# ---- design 1 ----
==> design_1/class_map.png <==
Scale bar: 20 um.
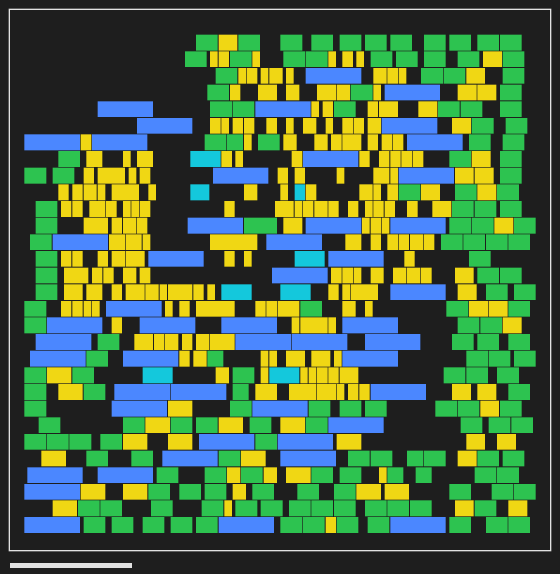
### src/rtl/data_mem_arbiter_pkg.sv
// Shared types for the data-memory arbiter: FSM encoding, bus width, defaults.
// Pure declarations, no timing or backpressure of its own.
package data_mem_arbiter_pkg;

  localparam int DATA_W               = 16;
  localparam int LEN_W_DEFAULT        = 8;
  localparam int STARVE_LIMIT_DEFAULT = 16;

  typedef enum logic [1:0] {
    ST_IDLE = 2'd0,
    ST_RUN  = 2'd1,
    ST_DONE = 2'd2
  } arb_state_e;

  typedef struct packed {
    logic [DATA_W-1:0] addr;
    logic [DATA_W-1:0] wdata;
    logic              re;
    logic              we;
  } mem_req_t;

  function automatic mem_req_t mem_req_idle();
    mem_req_idle = '0;
  endfunction

endpackage

### src/rtl/arb_sat_counter.sv
// Saturating wait counter with synchronous clear; sat_o is a decode of the register.
// One-cycle update latency, no backpressure (clear has priority over increment).
module arb_sat_counter #(
  parameter int LIMIT = 16,
  parameter int CW    = $clog2(LIMIT + 1)
) (
  input  logic clk,
  input  logic reset,
  input  logic inc_i,
  input  logic clr_i,
  output logic sat_o
);

  logic [CW-1:0] cnt_q, cnt_d;

  always_comb begin
    cnt_d = cnt_q;
    if (clr_i) begin
      cnt_d = '0;
    end else if (inc_i && (cnt_q != CW'(LIMIT))) begin
      cnt_d = cnt_q + CW'(1);
    end
  end

  always_ff @(posedge clk or posedge reset) begin
    if (reset) begin
      cnt_q <= '0;
    end else begin
      cnt_q <= cnt_d;
    end
  end

  assign sat_o = (cnt_q == CW'(LIMIT));

endmodule

### src/rtl/data_mem_arbiter.sv
// Shares one data-memory port: the pipeline always wins, a burst engine takes idle cycles.
// Burst grants start the cycle after sec_start; each pipeline access delays the burst one cycle.
module data_mem_arbiter
  import data_mem_arbiter_pkg::*;
#(
  parameter int LEN_W        = LEN_W_DEFAULT,
  parameter int STARVE_LIMIT = STARVE_LIMIT_DEFAULT
) (
  input  logic              clk,
  input  logic              reset,
  input  logic              cpu_mr,
  input  logic              cpu_mw,
  input  logic [DATA_W-1:0] cpu_addr,
  input  logic [DATA_W-1:0] cpu_wdata,
  output logic [DATA_W-1:0] cpu_rdata,
  input  logic              sec_start,
  input  logic              sec_write,
  input  logic [DATA_W-1:0] sec_base,
  input  logic [LEN_W-1:0]  sec_len,
  input  logic [DATA_W-1:0] sec_wdata,
  output logic              sec_wready,
  output logic [DATA_W-1:0] sec_rdata,
  output logic              sec_rvalid,
  output logic              sec_busy,
  output logic              sec_done,
  output logic              sec_starve,
  output logic [DATA_W-1:0] mem_addr,
  output logic [DATA_W-1:0] mem_wdata,
  output logic              mem_re,
  output logic              mem_we,
  input  logic [DATA_W-1:0] mem_rdata
);

  arb_state_e        state_q, state_d;
  logic [DATA_W-1:0] addr_q, addr_d;
  logic [LEN_W-1:0]  beats_q, beats_d;
  logic              dir_q, dir_d;
  logic [DATA_W-1:0] rdata_q, rdata_d;
  logic              rvalid_q, rvalid_d;

  logic     cpu_act;
  logic     grant;
  logic     wait_cyc;
  mem_req_t req;

  assign cpu_act  = cpu_mr | cpu_mw;
  assign grant    = (state_q == ST_RUN) & ~cpu_act;
  assign wait_cyc = (state_q == ST_RUN) & cpu_act;

  always_comb begin
    req = mem_req_idle();
    if (cpu_act) begin
      req.addr  = cpu_addr;
      req.wdata = cpu_wdata;
      req.re    = cpu_mr;
      req.we    = cpu_mw;
    end else if (grant) begin
      req.addr  = addr_q;
      req.wdata = sec_wdata;
      req.re    = ~dir_q;
      req.we    = dir_q;
    end
  end

  assign mem_addr  = req.addr;
  assign mem_wdata = req.wdata;
  assign mem_re    = req.re;
  assign mem_we    = req.we;
  assign cpu_rdata = mem_rdata;

  always_comb begin
    state_d  = state_q;
    addr_d   = addr_q;
    beats_d  = beats_q;
    dir_d    = dir_q;
    rvalid_d = grant & ~dir_q;
    rdata_d  = rdata_q;
    if (grant && !dir_q) begin
      rdata_d = mem_rdata;
    end
    case (state_q)
      ST_IDLE: begin
        // A zero-length request still reports completion, but never touches memory.
        if (sec_start) begin
          if (sec_len != '0) begin
            addr_d  = sec_base;
            beats_d = sec_len;
            dir_d   = sec_write;
            state_d = ST_RUN;
          end else begin
            state_d = ST_DONE;
          end
        end
      end
      ST_RUN: begin
        if (grant) begin
          addr_d  = addr_q + DATA_W'(1);
          beats_d = beats_q - LEN_W'(1);
          if (beats_q == LEN_W'(1)) begin
            state_d = ST_DONE;
          end
        end
      end
      ST_DONE: state_d = ST_IDLE;
      default: state_d = ST_IDLE;
    endcase
  end

  always_ff @(posedge clk or posedge reset) begin
    if (reset) begin
      state_q  <= ST_IDLE;
      addr_q   <= '0;
      beats_q  <= '0;
      dir_q    <= 1'b0;
      rdata_q  <= '0;
      rvalid_q <= 1'b0;
    end else begin
      state_q  <= state_d;
      addr_q   <= addr_d;
      beats_q  <= beats_d;
      dir_q    <= dir_d;
      rdata_q  <= rdata_d;
      rvalid_q <= rvalid_d;
    end
  end

  // Counts consecutive pipeline-stolen cycles while a burst is pending.
  arb_sat_counter #(
    .LIMIT (STARVE_LIMIT)
  ) u_starve (
    .clk   (clk),
    .reset (reset),
    .inc_i (wait_cyc),
    .clr_i (~wait_cyc),
    .sat_o (sec_starve)
  );

  assign sec_wready = grant & dir_q;
  assign sec_rdata  = rdata_q;
  assign sec_rvalid = rvalid_q;
  assign sec_busy   = (state_q == ST_RUN);
  assign sec_done   = (state_q == ST_DONE);

endmodule

### config.mk
export PLATFORM = sky130hd
export DESIGN_NAME = data_mem_arbiter
export DESIGN_NICKNAME = d
export VERILOG_FILES = /design/src/rtl/data_mem_arbiter_pkg.sv /design/src/rtl/arb_sat_counter.sv /design/src/rtl/data_mem_arbiter.sv
export SDC_FILE = /design/constraint.sdc
export NUM_CORES = 1
export LEC_CHECK = 0
export CORE_MARGIN = 2
export CORE_UTILIZATION = 42
export DETAILED_ROUTE_END_ITERATION = 8
export PLACE_DENSITY = 0.91
export SLEW_MARGIN = 20
export SYNTH_ARGS = -nofsm -noshare
export SYNTH_HDL_FRONTEND = slang
export SYNTH_SLANG_ARGS = --single-unit
### constraint.sdc
create_clock -name clk -period 6.1 [get_ports clk]
set_input_delay 1.83 -clock clk [delete_from_list [all_inputs] [get_ports clk]]
set_output_delay 1.83 -clock clk [all_outputs]
set_load 0.02 [all_outputs]
==> flow_summary.toml <==
# generated from flow reports
[run_status]
status = "finished clean"

[sta]
layout_min_cycle_time_ns = 5.61
tightest_slew_ns = 0.864
finalCritPeriodShare_pct = 92.0
fin_skew_ns = 0.00793
slew_headroom_pct = 42.3
setup_ws_ns = 0.487
hold_ws_ns = 0.502
setup_viol = 0

[power]
leakage_uw = 0.00189
peakVddDrop_mv = 0.229
p_per_area_nw_per_um2 = 339

[logic_synthesis]
yosysTopAreaCellShare_pct = 41.1
largest_area_cell = "dfrtp_1"
avgSynthCellArea_um2 = 9.27
yosys-top-cells-count = "dfrtp_1 (49), a21oi_1 (34), a22o_1 (26)"
syn_nets = 421
edf_count = 0
ys_area_um2 = 2980
synth_warnings = 0

[detailed_routing]
ant_nets = 0
topRoutingLayerUsed = "met4"
drtIter0Drc = 168
wl_met2_um = 4330
firstDrtPassIters = 4
wl_um = 8680

[clocking]
cts_resized = 0
cts_setup_buffers = 0
cts_tree = "done"
clkLatencyLatePin_ns = 0.30
cts_buffer_depth = 2

[cells_and_area]
ff_count = 49
lay_top_count = "clkdlybuf4s50_1"
syn_to_final_growth_pct = 56.8
buffers = 171
fin_cells = 560
fin_nets = 562
comb_area_um2 = 1510
flop_area_um2 = 1230
comb_share_pct = 32.2
dominant_cells = "non-clock buffers"
layout.cells.most_common_list = "clkdlybuf4s50_1 (164), dfrtp_1 (49), a21oi_1 (34)"
drive_gt1_share_pct = 9.70
nMultiInputCombCells = 229

[setup_path]
path_buffers = 3
slowest_delay_ns = 0.60
slowest_stage = "clkdlybuf4s50_1"
timing.rr.end = "sec_rdata[5]$_DFFE_PP0P_"
path_max_fanout = 26
ff2ff_setup_slack_ns = 3.94
cp-end-kind = "output pin"
crit_type = "in2out"

[floorplanning]
pin_count = 165
die_area_um2 = 7800
rows = 30
chipWidth_um = 88.3

[placed_design]
place_area_um2 = 4570
portBuffers = 164
hpwl_um = 6640
preCtsSetupSlack_ns = 0.480

[grt]
grt_pass1_vias = 2875
grt_pass1_wl_um = 13700
antenna_found_initial = 0

[hold_path]
worstHoldEndpoint = "beats_q[7]$_DFFE_PP0P_"
holdCritPathClass = "reg2reg"
Notes on design_1/class_map.png above:
Blue shows registers, cells 49, share of their area 27%. Green shows remaining buffers and delay cells, cells 171, share of their area 37%. Yellow shows remaining logic cells, cells 236, share of their area 34%. Cyan shows clock drivers and dummy loads, cells 8, share of their area 2.1%.
core box area: 6830 um2
flop share of the area: 26.2%

## registers in the layout (all words and copies together), names as in the netlist
| signal | flops |
|---|---|
| beats_q | 8 |
| dir_q | 1 |
| sec_rdata | 16 |
| state_q | 2 |
| addr_q | 16 |
| u_starve.cnt_q | 5 |
| sec_rvalid | 1 |
## routing by layer
metal,vias to the layer above,global-route usage [%]
met5,-,0
met3,13,4.20
li1,1450,-
met4,0,6.06
met2,141,39.4
met1,1385,27.6
## power by group
group	internal (uW)	leakage [uW]	switching [uW]	total, uW
registers	474	0.000587	133	608
clock network	92.2	0.0000512	111	203
logic	400	0.00125	374	774
## cells by family after synthesis
family	Yosys count	synth area share, %
AND/OR/NAND/NOR	90	15.1
XOR/XNOR	4	1.17
AND-OR/OR-AND	111	24.7
buffers and inverters	44	8.68
multiplexers	19	7.09
flip-flops	49	41.1
adder cells (fa/ha/maj)	5	2.10
## how the worst max path moves through the flow
stage	from	to	slack, ns
floorplan	cpu_mr	mem_addr[15]	1.22
global placement	cpu_mr	mem_wdata[3]	0.53
detailed placement	cpu_mr	mem_wdata[13]	0.48
CTS	cpu_mr	mem_wdata[13]	0.48
global route	cpu_mr	mem_addr[6]	0.38
finish	cpu_mr	mem_addr[13]	0.49

# ---- design 2 ----
[src/rtl/stim_loader.sv]
// Host byte-stream parser: splits framed opcodes into STIM_FIFO vector words
// and DI_FIFO mux-setup words, with back-pressure from both FIFOs.
module stim_loader #(
  parameter int STF_WIDTH     = 24,
  parameter int CMD_EXT_WIDTH = 8,
  parameter int DIF_WIDTH     = CMD_EXT_WIDTH + STF_WIDTH
) (
  input  logic                 clock,
  input  logic                 reset,
  input  logic [7:0]           in_data,
  input  logic                 in_valid,
  output logic                 in_ready,
  output logic [STF_WIDTH-1:0] sfifo_data,
  output logic                 sfifo_wrreq,
  input  logic                 sfifo_wrfull,
  output logic [DIF_WIDTH-1:0] dififo_data,
  output logic                 dififo_wrreq,
  input  logic                 dififo_wrfull,
  output logic                 busy,
  output logic                 frame_done,
  output logic                 err_opcode,
  output logic [7:0]           err_count
);

  localparam int BYTES = STF_WIDTH / 8;
  localparam int BCW   = (BYTES > 1) ? $clog2(BYTES) : 1;
  localparam logic [BCW-1:0] LAST_BYTE = BCW'(BYTES - 1);

  typedef enum logic [2:0] {
    IDLE, GET_COUNT, GET_VEC, PUT_VEC, GET_MUX, PUT_MUX
  } state_t;

  state_t               state_reg, state_next;
  logic [STF_WIDTH-1:0] hold_reg, hold_next;
  logic [BCW-1:0]       byte_cnt_reg, byte_cnt_next;
  logic [8:0]           words_reg, words_next;
  logic [7:0]           err_count_reg, err_count_next;
  logic                 err_pulse_reg, err_pulse_next;
  logic                 ready_en_reg;
  logic                 accept;

  always_ff @(posedge clock or posedge reset) begin
    if (reset) begin
      state_reg     <= IDLE;
      hold_reg      <= '0;
      byte_cnt_reg  <= '0;
      words_reg     <= '0;
      err_count_reg <= '0;
      err_pulse_reg <= 1'b0;
      ready_en_reg  <= 1'b0;
    end else begin
      state_reg     <= state_next;
      hold_reg      <= hold_next;
      byte_cnt_reg  <= byte_cnt_next;
      words_reg     <= words_next;
      err_count_reg <= err_count_next;
      err_pulse_reg <= err_pulse_next;
      ready_en_reg  <= 1'b1;
    end
  end

  always_comb begin
    state_next     = state_reg;
    hold_next      = hold_reg;
    byte_cnt_next  = byte_cnt_reg;
    words_next     = words_reg;
    err_count_next = err_count_reg;
    err_pulse_next = 1'b0;
    sfifo_wrreq    = 1'b0;
    dififo_wrreq   = 1'b0;
    frame_done     = 1'b0;
    // ready_en_reg keeps in_ready low while reset is held and for no longer
    in_ready = ready_en_reg && (state_reg == IDLE || state_reg == GET_COUNT ||
                                state_reg == GET_VEC || state_reg == GET_MUX);
    accept   = in_valid && in_ready;

    case (state_reg)
      IDLE: begin
        if (accept) begin
          byte_cnt_next = '0;
          if (in_data == 8'h01) begin
            state_next = GET_MUX;
          end else if (in_data == 8'h02) begin
            state_next = GET_COUNT;
          end else begin
            err_pulse_next = 1'b1;
            if (err_count_reg != 8'hFF) err_count_next = err_count_reg + 8'd1;
          end
        end
      end
      GET_COUNT: begin
        if (accept) begin
          words_next    = (in_data == 8'h00) ? 9'd256 : {1'b0, in_data};
          byte_cnt_next = '0;
          state_next    = GET_VEC;
        end
      end
      GET_VEC, GET_MUX: begin
        if (accept) begin
          hold_next = STF_WIDTH'({hold_reg, in_data});
          if (byte_cnt_reg == LAST_BYTE) begin
            byte_cnt_next = '0;
            state_next    = (state_reg == GET_VEC) ? PUT_VEC : PUT_MUX;
          end else begin
            byte_cnt_next = byte_cnt_reg + 1'b1;
          end
        end
      end
      PUT_VEC: begin
        if (!sfifo_wrfull) begin
          sfifo_wrreq = 1'b1;
          words_next  = words_reg - 9'd1;
          if (words_reg == 9'd1) begin
            frame_done = 1'b1;
            state_next = IDLE;
          end else begin
            state_next = GET_VEC;
          end
        end
      end
      PUT_MUX: begin
        if (!dififo_wrfull) begin
          dififo_wrreq = 1'b1;
          frame_done   = 1'b1;
          state_next   = IDLE;
        end
      end
      default: state_next = IDLE;
    endcase
  end

  assign sfifo_data  = hold_reg;
  assign dififo_data = {CMD_EXT_WIDTH'(8'h01), hold_reg};
  assign busy        = (state_reg != IDLE);
  assign err_opcode  = err_pulse_reg;
  assign err_count   = err_count_reg;

endmodule

[config.mk]
export PLATFORM = sky130hd
export DESIGN_NAME = stim_loader
export DESIGN_NICKNAME = d
export VERILOG_FILES = /design/src/rtl/stim_loader.sv
export SDC_FILE = /design/constraint.sdc
export NUM_CORES = 1
export LEC_CHECK = 0
export ABC_AREA = 0
export ABC_CLOCK_PERIOD_IN_PS = 2100
export CAP_MARGIN = 20
export CORE_MARGIN = 2
export CORE_UTILIZATION = 47
export CTS_CLUSTER_DIAMETER = 30
export DETAILED_ROUTE_END_ITERATION = 8
export GPL_TIMING_DRIVEN = 1
export PLACE_DENSITY = 0.81
export SLEW_MARGIN = 20
export SYNTH_ARGS = -nofsm -noshare
export SYNTH_HDL_FRONTEND = slang
export SYNTH_SLANG_ARGS = --single-unit
[constraint.sdc]
create_clock -name clock -period 2.1 [get_ports clock]
set_input_delay 0.42 -clock clock [delete_from_list [all_inputs] [get_ports clock]]
set_output_delay 0.42 -clock clock [all_outputs]
set_load 0.02 [all_outputs]
==> design_2/m1.png <==
Supply wires on this layer in grey.
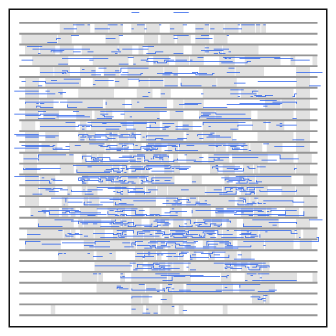
The layer holds 41% of the routed length. The layer carries 2440 um of wire. 297 nets have wire on it.

==> design_2/sizing.png <==
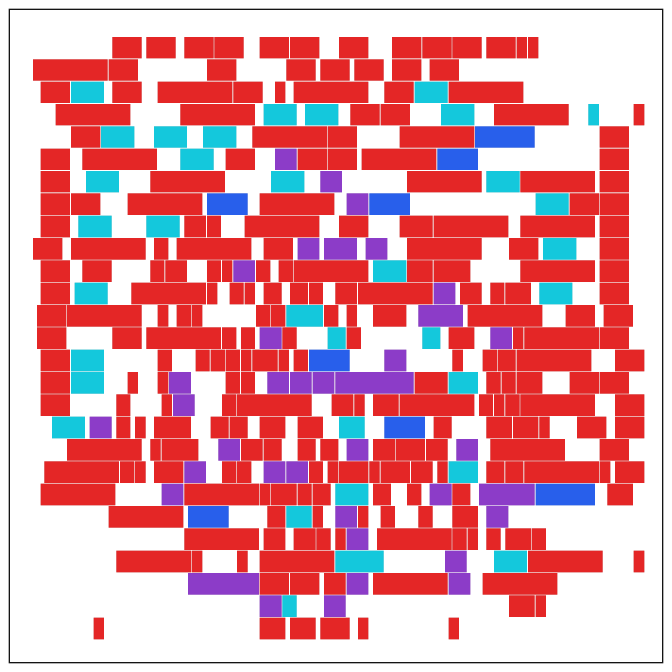
Red shows x1 and smaller, cells 255, share 76%, most used clkdlybuf4s50_1. Blue shows x6 and larger, cells 8, share 2.4%, most used clkbuf_8. Cyan shows x2, cells 34, share 10%, most used mux2_2. Purple shows x3 and x4, cells 37, share 11%, most used buf_4.

==> design_2/clock_wires.png <==
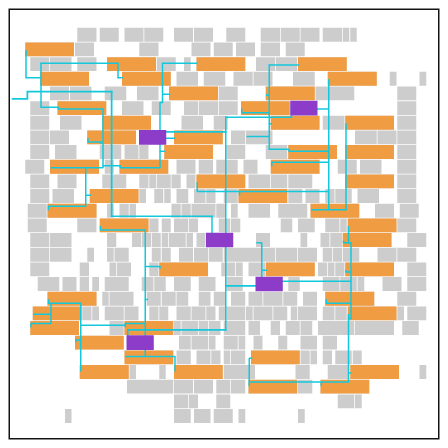
Orange shows flip-flops, count 48. Cyan shows clock wires, length 608 um. Purple shows clock-net drivers, count 5.
There are 6 routed clock nets.

==> flow_summary.toml <==
# generated from flow reports
[setup_path]
required_ns = 1.68
ff2ff_setup_slack_ns = 0.26
timing.rr.end = "err_count[5]$_DFFE_PP0P_"
worst_ep_arrival_time_ns = 1.63
cp-end-kind = "output pin"
startpoint = "dififo_wrfull"
ff2ff_path_depth = 7
path_max_fanout = 2
slowest_delay_ns = 0.47
crit_type = "in2out"

[logic_synthesis]
largest_area_cell = "dfrtp_1"
async_flop_share_pct = 100
ys_area_um2 = 2670
flop_cell = "dfrtp_1"
ys_seq_share_pct = 45.0
yosys-stat-cells = 257
avgSynthCellArea_um2 = 10.4
ys.flops = 48

[sta]
setup_viol = 0
layout_min_cycle_time_ns = 2.05
fin_skew_ns = 0.00938
hold_ws_ns = 0.439
finalCritPeriodShare_pct = 97.4

[cells_and_area]
comb_area_um2 = 1210
nonClkBufAreaFrac_pct = 27.6
largest_reg_flops = 24
fin_cells = 406
final_area_um2 = 3620
fin_nets = 349
drive_gt1_share_pct = 23.7
ff_count = 48
layout.cells.most_common_list = "clkdlybuf4s50_1 (69), dfrtp_1 (48), buf_4 (30)"
inv_count = 5

[floorplanning]
chipWidth_um = 79.4
pin_count = 83
fp-utilization_pct = 48.5
die_area_um2 = 6300
coreArea_um2 = 5510
tap_cells = 72
rows = 27

[detailed_routing]
drtIter0Drc = 111
firstDrtPassIters = 4
ant_nets = 0

[placed_design]
hpwl_um = 4430
dp.cells = 398

[power]
peakVddDrop_mv = 0.939
clk-power_uw = 589
power_frac_clock_pct = 10.5
p_per_area_nw_per_um2 = 1540
switching_share_pct = 42.2
power_uw = 5580
combPwrFrac_pct = 59.0
leakage_uw = 0.00156
p_seq_uw = 1700

[job]
cap_viol_max_count = 0

[clocking]
clockRootBuffer = "clkbuf_8"
cts_setup_buffers = 0
cts_tree = "done"

[grt]
grt_max_degree = 29
antenna_found_initial = 0
grt_pass1_wl_um = 9940
grt.overflow.total = 0

[run_status]
status = "finished clean"

[hold_path]
holdCritPathClass = "in2async"
-- worst max-delay path by stage --
stage / cells past startpoint / endpoint / slack [ns]
final: 3 / dififo_wrreq / 0.05
after global routing: 3 / dififo_wrreq / 0.008
after CTS: 3 / dififo_wrreq / 0.04
after detailed placement: 4 / frame_done / -0.34
after global placement: 4 / frame_done / -0.31
after floorplan: 4 / frame_done / 0.008
-- cell families (layout without fill, tap and decap cells) --
family / count (synthesis) / after routing / share of synthesized area, %
simple gates: 69 / 69 / 14.8
compound gates: 49 / 49 / 12.0
flops: 48 / 48 / 45.0
other cells: 2 / 9 / 0.281
fa+ha+maj: 3 / 3 / 1.41
buf+inv: 49 / 119 / 11.6
xor+xnor: 8 / 8 / 2.62
mux: 29 / 29 / 12.3
-- metal layers --
metal / vias to the layer above / wire length (um) / track usage (%)
met5: - / 0 / 0
met4: 0 / 86 / 6.72
met3: 9 / 363 / 5.32
met2: 75 / 3040 / 34.0
met1: 1038 / 2440 / 24.9
li1: 1026 / - / -
-- what timing repair did --
action                                  CTS  global route
hold buffers                              0             0
pin swaps                                 0             1
resized                                   9             2
endpoints found under the setup margin    5             3
cloned                                    0             0

# ---- design 3 ----
==> design_3/clock_nets.png <==
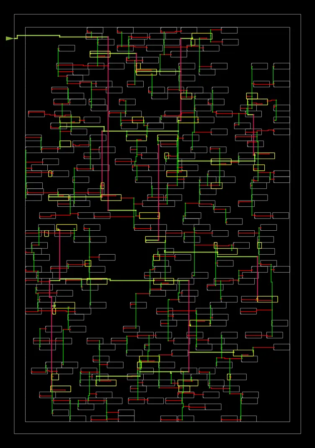
==> design_3/m1.png <==
Supply wires on this layer in grey.
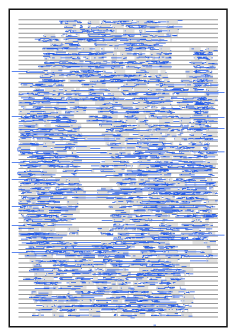
===== config.mk =====
export PLATFORM = sky130hd
export DESIGN_NAME = spi_bank_writer
export DESIGN_NICKNAME = d
export VERILOG_FILES = /design/src/rtl/spi_bank_writer.sv
export SDC_FILE = /design/constraint.sdc
export NUM_CORES = 1
export LEC_CHECK = 0
export CAP_MARGIN = 20
export CORE_ASPECT_RATIO = 1.5
export CORE_MARGIN = 5
export CORE_UTILIZATION = 57
export DETAILED_ROUTE_END_ITERATION = 10
export DONT_BUFFER_PORTS = 1
export PLACE_DENSITY = 0.75
export SLEW_MARGIN = 15
export SYNTH_ARGS = -nofsm -noshare
export SYNTH_HDL_FRONTEND = slang
export SYNTH_SLANG_ARGS = --single-unit

===== constraint.sdc =====
create_clock -name clk -period 2.7 [get_ports clk]
set_input_delay 0.54 -clock clk [delete_from_list [all_inputs] [get_ports clk]]
set_output_delay 0.54 -clock clk [all_outputs]
set_load 0.03 [all_outputs]

===== src/rtl/spi_bank_writer.sv =====
// Write buffer between the SPI slave and the configuration banks: queues validated
// write requests in a small FIFO and issues them one per cycle under bank_ready.
module spi_bank_writer #(
  parameter int N_PE_COL   = 5,
  parameter int FIFO_DEPTH = 4
) (
  input  logic                        clk,
  input  logic                        rst,
  input  logic                        req_valid,
  input  logic [2:0]                  req_target,
  input  logic [2:0]                  req_col,
  input  logic [11:0]                 req_addr,
  input  logic [31:0]                 req_data,
  input  logic                        en_conf,
  input  logic                        bank_ready,
  input  logic                        err_clr,
  output logic                        wen_block,
  output logic [N_PE_COL-1:0]         wen_row,
  output logic [N_PE_COL-1:0]         wen_ccl,
  output logic                        wen_weight,
  output logic                        wen_fe,
  output logic [11:0]                 wr_addr,
  output logic [31:0]                 wr_data,
  output logic [$clog2(FIFO_DEPTH):0] fifo_count,
  output logic                        fifo_empty,
  output logic [15:0]                 wr_count,
  output logic                        err_overflow,
  output logic                        err_target
);

  localparam int PW = $clog2(FIFO_DEPTH);
  localparam int CW = PW + 1;

  typedef enum logic [0:0] {IDLE, ISSUE} state_t;

  typedef struct packed {
    logic [2:0]  target;
    logic [2:0]  col;
    logic [11:0] addr;
    logic [31:0] data;
  } entry_t;

  state_t              state_q, state_d;
  entry_t              mem_q [FIFO_DEPTH];
  entry_t              mem_d [FIFO_DEPTH];
  entry_t              head;
  logic [PW-1:0]       wr_ptr_q, wr_ptr_d;
  logic [PW-1:0]       rd_ptr_q, rd_ptr_d;
  logic [CW-1:0]       fifo_count_q, fifo_count_d;
  logic                wen_block_q, wen_block_d;
  logic [N_PE_COL-1:0] wen_row_q, wen_row_d;
  logic [N_PE_COL-1:0] wen_ccl_q, wen_ccl_d;
  logic                wen_weight_q, wen_weight_d;
  logic                wen_fe_q, wen_fe_d;
  logic [11:0]         wr_addr_q, wr_addr_d;
  logic [31:0]         wr_data_q, wr_data_d;
  logic [15:0]         wr_count_q, wr_count_d;
  logic                err_overflow_q, err_overflow_d;
  logic                err_target_q, err_target_d;
  logic                legal, full, empty, push, pop;

  always_comb begin
    legal = 1'b0;
    case (req_target)
      3'd0, 3'd3, 3'd4: legal = 1'b1;
      3'd1, 3'd2:       legal = (int'(req_col) < N_PE_COL);
      default:          legal = 1'b0;
    endcase
  end

  assign empty = (fifo_count_q == '0);
  assign full  = (fifo_count_q == CW'(FIFO_DEPTH));
  assign head  = mem_q[rd_ptr_q];

  always_comb begin
    state_d      = state_q;
    pop          = 1'b0;
    wen_block_d  = wen_block_q;
    wen_row_d    = wen_row_q;
    wen_ccl_d    = wen_ccl_q;
    wen_weight_d = wen_weight_q;
    wen_fe_d     = wen_fe_q;
    wr_addr_d    = wr_addr_q;
    wr_data_d    = wr_data_q;
    wr_count_d   = wr_count_q;

    // A pop always coincides with loading the head into the registered write port
    case (state_q)
      IDLE: begin
        if (!empty && en_conf) begin
          pop     = 1'b1;
          state_d = ISSUE;
        end
      end
      ISSUE: begin
        if (bank_ready) begin
          wr_count_d = wr_count_q + 16'd1;
          if (!empty && en_conf) begin
            pop = 1'b1;
          end else begin
            state_d      = IDLE;
            wen_block_d  = 1'b0;
            wen_row_d    = '0;
            wen_ccl_d    = '0;
            wen_weight_d = 1'b0;
            wen_fe_d     = 1'b0;
          end
        end
      end
      default: state_d = IDLE;
    endcase

    if (pop) begin
      wen_block_d  = (head.target == 3'd0);
      wen_row_d    = (head.target == 3'd1) ? (N_PE_COL'(1) << head.col) : '0;
      wen_ccl_d    = (head.target == 3'd2) ? (N_PE_COL'(1) << head.col) : '0;
      wen_weight_d = (head.target == 3'd3);
      wen_fe_d     = (head.target == 3'd4);
      wr_addr_d    = head.addr;
      wr_data_d    = head.data;
    end
  end

  always_comb begin
    push         = req_valid && legal && (!full || pop);
    mem_d        = mem_q;
    wr_ptr_d     = wr_ptr_q;
    rd_ptr_d     = rd_ptr_q;
    fifo_count_d = fifo_count_q + CW'(push) - CW'(pop);
    if (push) begin
      mem_d[wr_ptr_q] = '{target: req_target, col: req_col, addr: req_addr, data: req_data};
      wr_ptr_d        = wr_ptr_q + PW'(1);
    end
    if (pop) begin
      rd_ptr_d = rd_ptr_q + PW'(1);
    end

    // New error events take priority over a same-cycle clear
    err_target_d   = err_target_q;
    err_overflow_d = err_overflow_q;
    if (err_clr) begin
      err_target_d   = 1'b0;
      err_overflow_d = 1'b0;
    end
    if (req_valid && !legal) begin
      err_target_d = 1'b1;
    end
    if (req_valid && legal && !push) begin
      err_overflow_d = 1'b1;
    end
  end

  always_ff @(posedge clk) begin
    if (rst) begin
      state_q        <= IDLE;
      for (int i = 0; i < FIFO_DEPTH; i++) begin
        mem_q[i] <= '0;
      end
      wr_ptr_q       <= '0;
      rd_ptr_q       <= '0;
      fifo_count_q   <= '0;
      wen_block_q    <= 1'b0;
      wen_row_q      <= '0;
      wen_ccl_q      <= '0;
      wen_weight_q   <= 1'b0;
      wen_fe_q       <= 1'b0;
      wr_addr_q      <= '0;
      wr_data_q      <= '0;
      wr_count_q     <= '0;
      err_overflow_q <= 1'b0;
      err_target_q   <= 1'b0;
    end else begin
      state_q        <= state_d;
      mem_q          <= mem_d;
      wr_ptr_q       <= wr_ptr_d;
      rd_ptr_q       <= rd_ptr_d;
      fifo_count_q   <= fifo_count_d;
      wen_block_q    <= wen_block_d;
      wen_row_q      <= wen_row_d;
      wen_ccl_q      <= wen_ccl_d;
      wen_weight_q   <= wen_weight_d;
      wen_fe_q       <= wen_fe_d;
      wr_addr_q      <= wr_addr_d;
      wr_data_q      <= wr_data_d;
      wr_count_q     <= wr_count_d;
      err_overflow_q <= err_overflow_d;
      err_target_q   <= err_target_d;
    end
  end

  assign wen_block    = wen_block_q;
  assign wen_row      = wen_row_q;
  assign wen_ccl      = wen_ccl_q;
  assign wen_weight   = wen_weight_q;
  assign wen_fe       = wen_fe_q;
  assign wr_addr      = wr_addr_q;
  assign wr_data      = wr_data_q;
  assign fifo_count   = fifo_count_q;
  assign fifo_empty   = empty;
  assign wr_count     = wr_count_q;
  assign err_overflow = err_overflow_q;
  assign err_target   = err_target_q;

endmodule


==> flow_summary.toml <==
# generated from flow reports
[sta]
finalCritPeriodShare_pct = 81.5
slew_headroom_pct = 54.5
maxSlewViolCount = 0
setup_ws_ns = 0.500
rsz0062_at_grt = "false"
hold_violations = 0
tightest_slew_ns = 0.682
fin_skew_ns = 0.0146
setup_viol = 0

[cells_and_area]
layout.cells.most_common_list = "dfxtp_1 (281), nand2b_1 (251), mux2i_1 (200)"
syn_to_final_growth_pct = 8.32
fin_cells = 1420
lay_top_count = "dfxtp_1"

[hold_path]
holdCritPathClass = "in2reg"
hold_depth = 1
worstHoldEndpoint = "rd_ptr_q[1]$_SDFFE_PP0P_"

[power]
leakage_uw = 0.00543
seq_power_share_pct = 47.2

[setup_path]
startpoint = "state_q$_SDFF_PP0_"
timing.rr.end = "fifo_count[2]$_SDFF_PP0_"
worst_ep_arrival_time_ns = 2.61
cp-end-kind = "flip-flop"

[clocking]
clockRootBuffer = "clkbuf_16"
cts.reportedPaths.clkPinSlew_ns = 0.07
cts_resized = 0

[floorplanning]
pin_count = 135
die_y_um = 191

[logic_synthesis]
netlist_instances = 1157
async_flop_share_pct = 0

[detailed_routing]
ant_nets = 0
drtIter0Drc = 383
firstDrtPassIters = 4
viasPerCell = 5.61

[job]
cap_viol_max_count = 0

[placed_design]
place_area_um2 = 12600
hpwl_um = 15700
dp.cells = 1372

[grt]
grt_pass1_vias = 8062

[run_status]
status = "finished clean"
## Picture notes: design_3/clock_nets.png
clk sinks: 283
CTS buffer count: 27
sequential cell count: 283

## Picture notes: design_3/m1.png
The layer holds 42% of the routed length. The wires run mostly horizontal. The longest straight run is 37.7 um. 1154 nets have wire on it. The layer carries 10600 um of wire.
GR met1 Demand/Resource: 25.8%
Routed Wire Length: 25300 um
vias: 7962

-- synthesized netlist by cell type, drive strengths merged (2+ instances only) --
master / number
nor2: 17
or4: 2
mux4: 50
dfxtp: 283
nand4: 3
nand3: 15
a22o: 6
ha: 7
xor2: 3
buf: 43
clkbuf: 41
nand2b: 251
nor4: 4
a21oi: 60
mux2i: 200
nand2: 98
nor4b: 3
xnor2: 10
o31ai: 3
and2: 3
o21ai: 8
nor3: 4
inv: 10
nor2b: 6
a32o: 4
and3: 3
or3: 5
-- worst reg2reg max path: cells and delay by family, from the launching register on --
family / cells / cell delay [ns]
fa+ha+maj: 3 / 0.81
flops: 1 / 0.43
simple gates: 3 / 0.45
buf+inv: 2 / 0.08
xor+xnor: 2 / 0.32
-- area by class of cell --
cell class                 instances  area (um2)  area share, %
tap                              272         340           2.53
multi-input combinational        779        6320           46.9
inverter                          11        41.3          0.307
clock buffer                      39         791           5.87
clock inverter                     9        53.8          0.400
timing repair buffer              27         253           1.88
sequential                       283        5670           42.1
-- routing by layer --
layer | vias to the layer above | part of all wire [%]
met5 | - | 0
met4 | 0 | 2.4
met3 | 38 | 5.6
met2 | 161 | 50
met1 | 3852 | 42
li1 | 3911 | -

# ---- design 4 ----
==> design_4/sizing.png <==
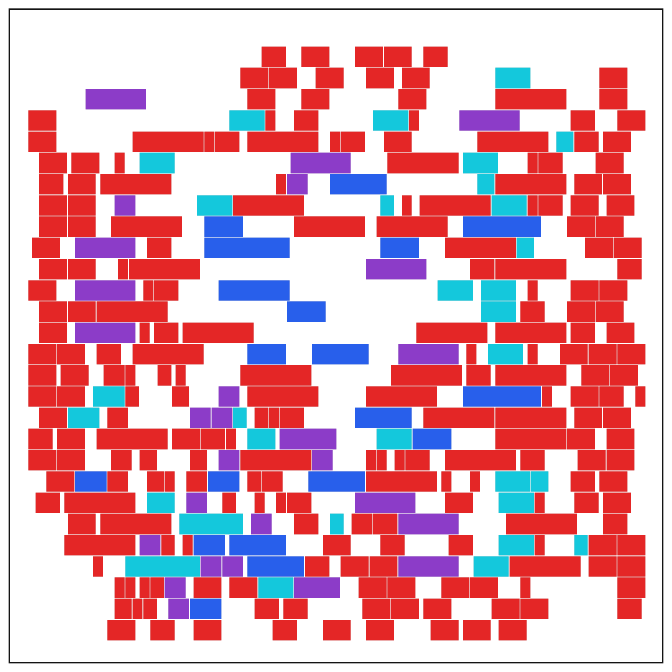
<file path="config.mk">
export PLATFORM = sky130hd
export DESIGN_NAME = adc16dv160_input_read
export DESIGN_NICKNAME = d
export VERILOG_FILES = /design/src/rtl/adc16dv160_input_read.sv
export SDC_FILE = /design/constraint.sdc
export NUM_CORES = 1
export LEC_CHECK = 0
export CORE_MARGIN = 2
export CORE_UTILIZATION = 32
export CTS_CLUSTER_DIAMETER = 100
export DETAILED_ROUTE_END_ITERATION = 8
export PLACE_DENSITY = 0.77
export SKIP_LAST_GASP = 1
export SLEW_MARGIN = 20
export SYNTH_ARGS = -nofsm -noshare
export SYNTH_HDL_FRONTEND = slang
export SYNTH_SLANG_ARGS = --single-unit
export TNS_END_PERCENT = 1
</file>
<file path="constraint.sdc">
create_clock -name ACLK -period 1.4 [get_ports ACLK]
set_clock_uncertainty 0.2 [all_clocks]
set_input_delay 0.28 -clock ACLK [delete_from_list [all_inputs] [get_ports ACLK]]
set_output_delay 0.28 -clock ACLK [all_outputs]
set_load 0.01 [all_outputs]
</file>
<file path="src/rtl/adc16dv160_input_read.sv">
// ADC16DV160 capture block: AXI4-Lite read channel.
// Serves the CR/DSIZE/SR/SCNT/VER registers with one outstanding read,
// and owns the done/overflow sticky status bits that an SR read clears.

package adc16dv160_input_common;
    localparam logic [7:0] AXI_ADDR_CR    = 8'h00;
    localparam logic [7:0] AXI_ADDR_DSIZE = 8'h04;
    localparam logic [7:0] AXI_ADDR_SR    = 8'h08;
    localparam logic [7:0] AXI_ADDR_SCNT  = 8'h0C;
    localparam logic [7:0] AXI_ADDR_VER   = 8'h10;

    localparam logic [1:0] RESP_OKAY   = 2'b00;
    localparam logic [1:0] RESP_SLVERR = 2'b10;
endpackage

module adc16dv160_input_read #(
    parameter logic [31:0] VERSION = 32'h0001_0000
) (
    input  logic        ACLK,
    input  logic        ARESETN,
    input  logic [31:0] ARADDR,
    input  logic        ARVALID,
    output logic        ARREADY,
    output logic [31:0] RDATA,
    output logic [1:0]  RRESP,
    output logic        RVALID,
    input  logic        RREADY,
    input  logic [31:0] dsize,
    input  logic        cr_test,
    input  logic        busy,
    input  logic        done_pulse,
    input  logic        ovf_pulse,
    input  logic [31:0] sample_cnt
);
    import adc16dv160_input_common::*;

    typedef enum logic {
        ST_IDLE = 1'b0,
        ST_DATA = 1'b1
    } state_t;

    state_t      state_q, state_d;
    logic        arready_q, arready_d;
    logic        rvalid_q, rvalid_d;
    logic [31:0] rdata_q, rdata_d;
    logic [1:0]  rresp_q, rresp_d;
    logic        done_sticky_q, done_sticky_d;
    logic        ovf_sticky_q, ovf_sticky_d;

    logic [7:0]  word_addr;
    logic [31:0] rd_data;
    logic [1:0]  rd_resp;
    logic        sr_sel;
    logic        ar_hs;
    logic        r_hs;

    // Address bits outside [7:2] carry no meaning for this register map.
    logic        unused_addr_bits;
    assign unused_addr_bits = ^{ARADDR[31:8], ARADDR[1:0]};

    assign word_addr = {ARADDR[7:2], 2'b00};
    assign ar_hs     = ARVALID && arready_q;
    assign r_hs      = rvalid_q && RREADY;

    // Register-map decode of the current address and live status inputs.
    always_comb begin
        // NOTE: every output of a combinational block gets a default first so no latch is inferred.
        rd_data = '0;
        rd_resp = RESP_OKAY;
        sr_sel  = 1'b0;
        case (word_addr)
            AXI_ADDR_CR:    rd_data = {30'b0, cr_test, 1'b0};
            AXI_ADDR_DSIZE: rd_data = dsize;
            AXI_ADDR_SR: begin
                rd_data = {29'b0, ovf_sticky_q, done_sticky_q, busy};
                sr_sel  = 1'b1;
            end
            AXI_ADDR_SCNT:  rd_data = sample_cnt;
            AXI_ADDR_VER:   rd_data = VERSION;
            default:        rd_resp = RESP_SLVERR;
        endcase
    end

    // Next-state logic: read FSM, response capture and sticky status bits.
    always_comb begin
        state_d       = state_q;
        arready_d     = arready_q;
        rvalid_d      = rvalid_q;
        rdata_d       = rdata_q;
        rresp_d       = rresp_q;
        done_sticky_d = done_sticky_q;
        ovf_sticky_d  = ovf_sticky_q;

        case (state_q)
            ST_IDLE: begin
                if (ar_hs) begin
                    state_d   = ST_DATA;
                    arready_d = 1'b0;
                    rvalid_d  = 1'b1;
                    rdata_d   = rd_data;
                    rresp_d   = rd_resp;
                end
            end
            ST_DATA: begin
                // Response stays frozen until the master takes it.
                if (r_hs) begin
                    state_d   = ST_IDLE;
                    arready_d = 1'b1;
                    rvalid_d  = 1'b0;
                end
            end
            default: begin
                state_d   = ST_IDLE;
                arready_d = 1'b1;
                rvalid_d  = 1'b0;
            end
        endcase

        // Clear on the SR read first, so a coincident pulse below wins.
        if (ar_hs && sr_sel) begin
            done_sticky_d = 1'b0;
            ovf_sticky_d  = 1'b0;
        end
        if (done_pulse) done_sticky_d = 1'b1;
        if (ovf_pulse)  ovf_sticky_d  = 1'b1;
    end

    // State registers; reset drops any pending response immediately.
    always_ff @(posedge ACLK or negedge ARESETN) begin
        if (!ARESETN) begin
            state_q       <= ST_IDLE;
            arready_q     <= 1'b1;
            rvalid_q      <= 1'b0;
            rdata_q       <= '0;
            rresp_q       <= RESP_OKAY;
            done_sticky_q <= 1'b0;
            ovf_sticky_q  <= 1'b0;
        end else begin
            // NOTE: non-blocking assignments so every flop samples pre-edge values.
            state_q       <= state_d;
            arready_q     <= arready_d;
            rvalid_q      <= rvalid_d;
            rdata_q       <= rdata_d;
            rresp_q       <= rresp_d;
            done_sticky_q <= done_sticky_d;
            ovf_sticky_q  <= ovf_sticky_d;
        end
    end

    assign ARREADY = arready_q;
    assign RVALID  = rvalid_q;
    assign RDATA   = rdata_q;
    assign RRESP   = rresp_q;

endmodule

</file>
==> flow_summary.toml <==
# generated from flow reports
[detailed_routing]
viasPerCell = 4.87
wl_met1_um = 2290
firstDrtPassIters = 4
wl_met2_um = 3070
route.detailed.drc = 0

[clocking]
cts_tree = "done"
cts_buffer_depth = 2
cts_resized = 65
cts_buffers = 5
clockRootBuffer = "clkbuf_8"
postCtsHoldBufs = 1
cts_sinks = 38
clkLatencyLatePin_ns = 0.28
h-tree-depth = 2

[floorplanning]
fp-utilization_pct = 33.6
chipWidth_um = 83.5
pin_count = 140
die_y_um = 83.5
coreArea_um2 = 6030
die_area_um2 = 6970

[logic_synthesis]
ys_area_um2 = 2020
ys_seq_share_pct = 47.1
largest_area_cell = "dfrtp_1"
synth.distinct_cells = 31
netlist_instances = 179
syn_nets = 283
synthesis.area_um2 = 2020

[cells_and_area]
fin_nets = 415
postLayoutCoreUtil_pct = 61.5
lay_top_count = "clkdlybuf4s50_1"
fillers = 531
layout.cells.most_common_list = "clkdlybuf4s50_1 (70), dlygate4sd2_1 (39), dfrtp_1 (37)"
final_area_um2 = 3710

[sta]
layout_min_cycle_time_ns = 1.50
setup_viol = 68
fin_tns_setup_ns = -3.53
rsz0062_at_grt = "true"
setup_ws_ns = -0.0985
hold_ws_ns = 0.223
hold_violations = 0

[placed_design]
preCtsSetupSlack_ns = -0.502
place_area_um2 = 3350

[setup_path]
slowest_delay_ns = 0.55
required_ns = 1.39
timing.rr.end = "RDATA[25]$_DFFE_PN0P_"
worstSetupPathDepth = 4
worst_ep_arrival_time_ns = 1.49
ff2ff_path_depth = 4
crit_type = "reg2reg"
r2r-start = "ARREADY$_DFFE_PN1P_"
ff2ff_setup_slack_ns = -0.1
critical_path.endpoint = "RDATA[25]$_DFFE_PN0P_"
cp_top_family = "flip-flops"

[grt]
use_met2_pct = 30.6
grt_pass1_wl_um = 9360
grt_pass1_vias = 1954

[run_status]
failed_checks = "negative setup slack"
status = "finished with violations"

[power]
p_per_area_nw_per_um2 = 653
power_uw = 2420

[hold_path]
holdCritPathClass = "in2async"

[job]
openroad.warnings = 55
Notes on design_4/sizing.png above:
Red shows x1 and smaller, cells 235, share 75%, most used clkdlybuf4s50_1. Cyan shows x2, cells 31, share 9.9%, most used o31ai_2. Purple shows x3 and x4, cells 27, share 8.7%, most used buf_4. Blue shows x6 and larger, cells 19, share 6.1%, most used buf_12.

==> area by class of cell <==
| type | instances | area [um2] | area share [%] |
|---|---|---|---|
| inverter | 2 | 7.51 | 0.203 |
| sequential | 38 | 952 | 25.7 |
| clock inverter | 3 | 40.0 | 1.08 |
| tap | 75 | 93.8 | 2.53 |
| clock buffer | 5 | 68.8 | 1.86 |
| timing repair buffer | 139 | 1410 | 38.1 |
| multi-input combinational | 125 | 1130 | 30.5 |
==> registers in the layout (all words and copies together) (netlist names) <==
name,count
RDATA,32
state_q,1
RRESP,1
done_sticky_q,1
RVALID,1
ovf_sticky_q,1
ARREADY,1
==> report_power, final <==
| part | total [uW] | internal [uW] | switching (uW) | leakage [uW] |
|---|---|---|---|---|
| clock network | 898 | 524 | 374 | 0.0000579 |
| logic | 423 | 267 | 156 | 0.00120 |
| registers | 1100 | 1100 | 0.000000000000203 | 0.000512 |
| total | 2420 | 1890 | 530 | 0.00177 |
==> logic make-up after synthesis <==
family                 after synthesis  synth area share (%)
flip-flops                          38                  47.1
buffers and inverters               16                  4.64
AND-OR/OR-AND                       42                  19.7
other                                1                 0.185
multiplexers                        31                  16.1
AND/OR/NAND/NOR                     51                  12.4

# ---- design 5 ----
<file path="src/rtl/proc_mc.sv">
// proc_mc: parametrised multi-cycle processor core (mv/mvi/add/sub/mvnz/ld/st).
// Each instruction is fetched in T0 and finishes in T1, T2 or T3. Done marks its
// final step. A single internal bus carries one source per step.
// Optional build macro: PROC_LOGIC_EN -- when defined, opcodes 4/5/6 perform
// and/or/xor. When undefined they decode as illegal, and the ALU is add/sub only.

// One general register with synchronous reset and write enable.
module proc_mc_reg #(
  parameter int DATA_W = 16
) (
  input  logic              clk,
  input  logic              rst,
  input  logic              we,
  input  logic [DATA_W-1:0] d,
  output logic [DATA_W-1:0] q
);
  // Hold the value, load from the bus when addressed, clear on reset
  always_ff @(posedge clk) begin
    if (rst)     q <= '0;
    else if (we) q <= d;
  end
endmodule

module proc_mc #(
  parameter int DATA_W = 16,
  parameter int NREG   = 8
) (
  input  logic              Clock,
  input  logic              Reset,
  input  logic              Run,
  input  logic [DATA_W-1:0] DIN,
  output logic              Done,
  output logic [DATA_W-1:0] BusWires,
  output logic [DATA_W-1:0] ADDR,
  output logic [DATA_W-1:0] DOUT,
  output logic              W
);
  localparam logic [3:0] OP_MV   = 4'd0;
  localparam logic [3:0] OP_MVI  = 4'd1;
  localparam logic [3:0] OP_ADD  = 4'd2;
  localparam logic [3:0] OP_SUB  = 4'd3;
  localparam logic [3:0] OP_MVNZ = 4'd7;
  localparam logic [3:0] OP_LD   = 4'd8;
  localparam logic [3:0] OP_ST   = 4'd9;
`ifdef PROC_LOGIC_EN
  localparam logic [3:0] OP_AND  = 4'd4;
  localparam logic [3:0] OP_OR   = 4'd5;
  localparam logic [3:0] OP_XOR  = 4'd6;
`endif

  typedef enum logic [1:0] {T0, T1, T2, T3} step_e;
  typedef enum logic [1:0] {SRC_NONE, SRC_DIN, SRC_REG, SRC_G} src_e;

  // Only the opcode and register fields are kept; the low bits of the
  // instruction word carry no meaning.
  typedef struct packed {
    logic [3:0] op;
    logic [2:0] x;
    logic [2:0] y;
  } instr_t;

  step_e  state, state_nxt;
  instr_t ir;
  src_e   src;
  logic [2:0] src_reg;
  logic [NREG-1:0][DATA_W-1:0] regs;
  logic [DATA_W-1:0] a_q, g_q, alu_res;
  logic z_q;
  logic fetch, rf_we, a_ld, g_ld, mem_ld, w_set, alu_op;

`ifdef PROC_LOGIC_EN
  assign alu_op = (ir.op >= OP_ADD) && (ir.op <= OP_XOR);
`else
  assign alu_op = (ir.op == OP_ADD) || (ir.op == OP_SUB);
`endif

  // Register file: every write to Rx comes from the bus
  for (genvar i = 0; i < NREG; i++) begin : g_rf
    proc_mc_reg #(.DATA_W(DATA_W)) u_reg (
      .clk (Clock),
      .rst (Reset),
      .we  (rf_we && (ir.x == 3'(i))),
      .d   (BusWires),
      .q   (regs[i])
    );
  end

  // Bus multiplexer: exactly one source per step, zero when idle
  always_comb begin
    BusWires = '0;
    case (src)
      SRC_DIN: BusWires = DIN;
      SRC_REG: BusWires = regs[src_reg];
      SRC_G:   BusWires = g_q;
      default: BusWires = '0;
    endcase
  end

  // ALU: A op bus, with Ry on the bus during T2
  always_comb begin
    alu_res = '0;
    case (ir.op)
      OP_ADD:  alu_res = a_q + BusWires;
      OP_SUB:  alu_res = a_q - BusWires;
`ifdef PROC_LOGIC_EN
      OP_AND:  alu_res = a_q & BusWires;
      OP_OR:   alu_res = a_q | BusWires;
      OP_XOR:  alu_res = a_q ^ BusWires;
`endif
      default: alu_res = '0;
    endcase
  end

  // Step sequencer: next step, bus source and load strobes for the current step
  always_comb begin
    state_nxt = state;
    Done      = 1'b0;
    fetch     = 1'b0;
    src       = SRC_NONE;
    src_reg   = ir.y;
    rf_we     = 1'b0;
    a_ld      = 1'b0;
    g_ld      = 1'b0;
    mem_ld    = 1'b0;
    w_set     = 1'b0;
    case (state)
      T0: begin
        if (Run) begin
          fetch     = 1'b1;
          state_nxt = T1;
        end
      end
      T1: begin
        if (alu_op) begin
          src       = SRC_REG;
          src_reg   = ir.x;
          a_ld      = 1'b1;
          state_nxt = T2;
        end else begin
          case (ir.op)
            OP_MV:   begin src = SRC_REG; rf_we = 1'b1; Done = 1'b1; end
            OP_MVI:  begin src = SRC_DIN; rf_we = 1'b1; Done = 1'b1; end
            OP_MVNZ: begin src = SRC_REG; rf_we = ~z_q; Done = 1'b1; end
            OP_LD:   begin src = SRC_REG; mem_ld = 1'b1; state_nxt = T2; end
            OP_ST: begin
              src       = SRC_REG;
              mem_ld    = 1'b1;
              w_set     = 1'b1;
              state_nxt = T2;
            end
            default: Done = 1'b1;   // illegal opcode: finish with no side effects
          endcase
        end
      end
      T2: begin
        if (alu_op) begin
          src       = SRC_REG;
          g_ld      = 1'b1;
          state_nxt = T3;
        end else if (ir.op == OP_LD) begin
          state_nxt = T3;           // memory read latency
        end else begin
          Done = 1'b1;              // st completes while W is high
        end
      end
      T3: begin
        src   = alu_op ? SRC_G : SRC_DIN;
        rf_we = 1'b1;
        Done  = 1'b1;
      end
      default: Done = 1'b1;
    endcase
    if (Done) state_nxt = T0;
  end

  // Step register and instruction capture
  always_ff @(posedge Clock) begin
    if (Reset) begin
      state <= T0;
      ir    <= '0;
    end else begin
      state <= state_nxt;
      if (fetch) ir <= instr_t'(DIN[DATA_W-1 -: 10]);
    end
  end

  // Datapath registers and memory port; W is high only for the cycle after st T1
  always_ff @(posedge Clock) begin
    if (Reset) begin
      a_q  <= '0;
      g_q  <= '0;
      z_q  <= 1'b0;
      ADDR <= '0;
      DOUT <= '0;
      W    <= 1'b0;
    end else begin
      if (a_ld) a_q <= BusWires;
      if (g_ld) begin
        g_q <= alu_res;
        z_q <= (alu_res == '0);
      end
      if (mem_ld) ADDR <= BusWires;
      if (w_set)  DOUT <= regs[ir.x];
      W <= w_set;
    end
  end
endmodule

</file>
<file path="config.mk">
export PLATFORM = sky130hd
export DESIGN_NAME = proc_mc
export DESIGN_NICKNAME = d
export VERILOG_FILES = /design/src/rtl/proc_mc.sv
export SDC_FILE = /design/constraint.sdc
export NUM_CORES = 1
export LEC_CHECK = 0
export ABC_CLOCK_PERIOD_IN_PS = 6100
export CAP_MARGIN = 5
export CORE_MARGIN = 10
export CORE_UTILIZATION = 55
export DETAILED_ROUTE_END_ITERATION = 8
export GPL_TIMING_DRIVEN = 0
export PLACE_DENSITY = 0.81
export RECOVER_POWER = 50
export SETUP_SLACK_MARGIN = 0.15
export SLEW_MARGIN = 20
export SYNTH_ARGS = -nofsm -noshare
export SYNTH_HDL_FRONTEND = slang
export SYNTH_SLANG_ARGS = --single-unit
</file>
<file path="constraint.sdc">
create_clock -name Clock -period 6.1 [get_ports Clock]
set_clock_uncertainty 0.05 [all_clocks]
set_input_delay 1.525 -clock Clock [delete_from_list [all_inputs] [get_ports Clock]]
set_output_delay 1.525 -clock Clock [all_outputs]
set_load 0.02 [all_outputs]
</file>
==> design_5/clock_wires.png <==
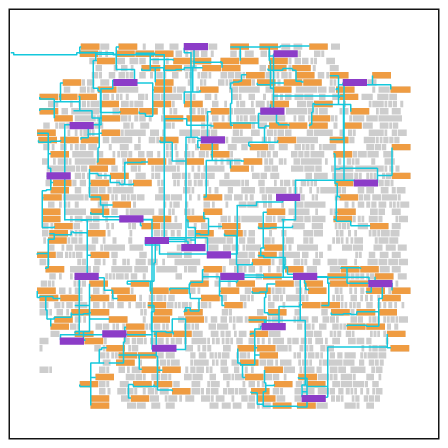
Orange shows flip-flops, count 206. Purple shows clock-net drivers, count 23. Cyan shows clock wires, length 2670 um.
Position of the flops: spread over the die.
clk ins delay skew pair: 0.53 ns
clock share of power: 25.0%

==> design_5/sizing.png <==
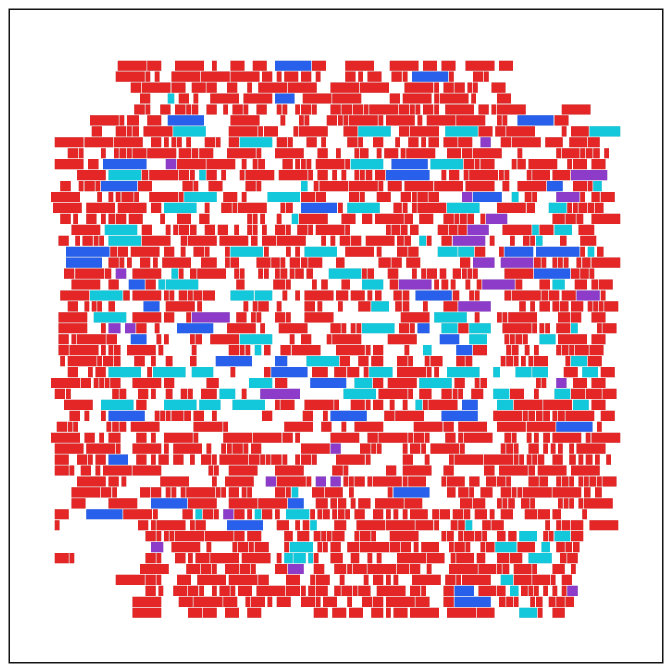
Blue shows x6 and larger, cells 42, share 3.0%, most used clkbuf_16. Cyan shows x2, cells 95, share 6.8%, most used mux4_2. Purple shows x3 and x4, cells 28, share 2.0%, most used buf_4. Red shows x1 and smaller, cells 1232, share 88%, most used nor2_1.

==> design_5/m1.png <==
Supply wires on this layer in grey.
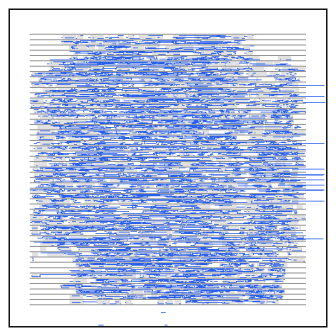
The longest straight run is 62.1 um. The layer carries 16100 um of wire. The layer holds 39% of the routed length.
GR met1 Demand/Resource: 39.8%
Routed Wire Length: 41600 um
vias: 10995

==> flow_summary.toml <==
# generated from flow reports
[logic_synthesis]
synthesis.area_um2 = 11100
area_leaders = "dfxtp_1 (37%), a211oi_1 (13%), nor2_1 (8.0%)"
flop_cell = "dfxtp_1"
largest_area_cell = "dfxtp_1"
synth_xor_xnor_area_share_pct = 2.20
ys_seq_share_pct = 37.1
synth.distinct_cells = 79
synth_warnings = 0
edf_count = 0
top_logic_kind = "AND-OR/OR-AND gates"

[setup_path]
cp-end-kind = "output pin"
required_ns = 4.53
r2r-start = "state[1]$_SDFFE_PP0P_"
ff2ff_setup_slack_ns = 0.36
ff2ff_path_depth = 27
timing.rr.end = "g_q[15]$_SDFFE_PP0P_"
path_buffers = 6
cp_top_family = "buffers and inverters"
startpoint = "state[1]$_SDFFE_PP0P_"
critical_path.endpoint = "BusWires[15]"
path_max_fanout = 10
crit_type = "reg2out"

[clocking]
clockRootBuffer = "clkbuf_16"
cts_tree = "done"
cts_sinks = 206
cts.reportedPaths.clkPinSlew_ns = 0.06
cts_buffers = 23

[detailed_routing]
firstDrtPassIters = 5
drtIter0Drc = 1421
wl_met2_um = 18500
topRoutingLayerUsed = "met4"
wl_met1_um = 16100
viasPerCell = 6.62
ant_nets = 0

[floorplanning]
die_area_um2 = 26300
rows = 51

[power]
switching_share_pct = 41.0
p_int_uw = 3560
netSwitchingPower_uw = 2480
p_per_area_nw_per_um2 = 459
seq_power_share_pct = 26.1

[cells_and_area]
clockNetworkAreaShare_pct = 6.18
largest_reg_flops = 128
fin_nets = 1424
comb_share_pct = 49.3
seq_share_pct = 31.4
layout.cells.most_common_list = "nor2_1 (234), dfxtp_1 (205), a211oi_1 (187)"
comb_area_um2 = 6470
fin_cells = 1662
syn_to_final_growth_pct = 18.3
ff_count = 206
clkbuf_count = 30
buffers = 192
nonClkBufAreaFrac_pct = 9.83

[sta]
finalCritPeriodShare_pct = 96.4
hold_ws_ns = 0.414
tightest_slew_ns = 1.16
layout_min_cycle_time_ns = 5.88

[run_status]
status = "finished clean"

[hold_path]
min_from = "g_q[6]$_SDFFE_PP0P_"

[placed_design]
hpwl_um = 30800
gp_congestion = 1.11
portBuffers = 67

[grt]
grt_pass1_vias = 10233
grt.overflow.total = 0
grt_max_degree = 15
grt_pass1_wl_um = 62200
## tightest hold or removal path, stage by stage (launching register included)
cell,delay [ns]
dfxtp_1,0.31
nand2_1,0.05
a21oi_1,0.05
## layer usage
| layer | vias up | global-route usage [%] |
|---|---|---|
| li1 | 4849 | - |
| met1 | 5251 | 39.8 |
| met2 | 740 | 47.0 |
| met3 | 155 | 6.14 |
| met4 | 0 | 15.6 |
| met5 | - | 0 |
## per-stage QoR
| stage | cell area (um2) | setup TNS [ns] | utilization, % |
|---|---|---|---|
| floorplan | 11100 | 0 | - |
| global placement | 12100 | -1.87 | 61.6 |
| detailed placement | 12100 | -2.22 | 61.6 |
| CTS | 13100 | 0 | 66.5 |
| global route | 13100 | 0 | 66.9 |
| finish | 13100 | 0 | 66.9 |
## power groups by stage
stage	sequential [uW]	combinational, uW	clock, uW
global route	1580	3160	1550
finish	1570	2950	1510
floorplan	1570	2010	0
CTS	1570	2800	1500
detailed placement	1600	2720	0
global placement	1590	2680	0
## repair_timing
action / 4_1_cts / 5_1_grt
pin swaps: 2 / 5
endpoints found under the setup margin: 16 / 12
hold buffers: 0 / 0
gates resized: 23 / 18
buffers inserted: 4 / 3

# ---- design 6 ----
==> design_6/clock_wires.png <==
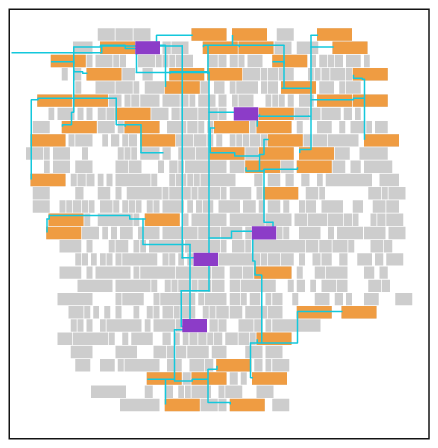
==> design_6/sizing.png <==
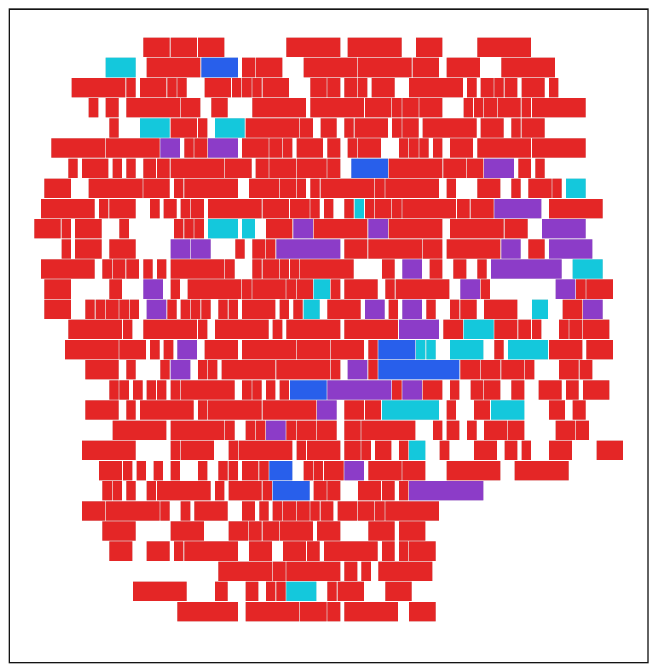
==> design_6/class_map.png <==
Scale bar: 20 um.
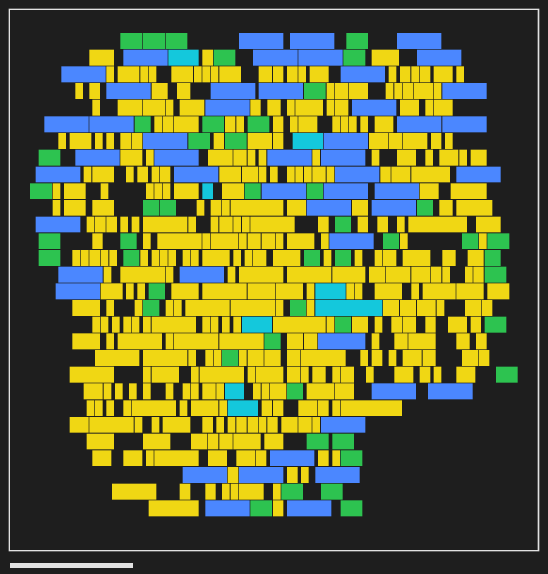
`config.mk`:
```
export PLATFORM = sky130hd
export DESIGN_NAME = fm_tx_controller
export DESIGN_NICKNAME = d
export VERILOG_FILES = /design/src/rtl/fm_tx_controller.sv
export SDC_FILE = /design/constraint.sdc
export NUM_CORES = 1
export LEC_CHECK = 0
export CAP_MARGIN = 20
export CORE_AREA = 3 3 83 85
export DETAILED_ROUTE_END_ITERATION = 12
export DIE_AREA = 0 0 86 88
export PLACE_DENSITY = 0.87
export SLEW_MARGIN = 40
export SYNTH_ARGS = -nofsm -noshare
export SYNTH_HDL_FRONTEND = slang
export SYNTH_SLANG_ARGS = --single-unit
```
`constraint.sdc`:
```
create_clock -name clk -period 5.6 [get_ports clk]
set_clock_uncertainty 0.15 [all_clocks]
set_input_delay 0.56 -clock clk [delete_from_list [all_inputs] [get_ports clk]]
set_output_delay 0.56 -clock clk [all_outputs]
set_load 0.05 [all_outputs]
```
`src/rtl/fm_tx_controller.sv`:
```
// FM transmit sequencer: sample clock, source select, soft gain ramp
// and sticky underrun flag in front of the modulator audio port.
module fm_tx_controller #(
  parameter int A         = 8,
  parameter int DIV       = 1024,
  parameter int G         = 4,
  parameter int TONE_HALF = 16
) (
  input  logic         clk,
  input  logic         rst_n,
  input  logic         enable,
  input  logic [1:0]   src_sel,
  input  logic [A-1:0] ext_audio,
  input  logic         ext_valid,
  output logic         ext_ready,
  output logic [A-1:0] audio,
  output logic         tx_en,
  output logic         sample_tick,
  output logic         busy,
  output logic         underrun
);

  localparam int CW = $clog2(DIV);
  localparam int TW = $clog2(TONE_HALF + 1);
  localparam int PW = A + G + 1;

  localparam logic [CW-1:0] CNT_MAX  = CW'(DIV - 1);
  localparam logic [TW-1:0] TONE_MAX = TW'(TONE_HALF - 1);
  localparam logic [G:0]    FULL     = {1'b1, {G{1'b0}}};
  localparam logic [A-1:0]  TONE_POS = A'(1 << (A - 2));
  localparam logic [A-1:0]  TONE_NEG = A'(-(1 << (A - 2)));

  typedef enum logic [1:0] {
    IDLE,
    RAMP_UP,
    ON,
    RAMP_DOWN
  } state_t;

  state_t state, state_n;

  logic [CW-1:0] cnt;
  logic [G:0]    gain, gain_n;
  logic [A-1:0]  hold;
  logic          hold_valid;
  logic [A-1:0]  last_raw;
  logic [TW-1:0] tone_cnt;
  logic          tone_neg;
  logic [A-1:0]  audio_q;
  logic          underrun_q;

  logic          ext_src;
  logic          take;
  logic [A-1:0]  raw;
  logic          starve;

  logic signed [PW-1:0] raw_x;
  logic signed [PW-1:0] gain_x;
  logic signed [PW-1:0] prod;
  logic [A-1:0]         audio_n;

  assign sample_tick = (cnt == CNT_MAX);
  assign ext_src     = (src_sel == 2'd0);
  assign ext_ready   = ext_src ? ~hold_valid : 1'b1;
  assign take        = ext_valid & ext_ready;

  assign tx_en    = (state != IDLE);
  assign busy     = tx_en;
  assign audio    = audio_q;
  assign underrun = underrun_q;

  // Raw sample selection; an empty hold falls through to the live bus.
  always_comb begin
    raw    = '0;
    starve = 1'b0;
    unique case (1'b1)
      ext_src: begin
        if (hold_valid) begin
          raw = hold;
        end else if (ext_valid) begin
          raw = ext_audio;
        end else begin
          raw    = last_raw;
          starve = 1'b1;
        end
      end
      (src_sel == 2'd1): begin
        raw = tone_neg ? TONE_NEG : TONE_POS;
      end
      src_sel[1]: begin
        raw = '0;
      end
    endcase
  end

  // Direction follows enable; gain only steps on a tick.
  always_comb begin
    state_n = state;
    gain_n  = gain;
    if (state == IDLE) begin
      gain_n = '0;
      if (enable) begin
        state_n = RAMP_UP;
      end
    end else begin
      if (sample_tick) begin
        if (enable) begin
          gain_n = (gain == FULL) ? FULL : gain + (G+1)'(1);
        end else begin
          gain_n = (gain == '0) ? '0 : gain - (G+1)'(1);
        end
      end
      if (enable) begin
        state_n = (gain_n == FULL) ? ON : RAMP_UP;
      end else if (sample_tick && gain_n == '0) begin
        state_n = IDLE;
      end else begin
        state_n = RAMP_DOWN;
      end
    end
  end

  assign raw_x   = {{(G+1){raw[A-1]}}, raw};
  assign gain_x  = {{A{1'b0}}, gain_n};
  assign prod    = raw_x * gain_x;
  assign audio_n = A'(prod >>> G);

  always_ff @(posedge clk) begin
    if (!rst_n) begin
      cnt        <= '0;
      state      <= IDLE;
      gain       <= '0;
      hold       <= '0;
      hold_valid <= 1'b0;
      last_raw   <= '0;
      tone_cnt   <= '0;
      tone_neg   <= 1'b0;
      audio_q    <= '0;
      underrun_q <= 1'b0;
    end else begin
      cnt   <= sample_tick ? '0 : cnt + CW'(1);
      state <= state_n;
      gain  <= gain_n;

      if (!ext_src) begin
        hold_valid <= 1'b0;
      end else if (sample_tick) begin
        hold_valid <= 1'b0;
      end else if (take) begin
        hold       <= ext_audio;
        hold_valid <= 1'b1;
      end

      if (sample_tick) begin
        last_raw <= raw;
        audio_q  <= (state == IDLE) ? '0 : audio_n;
        if (tone_cnt == TONE_MAX) begin
          tone_cnt <= '0;
          tone_neg <= ~tone_neg;
        end else begin
          tone_cnt <= tone_cnt + TW'(1);
        end
      end

      if (state == IDLE && enable) begin
        underrun_q <= 1'b0;
      end else if (sample_tick && ext_src && starve && state != IDLE) begin
        underrun_q <= 1'b1;
      end
    end
  end

endmodule
```
==> flow_summary.toml <==
# generated from flow reports
[run_status]
status = "finished clean"

[grt]
gr-usage-met1_pct = 27.6
grtUsageMet3_pct = 3.29
grt.overflow.total = 0

[power]
p_seq_uw = 357

[detailed_routing]
firstDrtPassIters = 5
wl_um = 8240
route.detailed.drc = 0

[logic_synthesis]
ys_sh_mux_pct = 6.40
async_flop_share_pct = 0
synth_warnings = 0
ys.flops = 49
netlist_instances = 430

[job]
cap_viol_max_count = 0

[setup_path]
cp-end-kind = "flip-flop"
## Picture notes: design_6/clock_wires.png
Orange shows flip-flops, count 49. Cyan shows clock wires, length 644 um. Purple shows clock-net drivers, count 5.
Position of the flops: spread over the die. There are 6 routed clock nets.
clk ins delay skew pair: 0.31 ns
clock share of power: 38.3%
Clk. pwr: 262 uW

## Picture notes: design_6/sizing.png
Purple shows x3 and x4, cells 31, share 6.6%, most used buf_4. Red shows x1 and smaller, cells 411, share 88%, most used nor2_1. Cyan shows x2, cells 20, share 4.3%, most used mux2_2. Blue shows x6 and larger, cells 7, share 1.5%, most used clkbuf_8.
Signal buffers: 47
fin area: 4220 um2
area growth from synthesis to final layout: 15.4%
setup ws final: 0.331 ns

## Picture notes: design_6/class_map.png
Cyan shows clock drivers and dummy loads, cells 8, share of their area 2.7%. Yellow shows remaining logic cells, cells 365, share of their area 63%. Blue shows registers, cells 49, share of their area 24%. Green shows remaining buffers and delay cells, cells 47, share of their area 10%.
core box area: 6280 um2
flop share of the area: 23.3%

==> flip-flops by register name, summed over array words and instances (netlist names) <==
signal / cells
cnt: 10
hold: 8
tone_neg: 1
state: 2
gain: 5
underrun: 1
last_raw: 8
hold_valid: 1
tone_cnt: 5
audio: 8
==> cells in the mapped netlist, drive strengths merged, types with 2 or more instances <==
cell type,count
a211oi,2
a21boi,2
a21o,4
a21oi,16
a31oi,2
and2,3
and3,6
buf,9
clkbuf,7
dfxtp,49
fa,22
ha,21
inv,39
mux2,8
mux2i,14
nand2,33
nand2b,5
nand3,13
nand4,3
nand4b,3
nor2,90
nor2b,3
nor3,4
nor4b,2
o211ai,2
o21a,4
o21ai,22
o21bai,2
or2,4
or3,2
xnor2,14
xor2,8
==> worst paths after layout <==
path                                       startpoint                     to  slack (ns)  cells past startpoint
worst max register to register      cnt[0]$_SDFF_PP0_  audio[7]$_SDFFE_PN0N_        0.33                     20
worst min-delay path            audio[4]$_SDFFE_PN0N_  audio[4]$_SDFFE_PN0N_        0.30                      2
worst min register to register  audio[4]$_SDFFE_PN0N_  audio[4]$_SDFFE_PN0N_        0.30                      2
worst max-delay path                cnt[0]$_SDFF_PP0_  audio[7]$_SDFFE_PN0N_        0.33                     20

# ---- design 7 ----
File: config.mk
export PLATFORM = sky130hd
export DESIGN_NAME = prog_mem_ctrl
export DESIGN_NICKNAME = d
export VERILOG_FILES = /design/src/rtl/prog_mem_pkg.sv /design/src/rtl/prog_ram.sv /design/src/rtl/prog_mem_ctrl.sv
export SDC_FILE = /design/constraint.sdc
export NUM_CORES = 1
export LEC_CHECK = 0
export CORE_ASPECT_RATIO = 0.5
export CORE_MARGIN = 2
export CORE_UTILIZATION = 55
export DETAILED_ROUTE_END_ITERATION = 16
export MAX_ROUTING_LAYER = met4
export PLACE_DENSITY = 0.72
export SKIP_CTS_REPAIR_TIMING = 1
export SLEW_MARGIN = 20
export SYNTH_ARGS = -nofsm -noshare
export SYNTH_HDL_FRONTEND = slang
export SYNTH_SLANG_ARGS = --single-unit
File: constraint.sdc
create_clock -name clk -period 2.5 [get_ports clk]
set_input_delay 0.5 -clock clk [delete_from_list [all_inputs] [get_ports clk]]
set_output_delay 0.5 -clock clk [all_outputs]
set_load 0.005 [all_outputs]
File: src/rtl/prog_mem_pkg.sv
// Shared types, constants and helpers for the loadable instruction memory.
// Default build macros are provided here when the surrounding build does not define them.
`ifndef A_BITS
`define A_BITS 5
`endif
`ifndef NOP
`define NOP 16'h0000
`endif
`ifndef HALT
`define HALT 4'hF
`endif

package prog_mem_pkg;

   typedef enum logic [1:0] {
      PM_IDLE = 2'd0,
      PM_LOAD = 2'd1,
      PM_RUN  = 2'd2
   } pm_state_t;

   // Widest instruction word supported; NOP_WORD is sliced down to I_WIDTH by users.
   localparam int unsigned      MAX_I_W  = 64;
   localparam logic [MAX_I_W-1:0] NOP_WORD = MAX_I_W'(`NOP);
   localparam logic [MAX_I_W-1:0] HALT_OP  = MAX_I_W'(`HALT);

   // True when the opcode field [iw-1 -: ow] of word equals the HALT opcode.
   function automatic logic is_halt(input logic [MAX_I_W-1:0] word,
                                    input int unsigned        iw,
                                    input int unsigned        ow);
      logic [MAX_I_W-1:0] v_mask;
      logic [MAX_I_W-1:0] v_op;
      v_mask = (MAX_I_W'(1) << ow) - MAX_I_W'(1);
      v_op   = (word >> (iw - ow)) & v_mask;
      return (v_op == (HALT_OP & v_mask));
   endfunction

endpackage

File: src/rtl/prog_ram.sv
// DEPTH x I_WIDTH program store: one write port and one registered read port.
// Contents are deliberately not reset.
module prog_ram
   import prog_mem_pkg::*;
#(
   parameter int I_WIDTH = 16,
   parameter int DEPTH   = 32,
   parameter int ADDR_W  = 5
) (
   input  logic               i_clk,
   input  logic               i_we,
   input  logic [ADDR_W-1:0]  i_waddr,
   input  logic [I_WIDTH-1:0] i_wdata,
   input  logic               i_re,
   input  logic [ADDR_W-1:0]  i_raddr,
   output logic [I_WIDTH-1:0] o_rdata
);

   logic [I_WIDTH-1:0] r_mem [DEPTH];
   logic [I_WIDTH-1:0] r_rdata;

   always_ff @(posedge i_clk) begin
      if (i_we) begin
         r_mem[i_waddr] <= i_wdata;
      end
      if (i_re) begin
         r_rdata <= r_mem[i_raddr];
      end
   end

   assign o_rdata = r_rdata;

endmodule

File: src/rtl/prog_mem_ctrl.sv
// Loadable instruction memory: streams a program into RAM, stalls the CPU until
// the load finishes, then serves 1-cycle fetches with NOP padding and HALT detect.
module prog_mem_ctrl
   import prog_mem_pkg::*;
#(
   parameter int I_WIDTH = 16,
   parameter int DEPTH   = 32,
   parameter int ADDR_W  = `A_BITS,
   parameter int OP_W    = 4
) (
   input  logic               clk,
   input  logic               rst,
   input  logic               load_start,
   input  logic               ld_valid,
   output logic               ld_ready,
   input  logic [I_WIDTH-1:0] ld_data,
   input  logic               ld_last,
   input  logic               fetch_en,
   input  logic [ADDR_W-1:0]  pc,
   output logic [I_WIDTH-1:0] instr,
   output logic               instr_valid,
   output logic               cpu_stall,
   output logic               load_done,
   output logic               load_err,
   output logic [ADDR_W:0]    prog_len,
   output logic               halted
);

   localparam logic [I_WIDTH-1:0] NOP_I = NOP_WORD[I_WIDTH-1:0];

   pm_state_t          r_state;
   logic [ADDR_W-1:0]  r_wptr;
   logic [ADDR_W:0]    r_prog_len;
   logic               r_ld_ready;
   logic               r_cpu_stall;
   logic               r_load_done;
   logic               r_load_err;
   logic               r_halted;
   logic               r_instr_valid;
   logic               r_hit;
   logic               r_halt_arm;

   logic               w_hs;
   logic               w_wr_last;
   logic               w_fetch;
   logic               w_in_range;
   logic [I_WIDTH-1:0] w_ram_rdata;
   logic [I_WIDTH-1:0] w_instr;
   logic               w_halt_now;

   // ld_ready is only ever high in LOAD, so it alone qualifies a write.
   assign w_hs       = ld_valid & r_ld_ready;
   assign w_wr_last  = (r_wptr == ADDR_W'(DEPTH - 1));
   assign w_fetch    = (r_state == PM_RUN) & fetch_en;
   assign w_in_range = ({1'b0, pc} < r_prog_len);

   prog_ram #(
      .I_WIDTH (I_WIDTH),
      .DEPTH   (DEPTH),
      .ADDR_W  (ADDR_W)
   ) u_ram (
      .i_clk   (clk),
      .i_we    (w_hs),
      .i_waddr (r_wptr),
      .i_wdata (ld_data),
      .i_re    (w_fetch & w_in_range),
      .i_raddr (pc),
      .o_rdata (w_ram_rdata)
   );

   // Out-of-range fetches leave the RAM register alone and select NOP instead;
   // both r_hit and the RAM register hold when no fetch occurs.
   assign w_instr = r_hit ? w_ram_rdata : NOP_I;

   // A fetch issued together with load_start must not re-raise the cleared flag.
   assign w_halt_now = r_instr_valid & r_halt_arm &
                       is_halt(MAX_I_W'(w_instr), I_WIDTH, OP_W);

   always_ff @(posedge clk) begin
      if (rst) begin
         r_state       <= PM_IDLE;
         r_wptr        <= '0;
         r_prog_len    <= '0;
         r_ld_ready    <= 1'b0;
         r_cpu_stall   <= 1'b1;
         r_load_done   <= 1'b0;
         r_load_err    <= 1'b0;
         r_halted      <= 1'b0;
         r_instr_valid <= 1'b0;
         r_hit         <= 1'b0;
         r_halt_arm    <= 1'b0;
      end else begin
         r_load_done   <= 1'b0;
         r_instr_valid <= w_fetch;
         if (w_fetch) begin
            r_hit      <= w_in_range;
            r_halt_arm <= ~load_start;
         end
         if (w_halt_now) begin
            r_halted <= 1'b1;
         end

         // Entering LOAD comes last so it overrides the sticky halt update above.
         case (r_state)
            PM_IDLE: begin
               if (load_start) begin
                  r_state     <= PM_LOAD;
                  r_wptr      <= '0;
                  r_prog_len  <= '0;
                  r_load_err  <= 1'b0;
                  r_halted    <= 1'b0;
                  r_ld_ready  <= 1'b1;
                  r_cpu_stall <= 1'b1;
               end
            end
            PM_LOAD: begin
               if (w_hs) begin
                  r_wptr     <= r_wptr + ADDR_W'(1);
                  r_prog_len <= r_prog_len + (ADDR_W + 1)'(1);
                  if (ld_last || w_wr_last) begin
                     r_state     <= PM_RUN;
                     r_ld_ready  <= 1'b0;
                     r_cpu_stall <= 1'b0;
                     r_load_done <= 1'b1;
                     r_load_err  <= ~ld_last;
                  end
               end
            end
            PM_RUN: begin
               if (load_start) begin
                  r_state     <= PM_LOAD;
                  r_wptr      <= '0;
                  r_prog_len  <= '0;
                  r_load_err  <= 1'b0;
                  r_halted    <= 1'b0;
                  r_ld_ready  <= 1'b1;
                  r_cpu_stall <= 1'b1;
               end
            end
            default: begin
               r_state     <= PM_IDLE;
               r_ld_ready  <= 1'b0;
               r_cpu_stall <= 1'b1;
            end
         endcase
      end
   end

   assign ld_ready    = r_ld_ready;
   assign instr       = w_instr;
   assign instr_valid = r_instr_valid;
   assign cpu_stall   = r_cpu_stall;
   assign load_done   = r_load_done;
   assign load_err    = r_load_err;
   assign prog_len    = r_prog_len;
   assign halted      = r_halted | w_halt_now;

endmodule

==> design_7/sizing.png <==
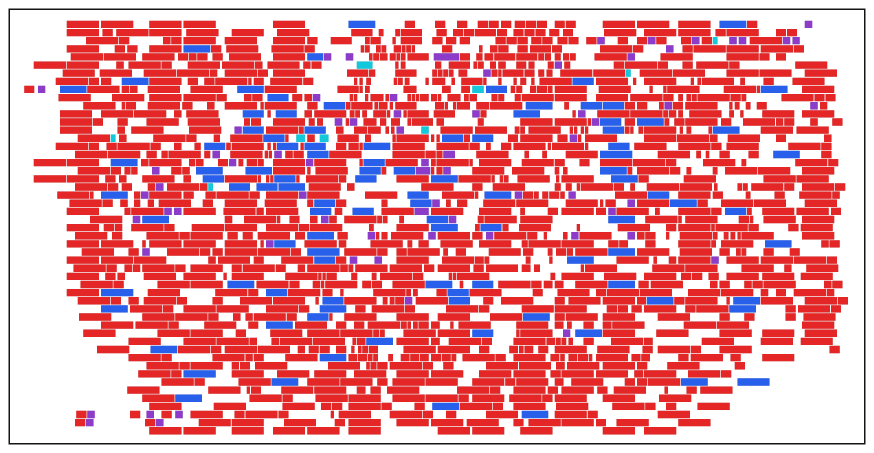
Cyan shows x2, cells 9, share 0.62%, most used clkinv_2. Purple shows x3 and x4, cells 69, share 4.7%, most used buf_4. Blue shows x6 and larger, cells 101, share 7.0%, most used clkbuf_16. Red shows x1 and smaller, cells 1274, share 88%, most used edfxtp_1.
area growth from synthesis to final layout: 16.2%
Signal buffers: 164
setup ws final: 0.0418 ns
fin area: 25400 um2

==> design_7/class_map.png <==
Scale bar: 100 um.
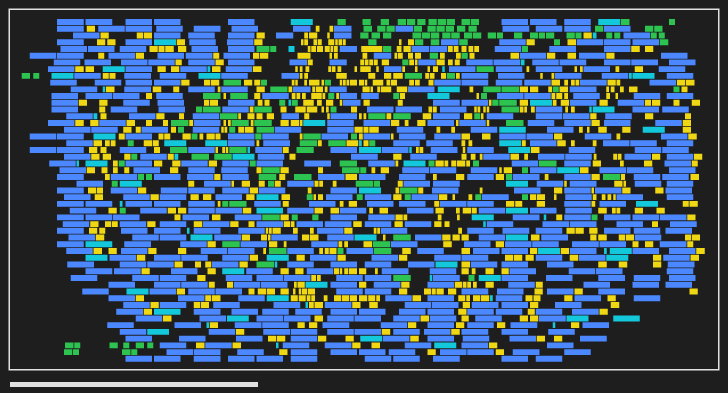
Cyan shows clock drivers and dummy loads, cells 81, share of their area 6.0%. Blue shows registers, cells 549, share of their area 66%. Green shows remaining buffers and delay cells, cells 164, share of their area 7.9%. Yellow shows remaining logic cells, cells 659, share of their area 20%.
core box area: 39100 um2
post-layout util: 65.0%
FP Rows: 51

==> design_7/m1.png <==
Supply wires on this layer in grey.
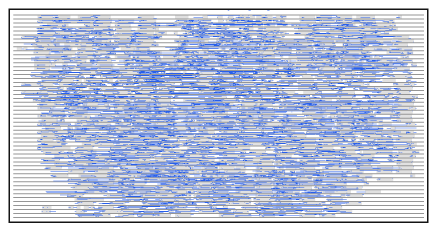
The layer holds 42% of the routed length. The wires run mostly horizontal. The longest straight run is 75.4 um. 1393 nets have wire on it. The layer carries 22.5 mm of wire.

worst reg2reg max path: stages (launching register included):
cell	delay (ns)
dfxtp_1	0.46
and2_1	0.26
nand2_1	0.44
nor2_1	0.42
buf_12	0.19
worst min path at each step:
| stage | startpoint | endpoint | slack [ns] |
|---|---|---|---|
| 6_report | load_err$_SDFFE_PP0P_ | load_err$_SDFFE_PP0P_ | 0.50 |
| 3_5_place_dp | load_err$_SDFFE_PP0P_ | load_err$_SDFFE_PP0P_ | 0.48 |
| 3_3_place_gp | load_err$_SDFFE_PP0P_ | load_err$_SDFFE_PP0P_ | 0.47 |
| 5_1_grt | load_err$_SDFFE_PP0P_ | load_err$_SDFFE_PP0P_ | 0.54 |
| 2_1_floorplan | cpu_stall$_SDFFE_PP1P_ | cpu_stall$_SDFFE_PP1P_ | 0.45 |
| 4_1_cts | load_err$_SDFFE_PP0P_ | load_err$_SDFFE_PP0P_ | 0.49 |
registers in the layout (all words and copies together) (netlist names):
name,flops
r_state,2
prog_len,6
load_done,1
load_err,1
r_wptr,5
cpu_stall,1
instr_valid,1
r_hit,1
u_ram.r_mem,512
ld_ready,1
u_ram.o_rdata,16
r_halted,1
r_halt_arm,1
==> flow_summary.toml <==
# generated from flow reports
[cells_and_area]
layout.cells.most_common_list = "edfxtp_1 (528), mux2i_1 (256), a22oi_1 (64), buf_4 (64), clkdlybuf4s50_1 (53)"
antenna_cells = 0
lay_top_count = "edfxtp_1"
drive_gt1_share_pct = 12.3
nMultiInputCombCells = 653
flop_area_um2 = 16300

[setup_path]
cp_top_family = "flip-flops"
slowest_delay_ns = 0.51
ff2ff_setup_slack_ns = 0.44
r2r-start = "ld_ready$_SDFFE_PP0P_"
startpoint = "u_ram.o_rdata[15]$_DFFE_PP_"
critical_path.endpoint = "halted"
worst_ep_arrival_time_ns = 1.96
timing.rr.end = "u_ram.r_mem[19][12]$_DFFE_PP_"

[sta]
fin_tns_setup_ns = 0
rsz0062_at_grt = "false"
slew_headroom_pct = 55.7
max_freq_ghz = 0.407
tightest_slew_ns = 0.663

[clocking]
cts_sinks = 549
clkLatencyLatePin_ns = 0.57
clockRootBuffer = "clkbuf_16"

[job]
openroad.warnings = 29
cap_viol_max_count = 0

[detailed_routing]
wl_um = 53600
ant_nets = 0
wl_met1_um = 22500
met3_length_um = 6040
route.detailed.drc = 0

[power]
p_int_uw = 14500
seq_power_share_pct = 55.1
switching_share_pct = 20.7
p_per_area_nw_per_um2 = 723
netSwitchingPower_uw = 3800
power_frac_clock_pct = 39.3
power_uw = 18300

[logic_synthesis]
yosys-top-cells-count = "edfxtp_1 (528), mux2i_1 (256), a22oi_1 (64)"
adder_share_pct = 0.573
ys_sh_simple_pct = 4.99
top_logic_kind = "multiplexers"
ys.flops = 549
ys_seq_share_pct = 74.5
edf_count = 528
netlist_instances = 1283

[placed_design]
place_area_um2 = 23900
dp.cells = 1902

[run_status]
status = "finished clean"

[grt]
grt_pass1_wl_um = 78700
globalRouteTotalUtil_pct = 26.9
use_met2_pct = 39.3
grt.overflow.total = 0
grt.busiest_layer = "met2"

[hold_path]
hold_depth = 2

[floorplanning]
pin_count = 55
tap_cells = 530

# ---- design 8 ----
### config.mk
export PLATFORM = sky130hd
export DESIGN_NAME = atm_txn_ctrl
export DESIGN_NICKNAME = d
export VERILOG_FILES = /design/src/rtl/atm_pkg.sv /design/src/rtl/atm_timer.sv /design/src/rtl/atm_txn_ctrl.sv
export SDC_FILE = /design/constraint.sdc
export NUM_CORES = 1
export LEC_CHECK = 0
export ABC_CLOCK_PERIOD_IN_PS = 2700
export CORE_ASPECT_RATIO = 0.7
export CORE_MARGIN = 2
export CORE_UTILIZATION = 45
export CTS_BUF_LIST = sky130_fd_sc_hd__clkbuf_4
export CTS_CLUSTER_DIAMETER = 60
export DETAILED_ROUTE_END_ITERATION = 12
export PLACE_DENSITY = 0.74
export SKIP_LAST_GASP = 1
export SLEW_MARGIN = 0
export SYNTH_ARGS = -nofsm -noshare
export SYNTH_HDL_FRONTEND = slang
export SYNTH_SLANG_ARGS = --single-unit
### constraint.sdc
create_clock -name clk -period 2.7 [get_ports clk]
set_input_delay 0.54 -clock clk [delete_from_list [all_inputs] [get_ports clk]]
set_output_delay 0.54 -clock clk [all_outputs]
set_load 0.005 [all_outputs]
### src/rtl/atm_pkg.sv
// Shared encodings and default widths for the ATM transaction path.
// Used by the sequencer, its timer, and the keypad/dispenser blocks around it.
package atm_pkg;

    localparam int PIN_W_DEF = 16;
    localparam int AMT_W_DEF = 16;

    typedef enum logic [2:0] {
        ST_IDLE     = 3'd0,
        ST_PIN      = 3'd1,
        ST_AMOUNT   = 3'd2,
        ST_DISPENSE = 3'd3,
        ST_EJECT    = 3'd4,
        ST_RETAIN   = 3'd5
    } state_t;

    typedef enum logic [2:0] {
        ERR_NONE    = 3'd0,
        ERR_BADPIN  = 3'd1,
        ERR_LOCKED  = 3'd2,
        ERR_TIMEOUT = 3'd3,
        ERR_INSUFF  = 3'd4,
        ERR_ABORT   = 3'd5
    } err_t;

endpackage

### src/rtl/atm_timer.sv
// Inactivity counter: expired is high while the count sits at TIMEOUT-1 and en is set.
// clr wins over en; the count never advances past the expiry value while enabled.
module atm_timer #(
    parameter int TIMEOUT = 1000
) (
    input  logic clk,
    input  logic rst_n,
    input  logic clr,
    input  logic en,
    output logic expired
);
    localparam int TW = (TIMEOUT > 2) ? $clog2(TIMEOUT) : 1;

    logic [TW-1:0] r_cnt;
    logic          w_at_limit;

    assign w_at_limit = (r_cnt == TW'(TIMEOUT - 1));
    assign expired    = en && w_at_limit;

    always_ff @(posedge clk) begin
        if (!rst_n) begin
            r_cnt <= '0;
        end else if (clr) begin
            r_cnt <= '0;
        end else if (en && !w_at_limit) begin
            r_cnt <= r_cnt + TW'(1);
        end
    end

endmodule

### src/rtl/atm_txn_ctrl.sv
// Card-session sequencer: PIN check, amount request, dispense handshake, card return.
// All outputs registered; a state change becomes visible one edge after its cause.
module atm_txn_ctrl
    import atm_pkg::*;
#(
    parameter int PIN_W     = PIN_W_DEF,
    parameter int AMT_W     = AMT_W_DEF,
    parameter int MAX_TRIES = 3,
    parameter int TIMEOUT   = 1000
) (
    input  logic             clk,
    input  logic             rst_n,
    input  logic             card_in,
    input  logic             pin_valid,
    input  logic [PIN_W-1:0] pin_code,
    input  logic [PIN_W-1:0] stored_pin,
    input  logic             amt_valid,
    input  logic [AMT_W-1:0] amt,
    input  logic [AMT_W-1:0] balance,
    output logic             disp_req,
    output logic [AMT_W-1:0] disp_amt,
    input  logic             disp_ack,
    output logic             bal_we,
    output logic [AMT_W-1:0] bal_new,
    output logic             card_eject,
    output logic             card_retain,
    output logic [2:0]       state,
    output logic [2:0]       err_code
);
    localparam int TRW = $clog2(MAX_TRIES + 1);

    state_t           r_state, w_nxt_state;
    err_t             r_err, w_nxt_err;
    logic [TRW-1:0]   r_tries, w_nxt_tries;
    logic             r_ign_card;
    logic             r_disp_req, r_bal_we, r_card_eject, r_card_retain;
    logic [AMT_W-1:0] r_disp_amt, r_bal_new;
    logic             w_acc, w_ack, w_latch;
    logic             w_tmr_en, w_tmr_clr, w_expired;

    assign w_tmr_en  = (r_state == ST_PIN) || (r_state == ST_AMOUNT);
    assign w_tmr_clr = !w_tmr_en || w_acc;

    atm_timer #(.TIMEOUT(TIMEOUT)) u_timer (
        .clk     (clk),
        .rst_n   (rst_n),
        .clr     (w_tmr_clr),
        .en      (w_tmr_en),
        .expired (w_expired)
    );

    always_comb begin
        w_nxt_state = r_state;
        w_nxt_err   = r_err;
        w_nxt_tries = r_tries;
        w_acc       = 1'b0;
        w_ack       = 1'b0;
        w_latch     = 1'b0;
        case (r_state)
            ST_IDLE: begin
                if (card_in && !r_ign_card) begin
                    w_nxt_state = ST_PIN;
                    w_nxt_err   = ERR_NONE;
                    w_nxt_tries = '0;
                end
            end
            ST_PIN: begin
                if (!card_in) begin
                    w_nxt_state = ST_IDLE;
                    w_nxt_err   = ERR_ABORT;
                end else if (pin_valid) begin
                    w_acc = 1'b1;
                    if (pin_code == stored_pin) begin
                        w_nxt_state = ST_AMOUNT;
                    end else if (int'(r_tries) + 1 < MAX_TRIES) begin
                        w_nxt_tries = r_tries + TRW'(1);
                        w_nxt_err   = ERR_BADPIN;
                    end else begin
                        w_nxt_state = ST_RETAIN;
                        w_nxt_err   = ERR_LOCKED;
                    end
                end else if (w_expired) begin
                    w_nxt_state = ST_EJECT;
                    w_nxt_err   = ERR_TIMEOUT;
                end
            end
            ST_AMOUNT: begin
                if (!card_in) begin
                    w_nxt_state = ST_IDLE;
                    w_nxt_err   = ERR_ABORT;
                end else if (amt_valid) begin
                    w_acc = 1'b1;
                    if ((amt == '0) || (amt > balance)) begin
                        w_nxt_state = ST_EJECT;
                        w_nxt_err   = ERR_INSUFF;
                    end else begin
                        w_latch     = 1'b1;
                        w_nxt_state = ST_DISPENSE;
                    end
                end else if (w_expired) begin
                    w_nxt_state = ST_EJECT;
                    w_nxt_err   = ERR_TIMEOUT;
                end
            end
            ST_DISPENSE: begin
                if (disp_ack) begin
                    w_ack       = 1'b1;
                    w_nxt_state = ST_EJECT;
                end
            end
            ST_EJECT: begin
                if (!card_in) w_nxt_state = ST_IDLE;
            end
            ST_RETAIN: w_nxt_state = ST_IDLE;
            default:   w_nxt_state = ST_IDLE;
        endcase
    end

    always_ff @(posedge clk) begin
        if (!rst_n) begin
            r_state       <= ST_IDLE;
            r_err         <= ERR_NONE;
            r_tries       <= '0;
            r_ign_card    <= 1'b0;
            r_disp_req    <= 1'b0;
            r_disp_amt    <= '0;
            r_bal_we      <= 1'b0;
            r_bal_new     <= '0;
            r_card_eject  <= 1'b0;
            r_card_retain <= 1'b0;
        end else begin
            r_state       <= w_nxt_state;
            r_err         <= w_nxt_err;
            r_tries       <= w_nxt_tries;
            // the retained card stays physically in the slot for one IDLE cycle
            r_ign_card    <= (r_state == ST_RETAIN);
            r_disp_req    <= (w_nxt_state == ST_DISPENSE);
            r_bal_we      <= w_ack;
            r_card_eject  <= (w_nxt_state == ST_EJECT) && (r_state != ST_EJECT);
            r_card_retain <= (w_nxt_state == ST_RETAIN);
            if (w_latch) r_disp_amt <= amt;
            if (w_ack)   r_bal_new  <= balance - r_disp_amt;
        end
    end

    assign state       = r_state;
    assign err_code    = r_err;
    assign disp_req    = r_disp_req;
    assign disp_amt    = r_disp_amt;
    assign bal_we      = r_bal_we;
    assign bal_new     = r_bal_new;
    assign card_eject  = r_card_eject;
    assign card_retain = r_card_retain;

endmodule
==> flow_summary.toml <==
# generated from flow reports
[cells_and_area]
buffers = 186
fillers = 663
nonClkBufAreaFrac_pct = 30.1
ff_count = 55
antenna_cells = 0
syn_to_final_growth_pct = 50.9
fin_cells = 755
seq_share_pct = 19.7
lay_top_count = "clkdlybuf4s50_1"

[power]
p_int_uw = 1280
clk-power_uw = 489
p_per_area_nw_per_um2 = 324
power-top-group = "sequential cells"
leakage_uw = 0.00220
p_seq_uw = 824
peakVddDrop_mv = 0.312

[detailed_routing]
topRoutingLayerUsed = "met4"
wl_um = 12300
ant_nets = 0
met3_length_um = 843
route.detailed.drc = 0
wl_met2_um = 5570

[logic_synthesis]
yosys-stat-cells = 478
ys_sh_simple_pct = 24.2
flop_cell = "dfxtp_1"
area_leaders = "dfxtp_1 (30%), ha_1 (12%), a21oi_1 (6.1%)"
edf_count = 0
synth_warnings = 0
avgSynthCellArea_um2 = 7.73
syn_nets = 583
synth.distinct_cells = 51
largest_area_cell = "dfxtp_1"
ys_sh_mux_pct = 1.08
ys.flops = 55

[sta]
setup_viol = 0
slew_headroom_pct = 62.9
hold_violations = 0

[clocking]
cts_buffer_depth = 2
clockRootBuffer = "clkbuf_4"
cts.reportedPaths.clkPinSlew_ns = 0.16

[setup_path]
cp-end-kind = "flip-flop"
startpoint_type = "input port"
required_ns = 3.01

[placed_design]
gp_congestion = 0.970
place_area_um2 = 5420
hpwl_um = 9900

[floorplanning]
coreArea_um2 = 7910
rows = 27
die_y_um = 79.8
pin_count = 112

[grt]
globalRouteTotalUtil_pct = 26.8
grt_pass1_vias = 3915
grt.busiest_layer = "met2"

[run_status]
status = "finished clean"
metrics by stage:
stage	power [uW]	hold WS [ns]	worst slack [ns]	util [%]
final	1810	0.469	0.0395	70.6
after global routing	1890	0.494	-0.0137	70.6
after CTS	1790	0.472	0.000863	69.6
after detailed placement	1310	0.451	-0.431	68.6
after global placement	1300	0.446	-0.361	68.6
after floorplan	1040	0.448	0.213	-
worst paths after layout:
| check | startpoint | endpoint | slack [ns] | depth (start not counted) |
|---|---|---|---|---|
| setup / recovery | balance[8] | err_code[2]$_SDFFE_PN0P_ | 0.04 | 10 |
| hold / removal | bal_new[11]$_SDFFE_PN0P_ | bal_new[11]$_SDFFE_PN0P_ | 0.47 | 2 |
| setup reg to reg | disp_amt[0]$_SDFFE_PN0P_ | bal_new[14]$_SDFFE_PN0P_ | 0.28 | 9 |
| hold reg to reg | bal_new[11]$_SDFFE_PN0P_ | bal_new[11]$_SDFFE_PN0P_ | 0.47 | 2 |
critical path, stage by stage:
cell	delay [ns]
clkdlybuf4s50_1	0.51
inv_1	0.05
ha_1	0.32
nand3_2	0.10
nor4_4	0.30
o21ai_2	0.12
a31oi_4	0.21
nor2_2	0.08
or3_4	0.38
a311o_1	0.35
==> design_8/clock_nets.png <==
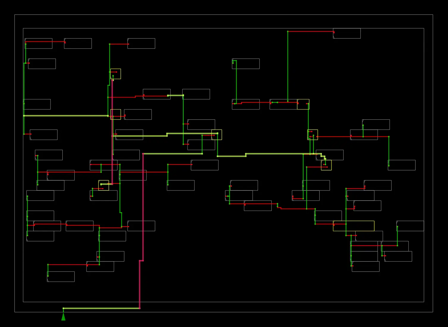
CTS buffer count: 5
clk ins delay skew pair: 0.40 ns
# clk buffers: 5
clk sinks: 55


# ---- design 9 ----
==> design_9/sizing.png <==
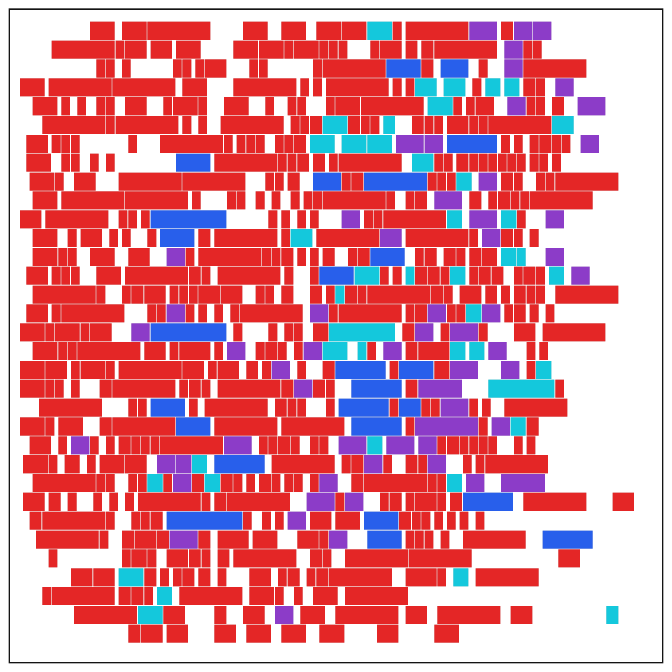
==> config.mk <==
export PLATFORM = sky130hd
export DESIGN_NAME = pulse_seq_ctrl
export DESIGN_NICKNAME = d
export VERILOG_FILES = /design/src/rtl/pulse_seq_ctrl_pkg.sv /design/src/rtl/pulse_seq_ctrl_cnt.sv /design/src/rtl/pulse_seq_ctrl.sv
export SDC_FILE = /design/constraint.sdc
export NUM_CORES = 1
export LEC_CHECK = 0
export ABC_AREA = 1
export CORE_UTILIZATION = 48
export DETAILED_ROUTE_END_ITERATION = 8
export PLACE_DENSITY = 0.77
export SYNTH_ARGS = -nofsm -noshare
export SYNTH_HDL_FRONTEND = slang
export SYNTH_SLANG_ARGS = --single-unit
==> constraint.sdc <==
create_clock -name clk -period 1.77 [get_ports clk]
set_input_delay 0.531 -clock clk [delete_from_list [all_inputs] [get_ports clk]]
set_output_delay 0.531 -clock clk [all_outputs]
set_load 0.02 [all_outputs]
==> src/rtl/pulse_seq_ctrl_pkg.sv <==
// Shared types and timing constants for the pulse sequencer.
package pulse_seq_ctrl_pkg;

    typedef enum logic [2:0] {
        S_IDLE,
        S_LOAD,
        S_FIRE,
        S_GAP,
        S_FIN
    } state_t;

    localparam int LOAD_CYC  = 4;
    localparam int FIRE_TAIL = 3;

endpackage

==> src/rtl/pulse_seq_ctrl_cnt.sv <==
// Loadable down counter that stops at 1 and flags terminal count.
module seq_down_counter #(
    parameter int W = 16
) (
    input  logic         clk,
    input  logic         rst_n,
    input  logic         i_load,
    input  logic         i_en,
    input  logic [W-1:0] i_val,
    output logic         o_tc
);

    logic [W-1:0] r_cnt;

    always_ff @(posedge clk or negedge rst_n) begin
        if (!rst_n) begin
            r_cnt <= '0;
        end else if (i_load) begin
            r_cnt <= i_val;
        end else if (i_en && r_cnt > W'(1)) begin
            r_cnt <= r_cnt - W'(1);
        end
    end

    assign o_tc = (r_cnt == W'(1));

endmodule

==> src/rtl/pulse_seq_ctrl.sv <==
// Sequences width loads and FIRE/GAP windows for a downstream pulse-gate stage.
module pulse_seq_ctrl
    import pulse_seq_ctrl_pkg::*;
#(
    parameter int CNT_W = 8,
    parameter int PER_W = 16
) (
    input  logic             clk,
    input  logic             reset,
    input  logic             start,
    input  logic             abort,
    input  logic [15:0]      cfg_width,
    input  logic [CNT_W-1:0] cfg_count,
    input  logic [PER_W-1:0] cfg_period,
    output logic [15:0]      width_data,
    output logic             width_load,
    output logic             pulse_arm_n,
    output logic             busy,
    output logic             done,
    output logic             aborted,
    output logic [CNT_W-1:0] rep_done
);

    // FIRE length can reach 63+3, so the shared counter needs at least 7 bits
    localparam int CW = (PER_W > 7) ? PER_W : 7;

    state_t           r_state;
    state_t           w_nxt;
    logic [1:0]       r_ld_cnt;
    logic [1:0]       w_ld_nxt;
    logic [CNT_W-1:0] r_cfg_count;
    logic [PER_W-1:0] r_cfg_period;
    logic             w_latch;
    logic             w_done;
    logic             w_abort;
    logic             w_rep_inc;
    logic             w_cnt_load;
    logic             w_cnt_en;
    logic             w_cnt_tc;
    logic [CW-1:0]    w_cnt_val;
    logic [CW-1:0]    w_fire_len;
    logic [CW-1:0]    w_gap_len;

    assign w_fire_len = CW'(width_data[15:10]) + CW'(FIRE_TAIL);
    assign w_gap_len  = (r_cfg_period == '0) ? CW'(1) : CW'(r_cfg_period);
    assign w_cnt_en   = (r_state == S_FIRE) || (r_state == S_GAP);

    seq_down_counter #(
        .W(CW)
    ) u_cnt (
        .clk   (clk),
        .rst_n (reset),
        .i_load(w_cnt_load),
        .i_en  (w_cnt_en),
        .i_val (w_cnt_val),
        .o_tc  (w_cnt_tc)
    );

    always_ff @(posedge clk or negedge reset) begin
        if (!reset) begin
            r_state <= S_IDLE;
        end else begin
            r_state <= w_nxt;
        end
    end

    always_comb begin
        w_nxt      = r_state;
        w_ld_nxt   = r_ld_cnt;
        w_latch    = 1'b0;
        w_done     = 1'b0;
        w_abort    = 1'b0;
        w_rep_inc  = 1'b0;
        w_cnt_load = 1'b0;
        w_cnt_val  = w_fire_len;
        if (abort && r_state != S_IDLE) begin
            w_nxt   = S_IDLE;
            w_abort = 1'b1;
        end else begin
            unique case (r_state)
                S_IDLE: begin
                    if (start) begin
                        if (cfg_count != '0) begin
                            w_latch  = 1'b1;
                            w_ld_nxt = '0;
                            w_nxt    = S_LOAD;
                        end else begin
                            w_done = 1'b1;
                        end
                    end
                end
                S_LOAD: begin
                    w_ld_nxt = r_ld_cnt + 2'd1;
                    if (r_ld_cnt == 2'(LOAD_CYC - 1)) begin
                        w_nxt      = S_FIRE;
                        w_cnt_load = 1'b1;
                    end
                end
                S_FIRE: begin
                    if (w_cnt_tc) begin
                        w_nxt      = S_GAP;
                        w_rep_inc  = 1'b1;
                        w_cnt_load = 1'b1;
                        w_cnt_val  = w_gap_len;
                    end
                end
                S_GAP: begin
                    if (w_cnt_tc) begin
                        if (rep_done == r_cfg_count) begin
                            w_nxt  = S_FIN;
                            w_done = 1'b1;
                        end else begin
                            w_nxt      = S_FIRE;
                            w_cnt_load = 1'b1;
                        end
                    end
                end
                S_FIN: w_nxt = S_IDLE;
                default: w_nxt = S_IDLE;
            endcase
        end
    end

    // Outputs are registered from the next state so they align with it
    always_ff @(posedge clk or negedge reset) begin
        if (!reset) begin
            r_ld_cnt     <= '0;
            r_cfg_count  <= '0;
            r_cfg_period <= '0;
            width_data   <= '0;
            width_load   <= 1'b0;
            pulse_arm_n  <= 1'b0;
            busy         <= 1'b0;
            done         <= 1'b0;
            aborted      <= 1'b0;
            rep_done     <= '0;
        end else begin
            r_ld_cnt    <= w_ld_nxt;
            width_load  <= (w_nxt == S_LOAD) && !w_ld_nxt[0];
            pulse_arm_n <= (w_nxt == S_FIRE);
            busy        <= (w_nxt != S_IDLE);
            done        <= w_done;
            aborted     <= w_abort;
            if (w_latch) begin
                width_data   <= cfg_width;
                r_cfg_count  <= cfg_count;
                r_cfg_period <= cfg_period;
            end
            if (w_latch) begin
                rep_done <= '0;
            end else if (w_rep_inc && rep_done != '1) begin
                rep_done <= rep_done + CNT_W'(1);
            end
        end
    end

endmodule

==> flow_summary.toml <==
# generated from flow reports
[detailed_routing]
wl_um = 11000
vias = 4058
topRoutingLayerUsed = "met4"
routedWlPerCell_um = 14.1

[setup_path]
required_ns = 2.01
ff2ff_setup_slack_ns = -0.08
worst_ep_arrival_time_ns = 2.10
path_max_fanout = 6
crit_type = "reg2reg"

[cells_and_area]
dominant_cells = "logic gates"
seq_share_pct = 32.5
drive_gt1_share_pct = 18.6
syn_to_final_growth_pct = 40.0
fin_nets = 725
ff_count = 74
fin_cells = 786

[power]
p_int_uw = 5070
switching_share_pct = 42.0
netSwitchingPower_uw = 3670
peakVddDrop_mv = 0.866
p_comb_uw = 4120
leakage_uw = 0.00289

[sta]
setup_viol = 20
finalCritPeriodShare_pct = 105
tightest_slew_ns = 0.415
hold_ws_ns = 0.105
setup_ws_ns = -0.0841

[placed_design]
dp.cells = 757
place_area_um2 = 5190
hpwl_um = 7350
gp_congestion = 0.844
preCtsSetupSlack_ns = -0.339

[logic_synthesis]
area_leaders = "dfrtp_1 (45%), nand2_1 (20%), nand3_1 (6.5%)"
top_cell = "nand2_1"
top_logic_kind = "simple AND/OR/NAND/NOR gates"
synth.distinct_cells = 29
synth_warnings = 0

[run_status]
status = "finished with violations"
failed_checks = "negative setup slack"

[grt]
grtUsageMet3_pct = 4.29
grt.busiest_layer = "met2"
grt.overflow.total = 0
grt_pass1_wl_um = 16600
grt_pass1_vias = 3742

[floorplanning]
pin_count = 73
coreArea_um2 = 8220

[clocking]
clockRootBuffer = "clkbuf_8"
cts_resized = 32
postCtsHoldBufs = 0
## Picture notes: design_9/sizing.png
Cyan shows x2, cells 43, share 6.3%, most used nand2_2. Purple shows x3 and x4, cells 59, share 8.7%, most used buf_4. Blue shows x6 and larger, cells 25, share 3.7%, most used clkbuf_8. Red shows x1 and smaller, cells 554, share 81%, most used nand2_1.

[registers in the layout, indices dropped and copies added (netlist names)]
signal and count:
r_cfg_period 16, u_cnt.r_cnt 16, width_data 16, r_cfg_count 8, rep_done 8, r_state 3, r_ld_cnt 2, aborted 1
busy 1, done 1, pulse_arm_n 1, width_load 1
[cell usage in the layout, fill, tap and decap left out, types with 2 or more instances in the layout]
cell,count
nand2_8,3
nor3_1,2
nand3_4,2
nor2_2,9
xor2_1,7
ha_1,4
o21ai_2,4
bufinv_16,3
dfrtp_2,2
a21oi_1,5
o21ai_1,4
buf_4,41
inv_2,4
xnor2_1,7
nor2_4,8
dlygate4sd2_1,29
dfrtp_1,72
inv_1,52
nand3_2,9
nand2_1,209
nand2_2,10
nand3_1,44
o21ai_0,32
buf_6,2
nand2_4,5
nand4_1,3
clkdlybuf4s50_1,42
nor2_1,38
buf_12,5
clkbuf_8,10
[worst max-delay path: cells and delay by family, from the launching register on]
kind	cells	cell delay (ns)
flops	1	0.43
buf+inv	1	0.13
simple gates	10	1.17

# ---- design 10 ----
<file path="config.mk">
export PLATFORM = sky130hd
export DESIGN_NAME = step_ctrl
export DESIGN_NICKNAME = d
export VERILOG_FILES = /design/src/rtl/step_ctrl.sv
export SDC_FILE = /design/constraint.sdc
export NUM_CORES = 1
export LEC_CHECK = 0
export CORE_UTILIZATION = 45
export CTS_CLUSTER_DIAMETER = 120
export DETAILED_ROUTE_END_ITERATION = 8
export PLACE_DENSITY_LB_ADDON = 0.25
export SYNTH_ARGS = -nofsm -noshare
export SYNTH_HDL_FRONTEND = slang
export SYNTH_SLANG_ARGS = --single-unit
</file>
<file path="constraint.sdc">
create_clock -name clk -period 2.8 [get_ports clk]
set_input_delay 0.28 -clock clk [delete_from_list [all_inputs] [get_ports clk]]
set_output_delay 0.28 -clock clk [all_outputs]
set_load 0.01 [all_outputs]
</file>
<file path="src/rtl/step_ctrl.sv">
// Button front end and STOP/RUN/RST controller for the single-cycle core.
// Makes press pulses, step/run clock enables, stretched core reset and a display-select index.
module step_ctrl #(
    parameter int unsigned RUN_DIV      = 50000000,
    parameter int unsigned REPEAT_DELAY = 25000000,
    parameter int unsigned REPEAT_RATE  = 5000000,
    parameter int unsigned RST_CYCLES   = 16,
    parameter int unsigned SEL_W        = 4
) (
    input  logic             clk,
    input  logic             rst_n,
    input  logic [4:0]       buttons,
    output logic [4:0]       btn_rise,
    output logic             step_en,
    output logic             running,
    output logic             cpu_rst,
    output logic [SEL_W-1:0] disp_sel
);

    typedef enum logic [1:0] {
        ST_RST  = 2'd0,
        ST_STOP = 2'd1,
        ST_RUN  = 2'd2
    } state_t;

    localparam logic [31:0] RUN_LAST = 32'(RUN_DIV - 1);
    localparam logic [31:0] RST_LAST = 32'(RST_CYCLES - 1);
    localparam logic [31:0] DELAY    = 32'(REPEAT_DELAY);
    localparam logic [31:0] RATE     = 32'(REPEAT_RATE);

    state_t      state, state_next;
    logic [4:0]  btn_q;
    logic [31:0] rst_cnt, rst_cnt_next;
    logic [31:0] run_cnt, run_cnt_next;
    logic [31:0] hold_cnt, hold_next;
    logic [31:0] hold_inc;
    logic        rep_flag, rep_next;
    logic        armed, armed_next;
    logic        step_next;

    // btn_q resets high so a button held through reset release never looks like a press.
    always_ff @(posedge clk or negedge rst_n) begin
        if (!rst_n) begin
            btn_q    <= '1;
            btn_rise <= '0;
        end else begin
            btn_q    <= buttons;
            btn_rise <= buttons & ~btn_q;
        end
    end

    always_ff @(posedge clk or negedge rst_n) begin
        if (!rst_n) begin
            state    <= ST_RST;
            rst_cnt  <= '0;
            run_cnt  <= '0;
            hold_cnt <= '0;
            rep_flag <= 1'b0;
            armed    <= 1'b0;
            step_en  <= 1'b0;
        end else begin
            state    <= state_next;
            rst_cnt  <= rst_cnt_next;
            run_cnt  <= run_cnt_next;
            hold_cnt <= hold_next;
            rep_flag <= rep_next;
            armed    <= armed_next;
            step_en  <= step_next;
        end
    end

    assign hold_inc = hold_cnt + 32'd1;

    // armed is set only by a real step press, so a level held since STOP entry never auto-repeats.
    always_comb begin
        state_next   = state;
        rst_cnt_next = rst_cnt;
        run_cnt_next = run_cnt;
        hold_next    = hold_cnt;
        rep_next     = rep_flag;
        armed_next   = armed;
        step_next    = 1'b0;
        if (btn_rise[2]) begin
            state_next   = ST_RST;
            rst_cnt_next = '0;
            hold_next    = '0;
            rep_next     = 1'b0;
            armed_next   = 1'b0;
        end else begin
            case (state)
                ST_RST: begin
                    hold_next  = '0;
                    rep_next   = 1'b0;
                    armed_next = 1'b0;
                    if (rst_cnt == RST_LAST) begin
                        state_next   = ST_STOP;
                        rst_cnt_next = '0;
                    end else begin
                        rst_cnt_next = rst_cnt + 32'd1;
                    end
                end
                ST_STOP: begin
                    if (btn_rise[1]) begin
                        state_next   = ST_RUN;
                        run_cnt_next = '0;
                        hold_next    = '0;
                        rep_next     = 1'b0;
                        armed_next   = 1'b0;
                    end else if (btn_rise[0]) begin
                        step_next  = 1'b1;
                        hold_next  = '0;
                        rep_next   = 1'b0;
                        armed_next = 1'b1;
                    end else if (buttons[0] && armed) begin
                        if (hold_inc == (rep_flag ? RATE : DELAY)) begin
                            step_next = 1'b1;
                            hold_next = '0;
                            rep_next  = 1'b1;
                        end else begin
                            hold_next = hold_inc;
                        end
                    end else begin
                        hold_next  = '0;
                        rep_next   = 1'b0;
                        armed_next = 1'b0;
                    end
                end
                ST_RUN: begin
                    hold_next  = '0;
                    rep_next   = 1'b0;
                    armed_next = 1'b0;
                    if (btn_rise[1]) begin
                        state_next = ST_STOP;
                    end else if (run_cnt == RUN_LAST) begin
                        run_cnt_next = '0;
                        step_next    = 1'b1;
                    end else begin
                        run_cnt_next = run_cnt + 32'd1;
                    end
                end
                default: state_next = ST_RST;
            endcase
        end
    end

    always_comb begin
        running = (state == ST_RUN);
        cpu_rst = (state == ST_RST);
    end

    // Simultaneous up and down presses cancel.
    always_ff @(posedge clk or negedge rst_n) begin
        if (!rst_n) begin
            disp_sel <= '0;
        end else begin
            case ({btn_rise[4], btn_rise[3]})
                2'b10:   disp_sel <= disp_sel + SEL_W'(1);
                2'b01:   disp_sel <= disp_sel - SEL_W'(1);
                default: disp_sel <= disp_sel;
            endcase
        end
    end

endmodule

</file>
==> design_10/sizing.png <==
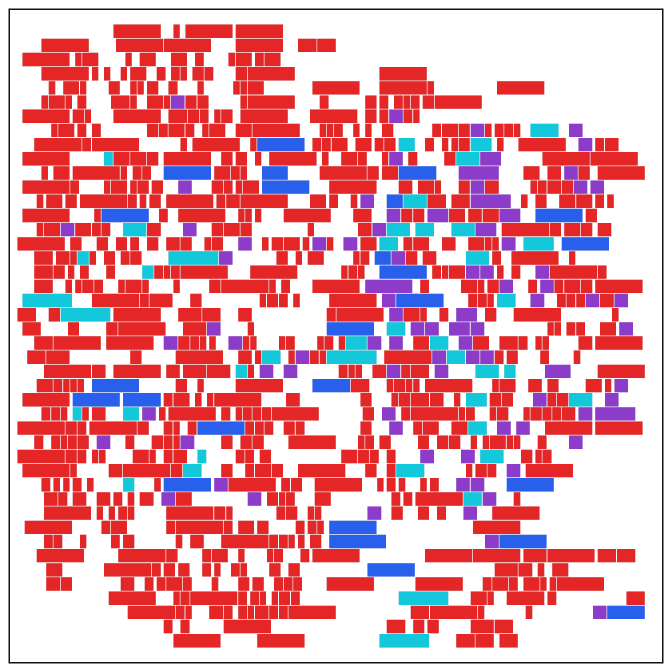
Purple shows x3 and x4, cells 86, share 9.9%, most used buf_4. Red shows x1 and smaller, cells 719, share 83%, most used dfrtp_1. Cyan shows x2, cells 41, share 4.7%. Blue shows x6 and larger, cells 25, share 2.9%, most used clkbuf_16.
area growth from synthesis to final layout: 22.1%
Signal buffers: 91
fin area: 8330 um2
setup ws final: 0.0589 ns

==> flow_summary.toml <==
# generated from flow reports
[run_status]
status = "finished clean"

[clocking]
h-tree-depth = 4
clockRootBuffer = "clkbuf_16"
cts_buffer_depth = 2
cts_resized = 6
cts_setup_buffers = 0
cts.reportedPaths.clkPinSlew_ns = 0.06
postCtsHoldBufs = 1

[grt]
antenna_found_initial = 0
grt_max_degree = 116

[sta]
hold_violations = 0
tightest_slew_ns = 0.674
slew_headroom_pct = 55.1
layout_min_cycle_time_ns = 2.74
maxSlewViolCount = 0
setup_viol = 0
fin_skew_ns = 0.00710

[detailed_routing]
drtIter0Drc = 631
ant_nets = 0
firstDrtPassIters = 7
met3_length_um = 945

[logic_synthesis]
ys.flops = 115
synthesis.area_um2 = 6820
edf_count = 0
syn_nets = 808
ys_sh_mux_pct = 0.624
ys_sh_simple_pct = 29.3
async_flop_share_pct = 100
top_cell = "dfrtp_1"
synth_xor_xnor_area_share_pct = 4.37

[cells_and_area]
dominant_cells = "logic gates"
fin_cells = 1055
comb_share_pct = 45.7
flop_area_um2 = 2890
inv_count = 20
postLayoutCoreUtil_pct = 56.9
seq_share_pct = 34.6
fin_nets = 876

[power]
switching_share_pct = 32.2
netSwitchingPower_uw = 1610
p_per_area_nw_per_um2 = 603
p_comb_uw = 1160

[setup_path]
required_ns = 3.13
slowest_stage = "or4_4"
path_max_fanout = 14
cp-end-kind = "flip-flop"
path_buffers = 1

[floorplanning]
fp-utilization_pct = 46.6
die_y_um = 125
chipWidth_um = 125

[placed_design]
preCtsSetupSlack_ns = -0.0445
hpwl_um = 11500

[job]
openroad.warnings = 32
==> design_10/clock_nets.png <==
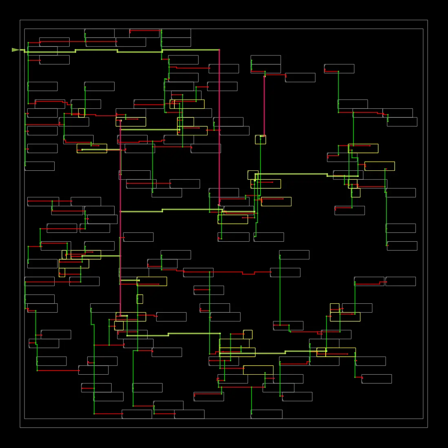
clk sinks: 115
Clk. pwr: 2040 uW
clk ins delay skew pair: 0.42 ns
CTS buffer count: 17
sequential cell count: 115

[path summary, 6_finish.rpt]
| check | start | endpoint | slack (ns) | cells after the start |
|---|---|---|---|---|
| worst max-delay path | hold_cnt[0]$_DFFE_PN0P_ | hold_cnt[13]$_DFFE_PN0P_ | 0.06 | 9 |
| worst min-delay path | buttons[1] | btn_q[1]$_DFF_PN1_ | 0.29 | 1 |
| worst max register to register | hold_cnt[0]$_DFFE_PN0P_ | hold_cnt[13]$_DFFE_PN0P_ | 0.06 | 9 |
| worst min register to register | disp_sel[3]$_DFFE_PN0P_ | disp_sel[3]$_DFFE_PN0P_ | 0.46 | 1 |
| max in group asynchronous | rst_n | hold_cnt[2]$_DFFE_PN0P_ | 1.74 | 3 |
| min in group asynchronous | rst_n | disp_sel[3]$_DFFE_PN0P_ | 0.48 | 3 |
[state kept, by name (all words and copies together) (netlist names)]
| signal | cells |
|---|---|
| btn_rise | 5 |
| hold_cnt | 32 |
| state | 2 |
| armed | 1 |
| rep_flag | 1 |
| rst_cnt | 32 |
| step_en | 1 |
| disp_sel | 4 |
| btn_q | 5 |
| run_cnt | 32 |

# ---- design 11 ----
**src/rtl/power_mode_ctrl.sv**
```systemverilog
// Run/sleep sequencer for the system clock sources, running on the always-on clock.
// Drains to sleep after an idle settle window and wakes on an external event or a timer.
module power_mode_ctrl #(
    parameter int WAKE_CNT_W    = 16,
    parameter int SETTLE_CYCLES = 4
) (
    input  logic                  aon_clk,
    input  logic                  reset,
    input  logic                  sleep_req,
    input  logic                  busy,
    input  logic                  wake_evt,
    input  logic [WAKE_CNT_W-1:0] wake_period,
    output logic                  clk_enable,
    output logic                  lsi_enable,
    output logic                  sleep_ack,
    output logic                  wake_irq,
    output logic [1:0]            wake_cause,
    output logic [1:0]            state
);

    localparam int SETTLE_W = $clog2(SETTLE_CYCLES + 1);
    localparam logic [SETTLE_W-1:0] SETTLE_MAX = SETTLE_W'(SETTLE_CYCLES);

    typedef enum logic [1:0] {
        ST_RUN    = 2'b00,
        ST_DRAIN  = 2'b01,
        ST_SLEEP  = 2'b10,
        ST_WAKEUP = 2'b11
    } state_t;

    state_t                  state_reg, state_next;
    logic [SETTLE_W-1:0]     settle_cnt_reg, settle_cnt_next;
    logic [WAKE_CNT_W-1:0]   wake_cnt_reg, wake_cnt_next;
    logic [1:0]              wake_cause_reg, wake_cause_next;
    logic                    sleep_req_q_reg;
    logic                    clk_enable_reg;
    logic                    lsi_enable_reg;
    logic                    sleep_ack_reg;
    logic                    wake_irq_reg;

    logic                    rise;
    logic                    timer_wake;
    logic [SETTLE_W-1:0]     settle_inc;

    assign rise       = sleep_req & ~sleep_req_q_reg;
    assign timer_wake = (wake_cnt_reg == WAKE_CNT_W'(1));
    // Saturating increment shared by the DRAIN idle window and the WAKEUP restart window.
    assign settle_inc = (settle_cnt_reg == SETTLE_MAX) ? settle_cnt_reg
                                                       : settle_cnt_reg + SETTLE_W'(1);

    always_comb begin
        state_next      = state_reg;
        settle_cnt_next = settle_cnt_reg;
        wake_cnt_next   = wake_cnt_reg;
        wake_cause_next = wake_cause_reg;
        case (state_reg)
            ST_RUN: begin
                if (rise) begin
                    state_next      = ST_DRAIN;
                    settle_cnt_next = '0;
                end
            end
            ST_DRAIN: begin
                if (!sleep_req) begin
                    state_next      = ST_RUN;
                    settle_cnt_next = '0;
                end else if (busy) begin
                    settle_cnt_next = '0;
                end else begin
                    settle_cnt_next = settle_inc;
                    if (settle_inc == SETTLE_MAX) begin
                        state_next      = ST_SLEEP;
                        wake_cnt_next   = wake_period;
                        wake_cause_next = 2'b00;
                    end
                end
            end
            ST_SLEEP: begin
                if (wake_cnt_reg != '0) begin
                    wake_cnt_next = wake_cnt_reg - WAKE_CNT_W'(1);
                end
                if (wake_evt || timer_wake) begin
                    state_next      = ST_WAKEUP;
                    settle_cnt_next = '0;
                    wake_cnt_next   = '0;
                    wake_cause_next = {timer_wake, wake_evt};
                end
            end
            ST_WAKEUP: begin
                settle_cnt_next = settle_inc;
                if (settle_inc == SETTLE_MAX) begin
                    state_next = ST_RUN;
                end
            end
            default: begin
                state_next = ST_RUN;
            end
        endcase
    end

    always_ff @(posedge aon_clk) begin
        if (!reset) begin
            state_reg       <= ST_RUN;
            settle_cnt_reg  <= '0;
            wake_cnt_reg    <= '0;
            wake_cause_reg  <= 2'b00;
            sleep_req_q_reg <= 1'b0;
            clk_enable_reg  <= 1'b1;
            lsi_enable_reg  <= 1'b0;
            sleep_ack_reg   <= 1'b0;
            wake_irq_reg    <= 1'b0;
        end else begin
            state_reg       <= state_next;
            settle_cnt_reg  <= settle_cnt_next;
            wake_cnt_reg    <= wake_cnt_next;
            wake_cause_reg  <= wake_cause_next;
            sleep_req_q_reg <= sleep_req;
            // Enables are decoded from the next state so they change on the transition edge.
            clk_enable_reg  <= (state_next != ST_SLEEP);
            lsi_enable_reg  <= (state_next == ST_SLEEP) || (state_next == ST_WAKEUP);
            sleep_ack_reg   <= (state_next == ST_SLEEP);
            wake_irq_reg    <= (state_reg == ST_WAKEUP) && (state_next == ST_RUN);
        end
    end

    assign clk_enable = clk_enable_reg;
    assign lsi_enable = lsi_enable_reg;
    assign sleep_ack  = sleep_ack_reg;
    assign wake_irq   = wake_irq_reg;
    assign wake_cause = wake_cause_reg;
    assign state      = state_reg;

endmodule

```
**config.mk**
```make
export PLATFORM = sky130hd
export DESIGN_NAME = power_mode_ctrl
export DESIGN_NICKNAME = d
export VERILOG_FILES = /design/src/rtl/power_mode_ctrl.sv
export SDC_FILE = /design/constraint.sdc
export NUM_CORES = 1
export LEC_CHECK = 0
export ABC_CLOCK_PERIOD_IN_PS = 3700
export CAP_MARGIN = 20
export CORE_MARGIN = 2
export CORE_UTILIZATION = 55
export DETAILED_ROUTE_END_ITERATION = 16
export GPL_ROUTABILITY_DRIVEN = 0
export GPL_TIMING_DRIVEN = 0
export PLACE_DENSITY = 0.83
export SKIP_LAST_GASP = 1
export SLEW_MARGIN = 20
export SYNTH_ARGS = -nofsm -noshare
export SYNTH_HDL_FRONTEND = slang
export SYNTH_SLANG_ARGS = --single-unit
```
**constraint.sdc**
```tcl
create_clock -name aon_clk -period 3.7 [get_ports aon_clk]
set_input_delay 0.37 -clock aon_clk [delete_from_list [all_inputs] [get_ports aon_clk]]
set_output_delay 0.37 -clock aon_clk [all_outputs]
set_load 0.03 [all_outputs]
```
==> design_11/m1.png <==
Supply wires on this layer in grey.
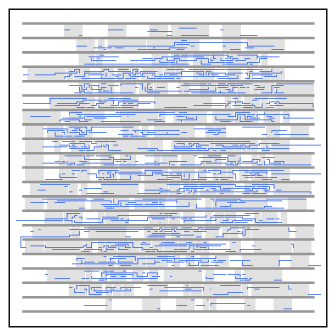
The layer holds 44% of the routed length. The layer carries 2030 um of wire. 240 nets have wire on it. The wires run mostly horizontal.

==> design_11/clock_wires.png <==
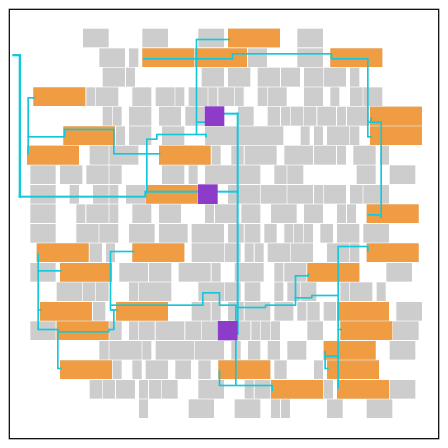
Orange shows flip-flops, count 28. Purple shows clock-net drivers, count 3. Cyan shows clock wires, length 358 um.
Position of the flops: spread over the die.
Clk. pwr: 210 uW
clk ins delay skew pair: 0.35 ns
clock share of power: 37.4%

==> design_11/sizing.png <==
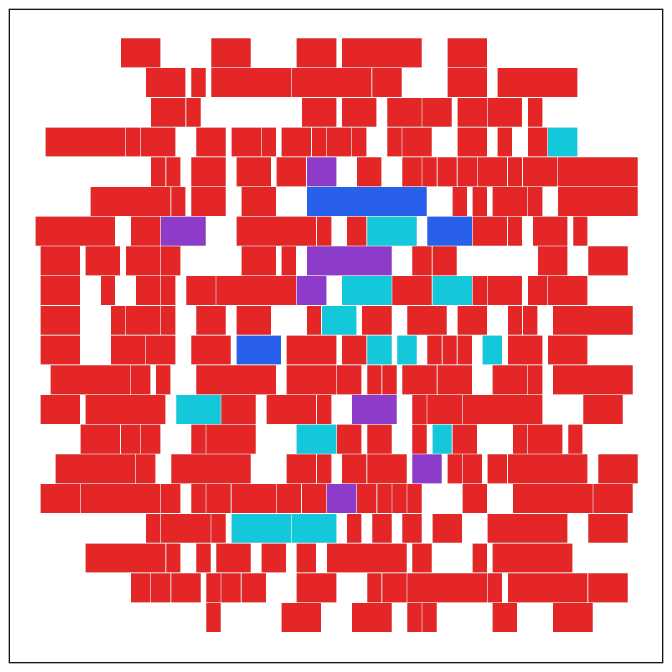
Purple shows x3 and x4, cells 7, share 3.0%, most used clkbuf_4. Cyan shows x2, cells 13, share 5.5%, most used buf_2. Blue shows x6 and larger, cells 3, share 1.3%, most used buf_6. Red shows x1 and smaller, cells 213, share 90%, most used dfxtp_1.

==> flow_summary.toml <==
# generated from flow reports
[power]
switching_share_pct = 22.0
netSwitchingPower_uw = 124
peakVddDrop_mv = 0.189
p_per_area_nw_per_um2 = 272
p_int_uw = 439
p_comb_uw = 47.5

[grt]
grt_max_degree = 17
grt_pass1_wl_um = 7600
antenna_found_initial = 0

[detailed_routing]
routedWlPerCell_um = 17.0
drtIter0Drc = 238
route.detailed.drc = 0
vias = 1777
wl_um = 4570
viasPerCell = 6.61

[logic_synthesis]
area_leaders = "dfxtp_1 (33%), o32ai_1 (7.2%), a22oi_1 (6.2%)"
ys_area_um2 = 1710
avgSynthCellArea_um2 = 8.32
async_flop_share_pct = 0
synth.distinct_cells = 48
top_cell = "dfxtp_1"

[hold_path]
holdCritPathClass = "in2reg"
hold_depth = 3

[placed_design]
dp.cells = 265
portBuffers = 27
preCtsSetupSlack_ns = 1.17

[floorplanning]
rows = 20
die_y_um = 59.7

[sta]
tightest_slew_ns = 0.618
maxSlewViolCount = 0
max_freq_ghz = 0.385
finalCritPeriodShare_pct = 70.3
hold_ws_ns = 0.429

[cells_and_area]
fin_nets = 263
lay_top_count = "dfxtp_1"
final_area_um2 = 2070
fin_cells = 269
postLayoutCoreUtil_pct = 68.9
antenna_cells = 0
largest_reg_flops = 16

[setup_path]
slowest_delay_ns = 0.43
required_ns = 3.94
path_buffers = 2
cp_top_family = "AND-OR/OR-AND gates"
path_max_fanout = 10
slowest_stage = "dfxtp_1"
r2r-start = "settle_cnt_reg[0]$_SDFFE_PN0P_"
worst_ep_arrival_time_ns = 2.84
worstSetupPathDepth = 8

[run_status]
status = "finished clean"

[clocking]
clockRootBuffer = "clkbuf_4"
postCtsHoldBufs = 0
cts_resized = 0
cts_setup_buffers = 0

[job]
openroad.warnings = 29
-- metal layers --
metal	GRT usage [%]	routed length, um
met1	41.1	2030
met2	41.9	2020
met3	2.81	447
met4	10.8	71
met5	0	0
-- final timing paths --
kind	endpoint	slack, ns
hold reg to reg	wake_cause[0]$_SDFFE_PN0P_	0.49
setup reg to reg	wake_cnt_reg[13]$_SDFFE_PN0P_	1.10
setup / recovery	wake_cnt_reg[13]$_SDFFE_PN0P_	1.10
hold / removal	wake_cnt_reg[3]$_SDFFE_PN0P_	0.43
-- layout make-up --
| cell class | count | area, um2 |
|---|---|---|
| tap | 33 | 41.3 |
| clock inverter | 1 | 30.0 |
| clock buffer | 3 | 22.5 |
| buffer | 12 | 67.6 |
| sequential | 28 | 561 |
| multi-input combinational | 154 | 1040 |
| inverter | 11 | 41.3 |
| timing repair buffer | 27 | 270 |
| fill | 254 | 933 |
-- logic make-up (layout without fill, tap and decap cells) --
kind of cell / count (synthesis) / in the layout / synth area share (%)
AOI/OAI and AO/OA: 66 / 66 / 30.0
adders and majority gates: 5 / 5 / 3.67
buffers and inverters: 23 / 54 / 6.38
DFF: 28 / 28 / 32.9
and+or+nand+nor: 83 / 83 / 27.1

# ---- design 12 ----
File: config.mk
export PLATFORM = sky130hd
export DESIGN_NAME = aes256_unloading
export DESIGN_NICKNAME = d
export VERILOG_FILES = /design/src/rtl/aes256_pkg.sv /design/src/rtl/aes256_unloading.sv
export SDC_FILE = /design/constraint.sdc
export NUM_CORES = 1
export LEC_CHECK = 0
export ABC_AREA = 1
export CORE_MARGIN = 5
export CORE_UTILIZATION = 53
export CTS_CLUSTER_DIAMETER = 200
export DETAILED_ROUTE_END_ITERATION = 8
export GPL_TIMING_DRIVEN = 0
export PLACE_DENSITY = 0.81
export SYNTH_ARGS = -nofsm -noshare
export SYNTH_HDL_FRONTEND = slang
export SYNTH_SLANG_ARGS = --single-unit
File: constraint.sdc
create_clock -name clk -period 6.6 [get_ports clk]
set_clock_uncertainty 0.1 [all_clocks]
set_input_delay 1.32 -clock clk [delete_from_list [all_inputs] [get_ports clk]]
set_output_delay 1.32 -clock clk [all_outputs]
set_load 0.01 [all_outputs]
File: src/rtl/aes256_pkg.sv
// Shared AES unloading types and block geometry constants.
package aes256_pkg;

  localparam int AES_BLOCK_BYTES = 16;
  localparam int AES_BLOCK_W     = 128;
  localparam int BYTE_W          = 8;

  typedef enum logic [1:0] {
    IDLE,
    REQ,
    WAIT,
    OUT
  } unload_state_t;

endpackage

File: src/rtl/aes256_unloading.sv
// Pulls 16 ciphertext bytes from upstream one request at a time and presents
// them MSB-first as a single 128-bit block with a valid/ready handshake.
module aes256_unloading
  import aes256_pkg::*;
#(
  parameter int TIMEOUT_CYCLES = 64
) (
  input  logic                   clk,
  input  logic                   rst,
  input  logic                   pi_enc_done,
  output logic                   po_next_val_req,
  input  logic                   pi_next_val_ready,
  input  logic [BYTE_W-1:0]      pi_data,
  output logic                   po_block_valid,
  output logic [AES_BLOCK_W-1:0] po_block,
  input  logic                   pi_block_ready,
  output logic                   po_busy,
  output logic                   po_timeout_err,
  output logic                   po_spurious_err
);

  localparam int               TMO_W     = $clog2(TIMEOUT_CYCLES + 1);
  localparam logic [TMO_W-1:0] TMO_LOAD  = TMO_W'(TIMEOUT_CYCLES - 1);
  localparam logic [3:0]       LAST_BYTE = 4'(AES_BLOCK_BYTES - 1);
  localparam logic [6:0]       TOP_LANE  = 7'(AES_BLOCK_W - BYTE_W);

  unload_state_t    state, state_nxt;
  logic [3:0]       byte_cnt;
  logic [TMO_W-1:0] tmo_cnt;
  logic [6:0]       lane_lsb;
  logic             byte_take;
  logic             last_byte;
  logic             tmo_expire;
  logic             spurious;

  always_ff @(posedge clk or posedge rst) begin
    if (rst) state <= IDLE;
    else     state <= state_nxt;
  end

  always_comb begin
    state_nxt  = state;
    byte_take  = 1'b0;
    tmo_expire = 1'b0;
    spurious   = 1'b0;
    last_byte  = (byte_cnt == LAST_BYTE);
    unique case (state)
      IDLE: begin
        spurious = pi_next_val_ready;
        if (pi_enc_done) state_nxt = REQ;
      end
      REQ: begin
        spurious  = pi_next_val_ready;
        state_nxt = WAIT;
      end
      WAIT: begin
        // A byte arriving on the expiry cycle still counts as an answer.
        if (pi_next_val_ready) begin
          byte_take = 1'b1;
          state_nxt = last_byte ? OUT : REQ;
        end else if (tmo_cnt == '0) begin
          tmo_expire = 1'b1;
          state_nxt  = IDLE;
        end
      end
      OUT: begin
        spurious = pi_next_val_ready;
        if (pi_block_ready) state_nxt = IDLE;
      end
      default: state_nxt = IDLE;
    endcase
  end

  assign po_busy        = (state != IDLE);
  assign po_block_valid = (state == OUT);
  assign lane_lsb       = TOP_LANE - {byte_cnt, 3'b000};

  always_ff @(posedge clk or posedge rst) begin
    if (rst) begin
      po_next_val_req <= 1'b0;
      po_block        <= '0;
      byte_cnt        <= '0;
      tmo_cnt         <= '0;
      po_timeout_err  <= 1'b0;
      po_spurious_err <= 1'b0;
    end else begin
      po_next_val_req <= (state_nxt == REQ);
      if (state == IDLE && pi_enc_done) begin
        byte_cnt <= '0;
        po_block <= '0;
      end
      if (state == REQ) tmo_cnt <= TMO_LOAD;
      if (byte_take) begin
        po_block[lane_lsb +: BYTE_W] <= pi_data;
        if (!last_byte) byte_cnt <= byte_cnt + 4'd1;
      end else if (tmo_expire) begin
        po_timeout_err <= 1'b1;
        po_block       <= '0;
        byte_cnt       <= '0;
      end else if (state == WAIT) begin
        tmo_cnt <= tmo_cnt - 1'b1;
      end
      if (spurious) po_spurious_err <= 1'b1;
    end
  end

endmodule
==> flow_summary.toml <==
# generated from flow reports
[run_status]
status = "finished clean"

[cells_and_area]
postLayoutCoreUtil_pct = 68.7
layout.cells.most_common_list = "nand2_1 (417), nand3_1 (308), clkdlybuf4s50_1 (145)"
lay_top_count = "nand2_1"
flop_area_um2 = 3600

[setup_path]
startpoint_type = "flip-flop"
ff2ff_setup_slack_ns = 3.41
startpoint = "byte_cnt[0]$_DFF_PP0_"
timing.rr.end = "po_block[102]$_DFF_PP0_"
ff2ff_path_depth = 10
worst_ep_arrival_time_ns = 3.39
required_ns = 6.80

[hold_path]
worstHoldEndpoint = "po_timeout_err$_DFFE_PP0P_"
holdCritPathClass = "reg2reg"
min_from = "po_timeout_err$_DFFE_PP0P_"

[logic_synthesis]
ys_area_um2 = 8060
edf_count = 0
largest_area_cell = "dfrtp_1"
synth_warnings = 0
top_cell = "nand2_1"
yosys-top-cells-count = "nand2_1 (417), nand3_1 (308), dfrtp_1 (144)"

[floorplanning]
die_area_um2 = 17800
chipWidth_um = 133
coreArea_um2 = 15100
pin_count = 146

[job]
openroad.warnings = 29

[placed_design]
place_area_um2 = 9780
portBuffers = 145

[grt]
gr-usage-met1_pct = 40.6
grt.busiest_layer = "met2"
globalRouteTotalUtil_pct = 29.3

[clocking]
cts_setup_buffers = 0

[sta]
slew_headroom_pct = 58.6
rsz0062_at_grt = "false"
hold_ws_ns = 0.364

[detailed_routing]
routedWlPerCell_um = 17.5
==> sequential cells by signal, summed over array words and instances (netlist names) <==
name	flops
po_spurious_err	1
byte_cnt	4
state	2
tmo_cnt	7
po_next_val_req	1
po_timeout_err	1
po_block	128
==> layout make-up <==
cell class,count,share of cell area [%]
buffer,72,2.99
timing repair buffer,146,14.3
clock buffer,21,4.54
multi-input combinational,868,38.4
clock inverter,11,1.09
inverter,45,1.68
sequential,144,34.8
tap,188,2.27
==> report_power, final <==
part           leakage (uW)  internal [uW]  switching [uW]
clock network      0.000284            581             382
registers           0.00197            983            93.4
logic               0.00302            403             925
total               0.00527           1970            1400
==> cell families after synthesis <==
| family | Yosys count | synth area share (%) |
|---|---|---|
| adder cells (fa/ha/maj) | 5 | 0.776 |
| flip-flops | 144 | 44.7 |
| AND-OR/OR-AND | 72 | 4.62 |
| AND/OR/NAND/NOR | 791 | 44.0 |
| buffers and inverters | 117 | 5.94 |
==> per-layer routing <==
layer | wire, um | share of wire (%) | up-vias
met5 | 0 | 0 | -
met3 | 2740 | 10 | 92
li1 | - | - | 4091
met4 | 1140 | 4.3 | 0
met2 | 11700 | 45 | 541
met1 | 10600 | 41 | 4134
==> design_12/clock_nets.png <==
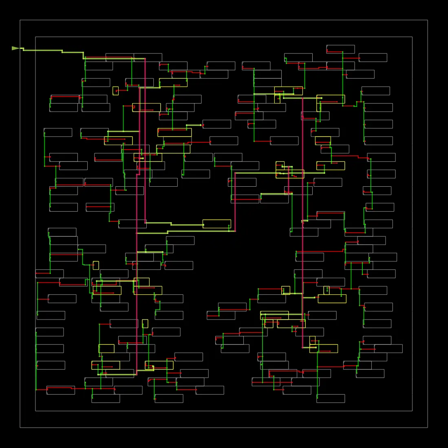
CTS buffer count: 17
sequential cell count: 144
clk sinks: 144

==> design_12/class_map.png <==
Scale bar: 50 um.
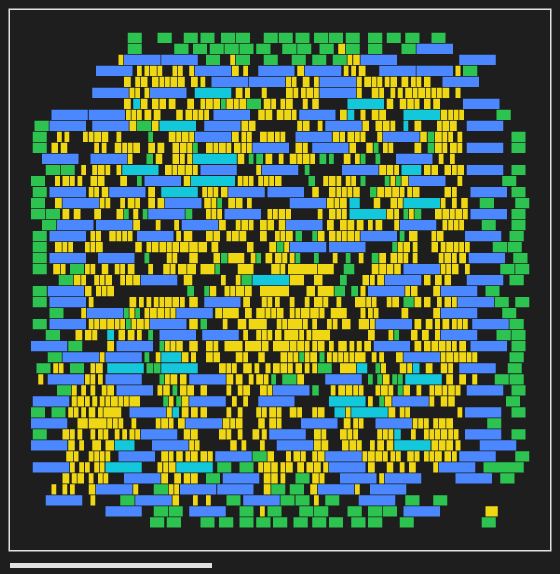
Green shows remaining buffers and delay cells, cells 218, share of their area 18%. Yellow shows remaining logic cells, cells 913, share of their area 41%. Blue shows registers, cells 144, share of their area 36%. Cyan shows clock drivers and dummy loads, cells 32, share of their area 5.8%.


# ---- design 13 ----
==> design_13/class_map.png <==
Scale bar: 20 um.
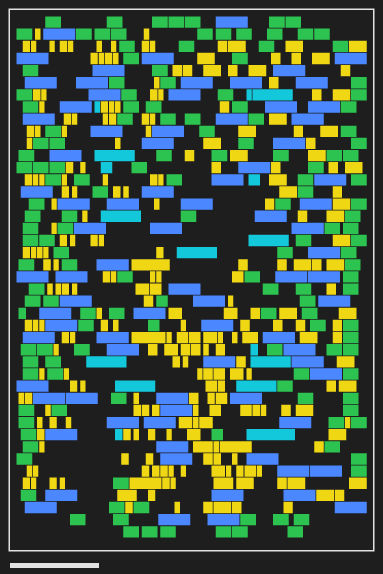
==> design_13/m1.png <==
Supply wires on this layer in grey.
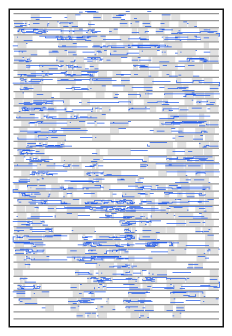
--- src/rtl/mem_master_pkg.sv ---
// Shared types and width helpers for the mem_master burst initiator.
package mem_master_pkg;

   typedef enum logic [2:0] {
      IDLE,
      RD_ISSUE,
      RD_WAIT,
      WR_BEAT,
      VERIFY,
      DONE,
      ERR
   } state_t;

   // Width of the burst-length field; a single-word burst still needs one bit.
   function automatic int len_width(input int max_burst);
      return (max_burst > 1) ? $clog2(max_burst) : 1;
   endfunction

   // Width of a counter that runs 0 .. latency-1.
   function automatic int lat_width(input int latency);
      return (latency > 1) ? $clog2(latency) : 1;
   endfunction

endpackage

--- src/rtl/mem_master_if.sv ---
// Single-port word memory bus; mem_master drives it through the master modport.
interface mem_master_if #(
   parameter int ADDR_WIDTH = 4,
   parameter int WORD_WIDTH = 32
);
   logic                  memRead;
   logic                  memWrite;
   logic [ADDR_WIDTH-1:0] address;
   logic [WORD_WIDTH-1:0] data_out;
   logic [WORD_WIDTH-1:0] data_in;

   modport master (output memRead, memWrite, address, data_out, input data_in);
   modport slave  (input memRead, memWrite, address, data_out, output data_in);
endinterface

--- src/rtl/mem_addr_gen.sv ---
// Burst address generator: base address, beat counter, last-beat and wrap detection.
module mem_addr_gen
   import mem_master_pkg::*;
#(
   parameter int ADDR_WIDTH = 4,
   parameter int LEN_W      = 2
) (
   input  logic                  clk,
   input  logic                  rst,
   input  logic                  load,
   input  logic                  inc,
   input  logic [ADDR_WIDTH-1:0] start_addr,
   input  logic [LEN_W-1:0]      len,
   output logic [ADDR_WIDTH-1:0] addr,
   output logic                  last,
   output logic                  range_err
);

   localparam logic [ADDR_WIDTH:0] ADDR_MAX = {1'b0, {ADDR_WIDTH{1'b1}}};

   logic [ADDR_WIDTH-1:0] base;
   logic [LEN_W-1:0]      len_q;
   logic [LEN_W-1:0]      beat;

   // NOTE: sequential state uses non-blocking assignments so every register
   // samples pre-edge values, independent of statement order.
   always_ff @(posedge clk) begin
      if (rst) begin
         base  <= '0;
         len_q <= '0;
         beat  <= '0;
      end else if (load) begin
         base  <= start_addr;
         len_q <= len;
         beat  <= '0;
      end else if (inc && !last) begin
         beat  <= beat + 1'b1;
      end
   end

   assign addr      = base + ADDR_WIDTH'(beat);
   assign last      = (beat == len_q);
   // One extra bit catches a burst that would run past the top word.
   assign range_err = ({1'b0, start_addr} + (ADDR_WIDTH + 1)'(len)) > ADDR_MAX;

endmodule

--- src/rtl/mem_master.sv ---
// Burst initiator for a single-port word memory. Optional write readback check
// is enabled by defining MEM_MASTER_WRITE_VERIFY_EN.
module mem_master
   import mem_master_pkg::*;
#(
   parameter  int ADDR_WIDTH   = 4,
   parameter  int WORD_WIDTH   = 32,
   parameter  int MAX_BURST    = 4,
   parameter  int READ_LATENCY = 1,
   localparam int LEN_W        = len_width(MAX_BURST)
) (
   input  logic                  clk,
   input  logic                  rst,
   input  logic                  req_valid,
   output logic                  req_ready,
   input  logic                  req_write,
   input  logic [ADDR_WIDTH-1:0] req_addr,
   input  logic [LEN_W-1:0]      req_len,
   input  logic                  wr_valid,
   output logic                  wr_ready,
   input  logic [WORD_WIDTH-1:0] wr_data,
   output logic                  rd_valid,
   output logic [WORD_WIDTH-1:0] rd_data,
   output logic                  done,
   output logic                  err,
   mem_master_if.master          mem
);

   localparam int LAT_W = lat_width(READ_LATENCY);

   state_t                state, state_nxt;
   logic                  rst_q;
   logic [LAT_W-1:0]      lat_cnt;
   logic                  lat_last;
   logic [ADDR_WIDTH-1:0] addr_hold;
   logic [WORD_WIDTH-1:0] data_hold;
   logic                  rd_strobe, wr_strobe, rd_capture;
   logic                  load, inc;
   logic [ADDR_WIDTH-1:0] cur_addr;
   logic                  last, range_err;
`ifdef MEM_MASTER_WRITE_VERIFY_EN
   logic                  write_q;
`endif

   mem_addr_gen #(
      .ADDR_WIDTH (ADDR_WIDTH),
      .LEN_W      (LEN_W)
   ) u_addr_gen (
      .clk        (clk),
      .rst        (rst),
      .load       (load),
      .inc        (inc),
      .start_addr (req_addr),
      .len        (req_len),
      .addr       (cur_addr),
      .last       (last),
      .range_err  (range_err)
   );

   assign lat_last  = (lat_cnt == LAT_W'(READ_LATENCY - 1));
   assign req_ready = (state == IDLE) && !rst_q;

   // NOTE: every signal gets a default before the case so no path leaves one
   // unassigned, which would otherwise infer a latch.
   always_comb begin
      state_nxt  = state;
      load       = 1'b0;
      inc        = 1'b0;
      rd_strobe  = 1'b0;
      wr_strobe  = 1'b0;
      rd_capture = 1'b0;
      wr_ready   = 1'b0;
      done       = 1'b0;
      err        = 1'b0;
      case (state)
         IDLE: begin
            if (req_valid && req_ready) begin
               load = 1'b1;
               if (range_err)      state_nxt = ERR;
               else if (req_write) state_nxt = WR_BEAT;
               else                state_nxt = RD_ISSUE;
            end
         end
         RD_ISSUE: begin
            rd_strobe = 1'b1;
`ifdef MEM_MASTER_WRITE_VERIFY_EN
            state_nxt = write_q ? VERIFY : RD_WAIT;
`else
            state_nxt = RD_WAIT;
`endif
         end
         RD_WAIT: begin
            if (lat_last) begin
               rd_capture = 1'b1;
               if (last) begin
                  state_nxt = DONE;
               end else begin
                  inc       = 1'b1;
                  state_nxt = RD_ISSUE;
               end
            end
         end
         WR_BEAT: begin
            wr_ready = 1'b1;
            if (wr_valid) begin
               wr_strobe = 1'b1;
`ifdef MEM_MASTER_WRITE_VERIFY_EN
               state_nxt = RD_ISSUE;
`else
               if (last) begin
                  state_nxt = DONE;
               end else begin
                  inc       = 1'b1;
                  state_nxt = WR_BEAT;
               end
`endif
            end
         end
`ifdef MEM_MASTER_WRITE_VERIFY_EN
         VERIFY: begin
            // data_hold still carries the word written by this beat.
            if (lat_last) begin
               if (mem.data_in != data_hold) begin
                  state_nxt = ERR;
               end else if (last) begin
                  state_nxt = DONE;
               end else begin
                  inc       = 1'b1;
                  state_nxt = WR_BEAT;
               end
            end
         end
`endif
         DONE: begin
            done      = 1'b1;
            state_nxt = IDLE;
         end
         ERR: begin
            err       = 1'b1;
            state_nxt = IDLE;
         end
         default: state_nxt = IDLE;
      endcase
   end

   always_ff @(posedge clk) begin
      if (rst) begin
         state     <= IDLE;
         rst_q     <= 1'b1;
         lat_cnt   <= '0;
         addr_hold <= '0;
         data_hold <= '0;
         rd_valid  <= 1'b0;
         rd_data   <= '0;
      end else begin
         state    <= state_nxt;
         rst_q    <= 1'b0;
         rd_valid <= rd_capture;
         if (rd_capture)             rd_data   <= mem.data_in;
         if (rd_strobe || wr_strobe) addr_hold <= cur_addr;
         if (wr_strobe)              data_hold <= wr_data;
         if (state == RD_WAIT || state == VERIFY) lat_cnt <= lat_cnt + 1'b1;
         else                                     lat_cnt <= '0;
      end
   end

`ifdef MEM_MASTER_WRITE_VERIFY_EN
   always_ff @(posedge clk) begin
      if (rst)       write_q <= 1'b0;
      else if (load) write_q <= req_write;
   end
`endif

   // Address and write data hold their last driven values while strobes are low.
   assign mem.memRead  = rd_strobe;
   assign mem.memWrite = wr_strobe;
   assign mem.address  = (rd_strobe || wr_strobe) ? cur_addr : addr_hold;
   assign mem.data_out = wr_strobe ? wr_data : data_hold;

   a_no_rd_wr: assert property (@(posedge clk) disable iff (rst)
      !(mem.memRead && mem.memWrite));

endmodule

--- src/flat_wrapper.sv ---
// flat-port wrapper written by rule: the top's interface ports become plain ports
module mem_master_flat import mem_master_pkg::*;
#(
   parameter  int ADDR_WIDTH   = 4,
   parameter  int WORD_WIDTH   = 32,
   parameter  int MAX_BURST    = 4,
   parameter  int READ_LATENCY = 1,
   localparam int LEN_W        = len_width(MAX_BURST)
)
  (clk, rst, req_valid, req_ready, req_write, req_addr, req_len, wr_valid, wr_ready, wr_data, rd_valid, rd_data, done, err, mem_memRead, mem_memWrite, mem_address, mem_data_out, mem_data_in);
  mem_master_if #(.ADDR_WIDTH(ADDR_WIDTH), .WORD_WIDTH(WORD_WIDTH)) mem_i ();
  input  logic clk;
  input  logic rst;
  input  logic req_valid;
  output logic req_ready;
  input  logic req_write;
  input  logic [ADDR_WIDTH-1:0] req_addr;
  input  logic [LEN_W-1:0] req_len;
  input  logic wr_valid;
  output logic wr_ready;
  input  logic [WORD_WIDTH-1:0] wr_data;
  output logic rd_valid;
  output logic [WORD_WIDTH-1:0] rd_data;
  output logic done;
  output logic err;
  output wire logic [$bits(mem_i.memRead)-1:0] mem_memRead;
  output wire logic [$bits(mem_i.memWrite)-1:0] mem_memWrite;
  output wire logic [$bits(mem_i.address)-1:0] mem_address;
  output wire logic [$bits(mem_i.data_out)-1:0] mem_data_out;
  input wire logic [$bits(mem_i.data_in)-1:0] mem_data_in;
  assign mem_memRead = mem_i.memRead;
  assign mem_memWrite = mem_i.memWrite;
  assign mem_address = mem_i.address;
  assign mem_data_out = mem_i.data_out;
  assign mem_i.data_in = mem_data_in;
  mem_master #(.ADDR_WIDTH(ADDR_WIDTH), .WORD_WIDTH(WORD_WIDTH), .MAX_BURST(MAX_BURST), .READ_LATENCY(READ_LATENCY)) u_core (.clk(clk), .rst(rst), .req_valid(req_valid), .req_ready(req_ready), .req_write(req_write), .req_addr(req_addr), .req_len(req_len), .wr_valid(wr_valid), .wr_ready(wr_ready), .wr_data(wr_data), .rd_valid(rd_valid), .rd_data(rd_data), .done(done), .err(err), .mem(mem_i));
endmodule
--- config.mk ---
export PLATFORM = sky130hd
export DESIGN_NAME = mem_master_flat
export DESIGN_NICKNAME = d
export VERILOG_FILES = /design/src/rtl/mem_master_pkg.sv /design/src/rtl/mem_master_if.sv /design/src/rtl/mem_addr_gen.sv /design/src/rtl/mem_master.sv /design/src/flat_wrapper.sv
export SDC_FILE = /design/constraint.sdc
export NUM_CORES = 1
export LEC_CHECK = 0
export CORE_ASPECT_RATIO = 1.5
export CORE_UTILIZATION = 35
export DETAILED_ROUTE_END_ITERATION = 12
export PLACE_DENSITY_LB_ADDON = 0.1
export SLEW_MARGIN = 20
export SYNTH_ARGS = -nofsm -noshare
export SYNTH_HDL_FRONTEND = slang
export SYNTH_SLANG_ARGS = --single-unit
--- constraint.sdc ---
create_clock -name clk -period 5.35 [get_ports clk]
set_clock_uncertainty 0.15 [all_clocks]
set_input_delay 0.535 -clock clk [delete_from_list [all_inputs] [get_ports clk]]
set_output_delay 0.535 -clock clk [all_outputs]
set_load 0.05 [all_outputs]
==> flow_summary.toml <==
# generated from flow reports
[setup_path]
ff2ff_path_depth = 3

[logic_synthesis]
syn_nets = 435
netlist_instances = 355
yosys-stat-cells = 355
largest_area_cell = "dfxtp_1"
synth_warnings = 0
adder_share_pct = 2.35

[detailed_routing]
drtIter0Drc = 71
routedWlPerCell_um = 12.8

[cells_and_area]
antenna_cells = 0

[clocking]
cts_resized = 0

[grt]
use_met2_pct = 27.8
grt.busiest_layer = "met2"
grtUsageMet3_pct = 5.71

[run_status]
status = "finished clean"

[power]
power-top-group = "sequential cells"
peakVddDrop_mv = 0.189

[placed_design]
gp_congestion = 0.752
## Picture notes: design_13/class_map.png
Blue shows registers, cells 82, share of their area 33%. Cyan shows clock drivers and dummy loads, cells 16, share of their area 5.8%. Yellow shows remaining logic cells, cells 250, share of their area 31%. Green shows remaining buffers and delay cells, cells 152, share of their area 30%.

## Picture notes: design_13/m1.png
The layer carries 3080 um of wire. The wires run mostly horizontal. The layer holds 39% of the routed length. The longest straight run is 24.4 um. 476 nets have wire on it.
Routed Wire Length: 7820 um
vias: 2910
GR met1 Demand/Resource: 17.0%

==> flip-flops by register name (all words and copies together) (netlist names) <==
register / flops
u_core.addr_hold: 4
u_core.data_hold: 32
u_core.lat_cnt: 1
u_core.rd_data: 32
u_core.rd_valid: 1
u_core.rst_q: 1
u_core.state: 3
u_core.u_addr_gen.base: 4
u_core.u_addr_gen.beat: 2
u_core.u_addr_gen.len_q: 2
==> per-stage QoR <==
step / util (%) / setup slack [ns] / instances
6_report: 55.9 / 1.51 / 612
5_1_grt: 55.9 / 1.23 / 612
4_1_cts: 55.9 / 1.40 / 612
3_5_place_dp: 52.8 / 1.57 / 596
3_3_place_gp: 52.8 / 1.60 / 596
2_1_floorplan: - / 2.85 / 355
==> layout make-up <==
class                           instances  area (um2)
Fill cell                             875        4060
Sequential cell                        82        1640
Multi-Input combinational cell        243        1540
Timing Repair Buffer                  152        1510
Clock buffer                           11         233
Tap cell                              112         140
Clock inverter                          5        55.1
Inverter                                7        26.3
==> worst max-delay path, delay by kind of cell (launching register included) <==
family,cells,cell delay [ns]
flops,1,0.73
simple gates,1,0.79
buf+inv,1,0.71
mux,1,0.59

# ---- design 14 ----
## src/rtl/fwd_hazard_unit.sv

```systemverilog
// Operand-forwarding and hazard-stall controller: shadow tag pipeline (EX + FWD_DEPTH stages),
// per-operand forward selects, load-use and multi-cycle stalls. Define FWD_HAZARD_STATS_EN for stat counters.
module fwd_hazard_unit #(
  parameter int unsigned REG_AW    = 5,
  parameter int unsigned NUM_SRC   = 2,
  parameter int unsigned FWD_DEPTH = 2,
  parameter int unsigned MC_LAT    = 4,
  localparam int unsigned SELW     = $clog2(FWD_DEPTH + 1)
) (
  input  logic                      clk,
  input  logic                      rst,
  input  logic                      id_valid,
  input  logic                      id_wr_en,
  input  logic [REG_AW-1:0]         id_wr_reg,
  input  logic                      id_is_load,
  input  logic                      id_is_mc,
  input  logic [NUM_SRC*REG_AW-1:0] id_src,
  input  logic                      flush,
  output logic                      stall,
  output logic                      mc_busy,
  output logic [NUM_SRC*SELW-1:0]   fwd_sel
`ifdef FWD_HAZARD_STATS_EN
  ,
  output logic [31:0]               stat_stall_cyc,
  output logic [31:0]               stat_fwd_evt
`endif
);

  localparam int unsigned CNTW = (MC_LAT > 1) ? $clog2(MC_LAT) : 1;

  typedef struct packed {
    logic              valid;
    logic              wr;
    logic [REG_AW-1:0] rd;
    logic              is_load;
  } tag_t;

  tag_t                      ex_tag;
  logic [NUM_SRC*REG_AW-1:0] ex_src;
  tag_t                      stage [1:FWD_DEPTH];
  logic [CNTW-1:0]           mc_cnt;
  logic                      load_use;
  logic [SELW-1:0]           sel;
  logic [REG_AW-1:0]         cur_src;

  function automatic logic is_wr_hazard(input tag_t t);
    return t.valid && t.wr && (t.rd != '0);
  endfunction

  always_comb begin
    load_use = 1'b0;
    if (is_wr_hazard(ex_tag) && ex_tag.is_load && id_valid) begin
      for (int unsigned i = 0; i < NUM_SRC; i++) begin
        if (id_src[i*REG_AW +: REG_AW] == ex_tag.rd) load_use = 1'b1;
      end
    end
  end

  assign mc_busy = (mc_cnt != '0);
  assign stall   = load_use | mc_busy;

  // Deepest-first scan so the nearest eligible stage overwrites; a load in stage 1 has no data yet.
  always_comb begin
    fwd_sel = '0;
    sel     = '0;
    cur_src = '0;
    for (int unsigned i = 0; i < NUM_SRC; i++) begin
      sel     = '0;
      cur_src = ex_src[i*REG_AW +: REG_AW];
      for (int unsigned k = FWD_DEPTH; k >= 1; k--) begin
        if (is_wr_hazard(stage[k]) && (stage[k].rd == cur_src) &&
            !((k == 1) && stage[k].is_load)) begin
          sel = SELW'(k);
        end
      end
      if (ex_tag.valid) fwd_sel[i*SELW +: SELW] = sel;
    end
  end

  always_ff @(posedge clk or posedge rst) begin
    if (rst) begin
      ex_tag <= '0;
      ex_src <= '0;
      mc_cnt <= '0;
      for (int unsigned k = 1; k <= FWD_DEPTH; k++) stage[k] <= '0;
    end else begin
      for (int unsigned k = FWD_DEPTH; k >= 2; k--) stage[k] <= stage[k-1];
      if (flush) begin
        stage[1]     <= ex_tag;
        ex_tag.valid <= 1'b0;
        mc_cnt       <= '0;
      end else if (mc_busy) begin
        // EX holds the multi-cycle op; bubbles drain into stage 1 meanwhile.
        stage[1] <= '0;
        mc_cnt   <= mc_cnt - CNTW'(1);
      end else if (load_use) begin
        stage[1]     <= ex_tag;
        ex_tag.valid <= 1'b0;
      end else begin
        stage[1] <= ex_tag;
        ex_tag   <= '{valid: id_valid, wr: id_wr_en, rd: id_wr_reg, is_load: id_is_load};
        ex_src   <= id_src;
        if (id_valid && id_is_mc) mc_cnt <= CNTW'(MC_LAT - 1);
      end
    end
  end

`ifdef FWD_HAZARD_STATS_EN
  logic fwd_any;
  assign fwd_any = ex_tag.valid && (fwd_sel != '0);

  always_ff @(posedge clk or posedge rst) begin
    if (rst) begin
      stat_stall_cyc <= '0;
      stat_fwd_evt   <= '0;
    end else begin
      if (stall && (stat_stall_cyc != '1)) stat_stall_cyc <= stat_stall_cyc + 32'd1;
      if (fwd_any && (stat_fwd_evt != '1)) stat_fwd_evt <= stat_fwd_evt + 32'd1;
    end
  end
`endif

endmodule
```

## config.mk

```make
export PLATFORM = sky130hd
export DESIGN_NAME = fwd_hazard_unit
export DESIGN_NICKNAME = d
export VERILOG_FILES = /design/src/rtl/fwd_hazard_unit.sv
export SDC_FILE = /design/constraint.sdc
export NUM_CORES = 1
export LEC_CHECK = 0
export ABC_AREA = 1
export CAP_MARGIN = 10
export CORE_ASPECT_RATIO = 2
export CORE_UTILIZATION = 50
export DETAILED_ROUTE_END_ITERATION = 8
export GPL_TIMING_DRIVEN = 0
export PLACE_DENSITY_LB_ADDON = 0.15
export REMOVE_ABC_BUFFERS = 1
export SYNTH_ARGS = -nofsm -noshare
export SYNTH_HDL_FRONTEND = slang
export SYNTH_SLANG_ARGS = --single-unit
export TNS_END_PERCENT = 10
```

## constraint.sdc

```tcl
create_clock -name clk -period 2.4 [get_ports clk]
set_clock_uncertainty 0.15 [all_clocks]
set_input_delay 0.36 -clock clk [delete_from_list [all_inputs] [get_ports clk]]
set_output_delay 0.36 -clock clk [all_outputs]
set_load 0.01 [all_outputs]
```

==> design_14/m1.png <==
Supply wires on this layer in grey.
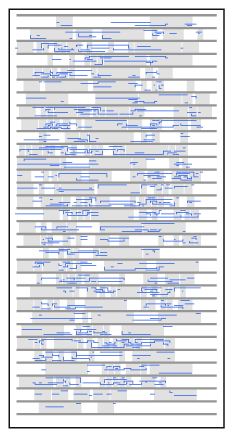
243 nets have wire on it. The layer carries 1350 um of wire.

==> cell type report <==
cell class                      count  area [um2]
Clock buffer                        6        82.6
Multi-Input combinational cell    159         830
Timing Repair Buffer               29         303
Clock inverter                      1        5.00
Inverter                           35         131
Tap cell                           49        61.3
Fill cell                         331        1280
Sequential cell                    35         877
==> cells by family after synthesis <==
family | count (synthesis)
compound gates | 17
xor+xnor | 12
fa+ha+maj | 1
buf+inv | 39
flops | 35
simple gates | 129
==> flip-flops by register name (all words and copies together), names as in the netlist <==
signal	flops
stage	15
ex_src	10
mc_cnt	2
ex_tag	8
==> worst max path at each step <==
| stage | startpoint | end | cells after the start |
|---|---|---|---|
| finish | id_src[2] | stall | 10 |
| global route | id_src[2] | stall | 10 |
| CTS | ex_src[7]$_DFFE_PP0P_ | fwd_sel[2] | 6 |
| detailed placement | id_src[2] | stall | 10 |
| global placement | id_src[2] | stall | 10 |
| floorplan | mc_cnt[0]$_DFFE_PP0P_ | ex_src[0]$_DFFE_PP0P_ | 7 |
==> what timing repair did <==
item,in CTS,in global routing
pin swaps,1,1
resized,9,1
setup endpoints to repair,4,2
setup buffers,1,0
==> flow_summary.toml <==
# generated from flow reports
[run_status]
status = "finished clean"

[placed_design]
dp.cells = 306
place_area_um2 = 2170

[cells_and_area]
syn_to_final_growth_pct = 23.4
fin_nets = 288
drive_gt1_share_pct = 11.7
postLayoutCoreUtil_pct = 64.2

[setup_path]
slowest_stage = "clkdlybuf4s50_1"
required_ns = 1.89
ff2ff_setup_slack_ns = 0.47
crit_top_cell = "nand2_1"

[detailed_routing]
firstDrtPassIters = 4
wl_um = 3740
wl_met1_um = 1350
routedWlPerCell_um = 11.9
route.detailed.drc = 0
topRoutingLayerUsed = "met4"

[clocking]
h-tree-depth = 2
cts_tree = "done"
postCtsHoldBufs = 0

[power]
combPwrFrac_pct = 39.6
p_int_uw = 1530
leakage_uw = 0.00117
power_frac_clock_pct = 16.4

[logic_synthesis]
top_logic_kind = "simple AND/OR/NAND/NOR gates"
synth.distinct_cells = 25
yosys-stat-cells = 233
area_leaders = "dfrtp_1 (47%), nand2_1 (14%), inv_1 (6.3%)"
avgSynthCellArea_um2 = 7.96
top_cell = "nand2_1"
edf_count = 0

[grt]
gr-usage-met1_pct = 22.3
grt_pass1_wl_um = 6230
grt_pass1_vias = 1442
antenna_found_initial = 0
grtUsageMet3_pct = 3.09
grt.overflow.total = 0
globalRouteTotalUtil_pct = 22.0

[sta]
maxSlewViolCount = 0
setup_viol = 0
fin_tns_setup_ns = 0
rsz0062_at_grt = "true"
hold_violations = 0
finalCritPeriodShare_pct = 98.4

[hold_path]
min_from = "stage[14]$_DFF_PP0_"
holdCritPathClass = "reg2reg"

[floorplanning]
chipWidth_um = 45.1
die_area_um2 = 3970
pin_count = 28
coreArea_um2 = 3570

# ---- design 15 ----
$ cat src/rtl/fib_pkg.sv
// Shared types and default sizing for the Fibonacci scheduler slice.
// Optional build macro used by fib_sched: FIB_SCHED_PRIO_EN.
package fib_pkg;

    localparam int unsigned FIB_W  = 11;
    localparam int unsigned FIB_NW = 5;

    typedef enum logic [1:0] {
        IDLE,
        RUN,
        DONE
    } state_t;

    typedef logic req_id_t;

endpackage

$ cat src/rtl/fib_core.sv
// Iterative Fibonacci engine: a/b/i/n registers with overflow tracking.
// load initialises a job, step advances one add; hit flags i == n.
module fib_core
    import fib_pkg::*;
#(
    parameter int unsigned W  = FIB_W,
    parameter int unsigned NW = FIB_NW
) (
    input  logic          clk,
    input  logic          rst,
    input  logic          load,
    input  logic          step,
    input  logic [NW-1:0] n_in,
    output logic [W-1:0]  a,
    output logic          ovf_a,
    output logic          hit
);

    logic [W-1:0]  a_q;
    logic [W-1:0]  b_q;
    logic [NW-1:0] i_q;
    logic [NW-1:0] n_q;
    logic          ovf_a_q;
    logic          ovf_b_q;
    logic [W:0]    sum;

    assign sum = {1'b0, a_q} + {1'b0, b_q};

    // ovf_x records whether the true (unbounded) value of x has reached 2^W.
    always_ff @(posedge clk or posedge rst) begin
        if (rst) begin
            a_q     <= '0;
            b_q     <= '0;
            i_q     <= '0;
            n_q     <= '0;
            ovf_a_q <= 1'b0;
            ovf_b_q <= 1'b0;
        end else if (load) begin
            a_q     <= '0;
            b_q     <= W'(1);
            i_q     <= '0;
            n_q     <= n_in;
            ovf_a_q <= 1'b0;
            ovf_b_q <= 1'b0;
        end else if (step) begin
            a_q     <= b_q;
            b_q     <= sum[W-1:0];
            i_q     <= i_q + NW'(1);
            ovf_a_q <= ovf_b_q;
            ovf_b_q <= ovf_b_q | sum[W] | ovf_a_q;
        end
    end

    assign a     = a_q;
    assign ovf_a = ovf_a_q;
    assign hit   = (i_q == n_q);

endmodule

$ cat src/rtl/fib_sched.sv
// Two-requester scheduler and controller for a shared fib_core engine.
// FIB_SCHED_PRIO_EN selects fixed priority (requester 0 wins) instead of round-robin.
module fib_sched
    import fib_pkg::*;
#(
    parameter int unsigned W  = FIB_W,
    parameter int unsigned NW = FIB_NW
) (
    input  logic          clk,
    input  logic          rst,
    input  logic [1:0]    req,
    input  logic [NW-1:0] n0,
    input  logic [NW-1:0] n1,
    output logic [1:0]    ack,
    output logic          busy,
    output logic          done,
    output logic          done_id,
    output logic [W-1:0]  result,
    output logic          overflow
);

    state_t        state;
    state_t        state_nx;
    req_id_t       grant_id;
    req_id_t       job_id;
    logic          load;
    logic          step;
    logic          hit;
    logic [W-1:0]  core_a;
    logic          core_ovf;
    logic [NW-1:0] n_sel;

`ifdef FIB_SCHED_PRIO_EN
    always_comb begin
        grant_id = req[0] ? 1'b0 : 1'b1;
    end
`else
    req_id_t rr_last;

    always_comb begin
        if (req == 2'b11) grant_id = ~rr_last;
        else              grant_id = req[1];
    end

    always_ff @(posedge clk or posedge rst) begin
        if (rst)       rr_last <= 1'b1;
        else if (load) rr_last <= grant_id;
    end
`endif

    assign n_sel = grant_id ? n1 : n0;

    fib_core #(
        .W  (W),
        .NW (NW)
    ) u_core (
        .clk   (clk),
        .rst   (rst),
        .load  (load),
        .step  (step),
        .n_in  (n_sel),
        .a     (core_a),
        .ovf_a (core_ovf),
        .hit   (hit)
    );

    always_ff @(posedge clk or posedge rst) begin
        if (rst) state <= IDLE;
        else     state <= state_nx;
    end

    always_comb begin
        state_nx = state;
        case (state)
            IDLE:    if (|req) state_nx = RUN;
            RUN:     if (hit)  state_nx = DONE;
            DONE:    state_nx = IDLE;
            default: state_nx = IDLE;
        endcase
    end

    always_comb begin
        ack  = '0;
        load = 1'b0;
        step = 1'b0;
        busy = (state != IDLE);
        done = (state == DONE);
        case (state)
            IDLE: begin
                if (|req) begin
                    ack[grant_id] = 1'b1;
                    load          = 1'b1;
                end
            end
            RUN:     step = ~hit;
            default: ;
        endcase
    end

    always_ff @(posedge clk or posedge rst) begin
        if (rst) begin
            job_id   <= 1'b0;
            result   <= '0;
            overflow <= 1'b0;
        end else begin
            if (load) job_id <= grant_id;
            if (state == RUN && hit) begin
                result   <= core_a;
                overflow <= core_ovf;
            end
        end
    end

    assign done_id = job_id;

endmodule

$ cat config.mk
export PLATFORM = sky130hd
export DESIGN_NAME = fib_sched
export DESIGN_NICKNAME = d
export VERILOG_FILES = /design/src/rtl/fib_pkg.sv /design/src/rtl/fib_core.sv /design/src/rtl/fib_sched.sv
export SDC_FILE = /design/constraint.sdc
export NUM_CORES = 1
export LEC_CHECK = 0
export CORE_ASPECT_RATIO = 0.5
export CORE_UTILIZATION = 40
export CTS_CLUSTER_DIAMETER = 30
export DETAILED_ROUTE_END_ITERATION = 10
export GPL_TIMING_DRIVEN = 0
export PLACE_DENSITY_LB_ADDON = 0.2
export SETUP_SLACK_MARGIN = 0.1
export SYNTH_ARGS = -nofsm -noshare
export SYNTH_HDL_FRONTEND = slang
export SYNTH_SLANG_ARGS = --single-unit
$ cat constraint.sdc
create_clock -name clk -period 5.2 [get_ports clk]
set_input_delay 0.78 -clock clk [delete_from_list [all_inputs] [get_ports clk]]
set_output_delay 0.78 -clock clk [all_outputs]
set_load 0.03 [all_outputs]
==> design_15/clock_wires.png <==
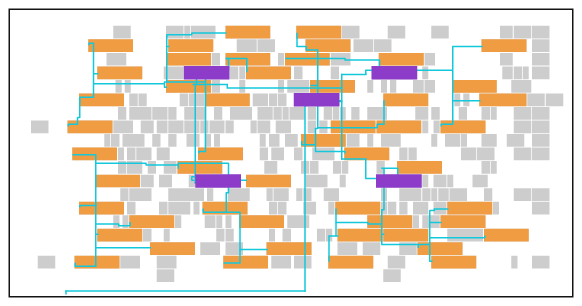
Orange shows flip-flops, count 50. Cyan shows clock wires, length 616 um. Purple shows clock-net drivers, count 5.
There are 6 routed clock nets. Position of the flops: spread over the die.

==> design_15/class_map.png <==
Scale bar: 20 um.
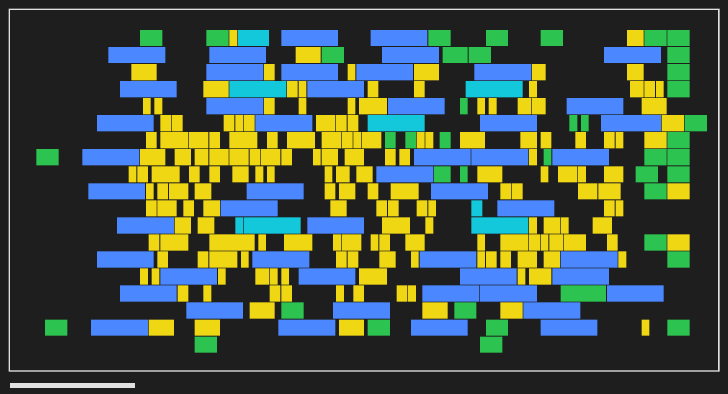
Green shows remaining buffers and delay cells, cells 41, share of their area 13%. Cyan shows clock drivers and dummy loads, cells 8, share of their area 5.0%. Yellow shows remaining logic cells, cells 176, share of their area 40%. Blue shows registers, cells 50, share of their area 43%.
post-layout util: 53.0%
fin area: 3020 um2
FP Rows: 19
flop share of the area: 41.4%

==> design_15/clock_nets.png <==
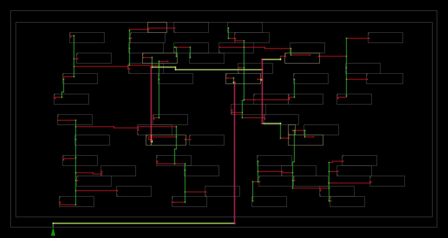
sequential cell count: 50
Clk. pwr: 326 uW
clk ins delay skew pair: 0.29 ns
clk sinks: 50
CTS buffer count: 5

==> flow_summary.toml <==
# generated from flow reports
[setup_path]
required_ns = 4.42
slowest_delay_ns = 0.61
crit_chain = "clkdlybuf4s50_1 > o21ai_1 > clkbuf_1 > nor2_1 > clkdlybuf4s50_1"
ff2ff_path_depth = 7
slowest_stage = "clkdlybuf4s50_1"

[detailed_routing]
vias = 1887
viasPerCell = 5.42

[floorplanning]
pin_count = 31
die_area_um2 = 6500
fp-utilization_pct = 43.2

[logic_synthesis]
ys_area_um2 = 2460
syn_nets = 263
ys_sh_simple_pct = 14.5
top_logic_kind = "simple AND/OR/NAND/NOR gates"
synth_warnings = 0
ys_seq_share_pct = 50.8
synth_xor_xnor_area_share_pct = 4.97

[clocking]
clockRootBuffer = "clkbuf_16"
cts_setup_buffers = 0
postCtsHoldBufs = 0
cts_resized = 0

[job]
openroad.warnings = 26

[power]
netSwitchingPower_uw = 1020

[hold_path]
holdCritPathClass = "reg2reg"

[cells_and_area]
syn_to_final_growth_pct = 22.7

[sta]
hold_violations = 0
fin_tns_setup_ns = 0
hold_ws_ns = 0.474
slew_headroom_pct = 57.4

[placed_design]
gp_congestion = 0.839
hpwl_um = 3790

[grt]
grt_pass1_vias = 1905
globalRouteTotalUtil_pct = 18.9

[run_status]
status = "finished clean"
synthesized netlist by cell type, drive strengths merged:
cell    number  area, um2
a211oi       2       15.0
a21boi       1       11.3
a21o         8       60.1
a21oi        7       35.0
a221oi       1       8.76
a22o         1       8.76
a31oi        1       6.26
a41oi        1       8.76
and2         1       6.26
and3         1       6.26
buf          5       33.8
clkbuf       5       18.8
dfrtp       49       1230
dfstp        1       26.3
fa           1       20.0
ha          12        150
inv          3       11.3
mux2        12        135
mux2i        7       70.1
nand2       40        150
nand2b       1       6.26
nand3       26        130
nand4        2       12.5
nor2         7       28.8
nor2b        1       6.26
nor3         1       10.0
o211ai       4       30.0
o21a         1       7.51
o21ai       19       95.1
o31ai        1       7.51
xnor2        4       35.0
xor2        10       87.6
flip-flops by register name (all words and copies together), names as in the netlist, 2 cells and up:
signal,cells
state,2
u_core.a,11
u_core.n_q,5
result,11
u_core.i_q,5
u_core.b_q,11
cell type report:
type	count	area (um2)
timing repair buffer	31	320
buffer	10	52.6
fill	540	2680
clock buffer	7	143
tap	73	91.3
clock inverter	1	5.00
multi-input combinational	173	1150
sequential	50	1250
inverter	3	11.3

# ---- design 16 ----
==> design_16/class_map.png <==
Scale bar: 20 um.
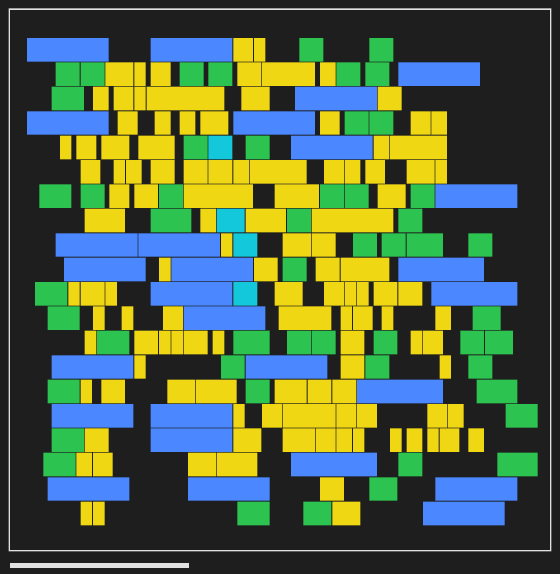
==> design_16/m1.png <==
Supply wires on this layer in grey.
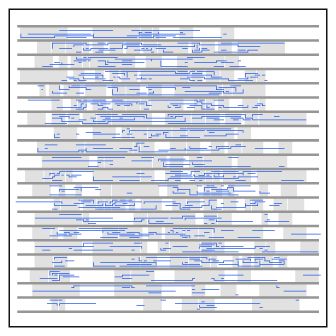
### config.mk
export PLATFORM = sky130hd
export DESIGN_NAME = fifo_uart_tx_flat
export DESIGN_NICKNAME = d
export VERILOG_FILES = /design/src/rtl/fifo_uart_tx_if.sv /design/src/rtl/fifo_uart_tx.sv /design/src/flat_wrapper.sv
export SDC_FILE = /design/constraint.sdc
export NUM_CORES = 1
export LEC_CHECK = 0
export CAP_MARGIN = 20
export CORE_UTILIZATION = 45
export DETAILED_ROUTE_END_ITERATION = 8
export PLACE_DENSITY = 0.66
export SLEW_MARGIN = 20
export SYNTH_ARGS = -nofsm -noshare
export SYNTH_HDL_FRONTEND = slang
export SYNTH_SLANG_ARGS = --single-unit
### constraint.sdc
create_clock -name clk -period 1.68 [get_ports clk]
set_input_delay 0.336 -clock clk [delete_from_list [all_inputs] [get_ports clk]]
set_output_delay 0.336 -clock clk [all_outputs]
set_load 0.02 [all_outputs]
### src/rtl/fifo_uart_tx_if.sv
// fifo_uart_tx_if: queue read port plus serial-line outputs of the drain.
//
// Parameter:
//   DATA_W        byte width (matches the queue word width)
//
// Signals:
//   fifo_empty    queue empty flag, driven by the queue
//   fifo_data     queue registered read data, valid the cycle after a pop
//   fifo_read_en  single-cycle pop strobe, driven by the drain
//   tx            serial line (idles high)
//   busy          high from the pop strobe through the end of the stop bit
//   tx_done       one-cycle pulse on the last cycle of the stop bit
//
// Handshake: a pop is the single cycle in which fifo_read_en is high. The
// drain raises it only after it has seen fifo_empty low. The queue then
// presents the popped word on fifo_data in the following cycle. There is no
// back-pressure on the queue side.
//
// Modports: master = the drain (fifo_uart_tx), slave = the queue/line side.
interface fifo_uart_tx_if #(
  parameter int DATA_W = 8
);
  logic              fifo_empty;
  logic [DATA_W-1:0] fifo_data;
  logic              fifo_read_en;
  logic              tx;
  logic              busy;
  logic              tx_done;

  modport master (
    input  fifo_empty,
    input  fifo_data,
    output fifo_read_en,
    output tx,
    output busy,
    output tx_done
  );

  modport slave (
    output fifo_empty,
    output fifo_data,
    input  fifo_read_en,
    input  tx,
    input  busy,
    input  tx_done
  );
endinterface

### src/rtl/fifo_uart_tx.sv
// fifo_uart_tx: drains a byte queue and serialises each byte as an
// asynchronous 8N1 frame, LSB first.
//
// Parameters:
//   CLKS_PER_BIT  clock cycles per serial bit (minimum 2)
//   DATA_W        byte width
//
// Ports:
//   clk        system clock, rising edge
//   rst        asynchronous reset, active-high
//   bus        fifo_uart_tx_if.master (fifo_empty, fifo_data, fifo_read_en,
//              tx, busy, tx_done)
//   state_dbg  current FSM state encoding
//
// Optional feature: define UART_TX_PARITY_EN to insert an even-parity bit
// between the last data bit and the stop bit.
//
// All outputs are registered. They are computed from the next-state values,
// so each output lines up with the state it belongs to.
module fifo_uart_tx #(
  parameter int CLKS_PER_BIT = 434,
  parameter int DATA_W       = 8
) (
  input  logic                 clk,
  input  logic                 rst,
  fifo_uart_tx_if.master       bus,
  output logic [2:0]           state_dbg
);

  localparam int CNT_W = (CLKS_PER_BIT > 1) ? $clog2(CLKS_PER_BIT) : 1;
  localparam int IDX_W = (DATA_W > 1) ? $clog2(DATA_W) : 1;
  localparam logic [CNT_W-1:0] CNT_MAX = CNT_W'(CLKS_PER_BIT - 1);
  localparam logic [IDX_W-1:0] IDX_MAX = IDX_W'(DATA_W - 1);

  typedef enum logic [2:0] {
    ST_IDLE,
    ST_POP,
    ST_LATCH,
    ST_START,
    ST_DATA,
`ifdef UART_TX_PARITY_EN
    ST_PARITY,
`endif
    ST_STOP
  } state_t;

  state_t            state, state_n;
  logic [CNT_W-1:0]  cnt, cnt_n;
  logic [IDX_W-1:0]  idx, idx_n;
  logic [DATA_W-1:0] shift, shift_n;
  logic              bit_end;
  logic              tx_n, read_en_n, busy_n, done_n;
`ifdef UART_TX_PARITY_EN
  logic              parity, parity_n;
`endif

  assign state_dbg = state;

  always_ff @(posedge clk or posedge rst) begin
    if (rst) begin
      state            <= ST_IDLE;
      cnt              <= '0;
      idx              <= '0;
      shift            <= '0;
      bus.tx           <= 1'b1;
      bus.fifo_read_en <= 1'b0;
      bus.busy         <= 1'b0;
      bus.tx_done      <= 1'b0;
`ifdef UART_TX_PARITY_EN
      parity           <= 1'b0;
`endif
    end else begin
      state            <= state_n;
      cnt              <= cnt_n;
      idx              <= idx_n;
      shift            <= shift_n;
      bus.tx           <= tx_n;
      bus.fifo_read_en <= read_en_n;
      bus.busy         <= busy_n;
      bus.tx_done      <= done_n;
`ifdef UART_TX_PARITY_EN
      parity           <= parity_n;
`endif
    end
  end

  always_comb begin
    state_n   = state;
    cnt_n     = cnt;
    idx_n     = idx;
    shift_n   = shift;
`ifdef UART_TX_PARITY_EN
    parity_n  = parity;
`endif
    bit_end   = (cnt == CNT_MAX);
    tx_n      = 1'b1;
    read_en_n = 1'b0;
    busy_n    = 1'b0;
    done_n    = 1'b0;

    case (state)
      ST_IDLE: begin
        if (!bus.fifo_empty) state_n = ST_POP;
      end
      ST_POP: begin
        state_n = ST_LATCH;
      end
      ST_LATCH: begin
        // The queue's registered read data shows the popped byte here.
        shift_n = bus.fifo_data;
`ifdef UART_TX_PARITY_EN
        parity_n = ^bus.fifo_data;
`endif
        state_n = ST_START;
      end
      ST_START: begin
        if (bit_end) begin
          cnt_n   = '0;
          idx_n   = '0;
          state_n = ST_DATA;
        end else begin
          cnt_n = cnt + 1'b1;
        end
      end
      ST_DATA: begin
        if (bit_end) begin
          cnt_n   = '0;
          shift_n = shift >> 1;
          if (idx == IDX_MAX) begin
            idx_n = '0;
`ifdef UART_TX_PARITY_EN
            state_n = ST_PARITY;
`else
            state_n = ST_STOP;
`endif
          end else begin
            idx_n = idx + 1'b1;
          end
        end else begin
          cnt_n = cnt + 1'b1;
        end
      end
`ifdef UART_TX_PARITY_EN
      ST_PARITY: begin
        if (bit_end) begin
          cnt_n   = '0;
          state_n = ST_STOP;
        end else begin
          cnt_n = cnt + 1'b1;
        end
      end
`endif
      ST_STOP: begin
        if (bit_end) begin
          cnt_n   = '0;
          state_n = ST_IDLE;
        end else begin
          cnt_n = cnt + 1'b1;
        end
      end
      default: begin
        state_n = ST_IDLE;
        cnt_n   = '0;
        idx_n   = '0;
      end
    endcase

    // Registered outputs are derived from the upcoming state so they are
    // valid in the same cycle as that state.
    case (state_n)
      ST_START:  tx_n = 1'b0;
      ST_DATA:   tx_n = shift_n[0];
`ifdef UART_TX_PARITY_EN
      ST_PARITY: tx_n = parity_n;
`endif
      default:   tx_n = 1'b1;
    endcase
    read_en_n = (state_n == ST_POP);
    busy_n    = (state_n != ST_IDLE);
    done_n    = (state_n == ST_STOP) && (cnt_n == CNT_MAX);
  end

endmodule

### src/flat_wrapper.sv
// flat-port wrapper written by rule: the top's interface ports become plain ports
module fifo_uart_tx_flat 
#(
  parameter int CLKS_PER_BIT = 434,
  parameter int DATA_W       = 8
)
  (clk, rst, state_dbg, bus_fifo_empty, bus_fifo_data, bus_fifo_read_en, bus_tx, bus_busy, bus_tx_done);
  fifo_uart_tx_if #(.DATA_W(DATA_W)) bus_i ();
  input  logic clk;
  input  logic rst;
  output logic [2:0] state_dbg;
  input wire logic [$bits(bus_i.fifo_empty)-1:0] bus_fifo_empty;
  input wire logic [$bits(bus_i.fifo_data)-1:0] bus_fifo_data;
  output wire logic [$bits(bus_i.fifo_read_en)-1:0] bus_fifo_read_en;
  output wire logic [$bits(bus_i.tx)-1:0] bus_tx;
  output wire logic [$bits(bus_i.busy)-1:0] bus_busy;
  output wire logic [$bits(bus_i.tx_done)-1:0] bus_tx_done;
  assign bus_i.fifo_empty = bus_fifo_empty;
  assign bus_i.fifo_data = bus_fifo_data;
  assign bus_fifo_read_en = bus_i.fifo_read_en;
  assign bus_tx = bus_i.tx;
  assign bus_busy = bus_i.busy;
  assign bus_tx_done = bus_i.tx_done;
  fifo_uart_tx #(.CLKS_PER_BIT(CLKS_PER_BIT), .DATA_W(DATA_W)) u_core (.clk(clk), .rst(rst), .bus(bus_i), .state_dbg(state_dbg));
endmodule
==> flow_summary.toml <==
# generated from flow reports
[cells_and_area]
fin_nets = 216
antenna_cells = 0
drive_gt1_share_pct = 32.5
largest_reg_flops = 9
fillers = 255
layout.cells.most_common_list = "buf_4 (32), dfrtp_1 (23), nand2_1 (21)"
largest_register = "u_core.cnt"
reg_top3 = "u_core.cnt (9), u_core.shift (8)"

[setup_path]
ff2ff_path_depth = 7
timing.rr.end = "u_core.bus.tx_done$_DFF_PP0_"
required_ns = 1.94
worst_ep_arrival_time_ns = 2.13
cp-end-kind = "flip-flop"
slowest_delay_ns = 0.44
worstSetupPathDepth = 7
path_buffers = 2
startpoint = "u_core.cnt[1]$_DFF_PP0_"

[sta]
max_freq_ghz = 0.535
tightest_slew_ns = 0.351
rsz0062_at_grt = "true"
setup_ws_ns = -0.190
maxSlewViolCount = 0
setup_viol = 5
hold_violations = 0
fin_skew_ns = 0.0119
fin_tns_setup_ns = -0.391

[clocking]
h-tree-depth = 1
clkLatencyLatePin_ns = 0.35
cts_setup_buffers = 5
postCtsHoldBufs = 0
clockRootBuffer = "clkbuf_4"
cts_resized = 12

[placed_design]
preCtsSetupSlack_ns = -0.167
portBuffers = 17
gp_congestion = 0.835

[hold_path]
holdCritPathClass = "in2async"

[floorplanning]
chipWidth_um = 60.2
die_y_um = 60.2
die_area_um2 = 3620

[logic_synthesis]
avgSynthCellArea_um2 = 9.90
ys_area_um2 = 1520
syn_nets = 169
synth.distinct_cells = 47
yosysTopAreaCellShare_pct = 42.7
edf_count = 0
largest_area_cell = "dfrtp_1"
ys_seq_share_pct = 44.4
ys.flops = 27

[grt]
grt_max_degree = 28
antenna_found_initial = 0
globalRouteTotalUtil_pct = 22.5
use_met2_pct = 38.3
grtUsageMet3_pct = 2.38
grt.overflow.total = 0
grt_pass1_vias = 1343

[job]
cap_viol_max_count = 0
openroad.warnings = 30

[power]
netSwitchingPower_uw = 257
peakVddDrop_mv = 0.352
p_seq_uw = 666
switching_share_pct = 24.6
power_uw = 1040
p_int_uw = 788
combPwrFrac_pct = 5.1
power_frac_clock_pct = 31.2

[run_status]
status = "finished with violations"
failed_checks = "negative setup slack"

[detailed_routing]
viasPerCell = 5.58
ant_nets = 0
drtIter0Drc = 71
Notes on design_16/class_map.png above:
Yellow shows remaining logic cells, cells 118, share of their area 43%. Green shows remaining buffers and delay cells, cells 51, share of their area 22%. Cyan shows clock drivers and dummy loads, cells 4, share of their area 1.6%. Blue shows registers, cells 27, share of their area 34%.
post-layout util: 65.8%
FP Rows: 20

Notes on design_16/m1.png above:
The layer carries 1770 um of wire. The longest straight run is 27.6 um. The layer holds 47% of the routed length. The wires run mostly horizontal. 192 nets have wire on it.
Routed Wire Length: 3800 um
GR met1 Demand/Resource: 29.9%
vias: 1361

[routing by layer]
metal  wire (um)  up-vias
met5           0        -
met4          48        0
met3         126        6
met2        1850       34
met1        1770      674
li1            -      647
[layout make-up]
cell class / instances / area [um2] / share of cell area [%]
Multi-Input combinational cell: 115 / 846 / 41.1
Sequential cell: 27 / 681 / 33.0
Timing Repair Buffer: 51 / 435 / 21.1
Tap cell: 44 / 55.1 / 2.67
Clock buffer: 3 / 22.5 / 1.09
Inverter: 3 / 11.3 / 0.547
Clock inverter: 1 / 8.76 / 0.425
[cells by family (layout without fill, tap and decap cells)]
kind of cell    after synthesis  in the layout  share of synthesized area, %
compound gates               42             42                          20.8
flops                        27             27                          44.4
simple gates                 66             66                          25.0
xor+xnor                      3              3                          1.72
fa+ha+maj                     4              4                          3.28
buf+inv                      12             58                          4.76
[metrics by stage]
| step | hold slack (ns) | std cells |
|---|---|---|
| 2_1_floorplan | 0.388 | 154 |
| 3_3_place_gp | 0.459 | 233 |
| 3_5_place_dp | 0.470 | 233 |
| 4_1_cts | 0.357 | 242 |
| 5_1_grt | 0.380 | 244 |
| 6_report | 0.339 | 244 |

# ---- design 17 ----
==> design_17/sizing.png <==
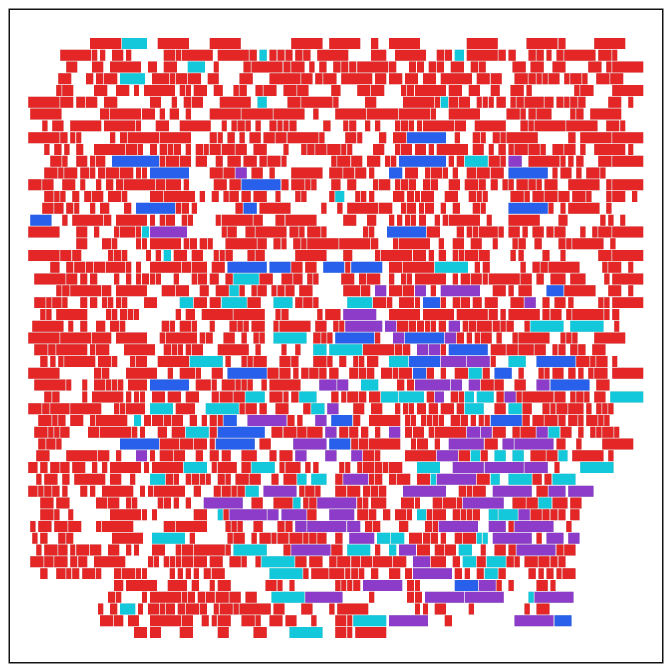
$ cat config.mk
export PLATFORM = sky130hd
export DESIGN_NAME = hilo_div_unit_flat
export DESIGN_NICKNAME = d
export VERILOG_FILES = /design/src/rtl/hilo_div_unit_if.sv /design/src/rtl/hilo_div_unit.sv /design/src/flat_wrapper.sv
export SDC_FILE = /design/constraint.sdc
export NUM_CORES = 1
export LEC_CHECK = 0
export CAP_MARGIN = 10
export CORE_MARGIN = 4
export CORE_UTILIZATION = 59
export CTS_CLUSTER_DIAMETER = 60
export DETAILED_ROUTE_END_ITERATION = 6
export DONT_BUFFER_PORTS = 1
export GPL_ROUTABILITY_DRIVEN = 0
export GPL_TIMING_DRIVEN = 0
export PLACE_DENSITY_LB_ADDON = 0.1
export SLEW_MARGIN = 20
export SYNTH_ARGS = -nofsm -noshare
export SYNTH_HDL_FRONTEND = slang
export SYNTH_SLANG_ARGS = --single-unit
$ cat constraint.sdc
create_clock -name clk -period 4.6 [get_ports clk]
set_input_delay 0.69 -clock clk [delete_from_list [all_inputs] [get_ports clk]]
set_output_delay 0.69 -clock clk [all_outputs]
set_load 0.05 [all_outputs]
$ cat src/rtl/hilo_div_unit_if.sv
// ---------------------------------------------------------------------------
// hilo_div_unit_if
// Handshake/operand bundle between the MIPS EX stage (master) and the HI/LO
// divider (slave). Signal names follow the core's existing divider naming.
//
// Signals
//   StartDiv  master->slave  request a divide
//   Sign      master->slave  1 = signed (div), 0 = unsigned (divu)
//   Annul     master->slave  cancel the in-flight divide
//   SrcA      master->slave  dividend
//   SrcB      master->slave  divisor
//   Busy      slave->master  divide in progress
//   Ready     slave->master  one-cycle result-valid pulse
//   DivZero   slave->master  divisor was zero
//   Result    slave->master  {remainder, quotient}
// ---------------------------------------------------------------------------
interface hilo_div_unit_if #(
    parameter int WIDTH = 32
);
    logic               StartDiv;
    logic               Sign;
    logic               Annul;
    logic [WIDTH-1:0]   SrcA;
    logic [WIDTH-1:0]   SrcB;
    logic               Busy;
    logic               Ready;
    logic               DivZero;
    logic [2*WIDTH-1:0] Result;

    modport master (
        output StartDiv, Sign, Annul, SrcA, SrcB,
        input  Busy, Ready, DivZero, Result
    );

    modport slave (
        input  StartDiv, Sign, Annul, SrcA, SrcB,
        output Busy, Ready, DivZero, Result
    );
endinterface

$ cat src/rtl/hilo_div_unit.sv
// ---------------------------------------------------------------------------
// hilo_div_unit
// Iterative restoring signed/unsigned divider that feeds the HI/LO registers.
// Remainder lands in Result[2*WIDTH-1:WIDTH] (HI), quotient in
// Result[WIDTH-1:0] (LO).
//
// Parameters
//   WIDTH           operand width (even, >= 4)
//   BITS_PER_CYCLE  quotient bits resolved per cycle (1 or 2, divides WIDTH)
//
// Ports
//   clk   clock
//   rst   synchronous reset, active-high; drops any divide in flight
//   bus   hilo_div_unit_if.slave: StartDiv/Sign/Annul/SrcA/SrcB in,
//         Busy/Ready/DivZero/Result out
//
// Optional feature
//   DIV_EARLY_OUT_EN  when defined, a divisor whose magnitude exceeds the
//                     dividend's finishes immediately with quotient 0 and
//                     remainder = dividend.
// ---------------------------------------------------------------------------
module hilo_div_unit #(
    parameter int WIDTH          = 32,
    parameter int BITS_PER_CYCLE = 1
) (
    input  logic            clk,
    input  logic            rst,
    hilo_div_unit_if.slave  bus
);

    localparam int N  = WIDTH / BITS_PER_CYCLE;
    localparam int SW = (N > 1) ? $clog2(N) : 1;
    localparam logic [SW-1:0] LAST_STEP = SW'(N - 1);

    typedef enum logic [1:0] {
        S_IDLE = 2'd0,
        S_CALC = 2'd1,
        S_DONE = 2'd2
    } state_t;

    state_t             r_state;
    logic [SW-1:0]      r_step;
    logic [WIDTH-1:0]   r_divisor;
    logic [WIDTH-1:0]   r_quot;
    logic [WIDTH:0]     r_rem;
    logic               r_qneg;
    logic               r_rneg;
    logic               r_busy;
    logic               r_ready;
    logic               r_divZero;
    logic [2*WIDTH-1:0] r_result;

    logic [WIDTH-1:0]   w_absA;
    logic [WIDTH-1:0]   w_absB;
    logic               w_accept;
    logic               w_zero;
    logic               w_early;
    logic [WIDTH:0]     w_remNext;
    logic [WIDTH-1:0]   w_quotNext;
    logic [WIDTH-1:0]   w_quotFix;
    logic [WIDTH-1:0]   w_remFix;

    // Operand magnitudes: only signed requests with a negative operand get
    // negated; the true signs are restored when the result is written.
    assign w_absA   = (bus.Sign && bus.SrcA[WIDTH-1]) ? -bus.SrcA : bus.SrcA;
    assign w_absB   = (bus.Sign && bus.SrcB[WIDTH-1]) ? -bus.SrcB : bus.SrcB;

    // A start is only looked at outside CALC, and Annul always suppresses it.
    assign w_accept = (r_state != S_CALC) && bus.StartDiv && !bus.Annul;
    assign w_zero   = (bus.SrcB == '0);

`ifdef DIV_EARLY_OUT_EN
    // Divisor larger than dividend: quotient is trivially zero.
    assign w_early  = (w_absB > w_absA);
`else
    assign w_early  = 1'b0;
`endif

    // One CALC cycle of restoring division. r_quot starts as the dividend and
    // is shifted out MSB-first into the partial remainder while quotient bits
    // shift in at the bottom. The remainder carries one extra bit because the
    // shifted partial remainder can reach 2*divisor-1.
    always_comb begin
        logic [WIDTH:0]   remWork;
        logic [WIDTH-1:0] quotWork;
        remWork  = r_rem;
        quotWork = r_quot;
        for (int i = 0; i < BITS_PER_CYCLE; i++) begin
            remWork  = {remWork[WIDTH-1:0], quotWork[WIDTH-1]};
            quotWork = {quotWork[WIDTH-2:0], 1'b0};
            if (remWork >= {1'b0, r_divisor}) begin
                remWork     = remWork - {1'b0, r_divisor};
                quotWork[0] = 1'b1;
            end
        end
        w_remNext  = remWork;
        w_quotNext = quotWork;
    end

    // Sign fix-up applied on the final step. MIN / -1 needs no special case:
    // both signs are negative so the quotient is not negated and the unsigned
    // quotient 2^(WIDTH-1) is already the wrapped MIN value.
    assign w_quotFix = r_qneg ? -w_quotNext : w_quotNext;
    assign w_remFix  = r_rneg ? -w_remNext[WIDTH-1:0] : w_remNext[WIDTH-1:0];

    // Main FSM. Busy and Ready are registered alongside the state so they
    // track CALC and DONE exactly. Result and DivZero are only touched when a
    // divide completes or a new start is accepted, so an annulled divide
    // leaves the previous values visible to the core.
    always_ff @(posedge clk) begin
        if (rst) begin
            r_state   <= S_IDLE;
            r_step    <= '0;
            r_divisor <= '0;
            r_quot    <= '0;
            r_rem     <= '0;
            r_qneg    <= 1'b0;
            r_rneg    <= 1'b0;
            r_busy    <= 1'b0;
            r_ready   <= 1'b0;
            r_divZero <= 1'b0;
            r_result  <= '0;
        end else begin
            r_ready <= 1'b0;
            case (r_state)
                S_IDLE, S_DONE: begin
                    r_busy <= 1'b0;
                    if (w_accept) begin
                        r_divZero <= w_zero;
                        r_qneg    <= bus.Sign & (bus.SrcA[WIDTH-1] ^ bus.SrcB[WIDTH-1]);
                        r_rneg    <= bus.Sign & bus.SrcA[WIDTH-1];
                        r_quot    <= w_absA;
                        r_rem     <= '0;
                        r_divisor <= w_absB;
                        r_step    <= '0;
                        if (w_zero) begin
                            r_result <= {bus.SrcA, {WIDTH{1'b1}}};
                            r_ready  <= 1'b1;
                            r_state  <= S_DONE;
                        end else if (w_early) begin
                            r_result <= {bus.SrcA, {WIDTH{1'b0}}};
                            r_ready  <= 1'b1;
                            r_state  <= S_DONE;
                        end else begin
                            r_busy   <= 1'b1;
                            r_state  <= S_CALC;
                        end
                    end else begin
                        r_state <= S_IDLE;
                    end
                end

                S_CALC: begin
                    if (bus.Annul) begin
                        r_busy  <= 1'b0;
                        r_state <= S_IDLE;
                    end else begin
                        r_rem  <= w_remNext;
                        r_quot <= w_quotNext;
                        r_step <= r_step + SW'(1);
                        if (r_step == LAST_STEP) begin
                            r_result <= {w_remFix, w_quotFix};
                            r_busy   <= 1'b0;
                            r_ready  <= 1'b1;
                            r_state  <= S_DONE;
                        end
                    end
                end

                default: begin
                    r_busy  <= 1'b0;
                    r_state <= S_IDLE;
                end
            endcase
        end
    end

    assign bus.Busy    = r_busy;
    assign bus.Ready   = r_ready;
    assign bus.DivZero = r_divZero;
    assign bus.Result  = r_result;

endmodule

$ cat src/flat_wrapper.sv
// flat-port wrapper written by rule: the top's interface ports become plain ports
module hilo_div_unit_flat 
#(
    parameter int WIDTH          = 32,
    parameter int BITS_PER_CYCLE = 1
)
  (clk, rst, bus_StartDiv, bus_Sign, bus_Annul, bus_SrcA, bus_SrcB, bus_Busy, bus_Ready, bus_DivZero, bus_Result);
  hilo_div_unit_if #(.WIDTH(WIDTH)) bus_i ();
  input  logic clk;
  input  logic rst;
  input wire logic [$bits(bus_i.StartDiv)-1:0] bus_StartDiv;
  input wire logic [$bits(bus_i.Sign)-1:0] bus_Sign;
  input wire logic [$bits(bus_i.Annul)-1:0] bus_Annul;
  input wire logic [$bits(bus_i.SrcA)-1:0] bus_SrcA;
  input wire logic [$bits(bus_i.SrcB)-1:0] bus_SrcB;
  output wire logic [$bits(bus_i.Busy)-1:0] bus_Busy;
  output wire logic [$bits(bus_i.Ready)-1:0] bus_Ready;
  output wire logic [$bits(bus_i.DivZero)-1:0] bus_DivZero;
  output wire logic [$bits(bus_i.Result)-1:0] bus_Result;
  assign bus_i.StartDiv = bus_StartDiv;
  assign bus_i.Sign = bus_Sign;
  assign bus_i.Annul = bus_Annul;
  assign bus_i.SrcA = bus_SrcA;
  assign bus_i.SrcB = bus_SrcB;
  assign bus_Busy = bus_i.Busy;
  assign bus_Ready = bus_i.Ready;
  assign bus_DivZero = bus_i.DivZero;
  assign bus_Result = bus_i.Result;
  hilo_div_unit #(.WIDTH(WIDTH), .BITS_PER_CYCLE(BITS_PER_CYCLE)) u_core (.clk(clk), .rst(rst), .bus(bus_i));
endmodule
==> flow_summary.toml <==
# generated from flow reports
[cells_and_area]
inv_count = 52
nonClkBufAreaFrac_pct = 5.05
comb_area_um2 = 8400
final_area_um2 = 13700
nMultiInputCombCells = 1264
flop_area_um2 = 3480
dominant_cells = "logic gates"
lay_top_count = "nor2_1"
drive_gt1_share_pct = 12.4
clkbuf_count = 19
clockNetworkAreaShare_pct = 4.45
comb_share_pct = 61.3
seq_share_pct = 25.4
syn_to_final_growth_pct = 14.4

[power]
netSwitchingPower_uw = 1490
switching_share_pct = 34.6
p_per_area_nw_per_um2 = 315
combPwrFrac_pct = 25.5

[setup_path]
cp_top_family = "AND-OR/OR-AND gates"
r2r-start = "u_core.r_rem[22]$_SDFFE_PP0P_"
startpoint_type = "flip-flop"
worstSetupPathDepth = 19
required_ns = 4.93
startpoint = "u_core.r_rem[22]$_SDFFE_PP0P_"
crit_top_cell = "buf_12"
ff2ff_path_depth = 19
slowest_stage = "dfxtp_1"
crit_chain = "ha_2 > and2_1 > a41o_4 > a41oi_4 > o21a_2 > nand2_4 > buf_12 > buf_12 > buf_12 > mux2i_4 > ha_4 > and2_4 > nand4b_1 > nor3b_2 > a41oi_2 > or2_1 > o31ai_2 > xor2_1 > a2111oi_1"
worst_ep_arrival_time_ns = 4.92
crit_type = "reg2reg"
timing.rr.end = "u_core.bus.Result[58]$_SDFFE_PP0P_"

[clocking]
cts_sinks = 172
cts.reportedPaths.clkPinSlew_ns = 0.07
clockRootBuffer = "clkbuf_16"
postCtsHoldBufs = 0
h-tree-depth = 4

[grt]
grt.overflow.total = 0
globalRouteTotalUtil_pct = 36.4

[job]
openroad.warnings = 28

[run_status]
status = "finished clean"

[hold_path]
hold_depth = 2
min_from = "bus_SrcB[31]"

[logic_synthesis]
adder_share_pct = 4.13
synth_xor_xnor_area_share_pct = 9.14
ys_area_um2 = 12000
yosys-top-cells-count = "nor2_1 (241), dfxtp_1 (172), nand2_1 (155)"
avgSynthCellArea_um2 = 7.53
synthAoiAreaFrac_pct = 27.9
synth_warnings = 0
area_leaders = "dfxtp_1 (29%), nor2_1 (7.5%), a21oi_1 (5.7%)"

[sta]
layout_min_cycle_time_ns = 4.59
max_freq_ghz = 0.218
fin_skew_ns = 0.0112
hold_violations = 0
hold_ws_ns = 0.392
finalCritPeriodShare_pct = 99.8
tightest_slew_ns = 0.886
slew_headroom_pct = 40.9
rsz0062_at_grt = "true"
fin_tns_setup_ns = 0
maxSlewViolCount = 0
setup_viol = 0

[floorplanning]
tap_cells = 265
pin_count = 136
rows = 51
chipWidth_um = 151

[detailed_routing]
drtIter0Drc = 1562
ant_nets = 0
vias = 12858

[placed_design]
hpwl_um = 31700
About design_17/sizing.png:
Cyan shows x2, cells 84, share 5.1%, most used dfxtp_2. Red shows x1 and smaller, cells 1437, share 88%, most used nor2_1. Purple shows x3 and x4, cells 83, share 5.1%, most used buf_4. Blue shows x6 and larger, cells 37, share 2.3%, most used clkbuf_16.

cells by family (layout without fill, tap and decap cells):
logic type / Yosys count / count (layout)
simple gates: 592 / 592
fa+ha+maj: 39 / 39
flops: 172 / 172
compound gates: 488 / 488
buf+inv: 155 / 205
mux: 20 / 20
xor+xnor: 125 / 125
routing by layer:
| metal | global-route usage (%) | vias up | part of all wire (%) |
|---|---|---|---|
| met3 | 12.5 | 154 | 13 |
| met5 | 0 | - | 0 |
| li1 | - | 5847 | - |
| met2 | 54.4 | 844 | 42 |
| met1 | 49.1 | 6013 | 40 |
| met4 | 12.8 | 0 | 4.0 |
sequential cells by signal, summed over array words and instances, names as in the netlist:
register / cells
u_core.r_quot: 32
u_core.bus.DivZero: 1
u_core.bus.Ready: 1
u_core.r_rneg: 1
u_core.r_rem: 32
u_core.r_divisor: 32
u_core.r_state: 2
u_core.r_step: 5
u_core.bus.Busy: 1
u_core.bus.Result: 64
u_core.r_qneg: 1

# ---- design 18 ----
File: config.mk
export PLATFORM = sky130hd
export DESIGN_NAME = quiz_arbiter
export DESIGN_NICKNAME = d
export VERILOG_FILES = /design/src/rtl/quiz_arbiter.sv
export SDC_FILE = /design/constraint.sdc
export NUM_CORES = 1
export LEC_CHECK = 0
export CORE_MARGIN = 5
export CORE_UTILIZATION = 31
export DETAILED_ROUTE_END_ITERATION = 12
export DONT_BUFFER_PORTS = 1
export SETUP_SLACK_MARGIN = 0.15
export SLEW_MARGIN = 10
export SYNTH_ARGS = -nofsm -noshare
export SYNTH_HDL_FRONTEND = slang
export SYNTH_SLANG_ARGS = --single-unit
File: constraint.sdc
create_clock -name CLK -period 1.63 [get_ports CLK]
set_input_delay 0.326 -clock CLK [delete_from_list [all_inputs] [get_ports CLK]]
set_output_delay 0.326 -clock CLK [all_outputs]
set_load 0.03 [all_outputs]
File: src/rtl/quiz_arbiter.sv
// quiz_arbiter: N-player quiz buzzer arbiter; the first synchronised key edge in an armed round wins.
// Optional feature macro FALSE_START_EN: key presses in IDLE flag and mask that player for the next round.
module quiz_arbiter #(
    parameter int unsigned N_PLAYERS   = 4,
    parameter int unsigned NUM_W       = 4,
    parameter int unsigned BLANK_CODE  = 10,
    parameter int unsigned BUZZ_CYCLES = 25_000_000
) (
    input  logic                 CLK,
    input  logic                 RSTn,
    input  logic                 Arm,
    input  logic                 Clear,
    input  logic                 Block_Sel,
    input  logic [N_PLAYERS-1:0] Keys,
    output logic [N_PLAYERS-1:0] LED_Out,
    output logic [NUM_W-1:0]     Player_Number,
    output logic                 Timer_Start,
    output logic                 Buzzer_Enable,
    output logic                 Winner_Valid,
    output logic [N_PLAYERS-1:0] False_Start
);

    localparam int unsigned      CNT_W     = $clog2(BUZZ_CYCLES + 1);
    localparam logic [NUM_W-1:0] BLANK     = NUM_W'(BLANK_CODE);
    localparam logic [CNT_W-1:0] BUZZ_LAST = CNT_W'(BUZZ_CYCLES);

    localparam logic [1:0] IDLE    = 2'd0;
    localparam logic [1:0] ARMED   = 2'd1;
    localparam logic [1:0] LOCKED  = 2'd2;
    localparam logic [1:0] TIMEOUT = 2'd3;

    logic [1:0]           state;
    logic [1:0]           state_d;
    logic [N_PLAYERS-1:0] sync1;
    logic [N_PLAYERS-1:0] sync2;
    logic [N_PLAYERS-1:0] sync3;
    logic [N_PLAYERS-1:0] key_edge;
    logic [N_PLAYERS-1:0] key_req;
    logic [N_PLAYERS-1:0] win_onehot;
    logic [N_PLAYERS-1:0] led_d;
    logic [NUM_W-1:0]     win_num;
    logic [NUM_W-1:0]     num_d;
    logic                 win_found;
    logic                 ts_d;
    logic                 wv_d;
    logic                 buzz_start;
    logic [CNT_W-1:0]     buzz_cnt;

    // Two-flop synchroniser plus one delay flop for rising-edge detection
    always_ff @(posedge CLK or negedge RSTn) begin
        if (!RSTn) begin
            sync1 <= '0;
            sync2 <= '0;
            sync3 <= '0;
        end else begin
            sync1 <= Keys;
            sync2 <= sync1;
            sync3 <= sync2;
        end
    end

    assign key_edge = sync2 & ~sync3;

`ifdef FALSE_START_EN
    logic [N_PLAYERS-1:0] fs_q;
    logic [N_PLAYERS-1:0] fs_d;

    assign key_req     = key_edge & ~fs_q;
    assign False_Start = fs_q;

    always_ff @(posedge CLK or negedge RSTn) begin
        if (!RSTn) begin
            fs_q <= '0;
        end else begin
            fs_q <= fs_d;
        end
    end

    // Flags accumulate only in IDLE and are dropped by Clear
    always_comb begin
        fs_d = fs_q;
        if (Clear) begin
            fs_d = '0;
        end else if (state == IDLE) begin
            fs_d = fs_q | key_edge;
        end
    end
`else
    assign key_req     = key_edge;
    assign False_Start = '0;
`endif

    // Lowest-index requesting player wins simultaneous edges
    always_comb begin
        win_onehot = '0;
        win_num    = BLANK;
        win_found  = 1'b0;
        for (int unsigned i = 0; i < N_PLAYERS; i++) begin
            if (key_req[i] && !win_found) begin
                win_found     = 1'b1;
                win_onehot[i] = 1'b1;
                win_num       = NUM_W'(i + 1);
            end
        end
    end

    always_ff @(posedge CLK or negedge RSTn) begin
        if (!RSTn) begin
            state <= IDLE;
        end else begin
            state <= state_d;
        end
    end

    always_comb begin
        state_d    = state;
        led_d      = LED_Out;
        num_d      = Player_Number;
        ts_d       = Timer_Start;
        wv_d       = Winner_Valid;
        buzz_start = 1'b0;
        if (Clear) begin
            state_d = IDLE;
            led_d   = '0;
            num_d   = BLANK;
            ts_d    = 1'b0;
            wv_d    = 1'b0;
        end else begin
            case (state)
                IDLE: begin
                    if (Arm) begin
                        state_d = ARMED;
                        ts_d    = 1'b1;
                        led_d   = '0;
                        num_d   = BLANK;
                    end
                end
                ARMED: begin
                    // A key edge beats a simultaneous timer expiry
                    if (win_found) begin
                        state_d    = LOCKED;
                        led_d      = win_onehot;
                        num_d      = win_num;
                        wv_d       = 1'b1;
                        ts_d       = 1'b0;
                        buzz_start = 1'b1;
                    end else if (Block_Sel) begin
                        state_d    = TIMEOUT;
                        ts_d       = 1'b0;
                        buzz_start = 1'b1;
                    end
                end
                default: begin
                end
            endcase
        end
    end

    always_ff @(posedge CLK or negedge RSTn) begin
        if (!RSTn) begin
            LED_Out       <= '0;
            Player_Number <= BLANK;
            Timer_Start   <= 1'b0;
            Winner_Valid  <= 1'b0;
        end else begin
            LED_Out       <= led_d;
            Player_Number <= num_d;
            Timer_Start   <= ts_d;
            Winner_Valid  <= wv_d;
        end
    end

    // Buzzer: counter holds the number of high cycles issued, saturating at the pulse length
    always_ff @(posedge CLK or negedge RSTn) begin
        if (!RSTn) begin
            Buzzer_Enable <= 1'b0;
            buzz_cnt      <= '0;
        end else if (Clear) begin
            Buzzer_Enable <= 1'b0;
            buzz_cnt      <= '0;
        end else if (buzz_start) begin
            Buzzer_Enable <= 1'b1;
            buzz_cnt      <= CNT_W'(1);
        end else if (Buzzer_Enable) begin
            if (buzz_cnt == BUZZ_LAST) begin
                Buzzer_Enable <= 1'b0;
            end else begin
                buzz_cnt <= buzz_cnt + CNT_W'(1);
            end
        end
    end

endmodule

==> flow_summary.toml <==
# generated from flow reports
[sta]
hold_ws_ns = 0.0421
hold_violations = 0
setup_ws_ns = -0.145
setup_viol = 13

[cells_and_area]
comb_area_um2 = 1160
clockNetworkAreaShare_pct = 3.22
drive_gt1_share_pct = 38.3
nMultiInputCombCells = 157
flop_area_um2 = 1230
dominant_cells = "flip-flops and latches"
layout.cells.most_common_list = "buf_4 (51), dfrtp_1 (46), nor2_1 (27)"
fillers = 677
fin_nets = 287
comb_share_pct = 37.4
syn_to_final_growth_pct = 37.5

[power]
power_uw = 2410
leakage_uw = 0.00140

[detailed_routing]
wl_um = 4940
ant_nets = 0
route.detailed.drc = 0

[logic_synthesis]
yosys-top-cells-count = "dfrtp_1 (47), nor2_1 (30), nand4_1 (14)"
ys.flops = 49
ys_sh_simple_pct = 23.7
ys_area_um2 = 2260
flop_cell = "dfrtp_1"
ys_seq_share_pct = 54.4
synthAoiAreaFrac_pct = 9.25
top_logic_kind = "simple AND/OR/NAND/NOR gates"

[run_status]
failed_checks = "negative setup slack"
status = "finished with violations"

[setup_path]
crit_type = "reg2reg"
worst_ep_arrival_time_ns = 2.01
cp-end-kind = "flip-flop"
cp_top_family = "simple AND/OR/NAND/NOR gates"

[grt]
grt.overflow.total = 0
globalRouteTotalUtil_pct = 12.2

[clocking]
cts_buffer_depth = 2
clockRootBuffer = "clkbuf_8"

[floorplanning]
die_y_um = 95.4
die_area_um2 = 9090

[job]
openroad.warnings = 31

[placed_design]
dp.cells = 350
worst paths after layout:
| check | endpoint | slack [ns] | depth (start not counted) | startpoint |
|---|---|---|---|---|
| max | buzz_cnt[13]$_DFFE_PN0P_ | -0.15 | 5 | buzz_cnt[6]$_DFFE_PN0P_ |
| min | sync1[0]$_DFF_PN0_ | 0.04 | 0 | Keys[0] |
| max reg2reg | buzz_cnt[13]$_DFFE_PN0P_ | -0.15 | 5 | buzz_cnt[6]$_DFFE_PN0P_ |
| max in group asynchronous | Player_Number[3]$_DFFE_PN1P_ | 0.85 | 2 | RSTn |
| min in group asynchronous | Player_Number[0]$_DFFE_PN0P_ | 0.51 | 2 | RSTn |
| min reg2reg | sync2[1]$_DFF_PN0_ | 0.35 | 0 | sync1[1]$_DFF_PN0_ |
per-layer routing:
layer / vias up / track usage (%) / share of wire (%)
met2: 28 / 18.8 / 45
met3: 6 / 3.08 / 4.3
met4: 0 / 4.33 / 1.6
li1: 873 / - / -
met5: - / 0 / 0
met1: 876 / 16.5 / 49
power by group:
group          internal (uW)  total (uW)  switching (uW)
combinational            140         310             170
clock                    353         786             433
sequential              1260        1320            57.4
==> design_18/m1.png <==
Supply wires on this layer in grey.
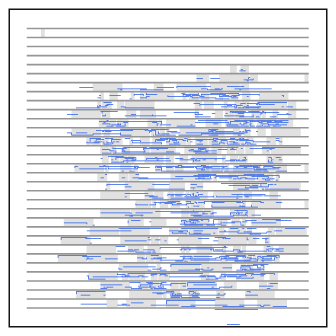
The layer carries 2430 um of wire. The layer holds 49% of the routed length. The wires run mostly horizontal. 270 nets have wire on it. The longest straight run is 26.7 um.

==> design_18/clock_wires.png <==
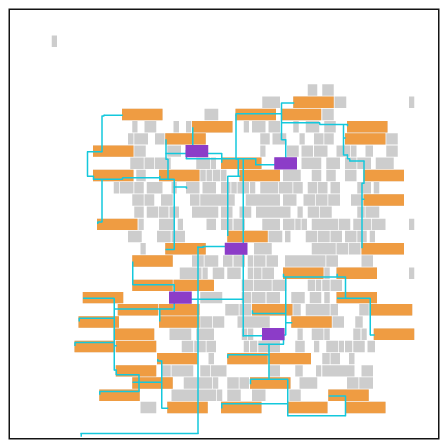
Cyan shows clock wires, length 629 um. Purple shows clock-net drivers, count 5. Orange shows flip-flops, count 49.
There are 6 routed clock nets.
clk_skew: 0.0108 ns
Clk. pwr: 786 uW
clk ins delay skew pair: 0.31 ns
clock share of power: 32.6%


# ---- design 19 ----
==> design_19/clock_wires.png <==
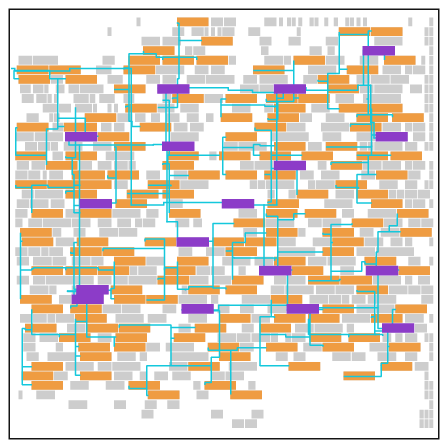
==> design_19/sizing.png <==
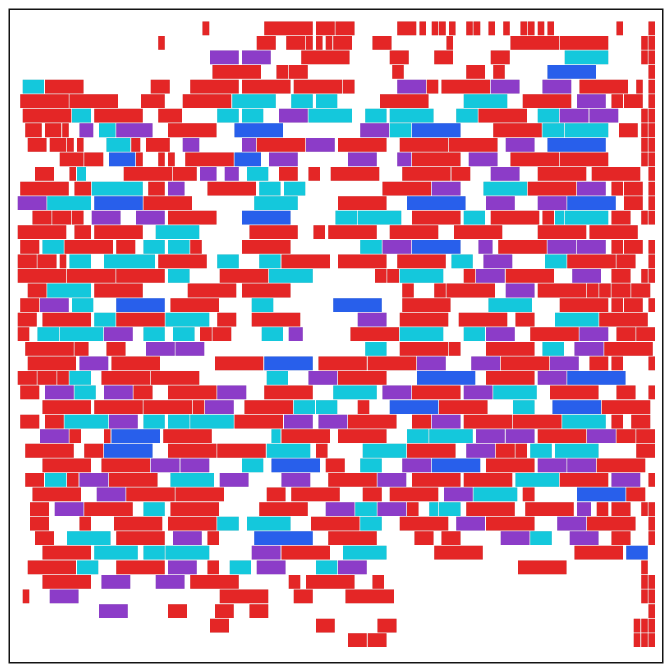
==> design_19/clock_nets.png <==
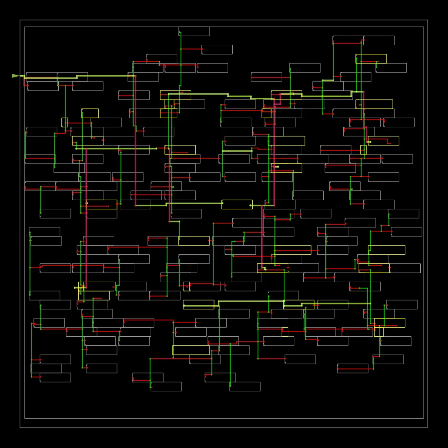
<file path="src/rtl/wb_pkg.sv">
// Shared definitions for the register-file write-back queue:
// default widths, the queue entry layout and the address legality check.
package wb_pkg;

    localparam int DATA_W = 32;
    localparam int ADDR_W = 5;
    localparam int NREGS  = 16;

    typedef struct packed {
        logic [ADDR_W-1:0] addr;
        logic [DATA_W-1:0] data;
    } wb_entry_t;

    // Only the lower NREGS addresses map onto implemented registers
    function automatic logic addr_legal(input logic [ADDR_W-1:0] a);
        return int'(a) < NREGS;
    endfunction

endpackage

</file>
<file path="src/rtl/wb_fwd_cam.sv">
// DEPTH-way address compare over the pending write-back entries.
// Walks the entries from oldest (rd_ptr) to youngest so the last match wins,
// which gives readers the value that will be in the register after draining.
module wb_fwd_cam
    import wb_pkg::*;
#(
    parameter int DEPTH = 4,
    parameter int PTR_W = $clog2(DEPTH),
    parameter int CNT_W = $clog2(DEPTH) + 1
) (
    input  logic [DEPTH-1:0][ADDR_W-1:0] addrs,
    input  logic [DEPTH-1:0][DATA_W-1:0] datas,
    input  logic [PTR_W-1:0]             rd_ptr,
    input  logic [CNT_W-1:0]             count,
    input  logic [ADDR_W-1:0]            query,
    output logic                         hit,
    output logic [DATA_W-1:0]            data
);

    logic [PTR_W-1:0] idx;

    // Oldest-to-youngest scan restricted to occupied slots; later matches override
    always_comb begin
        hit  = 1'b0;
        data = '0;
        idx  = '0;
        for (int k = 0; k < DEPTH; k++) begin
            idx = rd_ptr + PTR_W'(k);
            if ((CNT_W'(k) < count) && (addrs[idx] == query)) begin
                hit  = 1'b1;
                data = datas[idx];
            end
        end
    end

endmodule

</file>
<file path="src/rtl/regfile_wb_queue.sv">
// Write-back queue feeding the register-file write port.
// Buffers execute results in a DEPTH-entry FIFO and retires one per cycle.
// Optional read-port forwarding is enabled with the WB_FWD_EN macro.
module regfile_wb_queue
    import wb_pkg::*;
#(
    parameter int DEPTH = 4
) (
    input  logic              clk,
    input  logic              rst_n,
    input  logic              in_valid,
    output logic              in_ready,
    input  logic [ADDR_W-1:0] in_addr,
    input  logic [DATA_W-1:0] in_data,
    input  logic              wb_hold,
    output logic [ADDR_W-1:0] wb_addrc,
    output logic [DATA_W-1:0] wb_dinc,
    output logic              wb_wrback,
    input  logic [ADDR_W-1:0] q_addr_a,
    input  logic [ADDR_W-1:0] q_addr_b,
    output logic              fwd_hit_a,
    output logic [DATA_W-1:0] fwd_data_a,
    output logic              fwd_hit_b,
    output logic [DATA_W-1:0] fwd_data_b,
    output logic              idle,
    output logic              addr_err
);

    localparam int PTR_W = $clog2(DEPTH);
    localparam int CNT_W = $clog2(DEPTH) + 1;

    wb_entry_t        mem_reg [DEPTH];
    logic [PTR_W-1:0] rd_ptr_reg;
    logic [PTR_W-1:0] wr_ptr_reg;
    logic [CNT_W-1:0] count_reg;
    logic             addr_err_reg;

    logic empty;
    logic accept;
    logic push;
    logic pop;

    assign empty    = (count_reg == '0);
    assign in_ready = (count_reg < CNT_W'(DEPTH));
    assign accept   = in_valid & in_ready;
    // Illegal destinations complete the handshake but never enter the FIFO
    assign push     = accept & addr_legal(in_addr);
    assign pop      = ~empty & ~wb_hold;

    assign wb_wrback = pop;
    assign wb_addrc  = empty ? '0 : mem_reg[rd_ptr_reg].addr;
    assign wb_dinc   = empty ? '0 : mem_reg[rd_ptr_reg].data;
    assign idle      = empty;
    assign addr_err  = addr_err_reg;

    // Pointer, occupancy and sticky error bookkeeping
    always_ff @(posedge clk or negedge rst_n) begin
        if (!rst_n) begin
            rd_ptr_reg   <= '0;
            wr_ptr_reg   <= '0;
            count_reg    <= '0;
            addr_err_reg <= 1'b0;
        end else begin
            if (push) wr_ptr_reg <= wr_ptr_reg + 1'b1;
            if (pop)  rd_ptr_reg <= rd_ptr_reg + 1'b1;
            if (push && !pop)      count_reg <= count_reg + 1'b1;
            else if (!push && pop) count_reg <= count_reg - 1'b1;
            if (accept && !addr_legal(in_addr)) addr_err_reg <= 1'b1;
        end
    end

    // Entry storage; slots outside the occupied window are don't-care
    always_ff @(posedge clk or negedge rst_n) begin
        if (!rst_n) begin
            for (int i = 0; i < DEPTH; i++) mem_reg[i] <= '0;
        end else if (push) begin
            mem_reg[wr_ptr_reg] <= '{addr: in_addr, data: in_data};
        end
    end

`ifdef WB_FWD_EN
    logic [DEPTH-1:0][ADDR_W-1:0] cam_addrs;
    logic [DEPTH-1:0][DATA_W-1:0] cam_datas;

    for (genvar gi = 0; gi < DEPTH; gi++) begin : g_cam_flat
        assign cam_addrs[gi] = mem_reg[gi].addr;
        assign cam_datas[gi] = mem_reg[gi].data;
    end

    wb_fwd_cam #(.DEPTH(DEPTH)) u_cam_a (
        .addrs (cam_addrs),
        .datas (cam_datas),
        .rd_ptr(rd_ptr_reg),
        .count (count_reg),
        .query (q_addr_a),
        .hit   (fwd_hit_a),
        .data  (fwd_data_a)
    );

    wb_fwd_cam #(.DEPTH(DEPTH)) u_cam_b (
        .addrs (cam_addrs),
        .datas (cam_datas),
        .rd_ptr(rd_ptr_reg),
        .count (count_reg),
        .query (q_addr_b),
        .hit   (fwd_hit_b),
        .data  (fwd_data_b)
    );
`else
    logic unused_query;
    assign unused_query = ^{q_addr_a, q_addr_b};
    assign fwd_hit_a    = 1'b0;
    assign fwd_data_a   = '0;
    assign fwd_hit_b    = 1'b0;
    assign fwd_data_b   = '0;
`endif

endmodule

</file>
<file path="config.mk">
export PLATFORM = sky130hd
export DESIGN_NAME = regfile_wb_queue
export DESIGN_NICKNAME = d
export VERILOG_FILES = /design/src/rtl/wb_pkg.sv /design/src/rtl/wb_fwd_cam.sv /design/src/rtl/regfile_wb_queue.sv
export SDC_FILE = /design/constraint.sdc
export NUM_CORES = 1
export LEC_CHECK = 0
export CORE_UTILIZATION = 56
export DETAILED_ROUTE_END_ITERATION = 10
export PLACE_DENSITY = 0.86
export SLEW_MARGIN = 10
export SYNTH_ARGS = -nofsm -noshare
export SYNTH_HDL_FRONTEND = slang
export SYNTH_HIERARCHICAL = 1
export SYNTH_SLANG_ARGS = --single-unit
export TNS_END_PERCENT = 30
</file>
<file path="constraint.sdc">
create_clock -name clk -period 6.15 [get_ports clk]
set_input_delay 1.23 -clock clk [delete_from_list [all_inputs] [get_ports clk]]
set_output_delay 1.23 -clock clk [all_outputs]
set_load 0.02 [all_outputs]
</file>
==> flow_summary.toml <==
# generated from flow reports
[logic_synthesis]
synth.distinct_cells = 24
netlist_instances = 503
edf_count = 0

[detailed_routing]
wl_um = 14400
viasPerCell = 5.33

[clocking]
cts_resized = 0
cts.reportedPaths.clkPinSlew_ns = 0.06
cts_tree = "done"
clockRootBuffer = "clkbuf_16"
cts_buffer_depth = 2

[floorplanning]
die_area_um2 = 14800
coreArea_um2 = 13900
fp-utilization_pct = 57.6

[setup_path]
worst_ep_arrival_time_ns = 3.16

[sta]
maxSlewViolCount = 0
slew_headroom_pct = 28.3
layout_min_cycle_time_ns = 4.39

[grt]
grt_pass1_wl_um = 23400
grt_pass1_vias = 4401

[hold_path]
worstHoldEndpoint = "addr_err$_DFFE_PN0P_"

[cells_and_area]
clockNetworkAreaShare_pct = 7.08
drive_gt1_share_pct = 38.4
comb_share_pct = 38.5
flop_area_um2 = 3910
largest_reg_flops = 148

[power]
p_comb_uw = 2380

[run_status]
status = "finished clean"
## Picture notes: design_19/clock_wires.png
Orange shows flip-flops, count 156. Cyan shows clock wires, length 1880 um. Purple shows clock-net drivers, count 17.
Position of the flops: spread over the die. There are 18 routed clock nets.
Clk. pwr: 1150 uW
clock share of power: 21.2%
clk_skew: 0.00528 ns
clk ins delay skew pair: 0.43 ns

## Picture notes: design_19/sizing.png
Blue shows x6 and larger, cells 25, share 4.2%, most used clkbuf_16. Cyan shows x2, cells 104, share 18%, most used mux2_2. Red shows x1 and smaller, cells 364, share 62%, most used dfrtp_1. Purple shows x3 and x4, cells 98, share 17%, most used mux2_4.

## Picture notes: design_19/clock_nets.png
# clk buffers: 20
clk sinks: 156
sequential cell count: 156

## cells by family (layout without fill, tap and decap cells)
logic type | count (synthesis) | count (layout) | share of synthesized area, %
multiplexers | 182 | 182 | 34.8
XOR/XNOR | 6 | 6 | 0.655
other | 1 | 66 | 0.0467
buffers and inverters | 99 | 122 | 10.5
AND/OR/NAND/NOR | 51 | 51 | 4.21
flip-flops | 156 | 156 | 48.6
AND-OR/OR-AND | 2 | 2 | 0.171
adder cells (fa/ha/maj) | 6 | 6 | 1.03
## through the flow
| stage | instances | total power, uW | util (%) | hold slack [ns] | worst slack, ns |
|---|---|---|---|---|---|
| floorplan | 568 | 3550 | - | 0.459 | 3.31 |
| global placement | 739 | 4210 | 61.2 | 0.467 | 2.14 |
| detailed placement | 739 | 4310 | 61.2 | 0.467 | 2.14 |
| CTS | 771 | 5480 | 65.8 | 0.480 | 1.67 |
| global route | 771 | 5720 | 65.8 | 0.490 | 1.52 |
| finish | 771 | 5440 | 65.8 | 0.471 | 1.76 |
## routing by layer
metal	global-route usage (%)	vias up	part of all wire, %	wire length (um)
li1	-	1790	-	-
met1	28.9	2175	45	6530
met2	33.2	129	49	7050
met3	5.34	17	4.6	661
met4	8.18	0	1.4	202
met5	0	-	0	0

# ---- design 20 ----
==> design_20/clock_wires.png <==
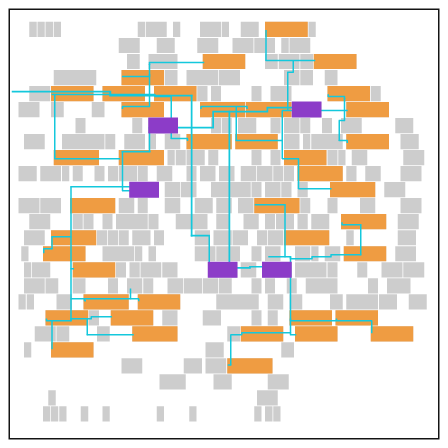
==> design_20/sizing.png <==
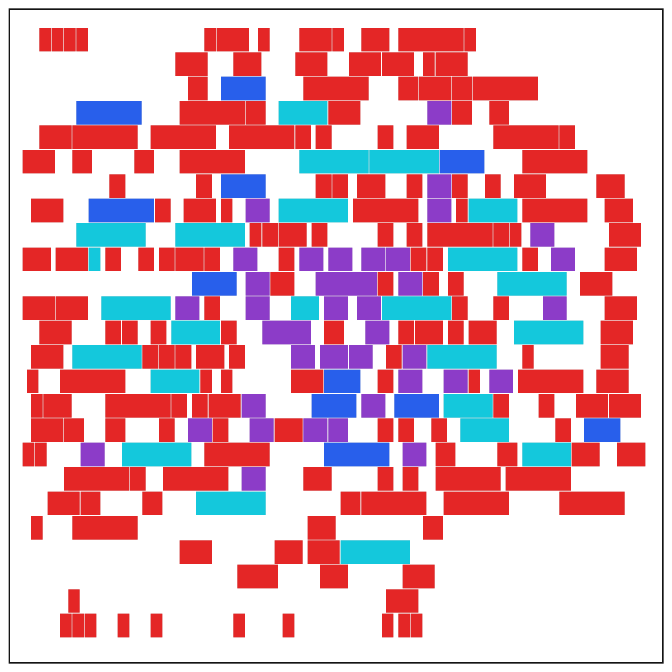
===== src/rtl/gpio_pkg.sv =====
// gpio_pkg: register map and address width shared by the GPIO block.
// Offsets are word indices taken from bus address bits [4:2].
package gpio_pkg;

  localparam int GPIO_AW = 3;

  localparam logic [GPIO_AW-1:0] GPIO_DATA_OUT  = 3'd0;
  localparam logic [GPIO_AW-1:0] GPIO_OUT_SET   = 3'd1;
  localparam logic [GPIO_AW-1:0] GPIO_OUT_CLR   = 3'd2;
  localparam logic [GPIO_AW-1:0] GPIO_DIR       = 3'd3;
  localparam logic [GPIO_AW-1:0] GPIO_DATA_IN   = 3'd4;
  localparam logic [GPIO_AW-1:0] GPIO_EDGE_STAT = 3'd5;
  localparam logic [GPIO_AW-1:0] GPIO_RISE_EN   = 3'd6;
  localparam logic [GPIO_AW-1:0] GPIO_FALL_EN   = 3'd7;

endpackage


===== src/rtl/gpio_sync.sv =====
// gpio_sync: WIDTH-wide, STAGES-deep input synchroniser chain.
// Ports: clk, reset (sync, active-high), d (async pads), q (synchronised).
module gpio_sync #(
  parameter int WIDTH  = 8,
  parameter int STAGES = 2
) (
  input  logic             clk,
  input  logic             reset,
  input  logic [WIDTH-1:0] d,
  output logic [WIDTH-1:0] q
);

  logic [STAGES-1:0][WIDTH-1:0] chain;

  always_ff @(posedge clk) begin
    if (reset) begin
      chain <= '0;
    end else begin
      chain <= {chain[STAGES-2:0], d};
    end
  end

  assign q = chain[STAGES-1];

endmodule


===== src/rtl/mmio_gpio.sv =====
// mmio_gpio: memory-mapped GPIO with atomic set/clear, synchronised input
// readback and per-pin edge interrupts (built only with GPIO_EDGE_IRQ_EN).
// Ports: clk, reset, cs/we/addr/wdata bus in, rdata (registered read),
// pin_in (async pads), pin_out/pin_oe (to top-level tri-states), irq.
module mmio_gpio
  import gpio_pkg::*;
#(
  parameter int               WIDTH       = 8,
  parameter int               SYNC_STAGES = 2,
  parameter logic [WIDTH-1:0] OUT_RESET   = '0
) (
  input  logic               clk,
  input  logic               reset,
  input  logic               cs,
  input  logic               we,
  input  logic [GPIO_AW-1:0] addr,
  input  logic [31:0]        wdata,
  output logic [31:0]        rdata,
  input  logic [WIDTH-1:0]   pin_in,
  output logic [WIDTH-1:0]   pin_out,
  output logic [WIDTH-1:0]   pin_oe,
  output logic               irq
);

  logic             wr_en;
  logic [WIDTH-1:0] wd;
  logic [WIDTH-1:0] dout_q;
  logic [WIDTH-1:0] dir_q;
  logic [WIDTH-1:0] s;
  logic [WIDTH-1:0] stat_q;
  logic [WIDTH-1:0] rise_q;
  logic [WIDTH-1:0] fall_q;
  logic [31:0]      rd_w;
  logic             unused_wdata;

  assign wr_en = cs & we;
  assign wd    = wdata[WIDTH-1:0];

  // Bits above WIDTH are architecturally ignored.
  assign unused_wdata = ^wdata;

  gpio_sync #(
    .WIDTH  (WIDTH),
    .STAGES (SYNC_STAGES)
  ) u_sync (
    .clk   (clk),
    .reset (reset),
    .d     (pin_in),
    .q     (s)
  );

  always_ff @(posedge clk) begin
    if (reset) begin
      dout_q <= OUT_RESET;
      dir_q  <= '0;
    end else if (wr_en) begin
      unique case (addr)
        GPIO_DATA_OUT: dout_q <= wd;
        GPIO_OUT_SET:  dout_q <= dout_q | wd;
        GPIO_OUT_CLR:  dout_q <= dout_q & ~wd;
        GPIO_DIR:      dir_q  <= wd;
        default: ;
      endcase
    end
  end

`ifdef GPIO_EDGE_IRQ_EN
  logic [WIDTH-1:0] p_q;
  logic [WIDTH-1:0] hit;
  logic [WIDTH-1:0] clr;

  assign hit = (s & ~p_q & rise_q)
             | (~s & p_q & fall_q);

  assign clr = (wr_en && addr == GPIO_EDGE_STAT)
             ? wd : '0;

  always_ff @(posedge clk) begin
    if (reset) begin
      p_q    <= '0;
      stat_q <= '0;
      rise_q <= '0;
      fall_q <= '0;
    end else begin
      p_q    <= s;
      // A new edge beats a same-cycle W1C.
      stat_q <= (stat_q & ~clr) | hit;
      if (wr_en && addr == GPIO_RISE_EN)
        rise_q <= wd;
      if (wr_en && addr == GPIO_FALL_EN)
        fall_q <= wd;
    end
  end

  assign irq = |stat_q;
`else
  assign stat_q = '0;
  assign rise_q = '0;
  assign fall_q = '0;
  assign irq    = 1'b0;
`endif

  // Read mux samples pre-write state; rdata is refreshed every
  // cycle regardless of cs so the top-level mux can pick it up.
  always_comb begin
    rd_w = '0;
    unique case (addr)
      GPIO_DATA_OUT:  rd_w[WIDTH-1:0] = dout_q;
      GPIO_OUT_SET:   rd_w[WIDTH-1:0] = dout_q;
      GPIO_OUT_CLR:   rd_w[WIDTH-1:0] = dout_q;
      GPIO_DIR:       rd_w[WIDTH-1:0] = dir_q;
      GPIO_DATA_IN:   rd_w[WIDTH-1:0] = s;
      GPIO_EDGE_STAT: rd_w[WIDTH-1:0] = stat_q;
      GPIO_RISE_EN:   rd_w[WIDTH-1:0] = rise_q;
      GPIO_FALL_EN:   rd_w[WIDTH-1:0] = fall_q;
      default:        rd_w = '0;
    endcase
  end

  always_ff @(posedge clk) begin
    if (reset) begin
      rdata <= '0;
    end else begin
      rdata <= rd_w;
    end
  end

  assign pin_out = dout_q;
  assign pin_oe  = dir_q;

endmodule


===== config.mk =====
export PLATFORM = sky130hd
export DESIGN_NAME = mmio_gpio
export DESIGN_NICKNAME = d
export VERILOG_FILES = /design/src/rtl/gpio_pkg.sv /design/src/rtl/gpio_sync.sv /design/src/rtl/mmio_gpio.sv
export SDC_FILE = /design/constraint.sdc
export NUM_CORES = 1
export LEC_CHECK = 0
export CORE_UTILIZATION = 34
export CTS_BUF_LIST = sky130_fd_sc_hd__clkbuf_4 sky130_fd_sc_hd__clkbuf_8 sky130_fd_sc_hd__clkbuf_16
export DETAILED_ROUTE_END_ITERATION = 6
export PLACE_DENSITY = 0.75
export REMOVE_ABC_BUFFERS = 1
export SYNTH_ARGS = -nofsm -noshare
export SYNTH_HDL_FRONTEND = slang
export SYNTH_SLANG_ARGS = --single-unit
export TNS_END_PERCENT = 1

===== constraint.sdc =====
create_clock -name clk -period 1.1 [get_ports clk]
set_input_delay 0.22 -clock clk [delete_from_list [all_inputs] [get_ports clk]]
set_output_delay 0.22 -clock clk [all_outputs]
set_load 0.005 [all_outputs]

==> flow_summary.toml <==
# generated from flow reports
[run_status]
status = "finished with violations"
failed_checks = "negative setup slack"

[grt]
grt.overflow.total = 0
grt_pass1_wl_um = 6650

[sta]
setup_ws_ns = -0.118
setup_viol = 7
hold_violations = 0
fin_skew_ns = 0.00298
fin_tns_setup_ns = -0.247
layout_min_cycle_time_ns = 1.22

[logic_synthesis]
avgSynthCellArea_um2 = 9.23
netlist_instances = 184
adder_share_pct = 0
area_leaders = "dfxtp_1 (47%), buf_4 (12%), o21ai_0 (6.5%)"
yosys-stat-cells = 184
synth_warnings = 0
async_flop_share_pct = 0
yosysTopAreaCellShare_pct = 47.2
top_logic_kind = "AND-OR/OR-AND gates"
ys_sh_simple_pct = 15.8
synthAoiAreaFrac_pct = 22.0
largest_area_cell = "dfxtp_1"
ys_sh_mux_pct = 0
synth_xor_xnor_area_share_pct = 0
yosys-top-cells-count = "dfxtp_1 (40), buf_4 (27), o21ai_0 (22)"
flop_cell = "dfxtp_1"

[detailed_routing]
drtIter0Drc = 103
viasPerCell = 4.65
route.detailed.drc = 0
wl_um = 4120
routedWlPerCell_um = 12.5

[setup_path]
required_ns = 1.26
worst_ep_arrival_time_ns = 1.38
cp_top_family = "buffers and inverters"
slowest_delay_ns = 0.29

[cells_and_area]
lay_top_count = "buf_4"
layout.cells.most_common_list = "buf_4 (31), conb_1 (25), dfxtp_1 (25)"
fillers = 466
fin_cells = 328
antenna_cells = 0

[floorplanning]
pin_count = 96
chipWidth_um = 72.7
rows = 25
die_y_um = 72.7
coreArea_um2 = 4750

[clocking]
clkLatencyLatePin_ns = 0.28
cts_sinks = 40
cts_buffers = 5
cts.reportedPaths.clkPinSlew_ns = 0.07

[power]
leakage_uw = 0.00107
power_uw = 2990

[hold_path]
holdCritPathClass = "in2reg"

[job]
openroad.warnings = 51

[placed_design]
place_area_um2 = 2390
About design_20/clock_wires.png:
Purple shows clock-net drivers, count 5. Orange shows flip-flops, count 40. Cyan shows clock wires, length 483 um.
There are 6 routed clock nets.

About design_20/sizing.png:
Blue shows x6 and larger, cells 11, share 4.2%, most used clkbuf_8. Purple shows x3 and x4, cells 37, share 14%, most used buf_4. Cyan shows x2, cells 24, share 9.2%, most used dfxtp_2. Red shows x1 and smaller, cells 189, share 72%.

power by group:
part           total, uW  internal, uW  switching, uW
logic                442           230            212
clock network       1030           561            472
registers           1520          1500           15.6
total               2990          2290            699
final timing paths:
kind	to	cells past startpoint	slack (ns)	startpoint
worst max-delay path	pin_out[3]$_SDFFE_PP0P_	5	-0.12	addr[0]
worst min-delay path	pin_oe[4]$_SDFFE_PP0P_	3	0.44	addr[0]
worst max register to register	rdata[7]$_SDFF_PP0_	3	0.10	pin_oe[7]$_SDFFE_PP0P_
worst min register to register	u_sync.q[4]$_SDFF_PP0_	1	0.44	u_sync.chain[4]$_SDFF_PP0_
metal layers:
| layer | vias to the layer above | share of wire (%) | routed length (um) | global-route usage (%) |
|---|---|---|---|---|
| li1 | 762 | - | - | - |
| met1 | 701 | 44 | 1830 | 21.6 |
| met2 | 55 | 49 | 2000 | 26.7 |
| met3 | 6 | 5.2 | 214 | 3.73 |
| met4 | 0 | 1.6 | 65 | 6.54 |
| met5 | - | 0 | 0 | 0 |
final cells by class:
cell class                 instances  area share [%]
timing repair buffer              82            29.9
inverter                           2           0.393
sequential                        40            32.2
tap                               67            3.29
clock buffer                       8            3.83
multi-input combinational        129            30.4

# ---- design 21 ----
===== config.mk =====
export PLATFORM = sky130hd
export DESIGN_NAME = mem_wb_pipe_reg
export DESIGN_NICKNAME = d
export VERILOG_FILES = /design/src/rtl/pipe_pkg.sv /design/src/rtl/pipe_slot.sv /design/src/rtl/mem_wb_pipe_reg.sv
export SDC_FILE = /design/constraint.sdc
export NUM_CORES = 1
export LEC_CHECK = 0
export CAP_MARGIN = 20
export CORE_MARGIN = 10
export CORE_UTILIZATION = 44
export DETAILED_ROUTE_END_ITERATION = 7
export PLACE_DENSITY = 0.72
export SLEW_MARGIN = 20
export SYNTH_ARGS = -nofsm -noshare
export SYNTH_HDL_FRONTEND = slang
export SYNTH_SLANG_ARGS = --single-unit

===== constraint.sdc =====
create_clock -name clk -period 1.7 [get_ports clk]
set_input_delay 0.255 -clock clk [delete_from_list [all_inputs] [get_ports clk]]
set_output_delay 0.255 -clock clk [all_outputs]
set_load 0.02 [all_outputs]

===== src/rtl/pipe_pkg.sv =====
// ============================================================================
// Module      : pipe_pkg
// Description : Shared pipeline-stage definitions: load opcodes, occupancy
//               encoding and the opcode-field slice helper.
// Revision    : 1.0 - initial release
// ============================================================================
`default_nettype none

package pipe_pkg;

    // Widest instruction the opcode helper can slice
    localparam int INSTR_MAX_W = 64;

    // Opcodes that return memory data to the register file
    localparam logic [3:0] OP_LW = 4'b0110;
    localparam logic [3:0] OP_LB = 4'b0100;

    // Occupancy of a two-slot (head + skid) pipeline register
    typedef enum logic [1:0] {
        ST_EMPTY = 2'd0,
        ST_HEAD  = 2'd1,
        ST_FULL  = 2'd2
    } occ_e;

    // Returns the 4-bit opcode held in the top nibble of an instruction of
    // width instr_w, which the caller zero-extends to INSTR_MAX_W bits.
    function automatic logic [3:0] op_field(
        input logic [INSTR_MAX_W-1:0] instr,
        input int unsigned            instr_w
    );
        logic [INSTR_MAX_W-1:0] w_shifted;
        w_shifted = instr >> (instr_w - 4);
        return w_shifted[3:0];
    endfunction

endpackage

`default_nettype wire


===== src/rtl/pipe_slot.sv =====
// ============================================================================
// Module      : pipe_slot
// Description : One storage slot of a pipeline register: a valid bit plus a
//               flat payload register with load and clear controls. Clear
//               only drops the valid bit; payload keeps its stale contents.
// Revision    : 1.0 - initial release
// ============================================================================
`default_nettype none

module pipe_slot #(
    parameter int PAY_W = 8
) (
    input  logic             clk,
    input  logic             rst,
    input  logic             load_i,
    input  logic             clear_i,
    input  logic [PAY_W-1:0] pay_i,
    output logic             valid_o,
    output logic [PAY_W-1:0] pay_o
);

    logic             valid_q;
    logic             valid_d;
    logic [PAY_W-1:0] pay_q;
    logic [PAY_W-1:0] pay_d;

    // Load wins over clear; clear leaves payload untouched
    always_comb begin
        valid_d = valid_q;
        pay_d   = pay_q;
        if (load_i) begin
            valid_d = 1'b1;
            pay_d   = pay_i;
        end else if (clear_i) begin
            valid_d = 1'b0;
        end
    end

    // Slot state register; reset zeroes payload so outputs read 0
    always_ff @(posedge clk) begin
        if (rst) begin
            valid_q <= 1'b0;
            pay_q   <= '0;
        end else begin
            valid_q <= valid_d;
            pay_q   <= pay_d;
        end
    end

    assign valid_o = valid_q;
    assign pay_o   = pay_q;

endmodule

`default_nettype wire


===== src/rtl/mem_wb_pipe_reg.sv =====
// ============================================================================
// Module      : mem_wb_pipe_reg
// Description : MEM->WB pipeline register with valid/ready handshake, a
//               two-entry (head + skid) buffer, writeback-value selection at
//               capture and a one-away forwarding port.
// Revision    : 1.0 - initial release
// ============================================================================
`default_nettype none

module mem_wb_pipe_reg
    import pipe_pkg::*;
#(
    parameter int         INSTR_W  = 16,
    parameter int         DATA_W   = 32,
    parameter int         MEM_W    = 16,
    parameter int         RD_LSB   = 8,
    parameter int         RD_W     = 4,
    parameter logic [3:0] LOAD_OP0 = OP_LW,
    parameter logic [3:0] LOAD_OP1 = OP_LB
) (
    input  logic               clk,
    input  logic               rst,
    input  logic               in_valid,
    output logic               in_ready,
    input  logic [INSTR_W-1:0] instr_in,
    input  logic [DATA_W-1:0]  alu_in,
    input  logic [MEM_W-1:0]   rdata_in,
    input  logic               wb_en_in,
    input  logic               flush,
    output logic               out_valid,
    input  logic               out_ready,
    output logic [INSTR_W-1:0] instr_out,
    output logic [DATA_W-1:0]  alu_out,
    output logic [MEM_W-1:0]   rdata_out,
    output logic               wb_en_out,
    output logic [DATA_W-1:0]  wb_data,
    output logic               fwd_valid,
    output logic [RD_W-1:0]    fwd_rd,
    output logic [DATA_W-1:0]  fwd_data
);

    // Payload layout: {instr, alu, rdata, wb_en, wb_data}
    localparam int PAY_W = INSTR_W + DATA_W + MEM_W + 1 + DATA_W;

    occ_e state_q;
    occ_e state_d;

    logic                   w_accept;
    logic                   w_pop;
    logic                   h_load;
    logic                   h_clear;
    logic                   h_from_s;
    logic                   s_load;
    logic                   s_clear;
    logic                   h_valid;
    logic                   s_valid;
    logic                   w_h_wb_en;
    logic [INSTR_MAX_W-1:0] w_instr_ext;
    logic [3:0]             w_op;
    logic [DATA_W-1:0]      w_wb_sel;
    logic [PAY_W-1:0]       w_in_pay;
    logic [PAY_W-1:0]       w_h_din;
    logic [PAY_W-1:0]       w_h_pay;
    logic [PAY_W-1:0]       w_s_pay;

    // Writeback value chosen once, at capture, and stored with the entry
    always_comb begin
        w_instr_ext                = '0;
        w_instr_ext[INSTR_W-1:0]   = instr_in;
        w_op                       = op_field(w_instr_ext, INSTR_W);
        if ((w_op == LOAD_OP0) || (w_op == LOAD_OP1)) begin
            w_wb_sel = DATA_W'(rdata_in);
        end else begin
            w_wb_sel = alu_in;
        end
    end

    assign w_in_pay = {instr_in, alu_in, rdata_in, wb_en_in, w_wb_sel};

    // in_ready comes straight from the skid valid register, so there is no
    // combinational path from out_ready back to the MEM stage.
    assign in_ready = ~s_valid;
    assign w_accept = in_valid & in_ready & ~flush;
    assign w_pop    = h_valid & out_ready;

    // Occupancy next-state and slot load/clear controls; flush beats all
    always_comb begin
        state_d  = state_q;
        h_load   = 1'b0;
        h_clear  = 1'b0;
        h_from_s = 1'b0;
        s_load   = 1'b0;
        s_clear  = 1'b0;
        if (flush) begin
            h_clear = 1'b1;
            s_clear = 1'b1;
            state_d = ST_EMPTY;
        end else begin
            case (state_q)
                ST_EMPTY: begin
                    if (w_accept) begin
                        h_load  = 1'b1;
                        state_d = ST_HEAD;
                    end
                end
                ST_HEAD: begin
                    if (w_pop) begin
                        if (w_accept) begin
                            h_load = 1'b1;
                        end else begin
                            h_clear = 1'b1;
                            state_d = ST_EMPTY;
                        end
                    end else if (w_accept) begin
                        s_load  = 1'b1;
                        state_d = ST_FULL;
                    end
                end
                ST_FULL: begin
                    // Skid is occupied so nothing can be accepted this cycle
                    if (w_pop) begin
                        h_load   = 1'b1;
                        h_from_s = 1'b1;
                        s_clear  = 1'b1;
                        state_d  = ST_HEAD;
                    end
                end
                default: begin
                    state_d = ST_EMPTY;
                end
            endcase
        end
    end

    // Occupancy register
    always_ff @(posedge clk) begin
        if (rst) begin
            state_q <= ST_EMPTY;
        end else begin
            state_q <= state_d;
        end
    end

    assign w_h_din = h_from_s ? w_s_pay : w_in_pay;

    pipe_slot #(
        .PAY_W   (PAY_W)
    ) u_head (
        .clk     (clk),
        .rst     (rst),
        .load_i  (h_load),
        .clear_i (h_clear),
        .pay_i   (w_h_din),
        .valid_o (h_valid),
        .pay_o   (w_h_pay)
    );

    pipe_slot #(
        .PAY_W   (PAY_W)
    ) u_skid (
        .clk     (clk),
        .rst     (rst),
        .load_i  (s_load),
        .clear_i (s_clear),
        .pay_i   (w_in_pay),
        .valid_o (s_valid),
        .pay_o   (w_s_pay)
    );

    assign {instr_out, alu_out, rdata_out, w_h_wb_en, wb_data} = w_h_pay;

    assign out_valid = h_valid;
    assign wb_en_out = h_valid & w_h_wb_en;
    assign fwd_valid = out_valid & wb_en_out;
    assign fwd_rd    = instr_out[RD_LSB +: RD_W];
    assign fwd_data  = wb_data;

endmodule

`default_nettype wire

==> design_21/clock_nets.png <==
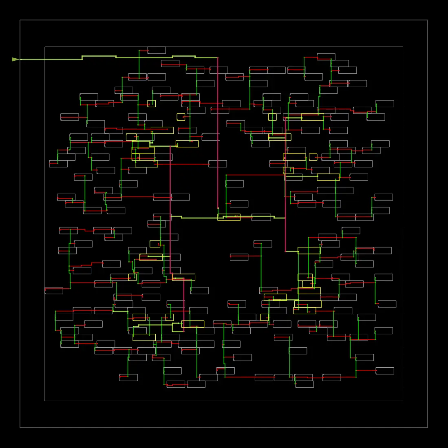
CTS buffer count: 17
# clk buffers: 18
clk_skew: 0.0119 ns
clk ins delay skew pair: 0.44 ns

==> design_21/class_map.png <==
Scale bar: 50 um.
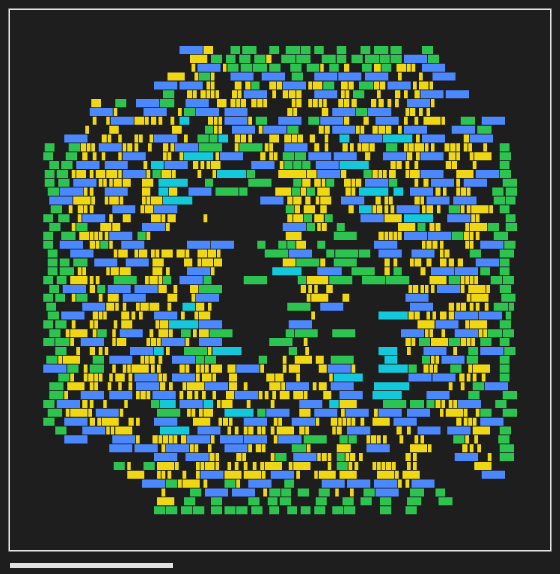
Green shows remaining buffers and delay cells, cells 277, share of their area 25%. Blue shows registers, cells 198, share of their area 34%. Cyan shows clock drivers and dummy loads, cells 32, share of their area 5.2%. Yellow shows remaining logic cells, cells 743, share of their area 35%.

==> flow_summary.toml <==
# generated from flow reports
[cells_and_area]
fillers = 1882
drive_gt1_share_pct = 13.3
antenna_cells = 0
fin_nets = 1307
comb_area_um2 = 3990

[placed_design]
portBuffers = 205
place_area_um2 = 11200
gp_congestion = 0.820
hpwl_um = 18400

[setup_path]
r2r-start = "u_skid.valid_o$_SDFFE_PP0P_"
cp-end-kind = "output pin"
cp_top_family = "buffers and inverters"
slowest_delay_ns = 0.63
worstSetupPathDepth = 1
required_ns = 1.44
path_max_fanout = 2
timing.rr.end = "u_head.pay_o[50]$_SDFFE_PP0P_"
slowest_stage = "clkdlybuf4s50_1"
ff2ff_path_depth = 6
startpoint = "u_head.pay_o[75]$_SDFFE_PP0P_"
crit_chain = "clkdlybuf4s50_1"

[logic_synthesis]
flop_cell = "dfxtp_1"
ys_seq_share_pct = 42.3
largest_area_cell = "dfxtp_1"
top_cell = "nand2_1"
async_flop_share_pct = 0
ys_area_um2 = 9380
synthesis.area_um2 = 9380
yosysTopAreaCellShare_pct = 42.3
area_leaders = "dfxtp_1 (42%), nand2_1 (13%), buf_4 (11%)"
avgSynthCellArea_um2 = 8.02
syn_nets = 1240

[run_status]
status = "finished clean"

[detailed_routing]
routedWlPerCell_um = 17.2
wl_um = 26200
firstDrtPassIters = 5
route.detailed.drc = 0
ant_nets = 0

[job]
openroad.warnings = 26

[grt]
globalRouteTotalUtil_pct = 18.2
antenna_found_initial = 0
grt_pass1_vias = 7882

[power]
power_frac_clock_pct = 39.1
leakage_uw = 0.00528
peakVddDrop_mv = 0.645
power_uw = 10500
netSwitchingPower_uw = 2900
p_seq_uw = 4890
p_int_uw = 7630
combPwrFrac_pct = 14.5
p_per_area_nw_per_um2 = 885
p_comb_uw = 1520

[clocking]
cts_sinks = 198
cts.reportedPaths.clkPinSlew_ns = 0.08
h-tree-depth = 4
clockRootBuffer = "clkbuf_16"
cts_setup_buffers = 0
cts_resized = 56

[floorplanning]
coreArea_um2 = 21000
pin_count = 206
chipWidth_um = 166

[hold_path]
holdCritPathClass = "in2reg"
hold_depth = 2

[sta]
hold_ws_ns = 0.178
setup_viol = 0
fin_tns_setup_ns = 0
max_freq_ghz = 0.595
metal layers:
metal / share of wire, % / up-vias / track usage, %
met5: 0 / - / 0
met3: 7.0 / 28 / 5.09
met2: 48 / 253 / 30.2
met1: 44 / 3793 / 22.5
met4: 1.5 / 0 / 5.51
li1: - / 3948 / -
cells by family after synthesis:
family	synth area share (%)
simple gates	22.4
buf+inv	16.1
compound gates	19.0
flops	42.3
mux	0.227
cell usage in the layout, fill, tap and decap left out, types with 17 or more instances in the layout:
| cell | n |
|---|---|
| nand2_1 | 311 |
| a21oi_1 | 100 |
| clkdlybuf4s50_1 | 114 |
| nor2_1 | 114 |
| nor3_1 | 18 |
| clkbuf_16 | 17 |
| a311oi_2 | 48 |
| dfxtp_1 | 197 |
| a311oi_1 | 33 |
| buf_12 | 26 |
| buf_4 | 46 |
| nor4_1 | 17 |
| dlymetal6s2s_1 | 35 |
| inv_1 | 17 |
| dlygate4sd2_1 | 53 |
area by class of cell:
class	instances	share of cell area, %
Multi-Input combinational cell	726	33.6
Tap cell	275	2.89
Clock inverter	14	1.36
Inverter	17	0.536
Clock buffer	18	3.69
Timing Repair Buffer	277	24.6
Sequential cell	198	33.3

# ---- design 22 ----
==> design_22/m1.png <==
Supply wires on this layer in grey.
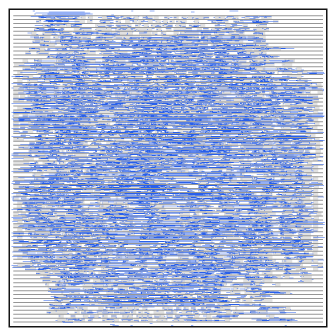
==> design_22/clock_nets.png <==
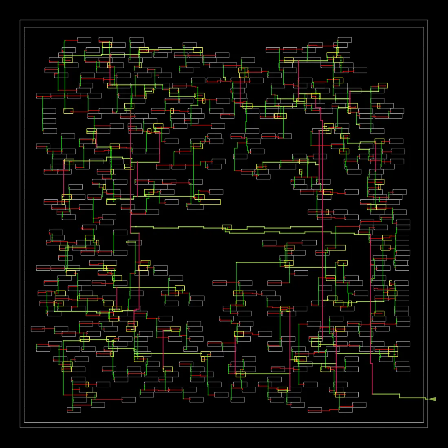
$ cat config.mk
export PLATFORM = sky130hd
export DESIGN_NAME = line_clear_engine_flat
export DESIGN_NICKNAME = d
export VERILOG_FILES = /design/src/rtl/line_clear_engine.sv /design/src/rtl/line_clear_engine_if.sv /design/src/flat_wrapper.sv
export SDC_FILE = /design/constraint.sdc
export NUM_CORES = 1
export LEC_CHECK = 0
export ABC_CLOCK_PERIOD_IN_PS = 2800
export CORE_MARGIN = 2
export CORE_UTILIZATION = 42
export CTS_BUF_LIST = sky130_fd_sc_hd__clkbuf_8
export DETAILED_ROUTE_END_ITERATION = 12
export GPL_TIMING_DRIVEN = 0
export PLACE_DENSITY = 0.71
export SYNTH_ARGS = -nofsm -noshare
export SYNTH_HDL_FRONTEND = slang
export SYNTH_SLANG_ARGS = --single-unit
$ cat constraint.sdc
create_clock -name clk -period 2.8 [get_ports clk]
set_clock_uncertainty 0.1 [all_clocks]
set_input_delay 0.28 -clock clk [delete_from_list [all_inputs] [get_ports clk]]
set_output_delay 0.28 -clock clk [all_outputs]
set_load 0.03 [all_outputs]
$ cat src/rtl/line_clear_engine.sv
// line_clear_engine: sequential full-row detection and collapse of the locked Tetris board
// Ports:
//   clk   - game clock, rising edge
//   reset - synchronous active-high reset
//   bus   - line_clear_engine_if.slave (start, board_in, board_out, busy, done,
//           lines_cleared, cleared_mask, total_lines when enabled)
// Optional feature: define LINE_CLEAR_STATS_EN to add the saturating total_lines counter.
package game_state_pkg;
    typedef struct packed {
        logic [9:0][19:0] screen;
    } game_state_t;
endpackage

module line_clear_engine
    import game_state_pkg::*;
(
    input logic          clk,
    input logic          reset,
    line_clear_engine_if.slave bus
);
    typedef enum logic [1:0] {IDLE, SCAN, DONE} state_t;

    state_t      r_state;
    game_state_t r_work;
    game_state_t r_board_out;
    logic [4:0]  r_row;
    logic [4:0]  r_k;
    logic [19:0] r_m;
    logic [4:0]  r_lines;
    logic [19:0] r_mask;
    logic        r_busy;
    logic        r_done;

    logic        w_full;
    game_state_t w_shift;
    logic [4:0]  w_idx;

    // Row r_row is full when every column has it set; the shifted board drops rows 0..r_row-1 down by one.
    always_comb begin
        w_full  = 1'b1;
        w_shift = r_work;
        for (int c = 0; c < 10; c++) begin
            w_full = w_full & r_work.screen[c][r_row];
            w_shift.screen[c][0] = 1'b0;
            for (int i = 1; i < 20; i++)
                if (5'(i) <= r_row) w_shift.screen[c][i] = r_work.screen[c][i-1];
        end
    end

    // After k shifts the row at r_row originally sat at r_row - k.
    assign w_idx = r_row - r_k;

`ifdef LINE_CLEAR_STATS_EN
    logic [15:0] r_total;
    logic [16:0] w_sum;
    assign w_sum           = {1'b0, r_total} + {12'b0, r_k};
    assign bus.total_lines = r_total;

    always_ff @(posedge clk)
        if (reset) r_total <= '0;
        else if (r_state == SCAN && !w_full && r_row == 5'd0) r_total <= w_sum[16] ? 16'hFFFF : w_sum[15:0];
`endif

    always_ff @(posedge clk) begin
        if (reset) begin
            r_state     <= IDLE;
            r_work      <= '0;
            r_board_out <= '0;
            r_row       <= '0;
            r_k         <= '0;
            r_m         <= '0;
            r_lines     <= '0;
            r_mask      <= '0;
            r_busy      <= 1'b0;
            r_done      <= 1'b0;
        end else begin
            case (r_state)
                IDLE: if (bus.start) begin
                    r_work  <= bus.board_in;
                    r_row   <= 5'd19;
                    r_k     <= '0;
                    r_m     <= '0;
                    r_busy  <= 1'b1;
                    r_state <= SCAN;
                end
                SCAN: if (w_full) begin
                    // Row index held so the row that dropped into it is checked next.
                    r_work     <= w_shift;
                    r_k        <= r_k + 5'd1;
                    r_m[w_idx] <= 1'b1;
                end else if (r_row != 5'd0) begin
                    r_row <= r_row - 5'd1;
                end else begin
                    r_board_out <= r_work;
                    r_lines     <= r_k;
                    r_mask      <= r_m;
                    r_done      <= 1'b1;
                    r_state     <= DONE;
                end
                DONE: begin
                    r_done  <= 1'b0;
                    r_busy  <= 1'b0;
                    r_state <= IDLE;
                end
                default: r_state <= IDLE;
            endcase
        end
    end

    assign bus.board_out     = r_board_out;
    assign bus.busy          = r_busy;
    assign bus.done          = r_done;
    assign bus.lines_cleared = r_lines;
    assign bus.cleared_mask  = r_mask;
endmodule

$ cat src/rtl/line_clear_engine_if.sv
// line_clear_engine_if: start/result bundle between the lock logic and line_clear_engine
// Signals:
//   start         - single-cycle run request (master -> slave)
//   board_in      - locked board, [col][row], row 0 = top (master -> slave)
//   board_out     - board after clearing, held until next completion (slave -> master)
//   busy, done    - run in progress / one-cycle completion pulse (slave -> master)
//   lines_cleared - rows removed by the last run (slave -> master)
//   cleared_mask  - original row indices that were full (slave -> master)
//   total_lines   - saturating cumulative line count, only with LINE_CLEAR_STATS_EN
interface line_clear_engine_if;
    logic             start;
    logic [9:0][19:0] board_in;
    logic [9:0][19:0] board_out;
    logic             busy;
    logic             done;
    logic [4:0]       lines_cleared;
    logic [19:0]      cleared_mask;
`ifdef LINE_CLEAR_STATS_EN
    logic [15:0]      total_lines;
    modport master (output start, board_in,
                    input  board_out, busy, done, lines_cleared, cleared_mask, total_lines);
    modport slave  (input  start, board_in,
                    output board_out, busy, done, lines_cleared, cleared_mask, total_lines);
`else
    modport master (output start, board_in,
                    input  board_out, busy, done, lines_cleared, cleared_mask);
    modport slave  (input  start, board_in,
                    output board_out, busy, done, lines_cleared, cleared_mask);
`endif
endinterface

$ cat src/flat_wrapper.sv
// flat-port wrapper written by rule: the top's interface ports become plain ports
module line_clear_engine_flat import game_state_pkg::*;
  (clk, reset, bus_start, bus_board_in, bus_board_out, bus_busy, bus_done, bus_lines_cleared, bus_cleared_mask);
  line_clear_engine_if bus_i ();
  input logic clk;
  input logic reset;
  input wire logic [$bits(bus_i.start)-1:0] bus_start;
  input wire logic [$bits(bus_i.board_in)-1:0] bus_board_in;
  output wire logic [$bits(bus_i.board_out)-1:0] bus_board_out;
  output wire logic [$bits(bus_i.busy)-1:0] bus_busy;
  output wire logic [$bits(bus_i.done)-1:0] bus_done;
  output wire logic [$bits(bus_i.lines_cleared)-1:0] bus_lines_cleared;
  output wire logic [$bits(bus_i.cleared_mask)-1:0] bus_cleared_mask;
  assign bus_i.start = bus_start;
  assign bus_i.board_in = bus_board_in;
  assign bus_board_out = bus_i.board_out;
  assign bus_busy = bus_i.busy;
  assign bus_done = bus_i.done;
  assign bus_lines_cleared = bus_i.lines_cleared;
  assign bus_cleared_mask = bus_i.cleared_mask;
  line_clear_engine u_core (.clk(clk), .reset(reset), .bus(bus_i));
endmodule
==> flow_summary.toml <==
# generated from flow reports
[run_status]
status = "finished with violations"
failed_checks = "negative setup slack"

[detailed_routing]
routedWlPerCell_um = 29.5
ant_nets = 0
met3_length_um = 11800

[job]
openroad.warnings = 34

[cells_and_area]
dominant_cells = "logic gates"
clockNetworkAreaShare_pct = 4.83

[sta]
setup_viol = 455
rsz0062_at_grt = "true"
setup_ws_ns = -0.381

[logic_synthesis]
yosys-top-cells-count = "dfxtp_1 (459), nor2_1 (306), mux2i_1 (281)"
avgSynthCellArea_um2 = 9.54
synth.distinct_cells = 63
ys.flops = 459
flop_cell = "dfxtp_1"

[clocking]
cts_tree = "done"

[floorplanning]
die_y_um = 219
rows = 78

[grt]
antenna_found_initial = 1

[setup_path]
crit_type = "reg2reg"

[power]
leakage_uw = 0.0123
peakVddDrop_mv = 0.361
Notes on design_22/m1.png above:
The layer holds 38% of the routed length. The layer carries 37.3 mm of wire. The wires run mostly horizontal. The longest straight run is 83.7 um.

Notes on design_22/clock_nets.png above:
# clk buffers: 90
clk sinks: 459
sequential cell count: 459
clk ins delay skew pair: 0.66 ns
Clk. pwr: 5870 uW

per-stage QoR:
stage / power [uW] / hold WS (ns)
6_report: 25800 / 0.0786
5_1_grt: 26300 / 0.106
4_1_cts: 23900 / 0.0648
3_5_place_dp: 15900 / 0.338
3_3_place_gp: 15800 / 0.340
2_1_floorplan: 12900 / 0.316
report_power, final:
| group | switching (uW) | internal [uW] | leakage [uW] | total, uW |
|---|---|---|---|---|
| combinational | 5810 | 5080 | 0.00769 | 10900 |
| clock | 2720 | 3150 | 0.000822 | 5870 |
| sequential | 1480 | 7570 | 0.00374 | 9050 |
| total | 10000 | 15800 | 0.0123 | 25800 |
critical path: stages (launching register included):
cell and delay (ns):
dfxtp_1 0.32, inv_1 0.11, ha_1 0.19, clkbuf_1 0.63, nand2_1 0.37, o32ai_2 0.28, a211oi_4 0.09, buf_6 0.20
buf_8 0.14, buf_12 0.15, buf_4 0.15, a211o_1 0.26, o21ai_1 0.08
state kept, by name (all words and copies together), names as in the netlist:
name                      count
u_core.r_state                2
u_core.r_row                  5
u_core.bus.lines_cleared      5
u_core.r_m                   20
u_core.bus.busy               1
u_core.bus.done               1
u_core.r_work               200
u_core.bus.board_out        200
u_core.r_k                    5
u_core.bus.cleared_mask      20


==> notes/layouts.md <==
Pictures saved along the way, in no particular order.

Placement by cell class.
picture 1
Scale bar: 50 um.
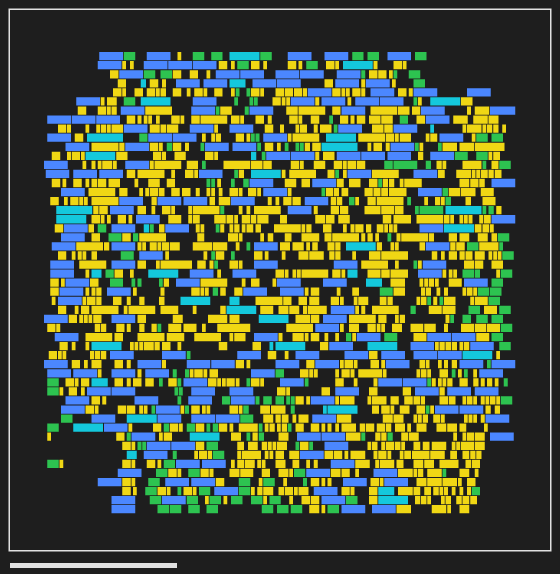
picture 2
Scale bar: 20 um.
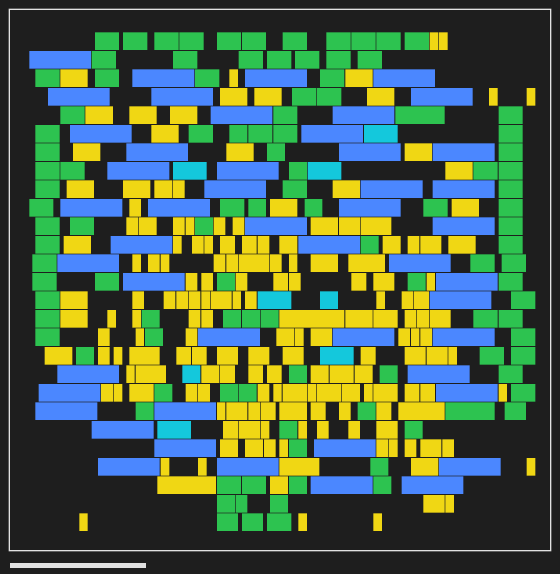
picture 3
Scale bar: 50 um.
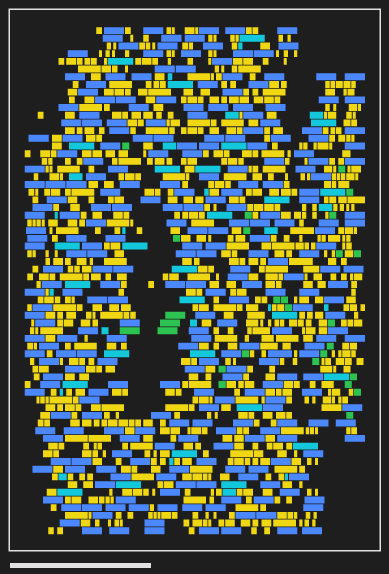
picture 4
Scale bar: 20 um.
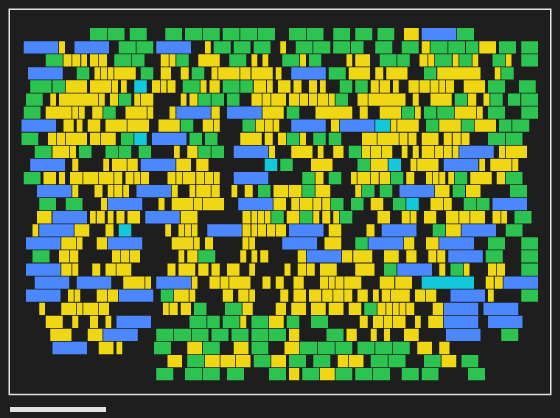
picture 5
Scale bar: 50 um.
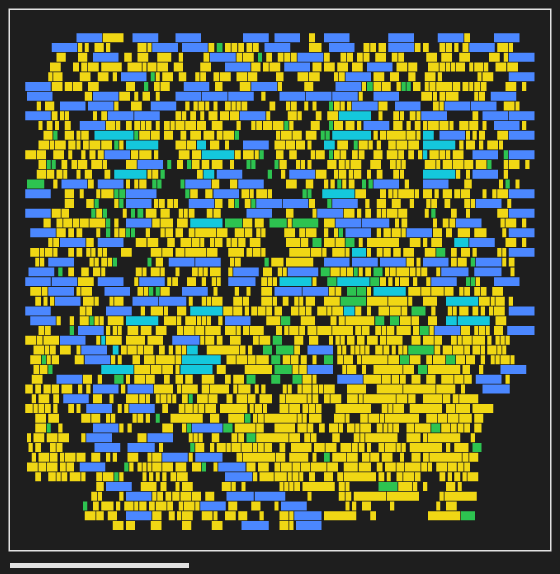
picture 6
Scale bar: 20 um.
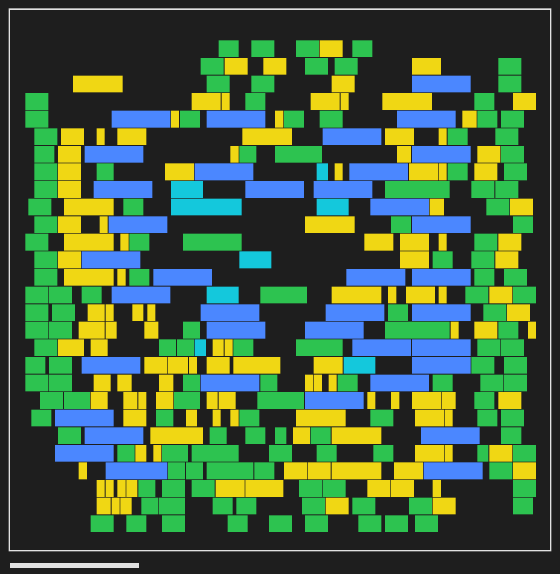
| picture | from |
|---|---|
| picture 6 | design 4 |
| picture 3 | design 3 |
| picture 5 | design 17 |
| picture 2 | design 2 |
| picture 4 | design 8 |
| picture 1 | design 5 |
Of these, most sequential cells: picture 3
Of these, fewest sequential cells: picture 6

Key to picture 4:
Blue shows registers, cells 55, share of their area 20%. Cyan shows clock drivers and dummy loads, cells 8, share of their area 1.5%. Green shows remaining buffers and delay cells, cells 186, share of their area 31%. Yellow shows remaining logic cells, cells 405, share of their area 48%.


==> screenshots <==
The metal 1 layer.
Supply wires on this layer in grey.
panel A
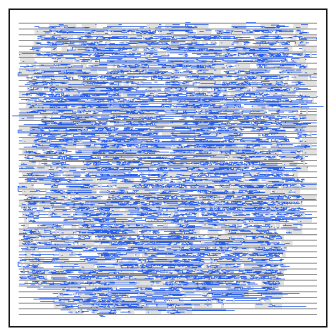
panel B
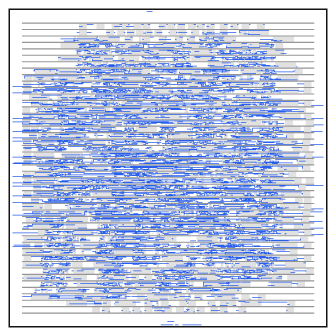
panel C
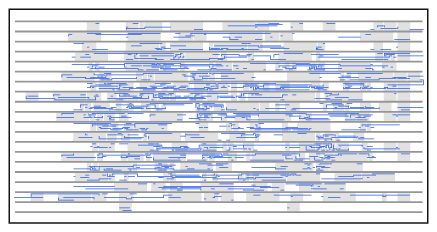
panel D
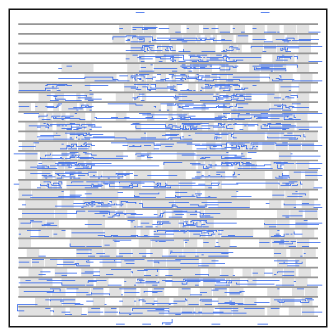
panel E
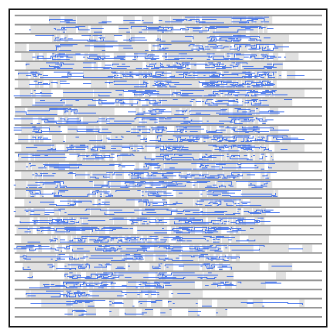
panel F
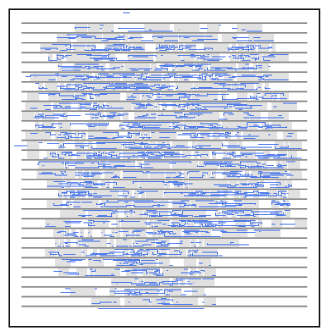
For design 15, see panel C.
For design 12, see panel B.
For design 6, see panel F.
For design 17, see panel A.
For design 1, see panel D.
For design 9, see panel E.

Key to panel D:
472 nets have wire on it. The longest straight run is 35.0 um. The layer holds 39% of the routed length. The layer carries 3400 um of wire. The wires run mostly horizontal.

Power is estimated from default activity; no workload was simulated.
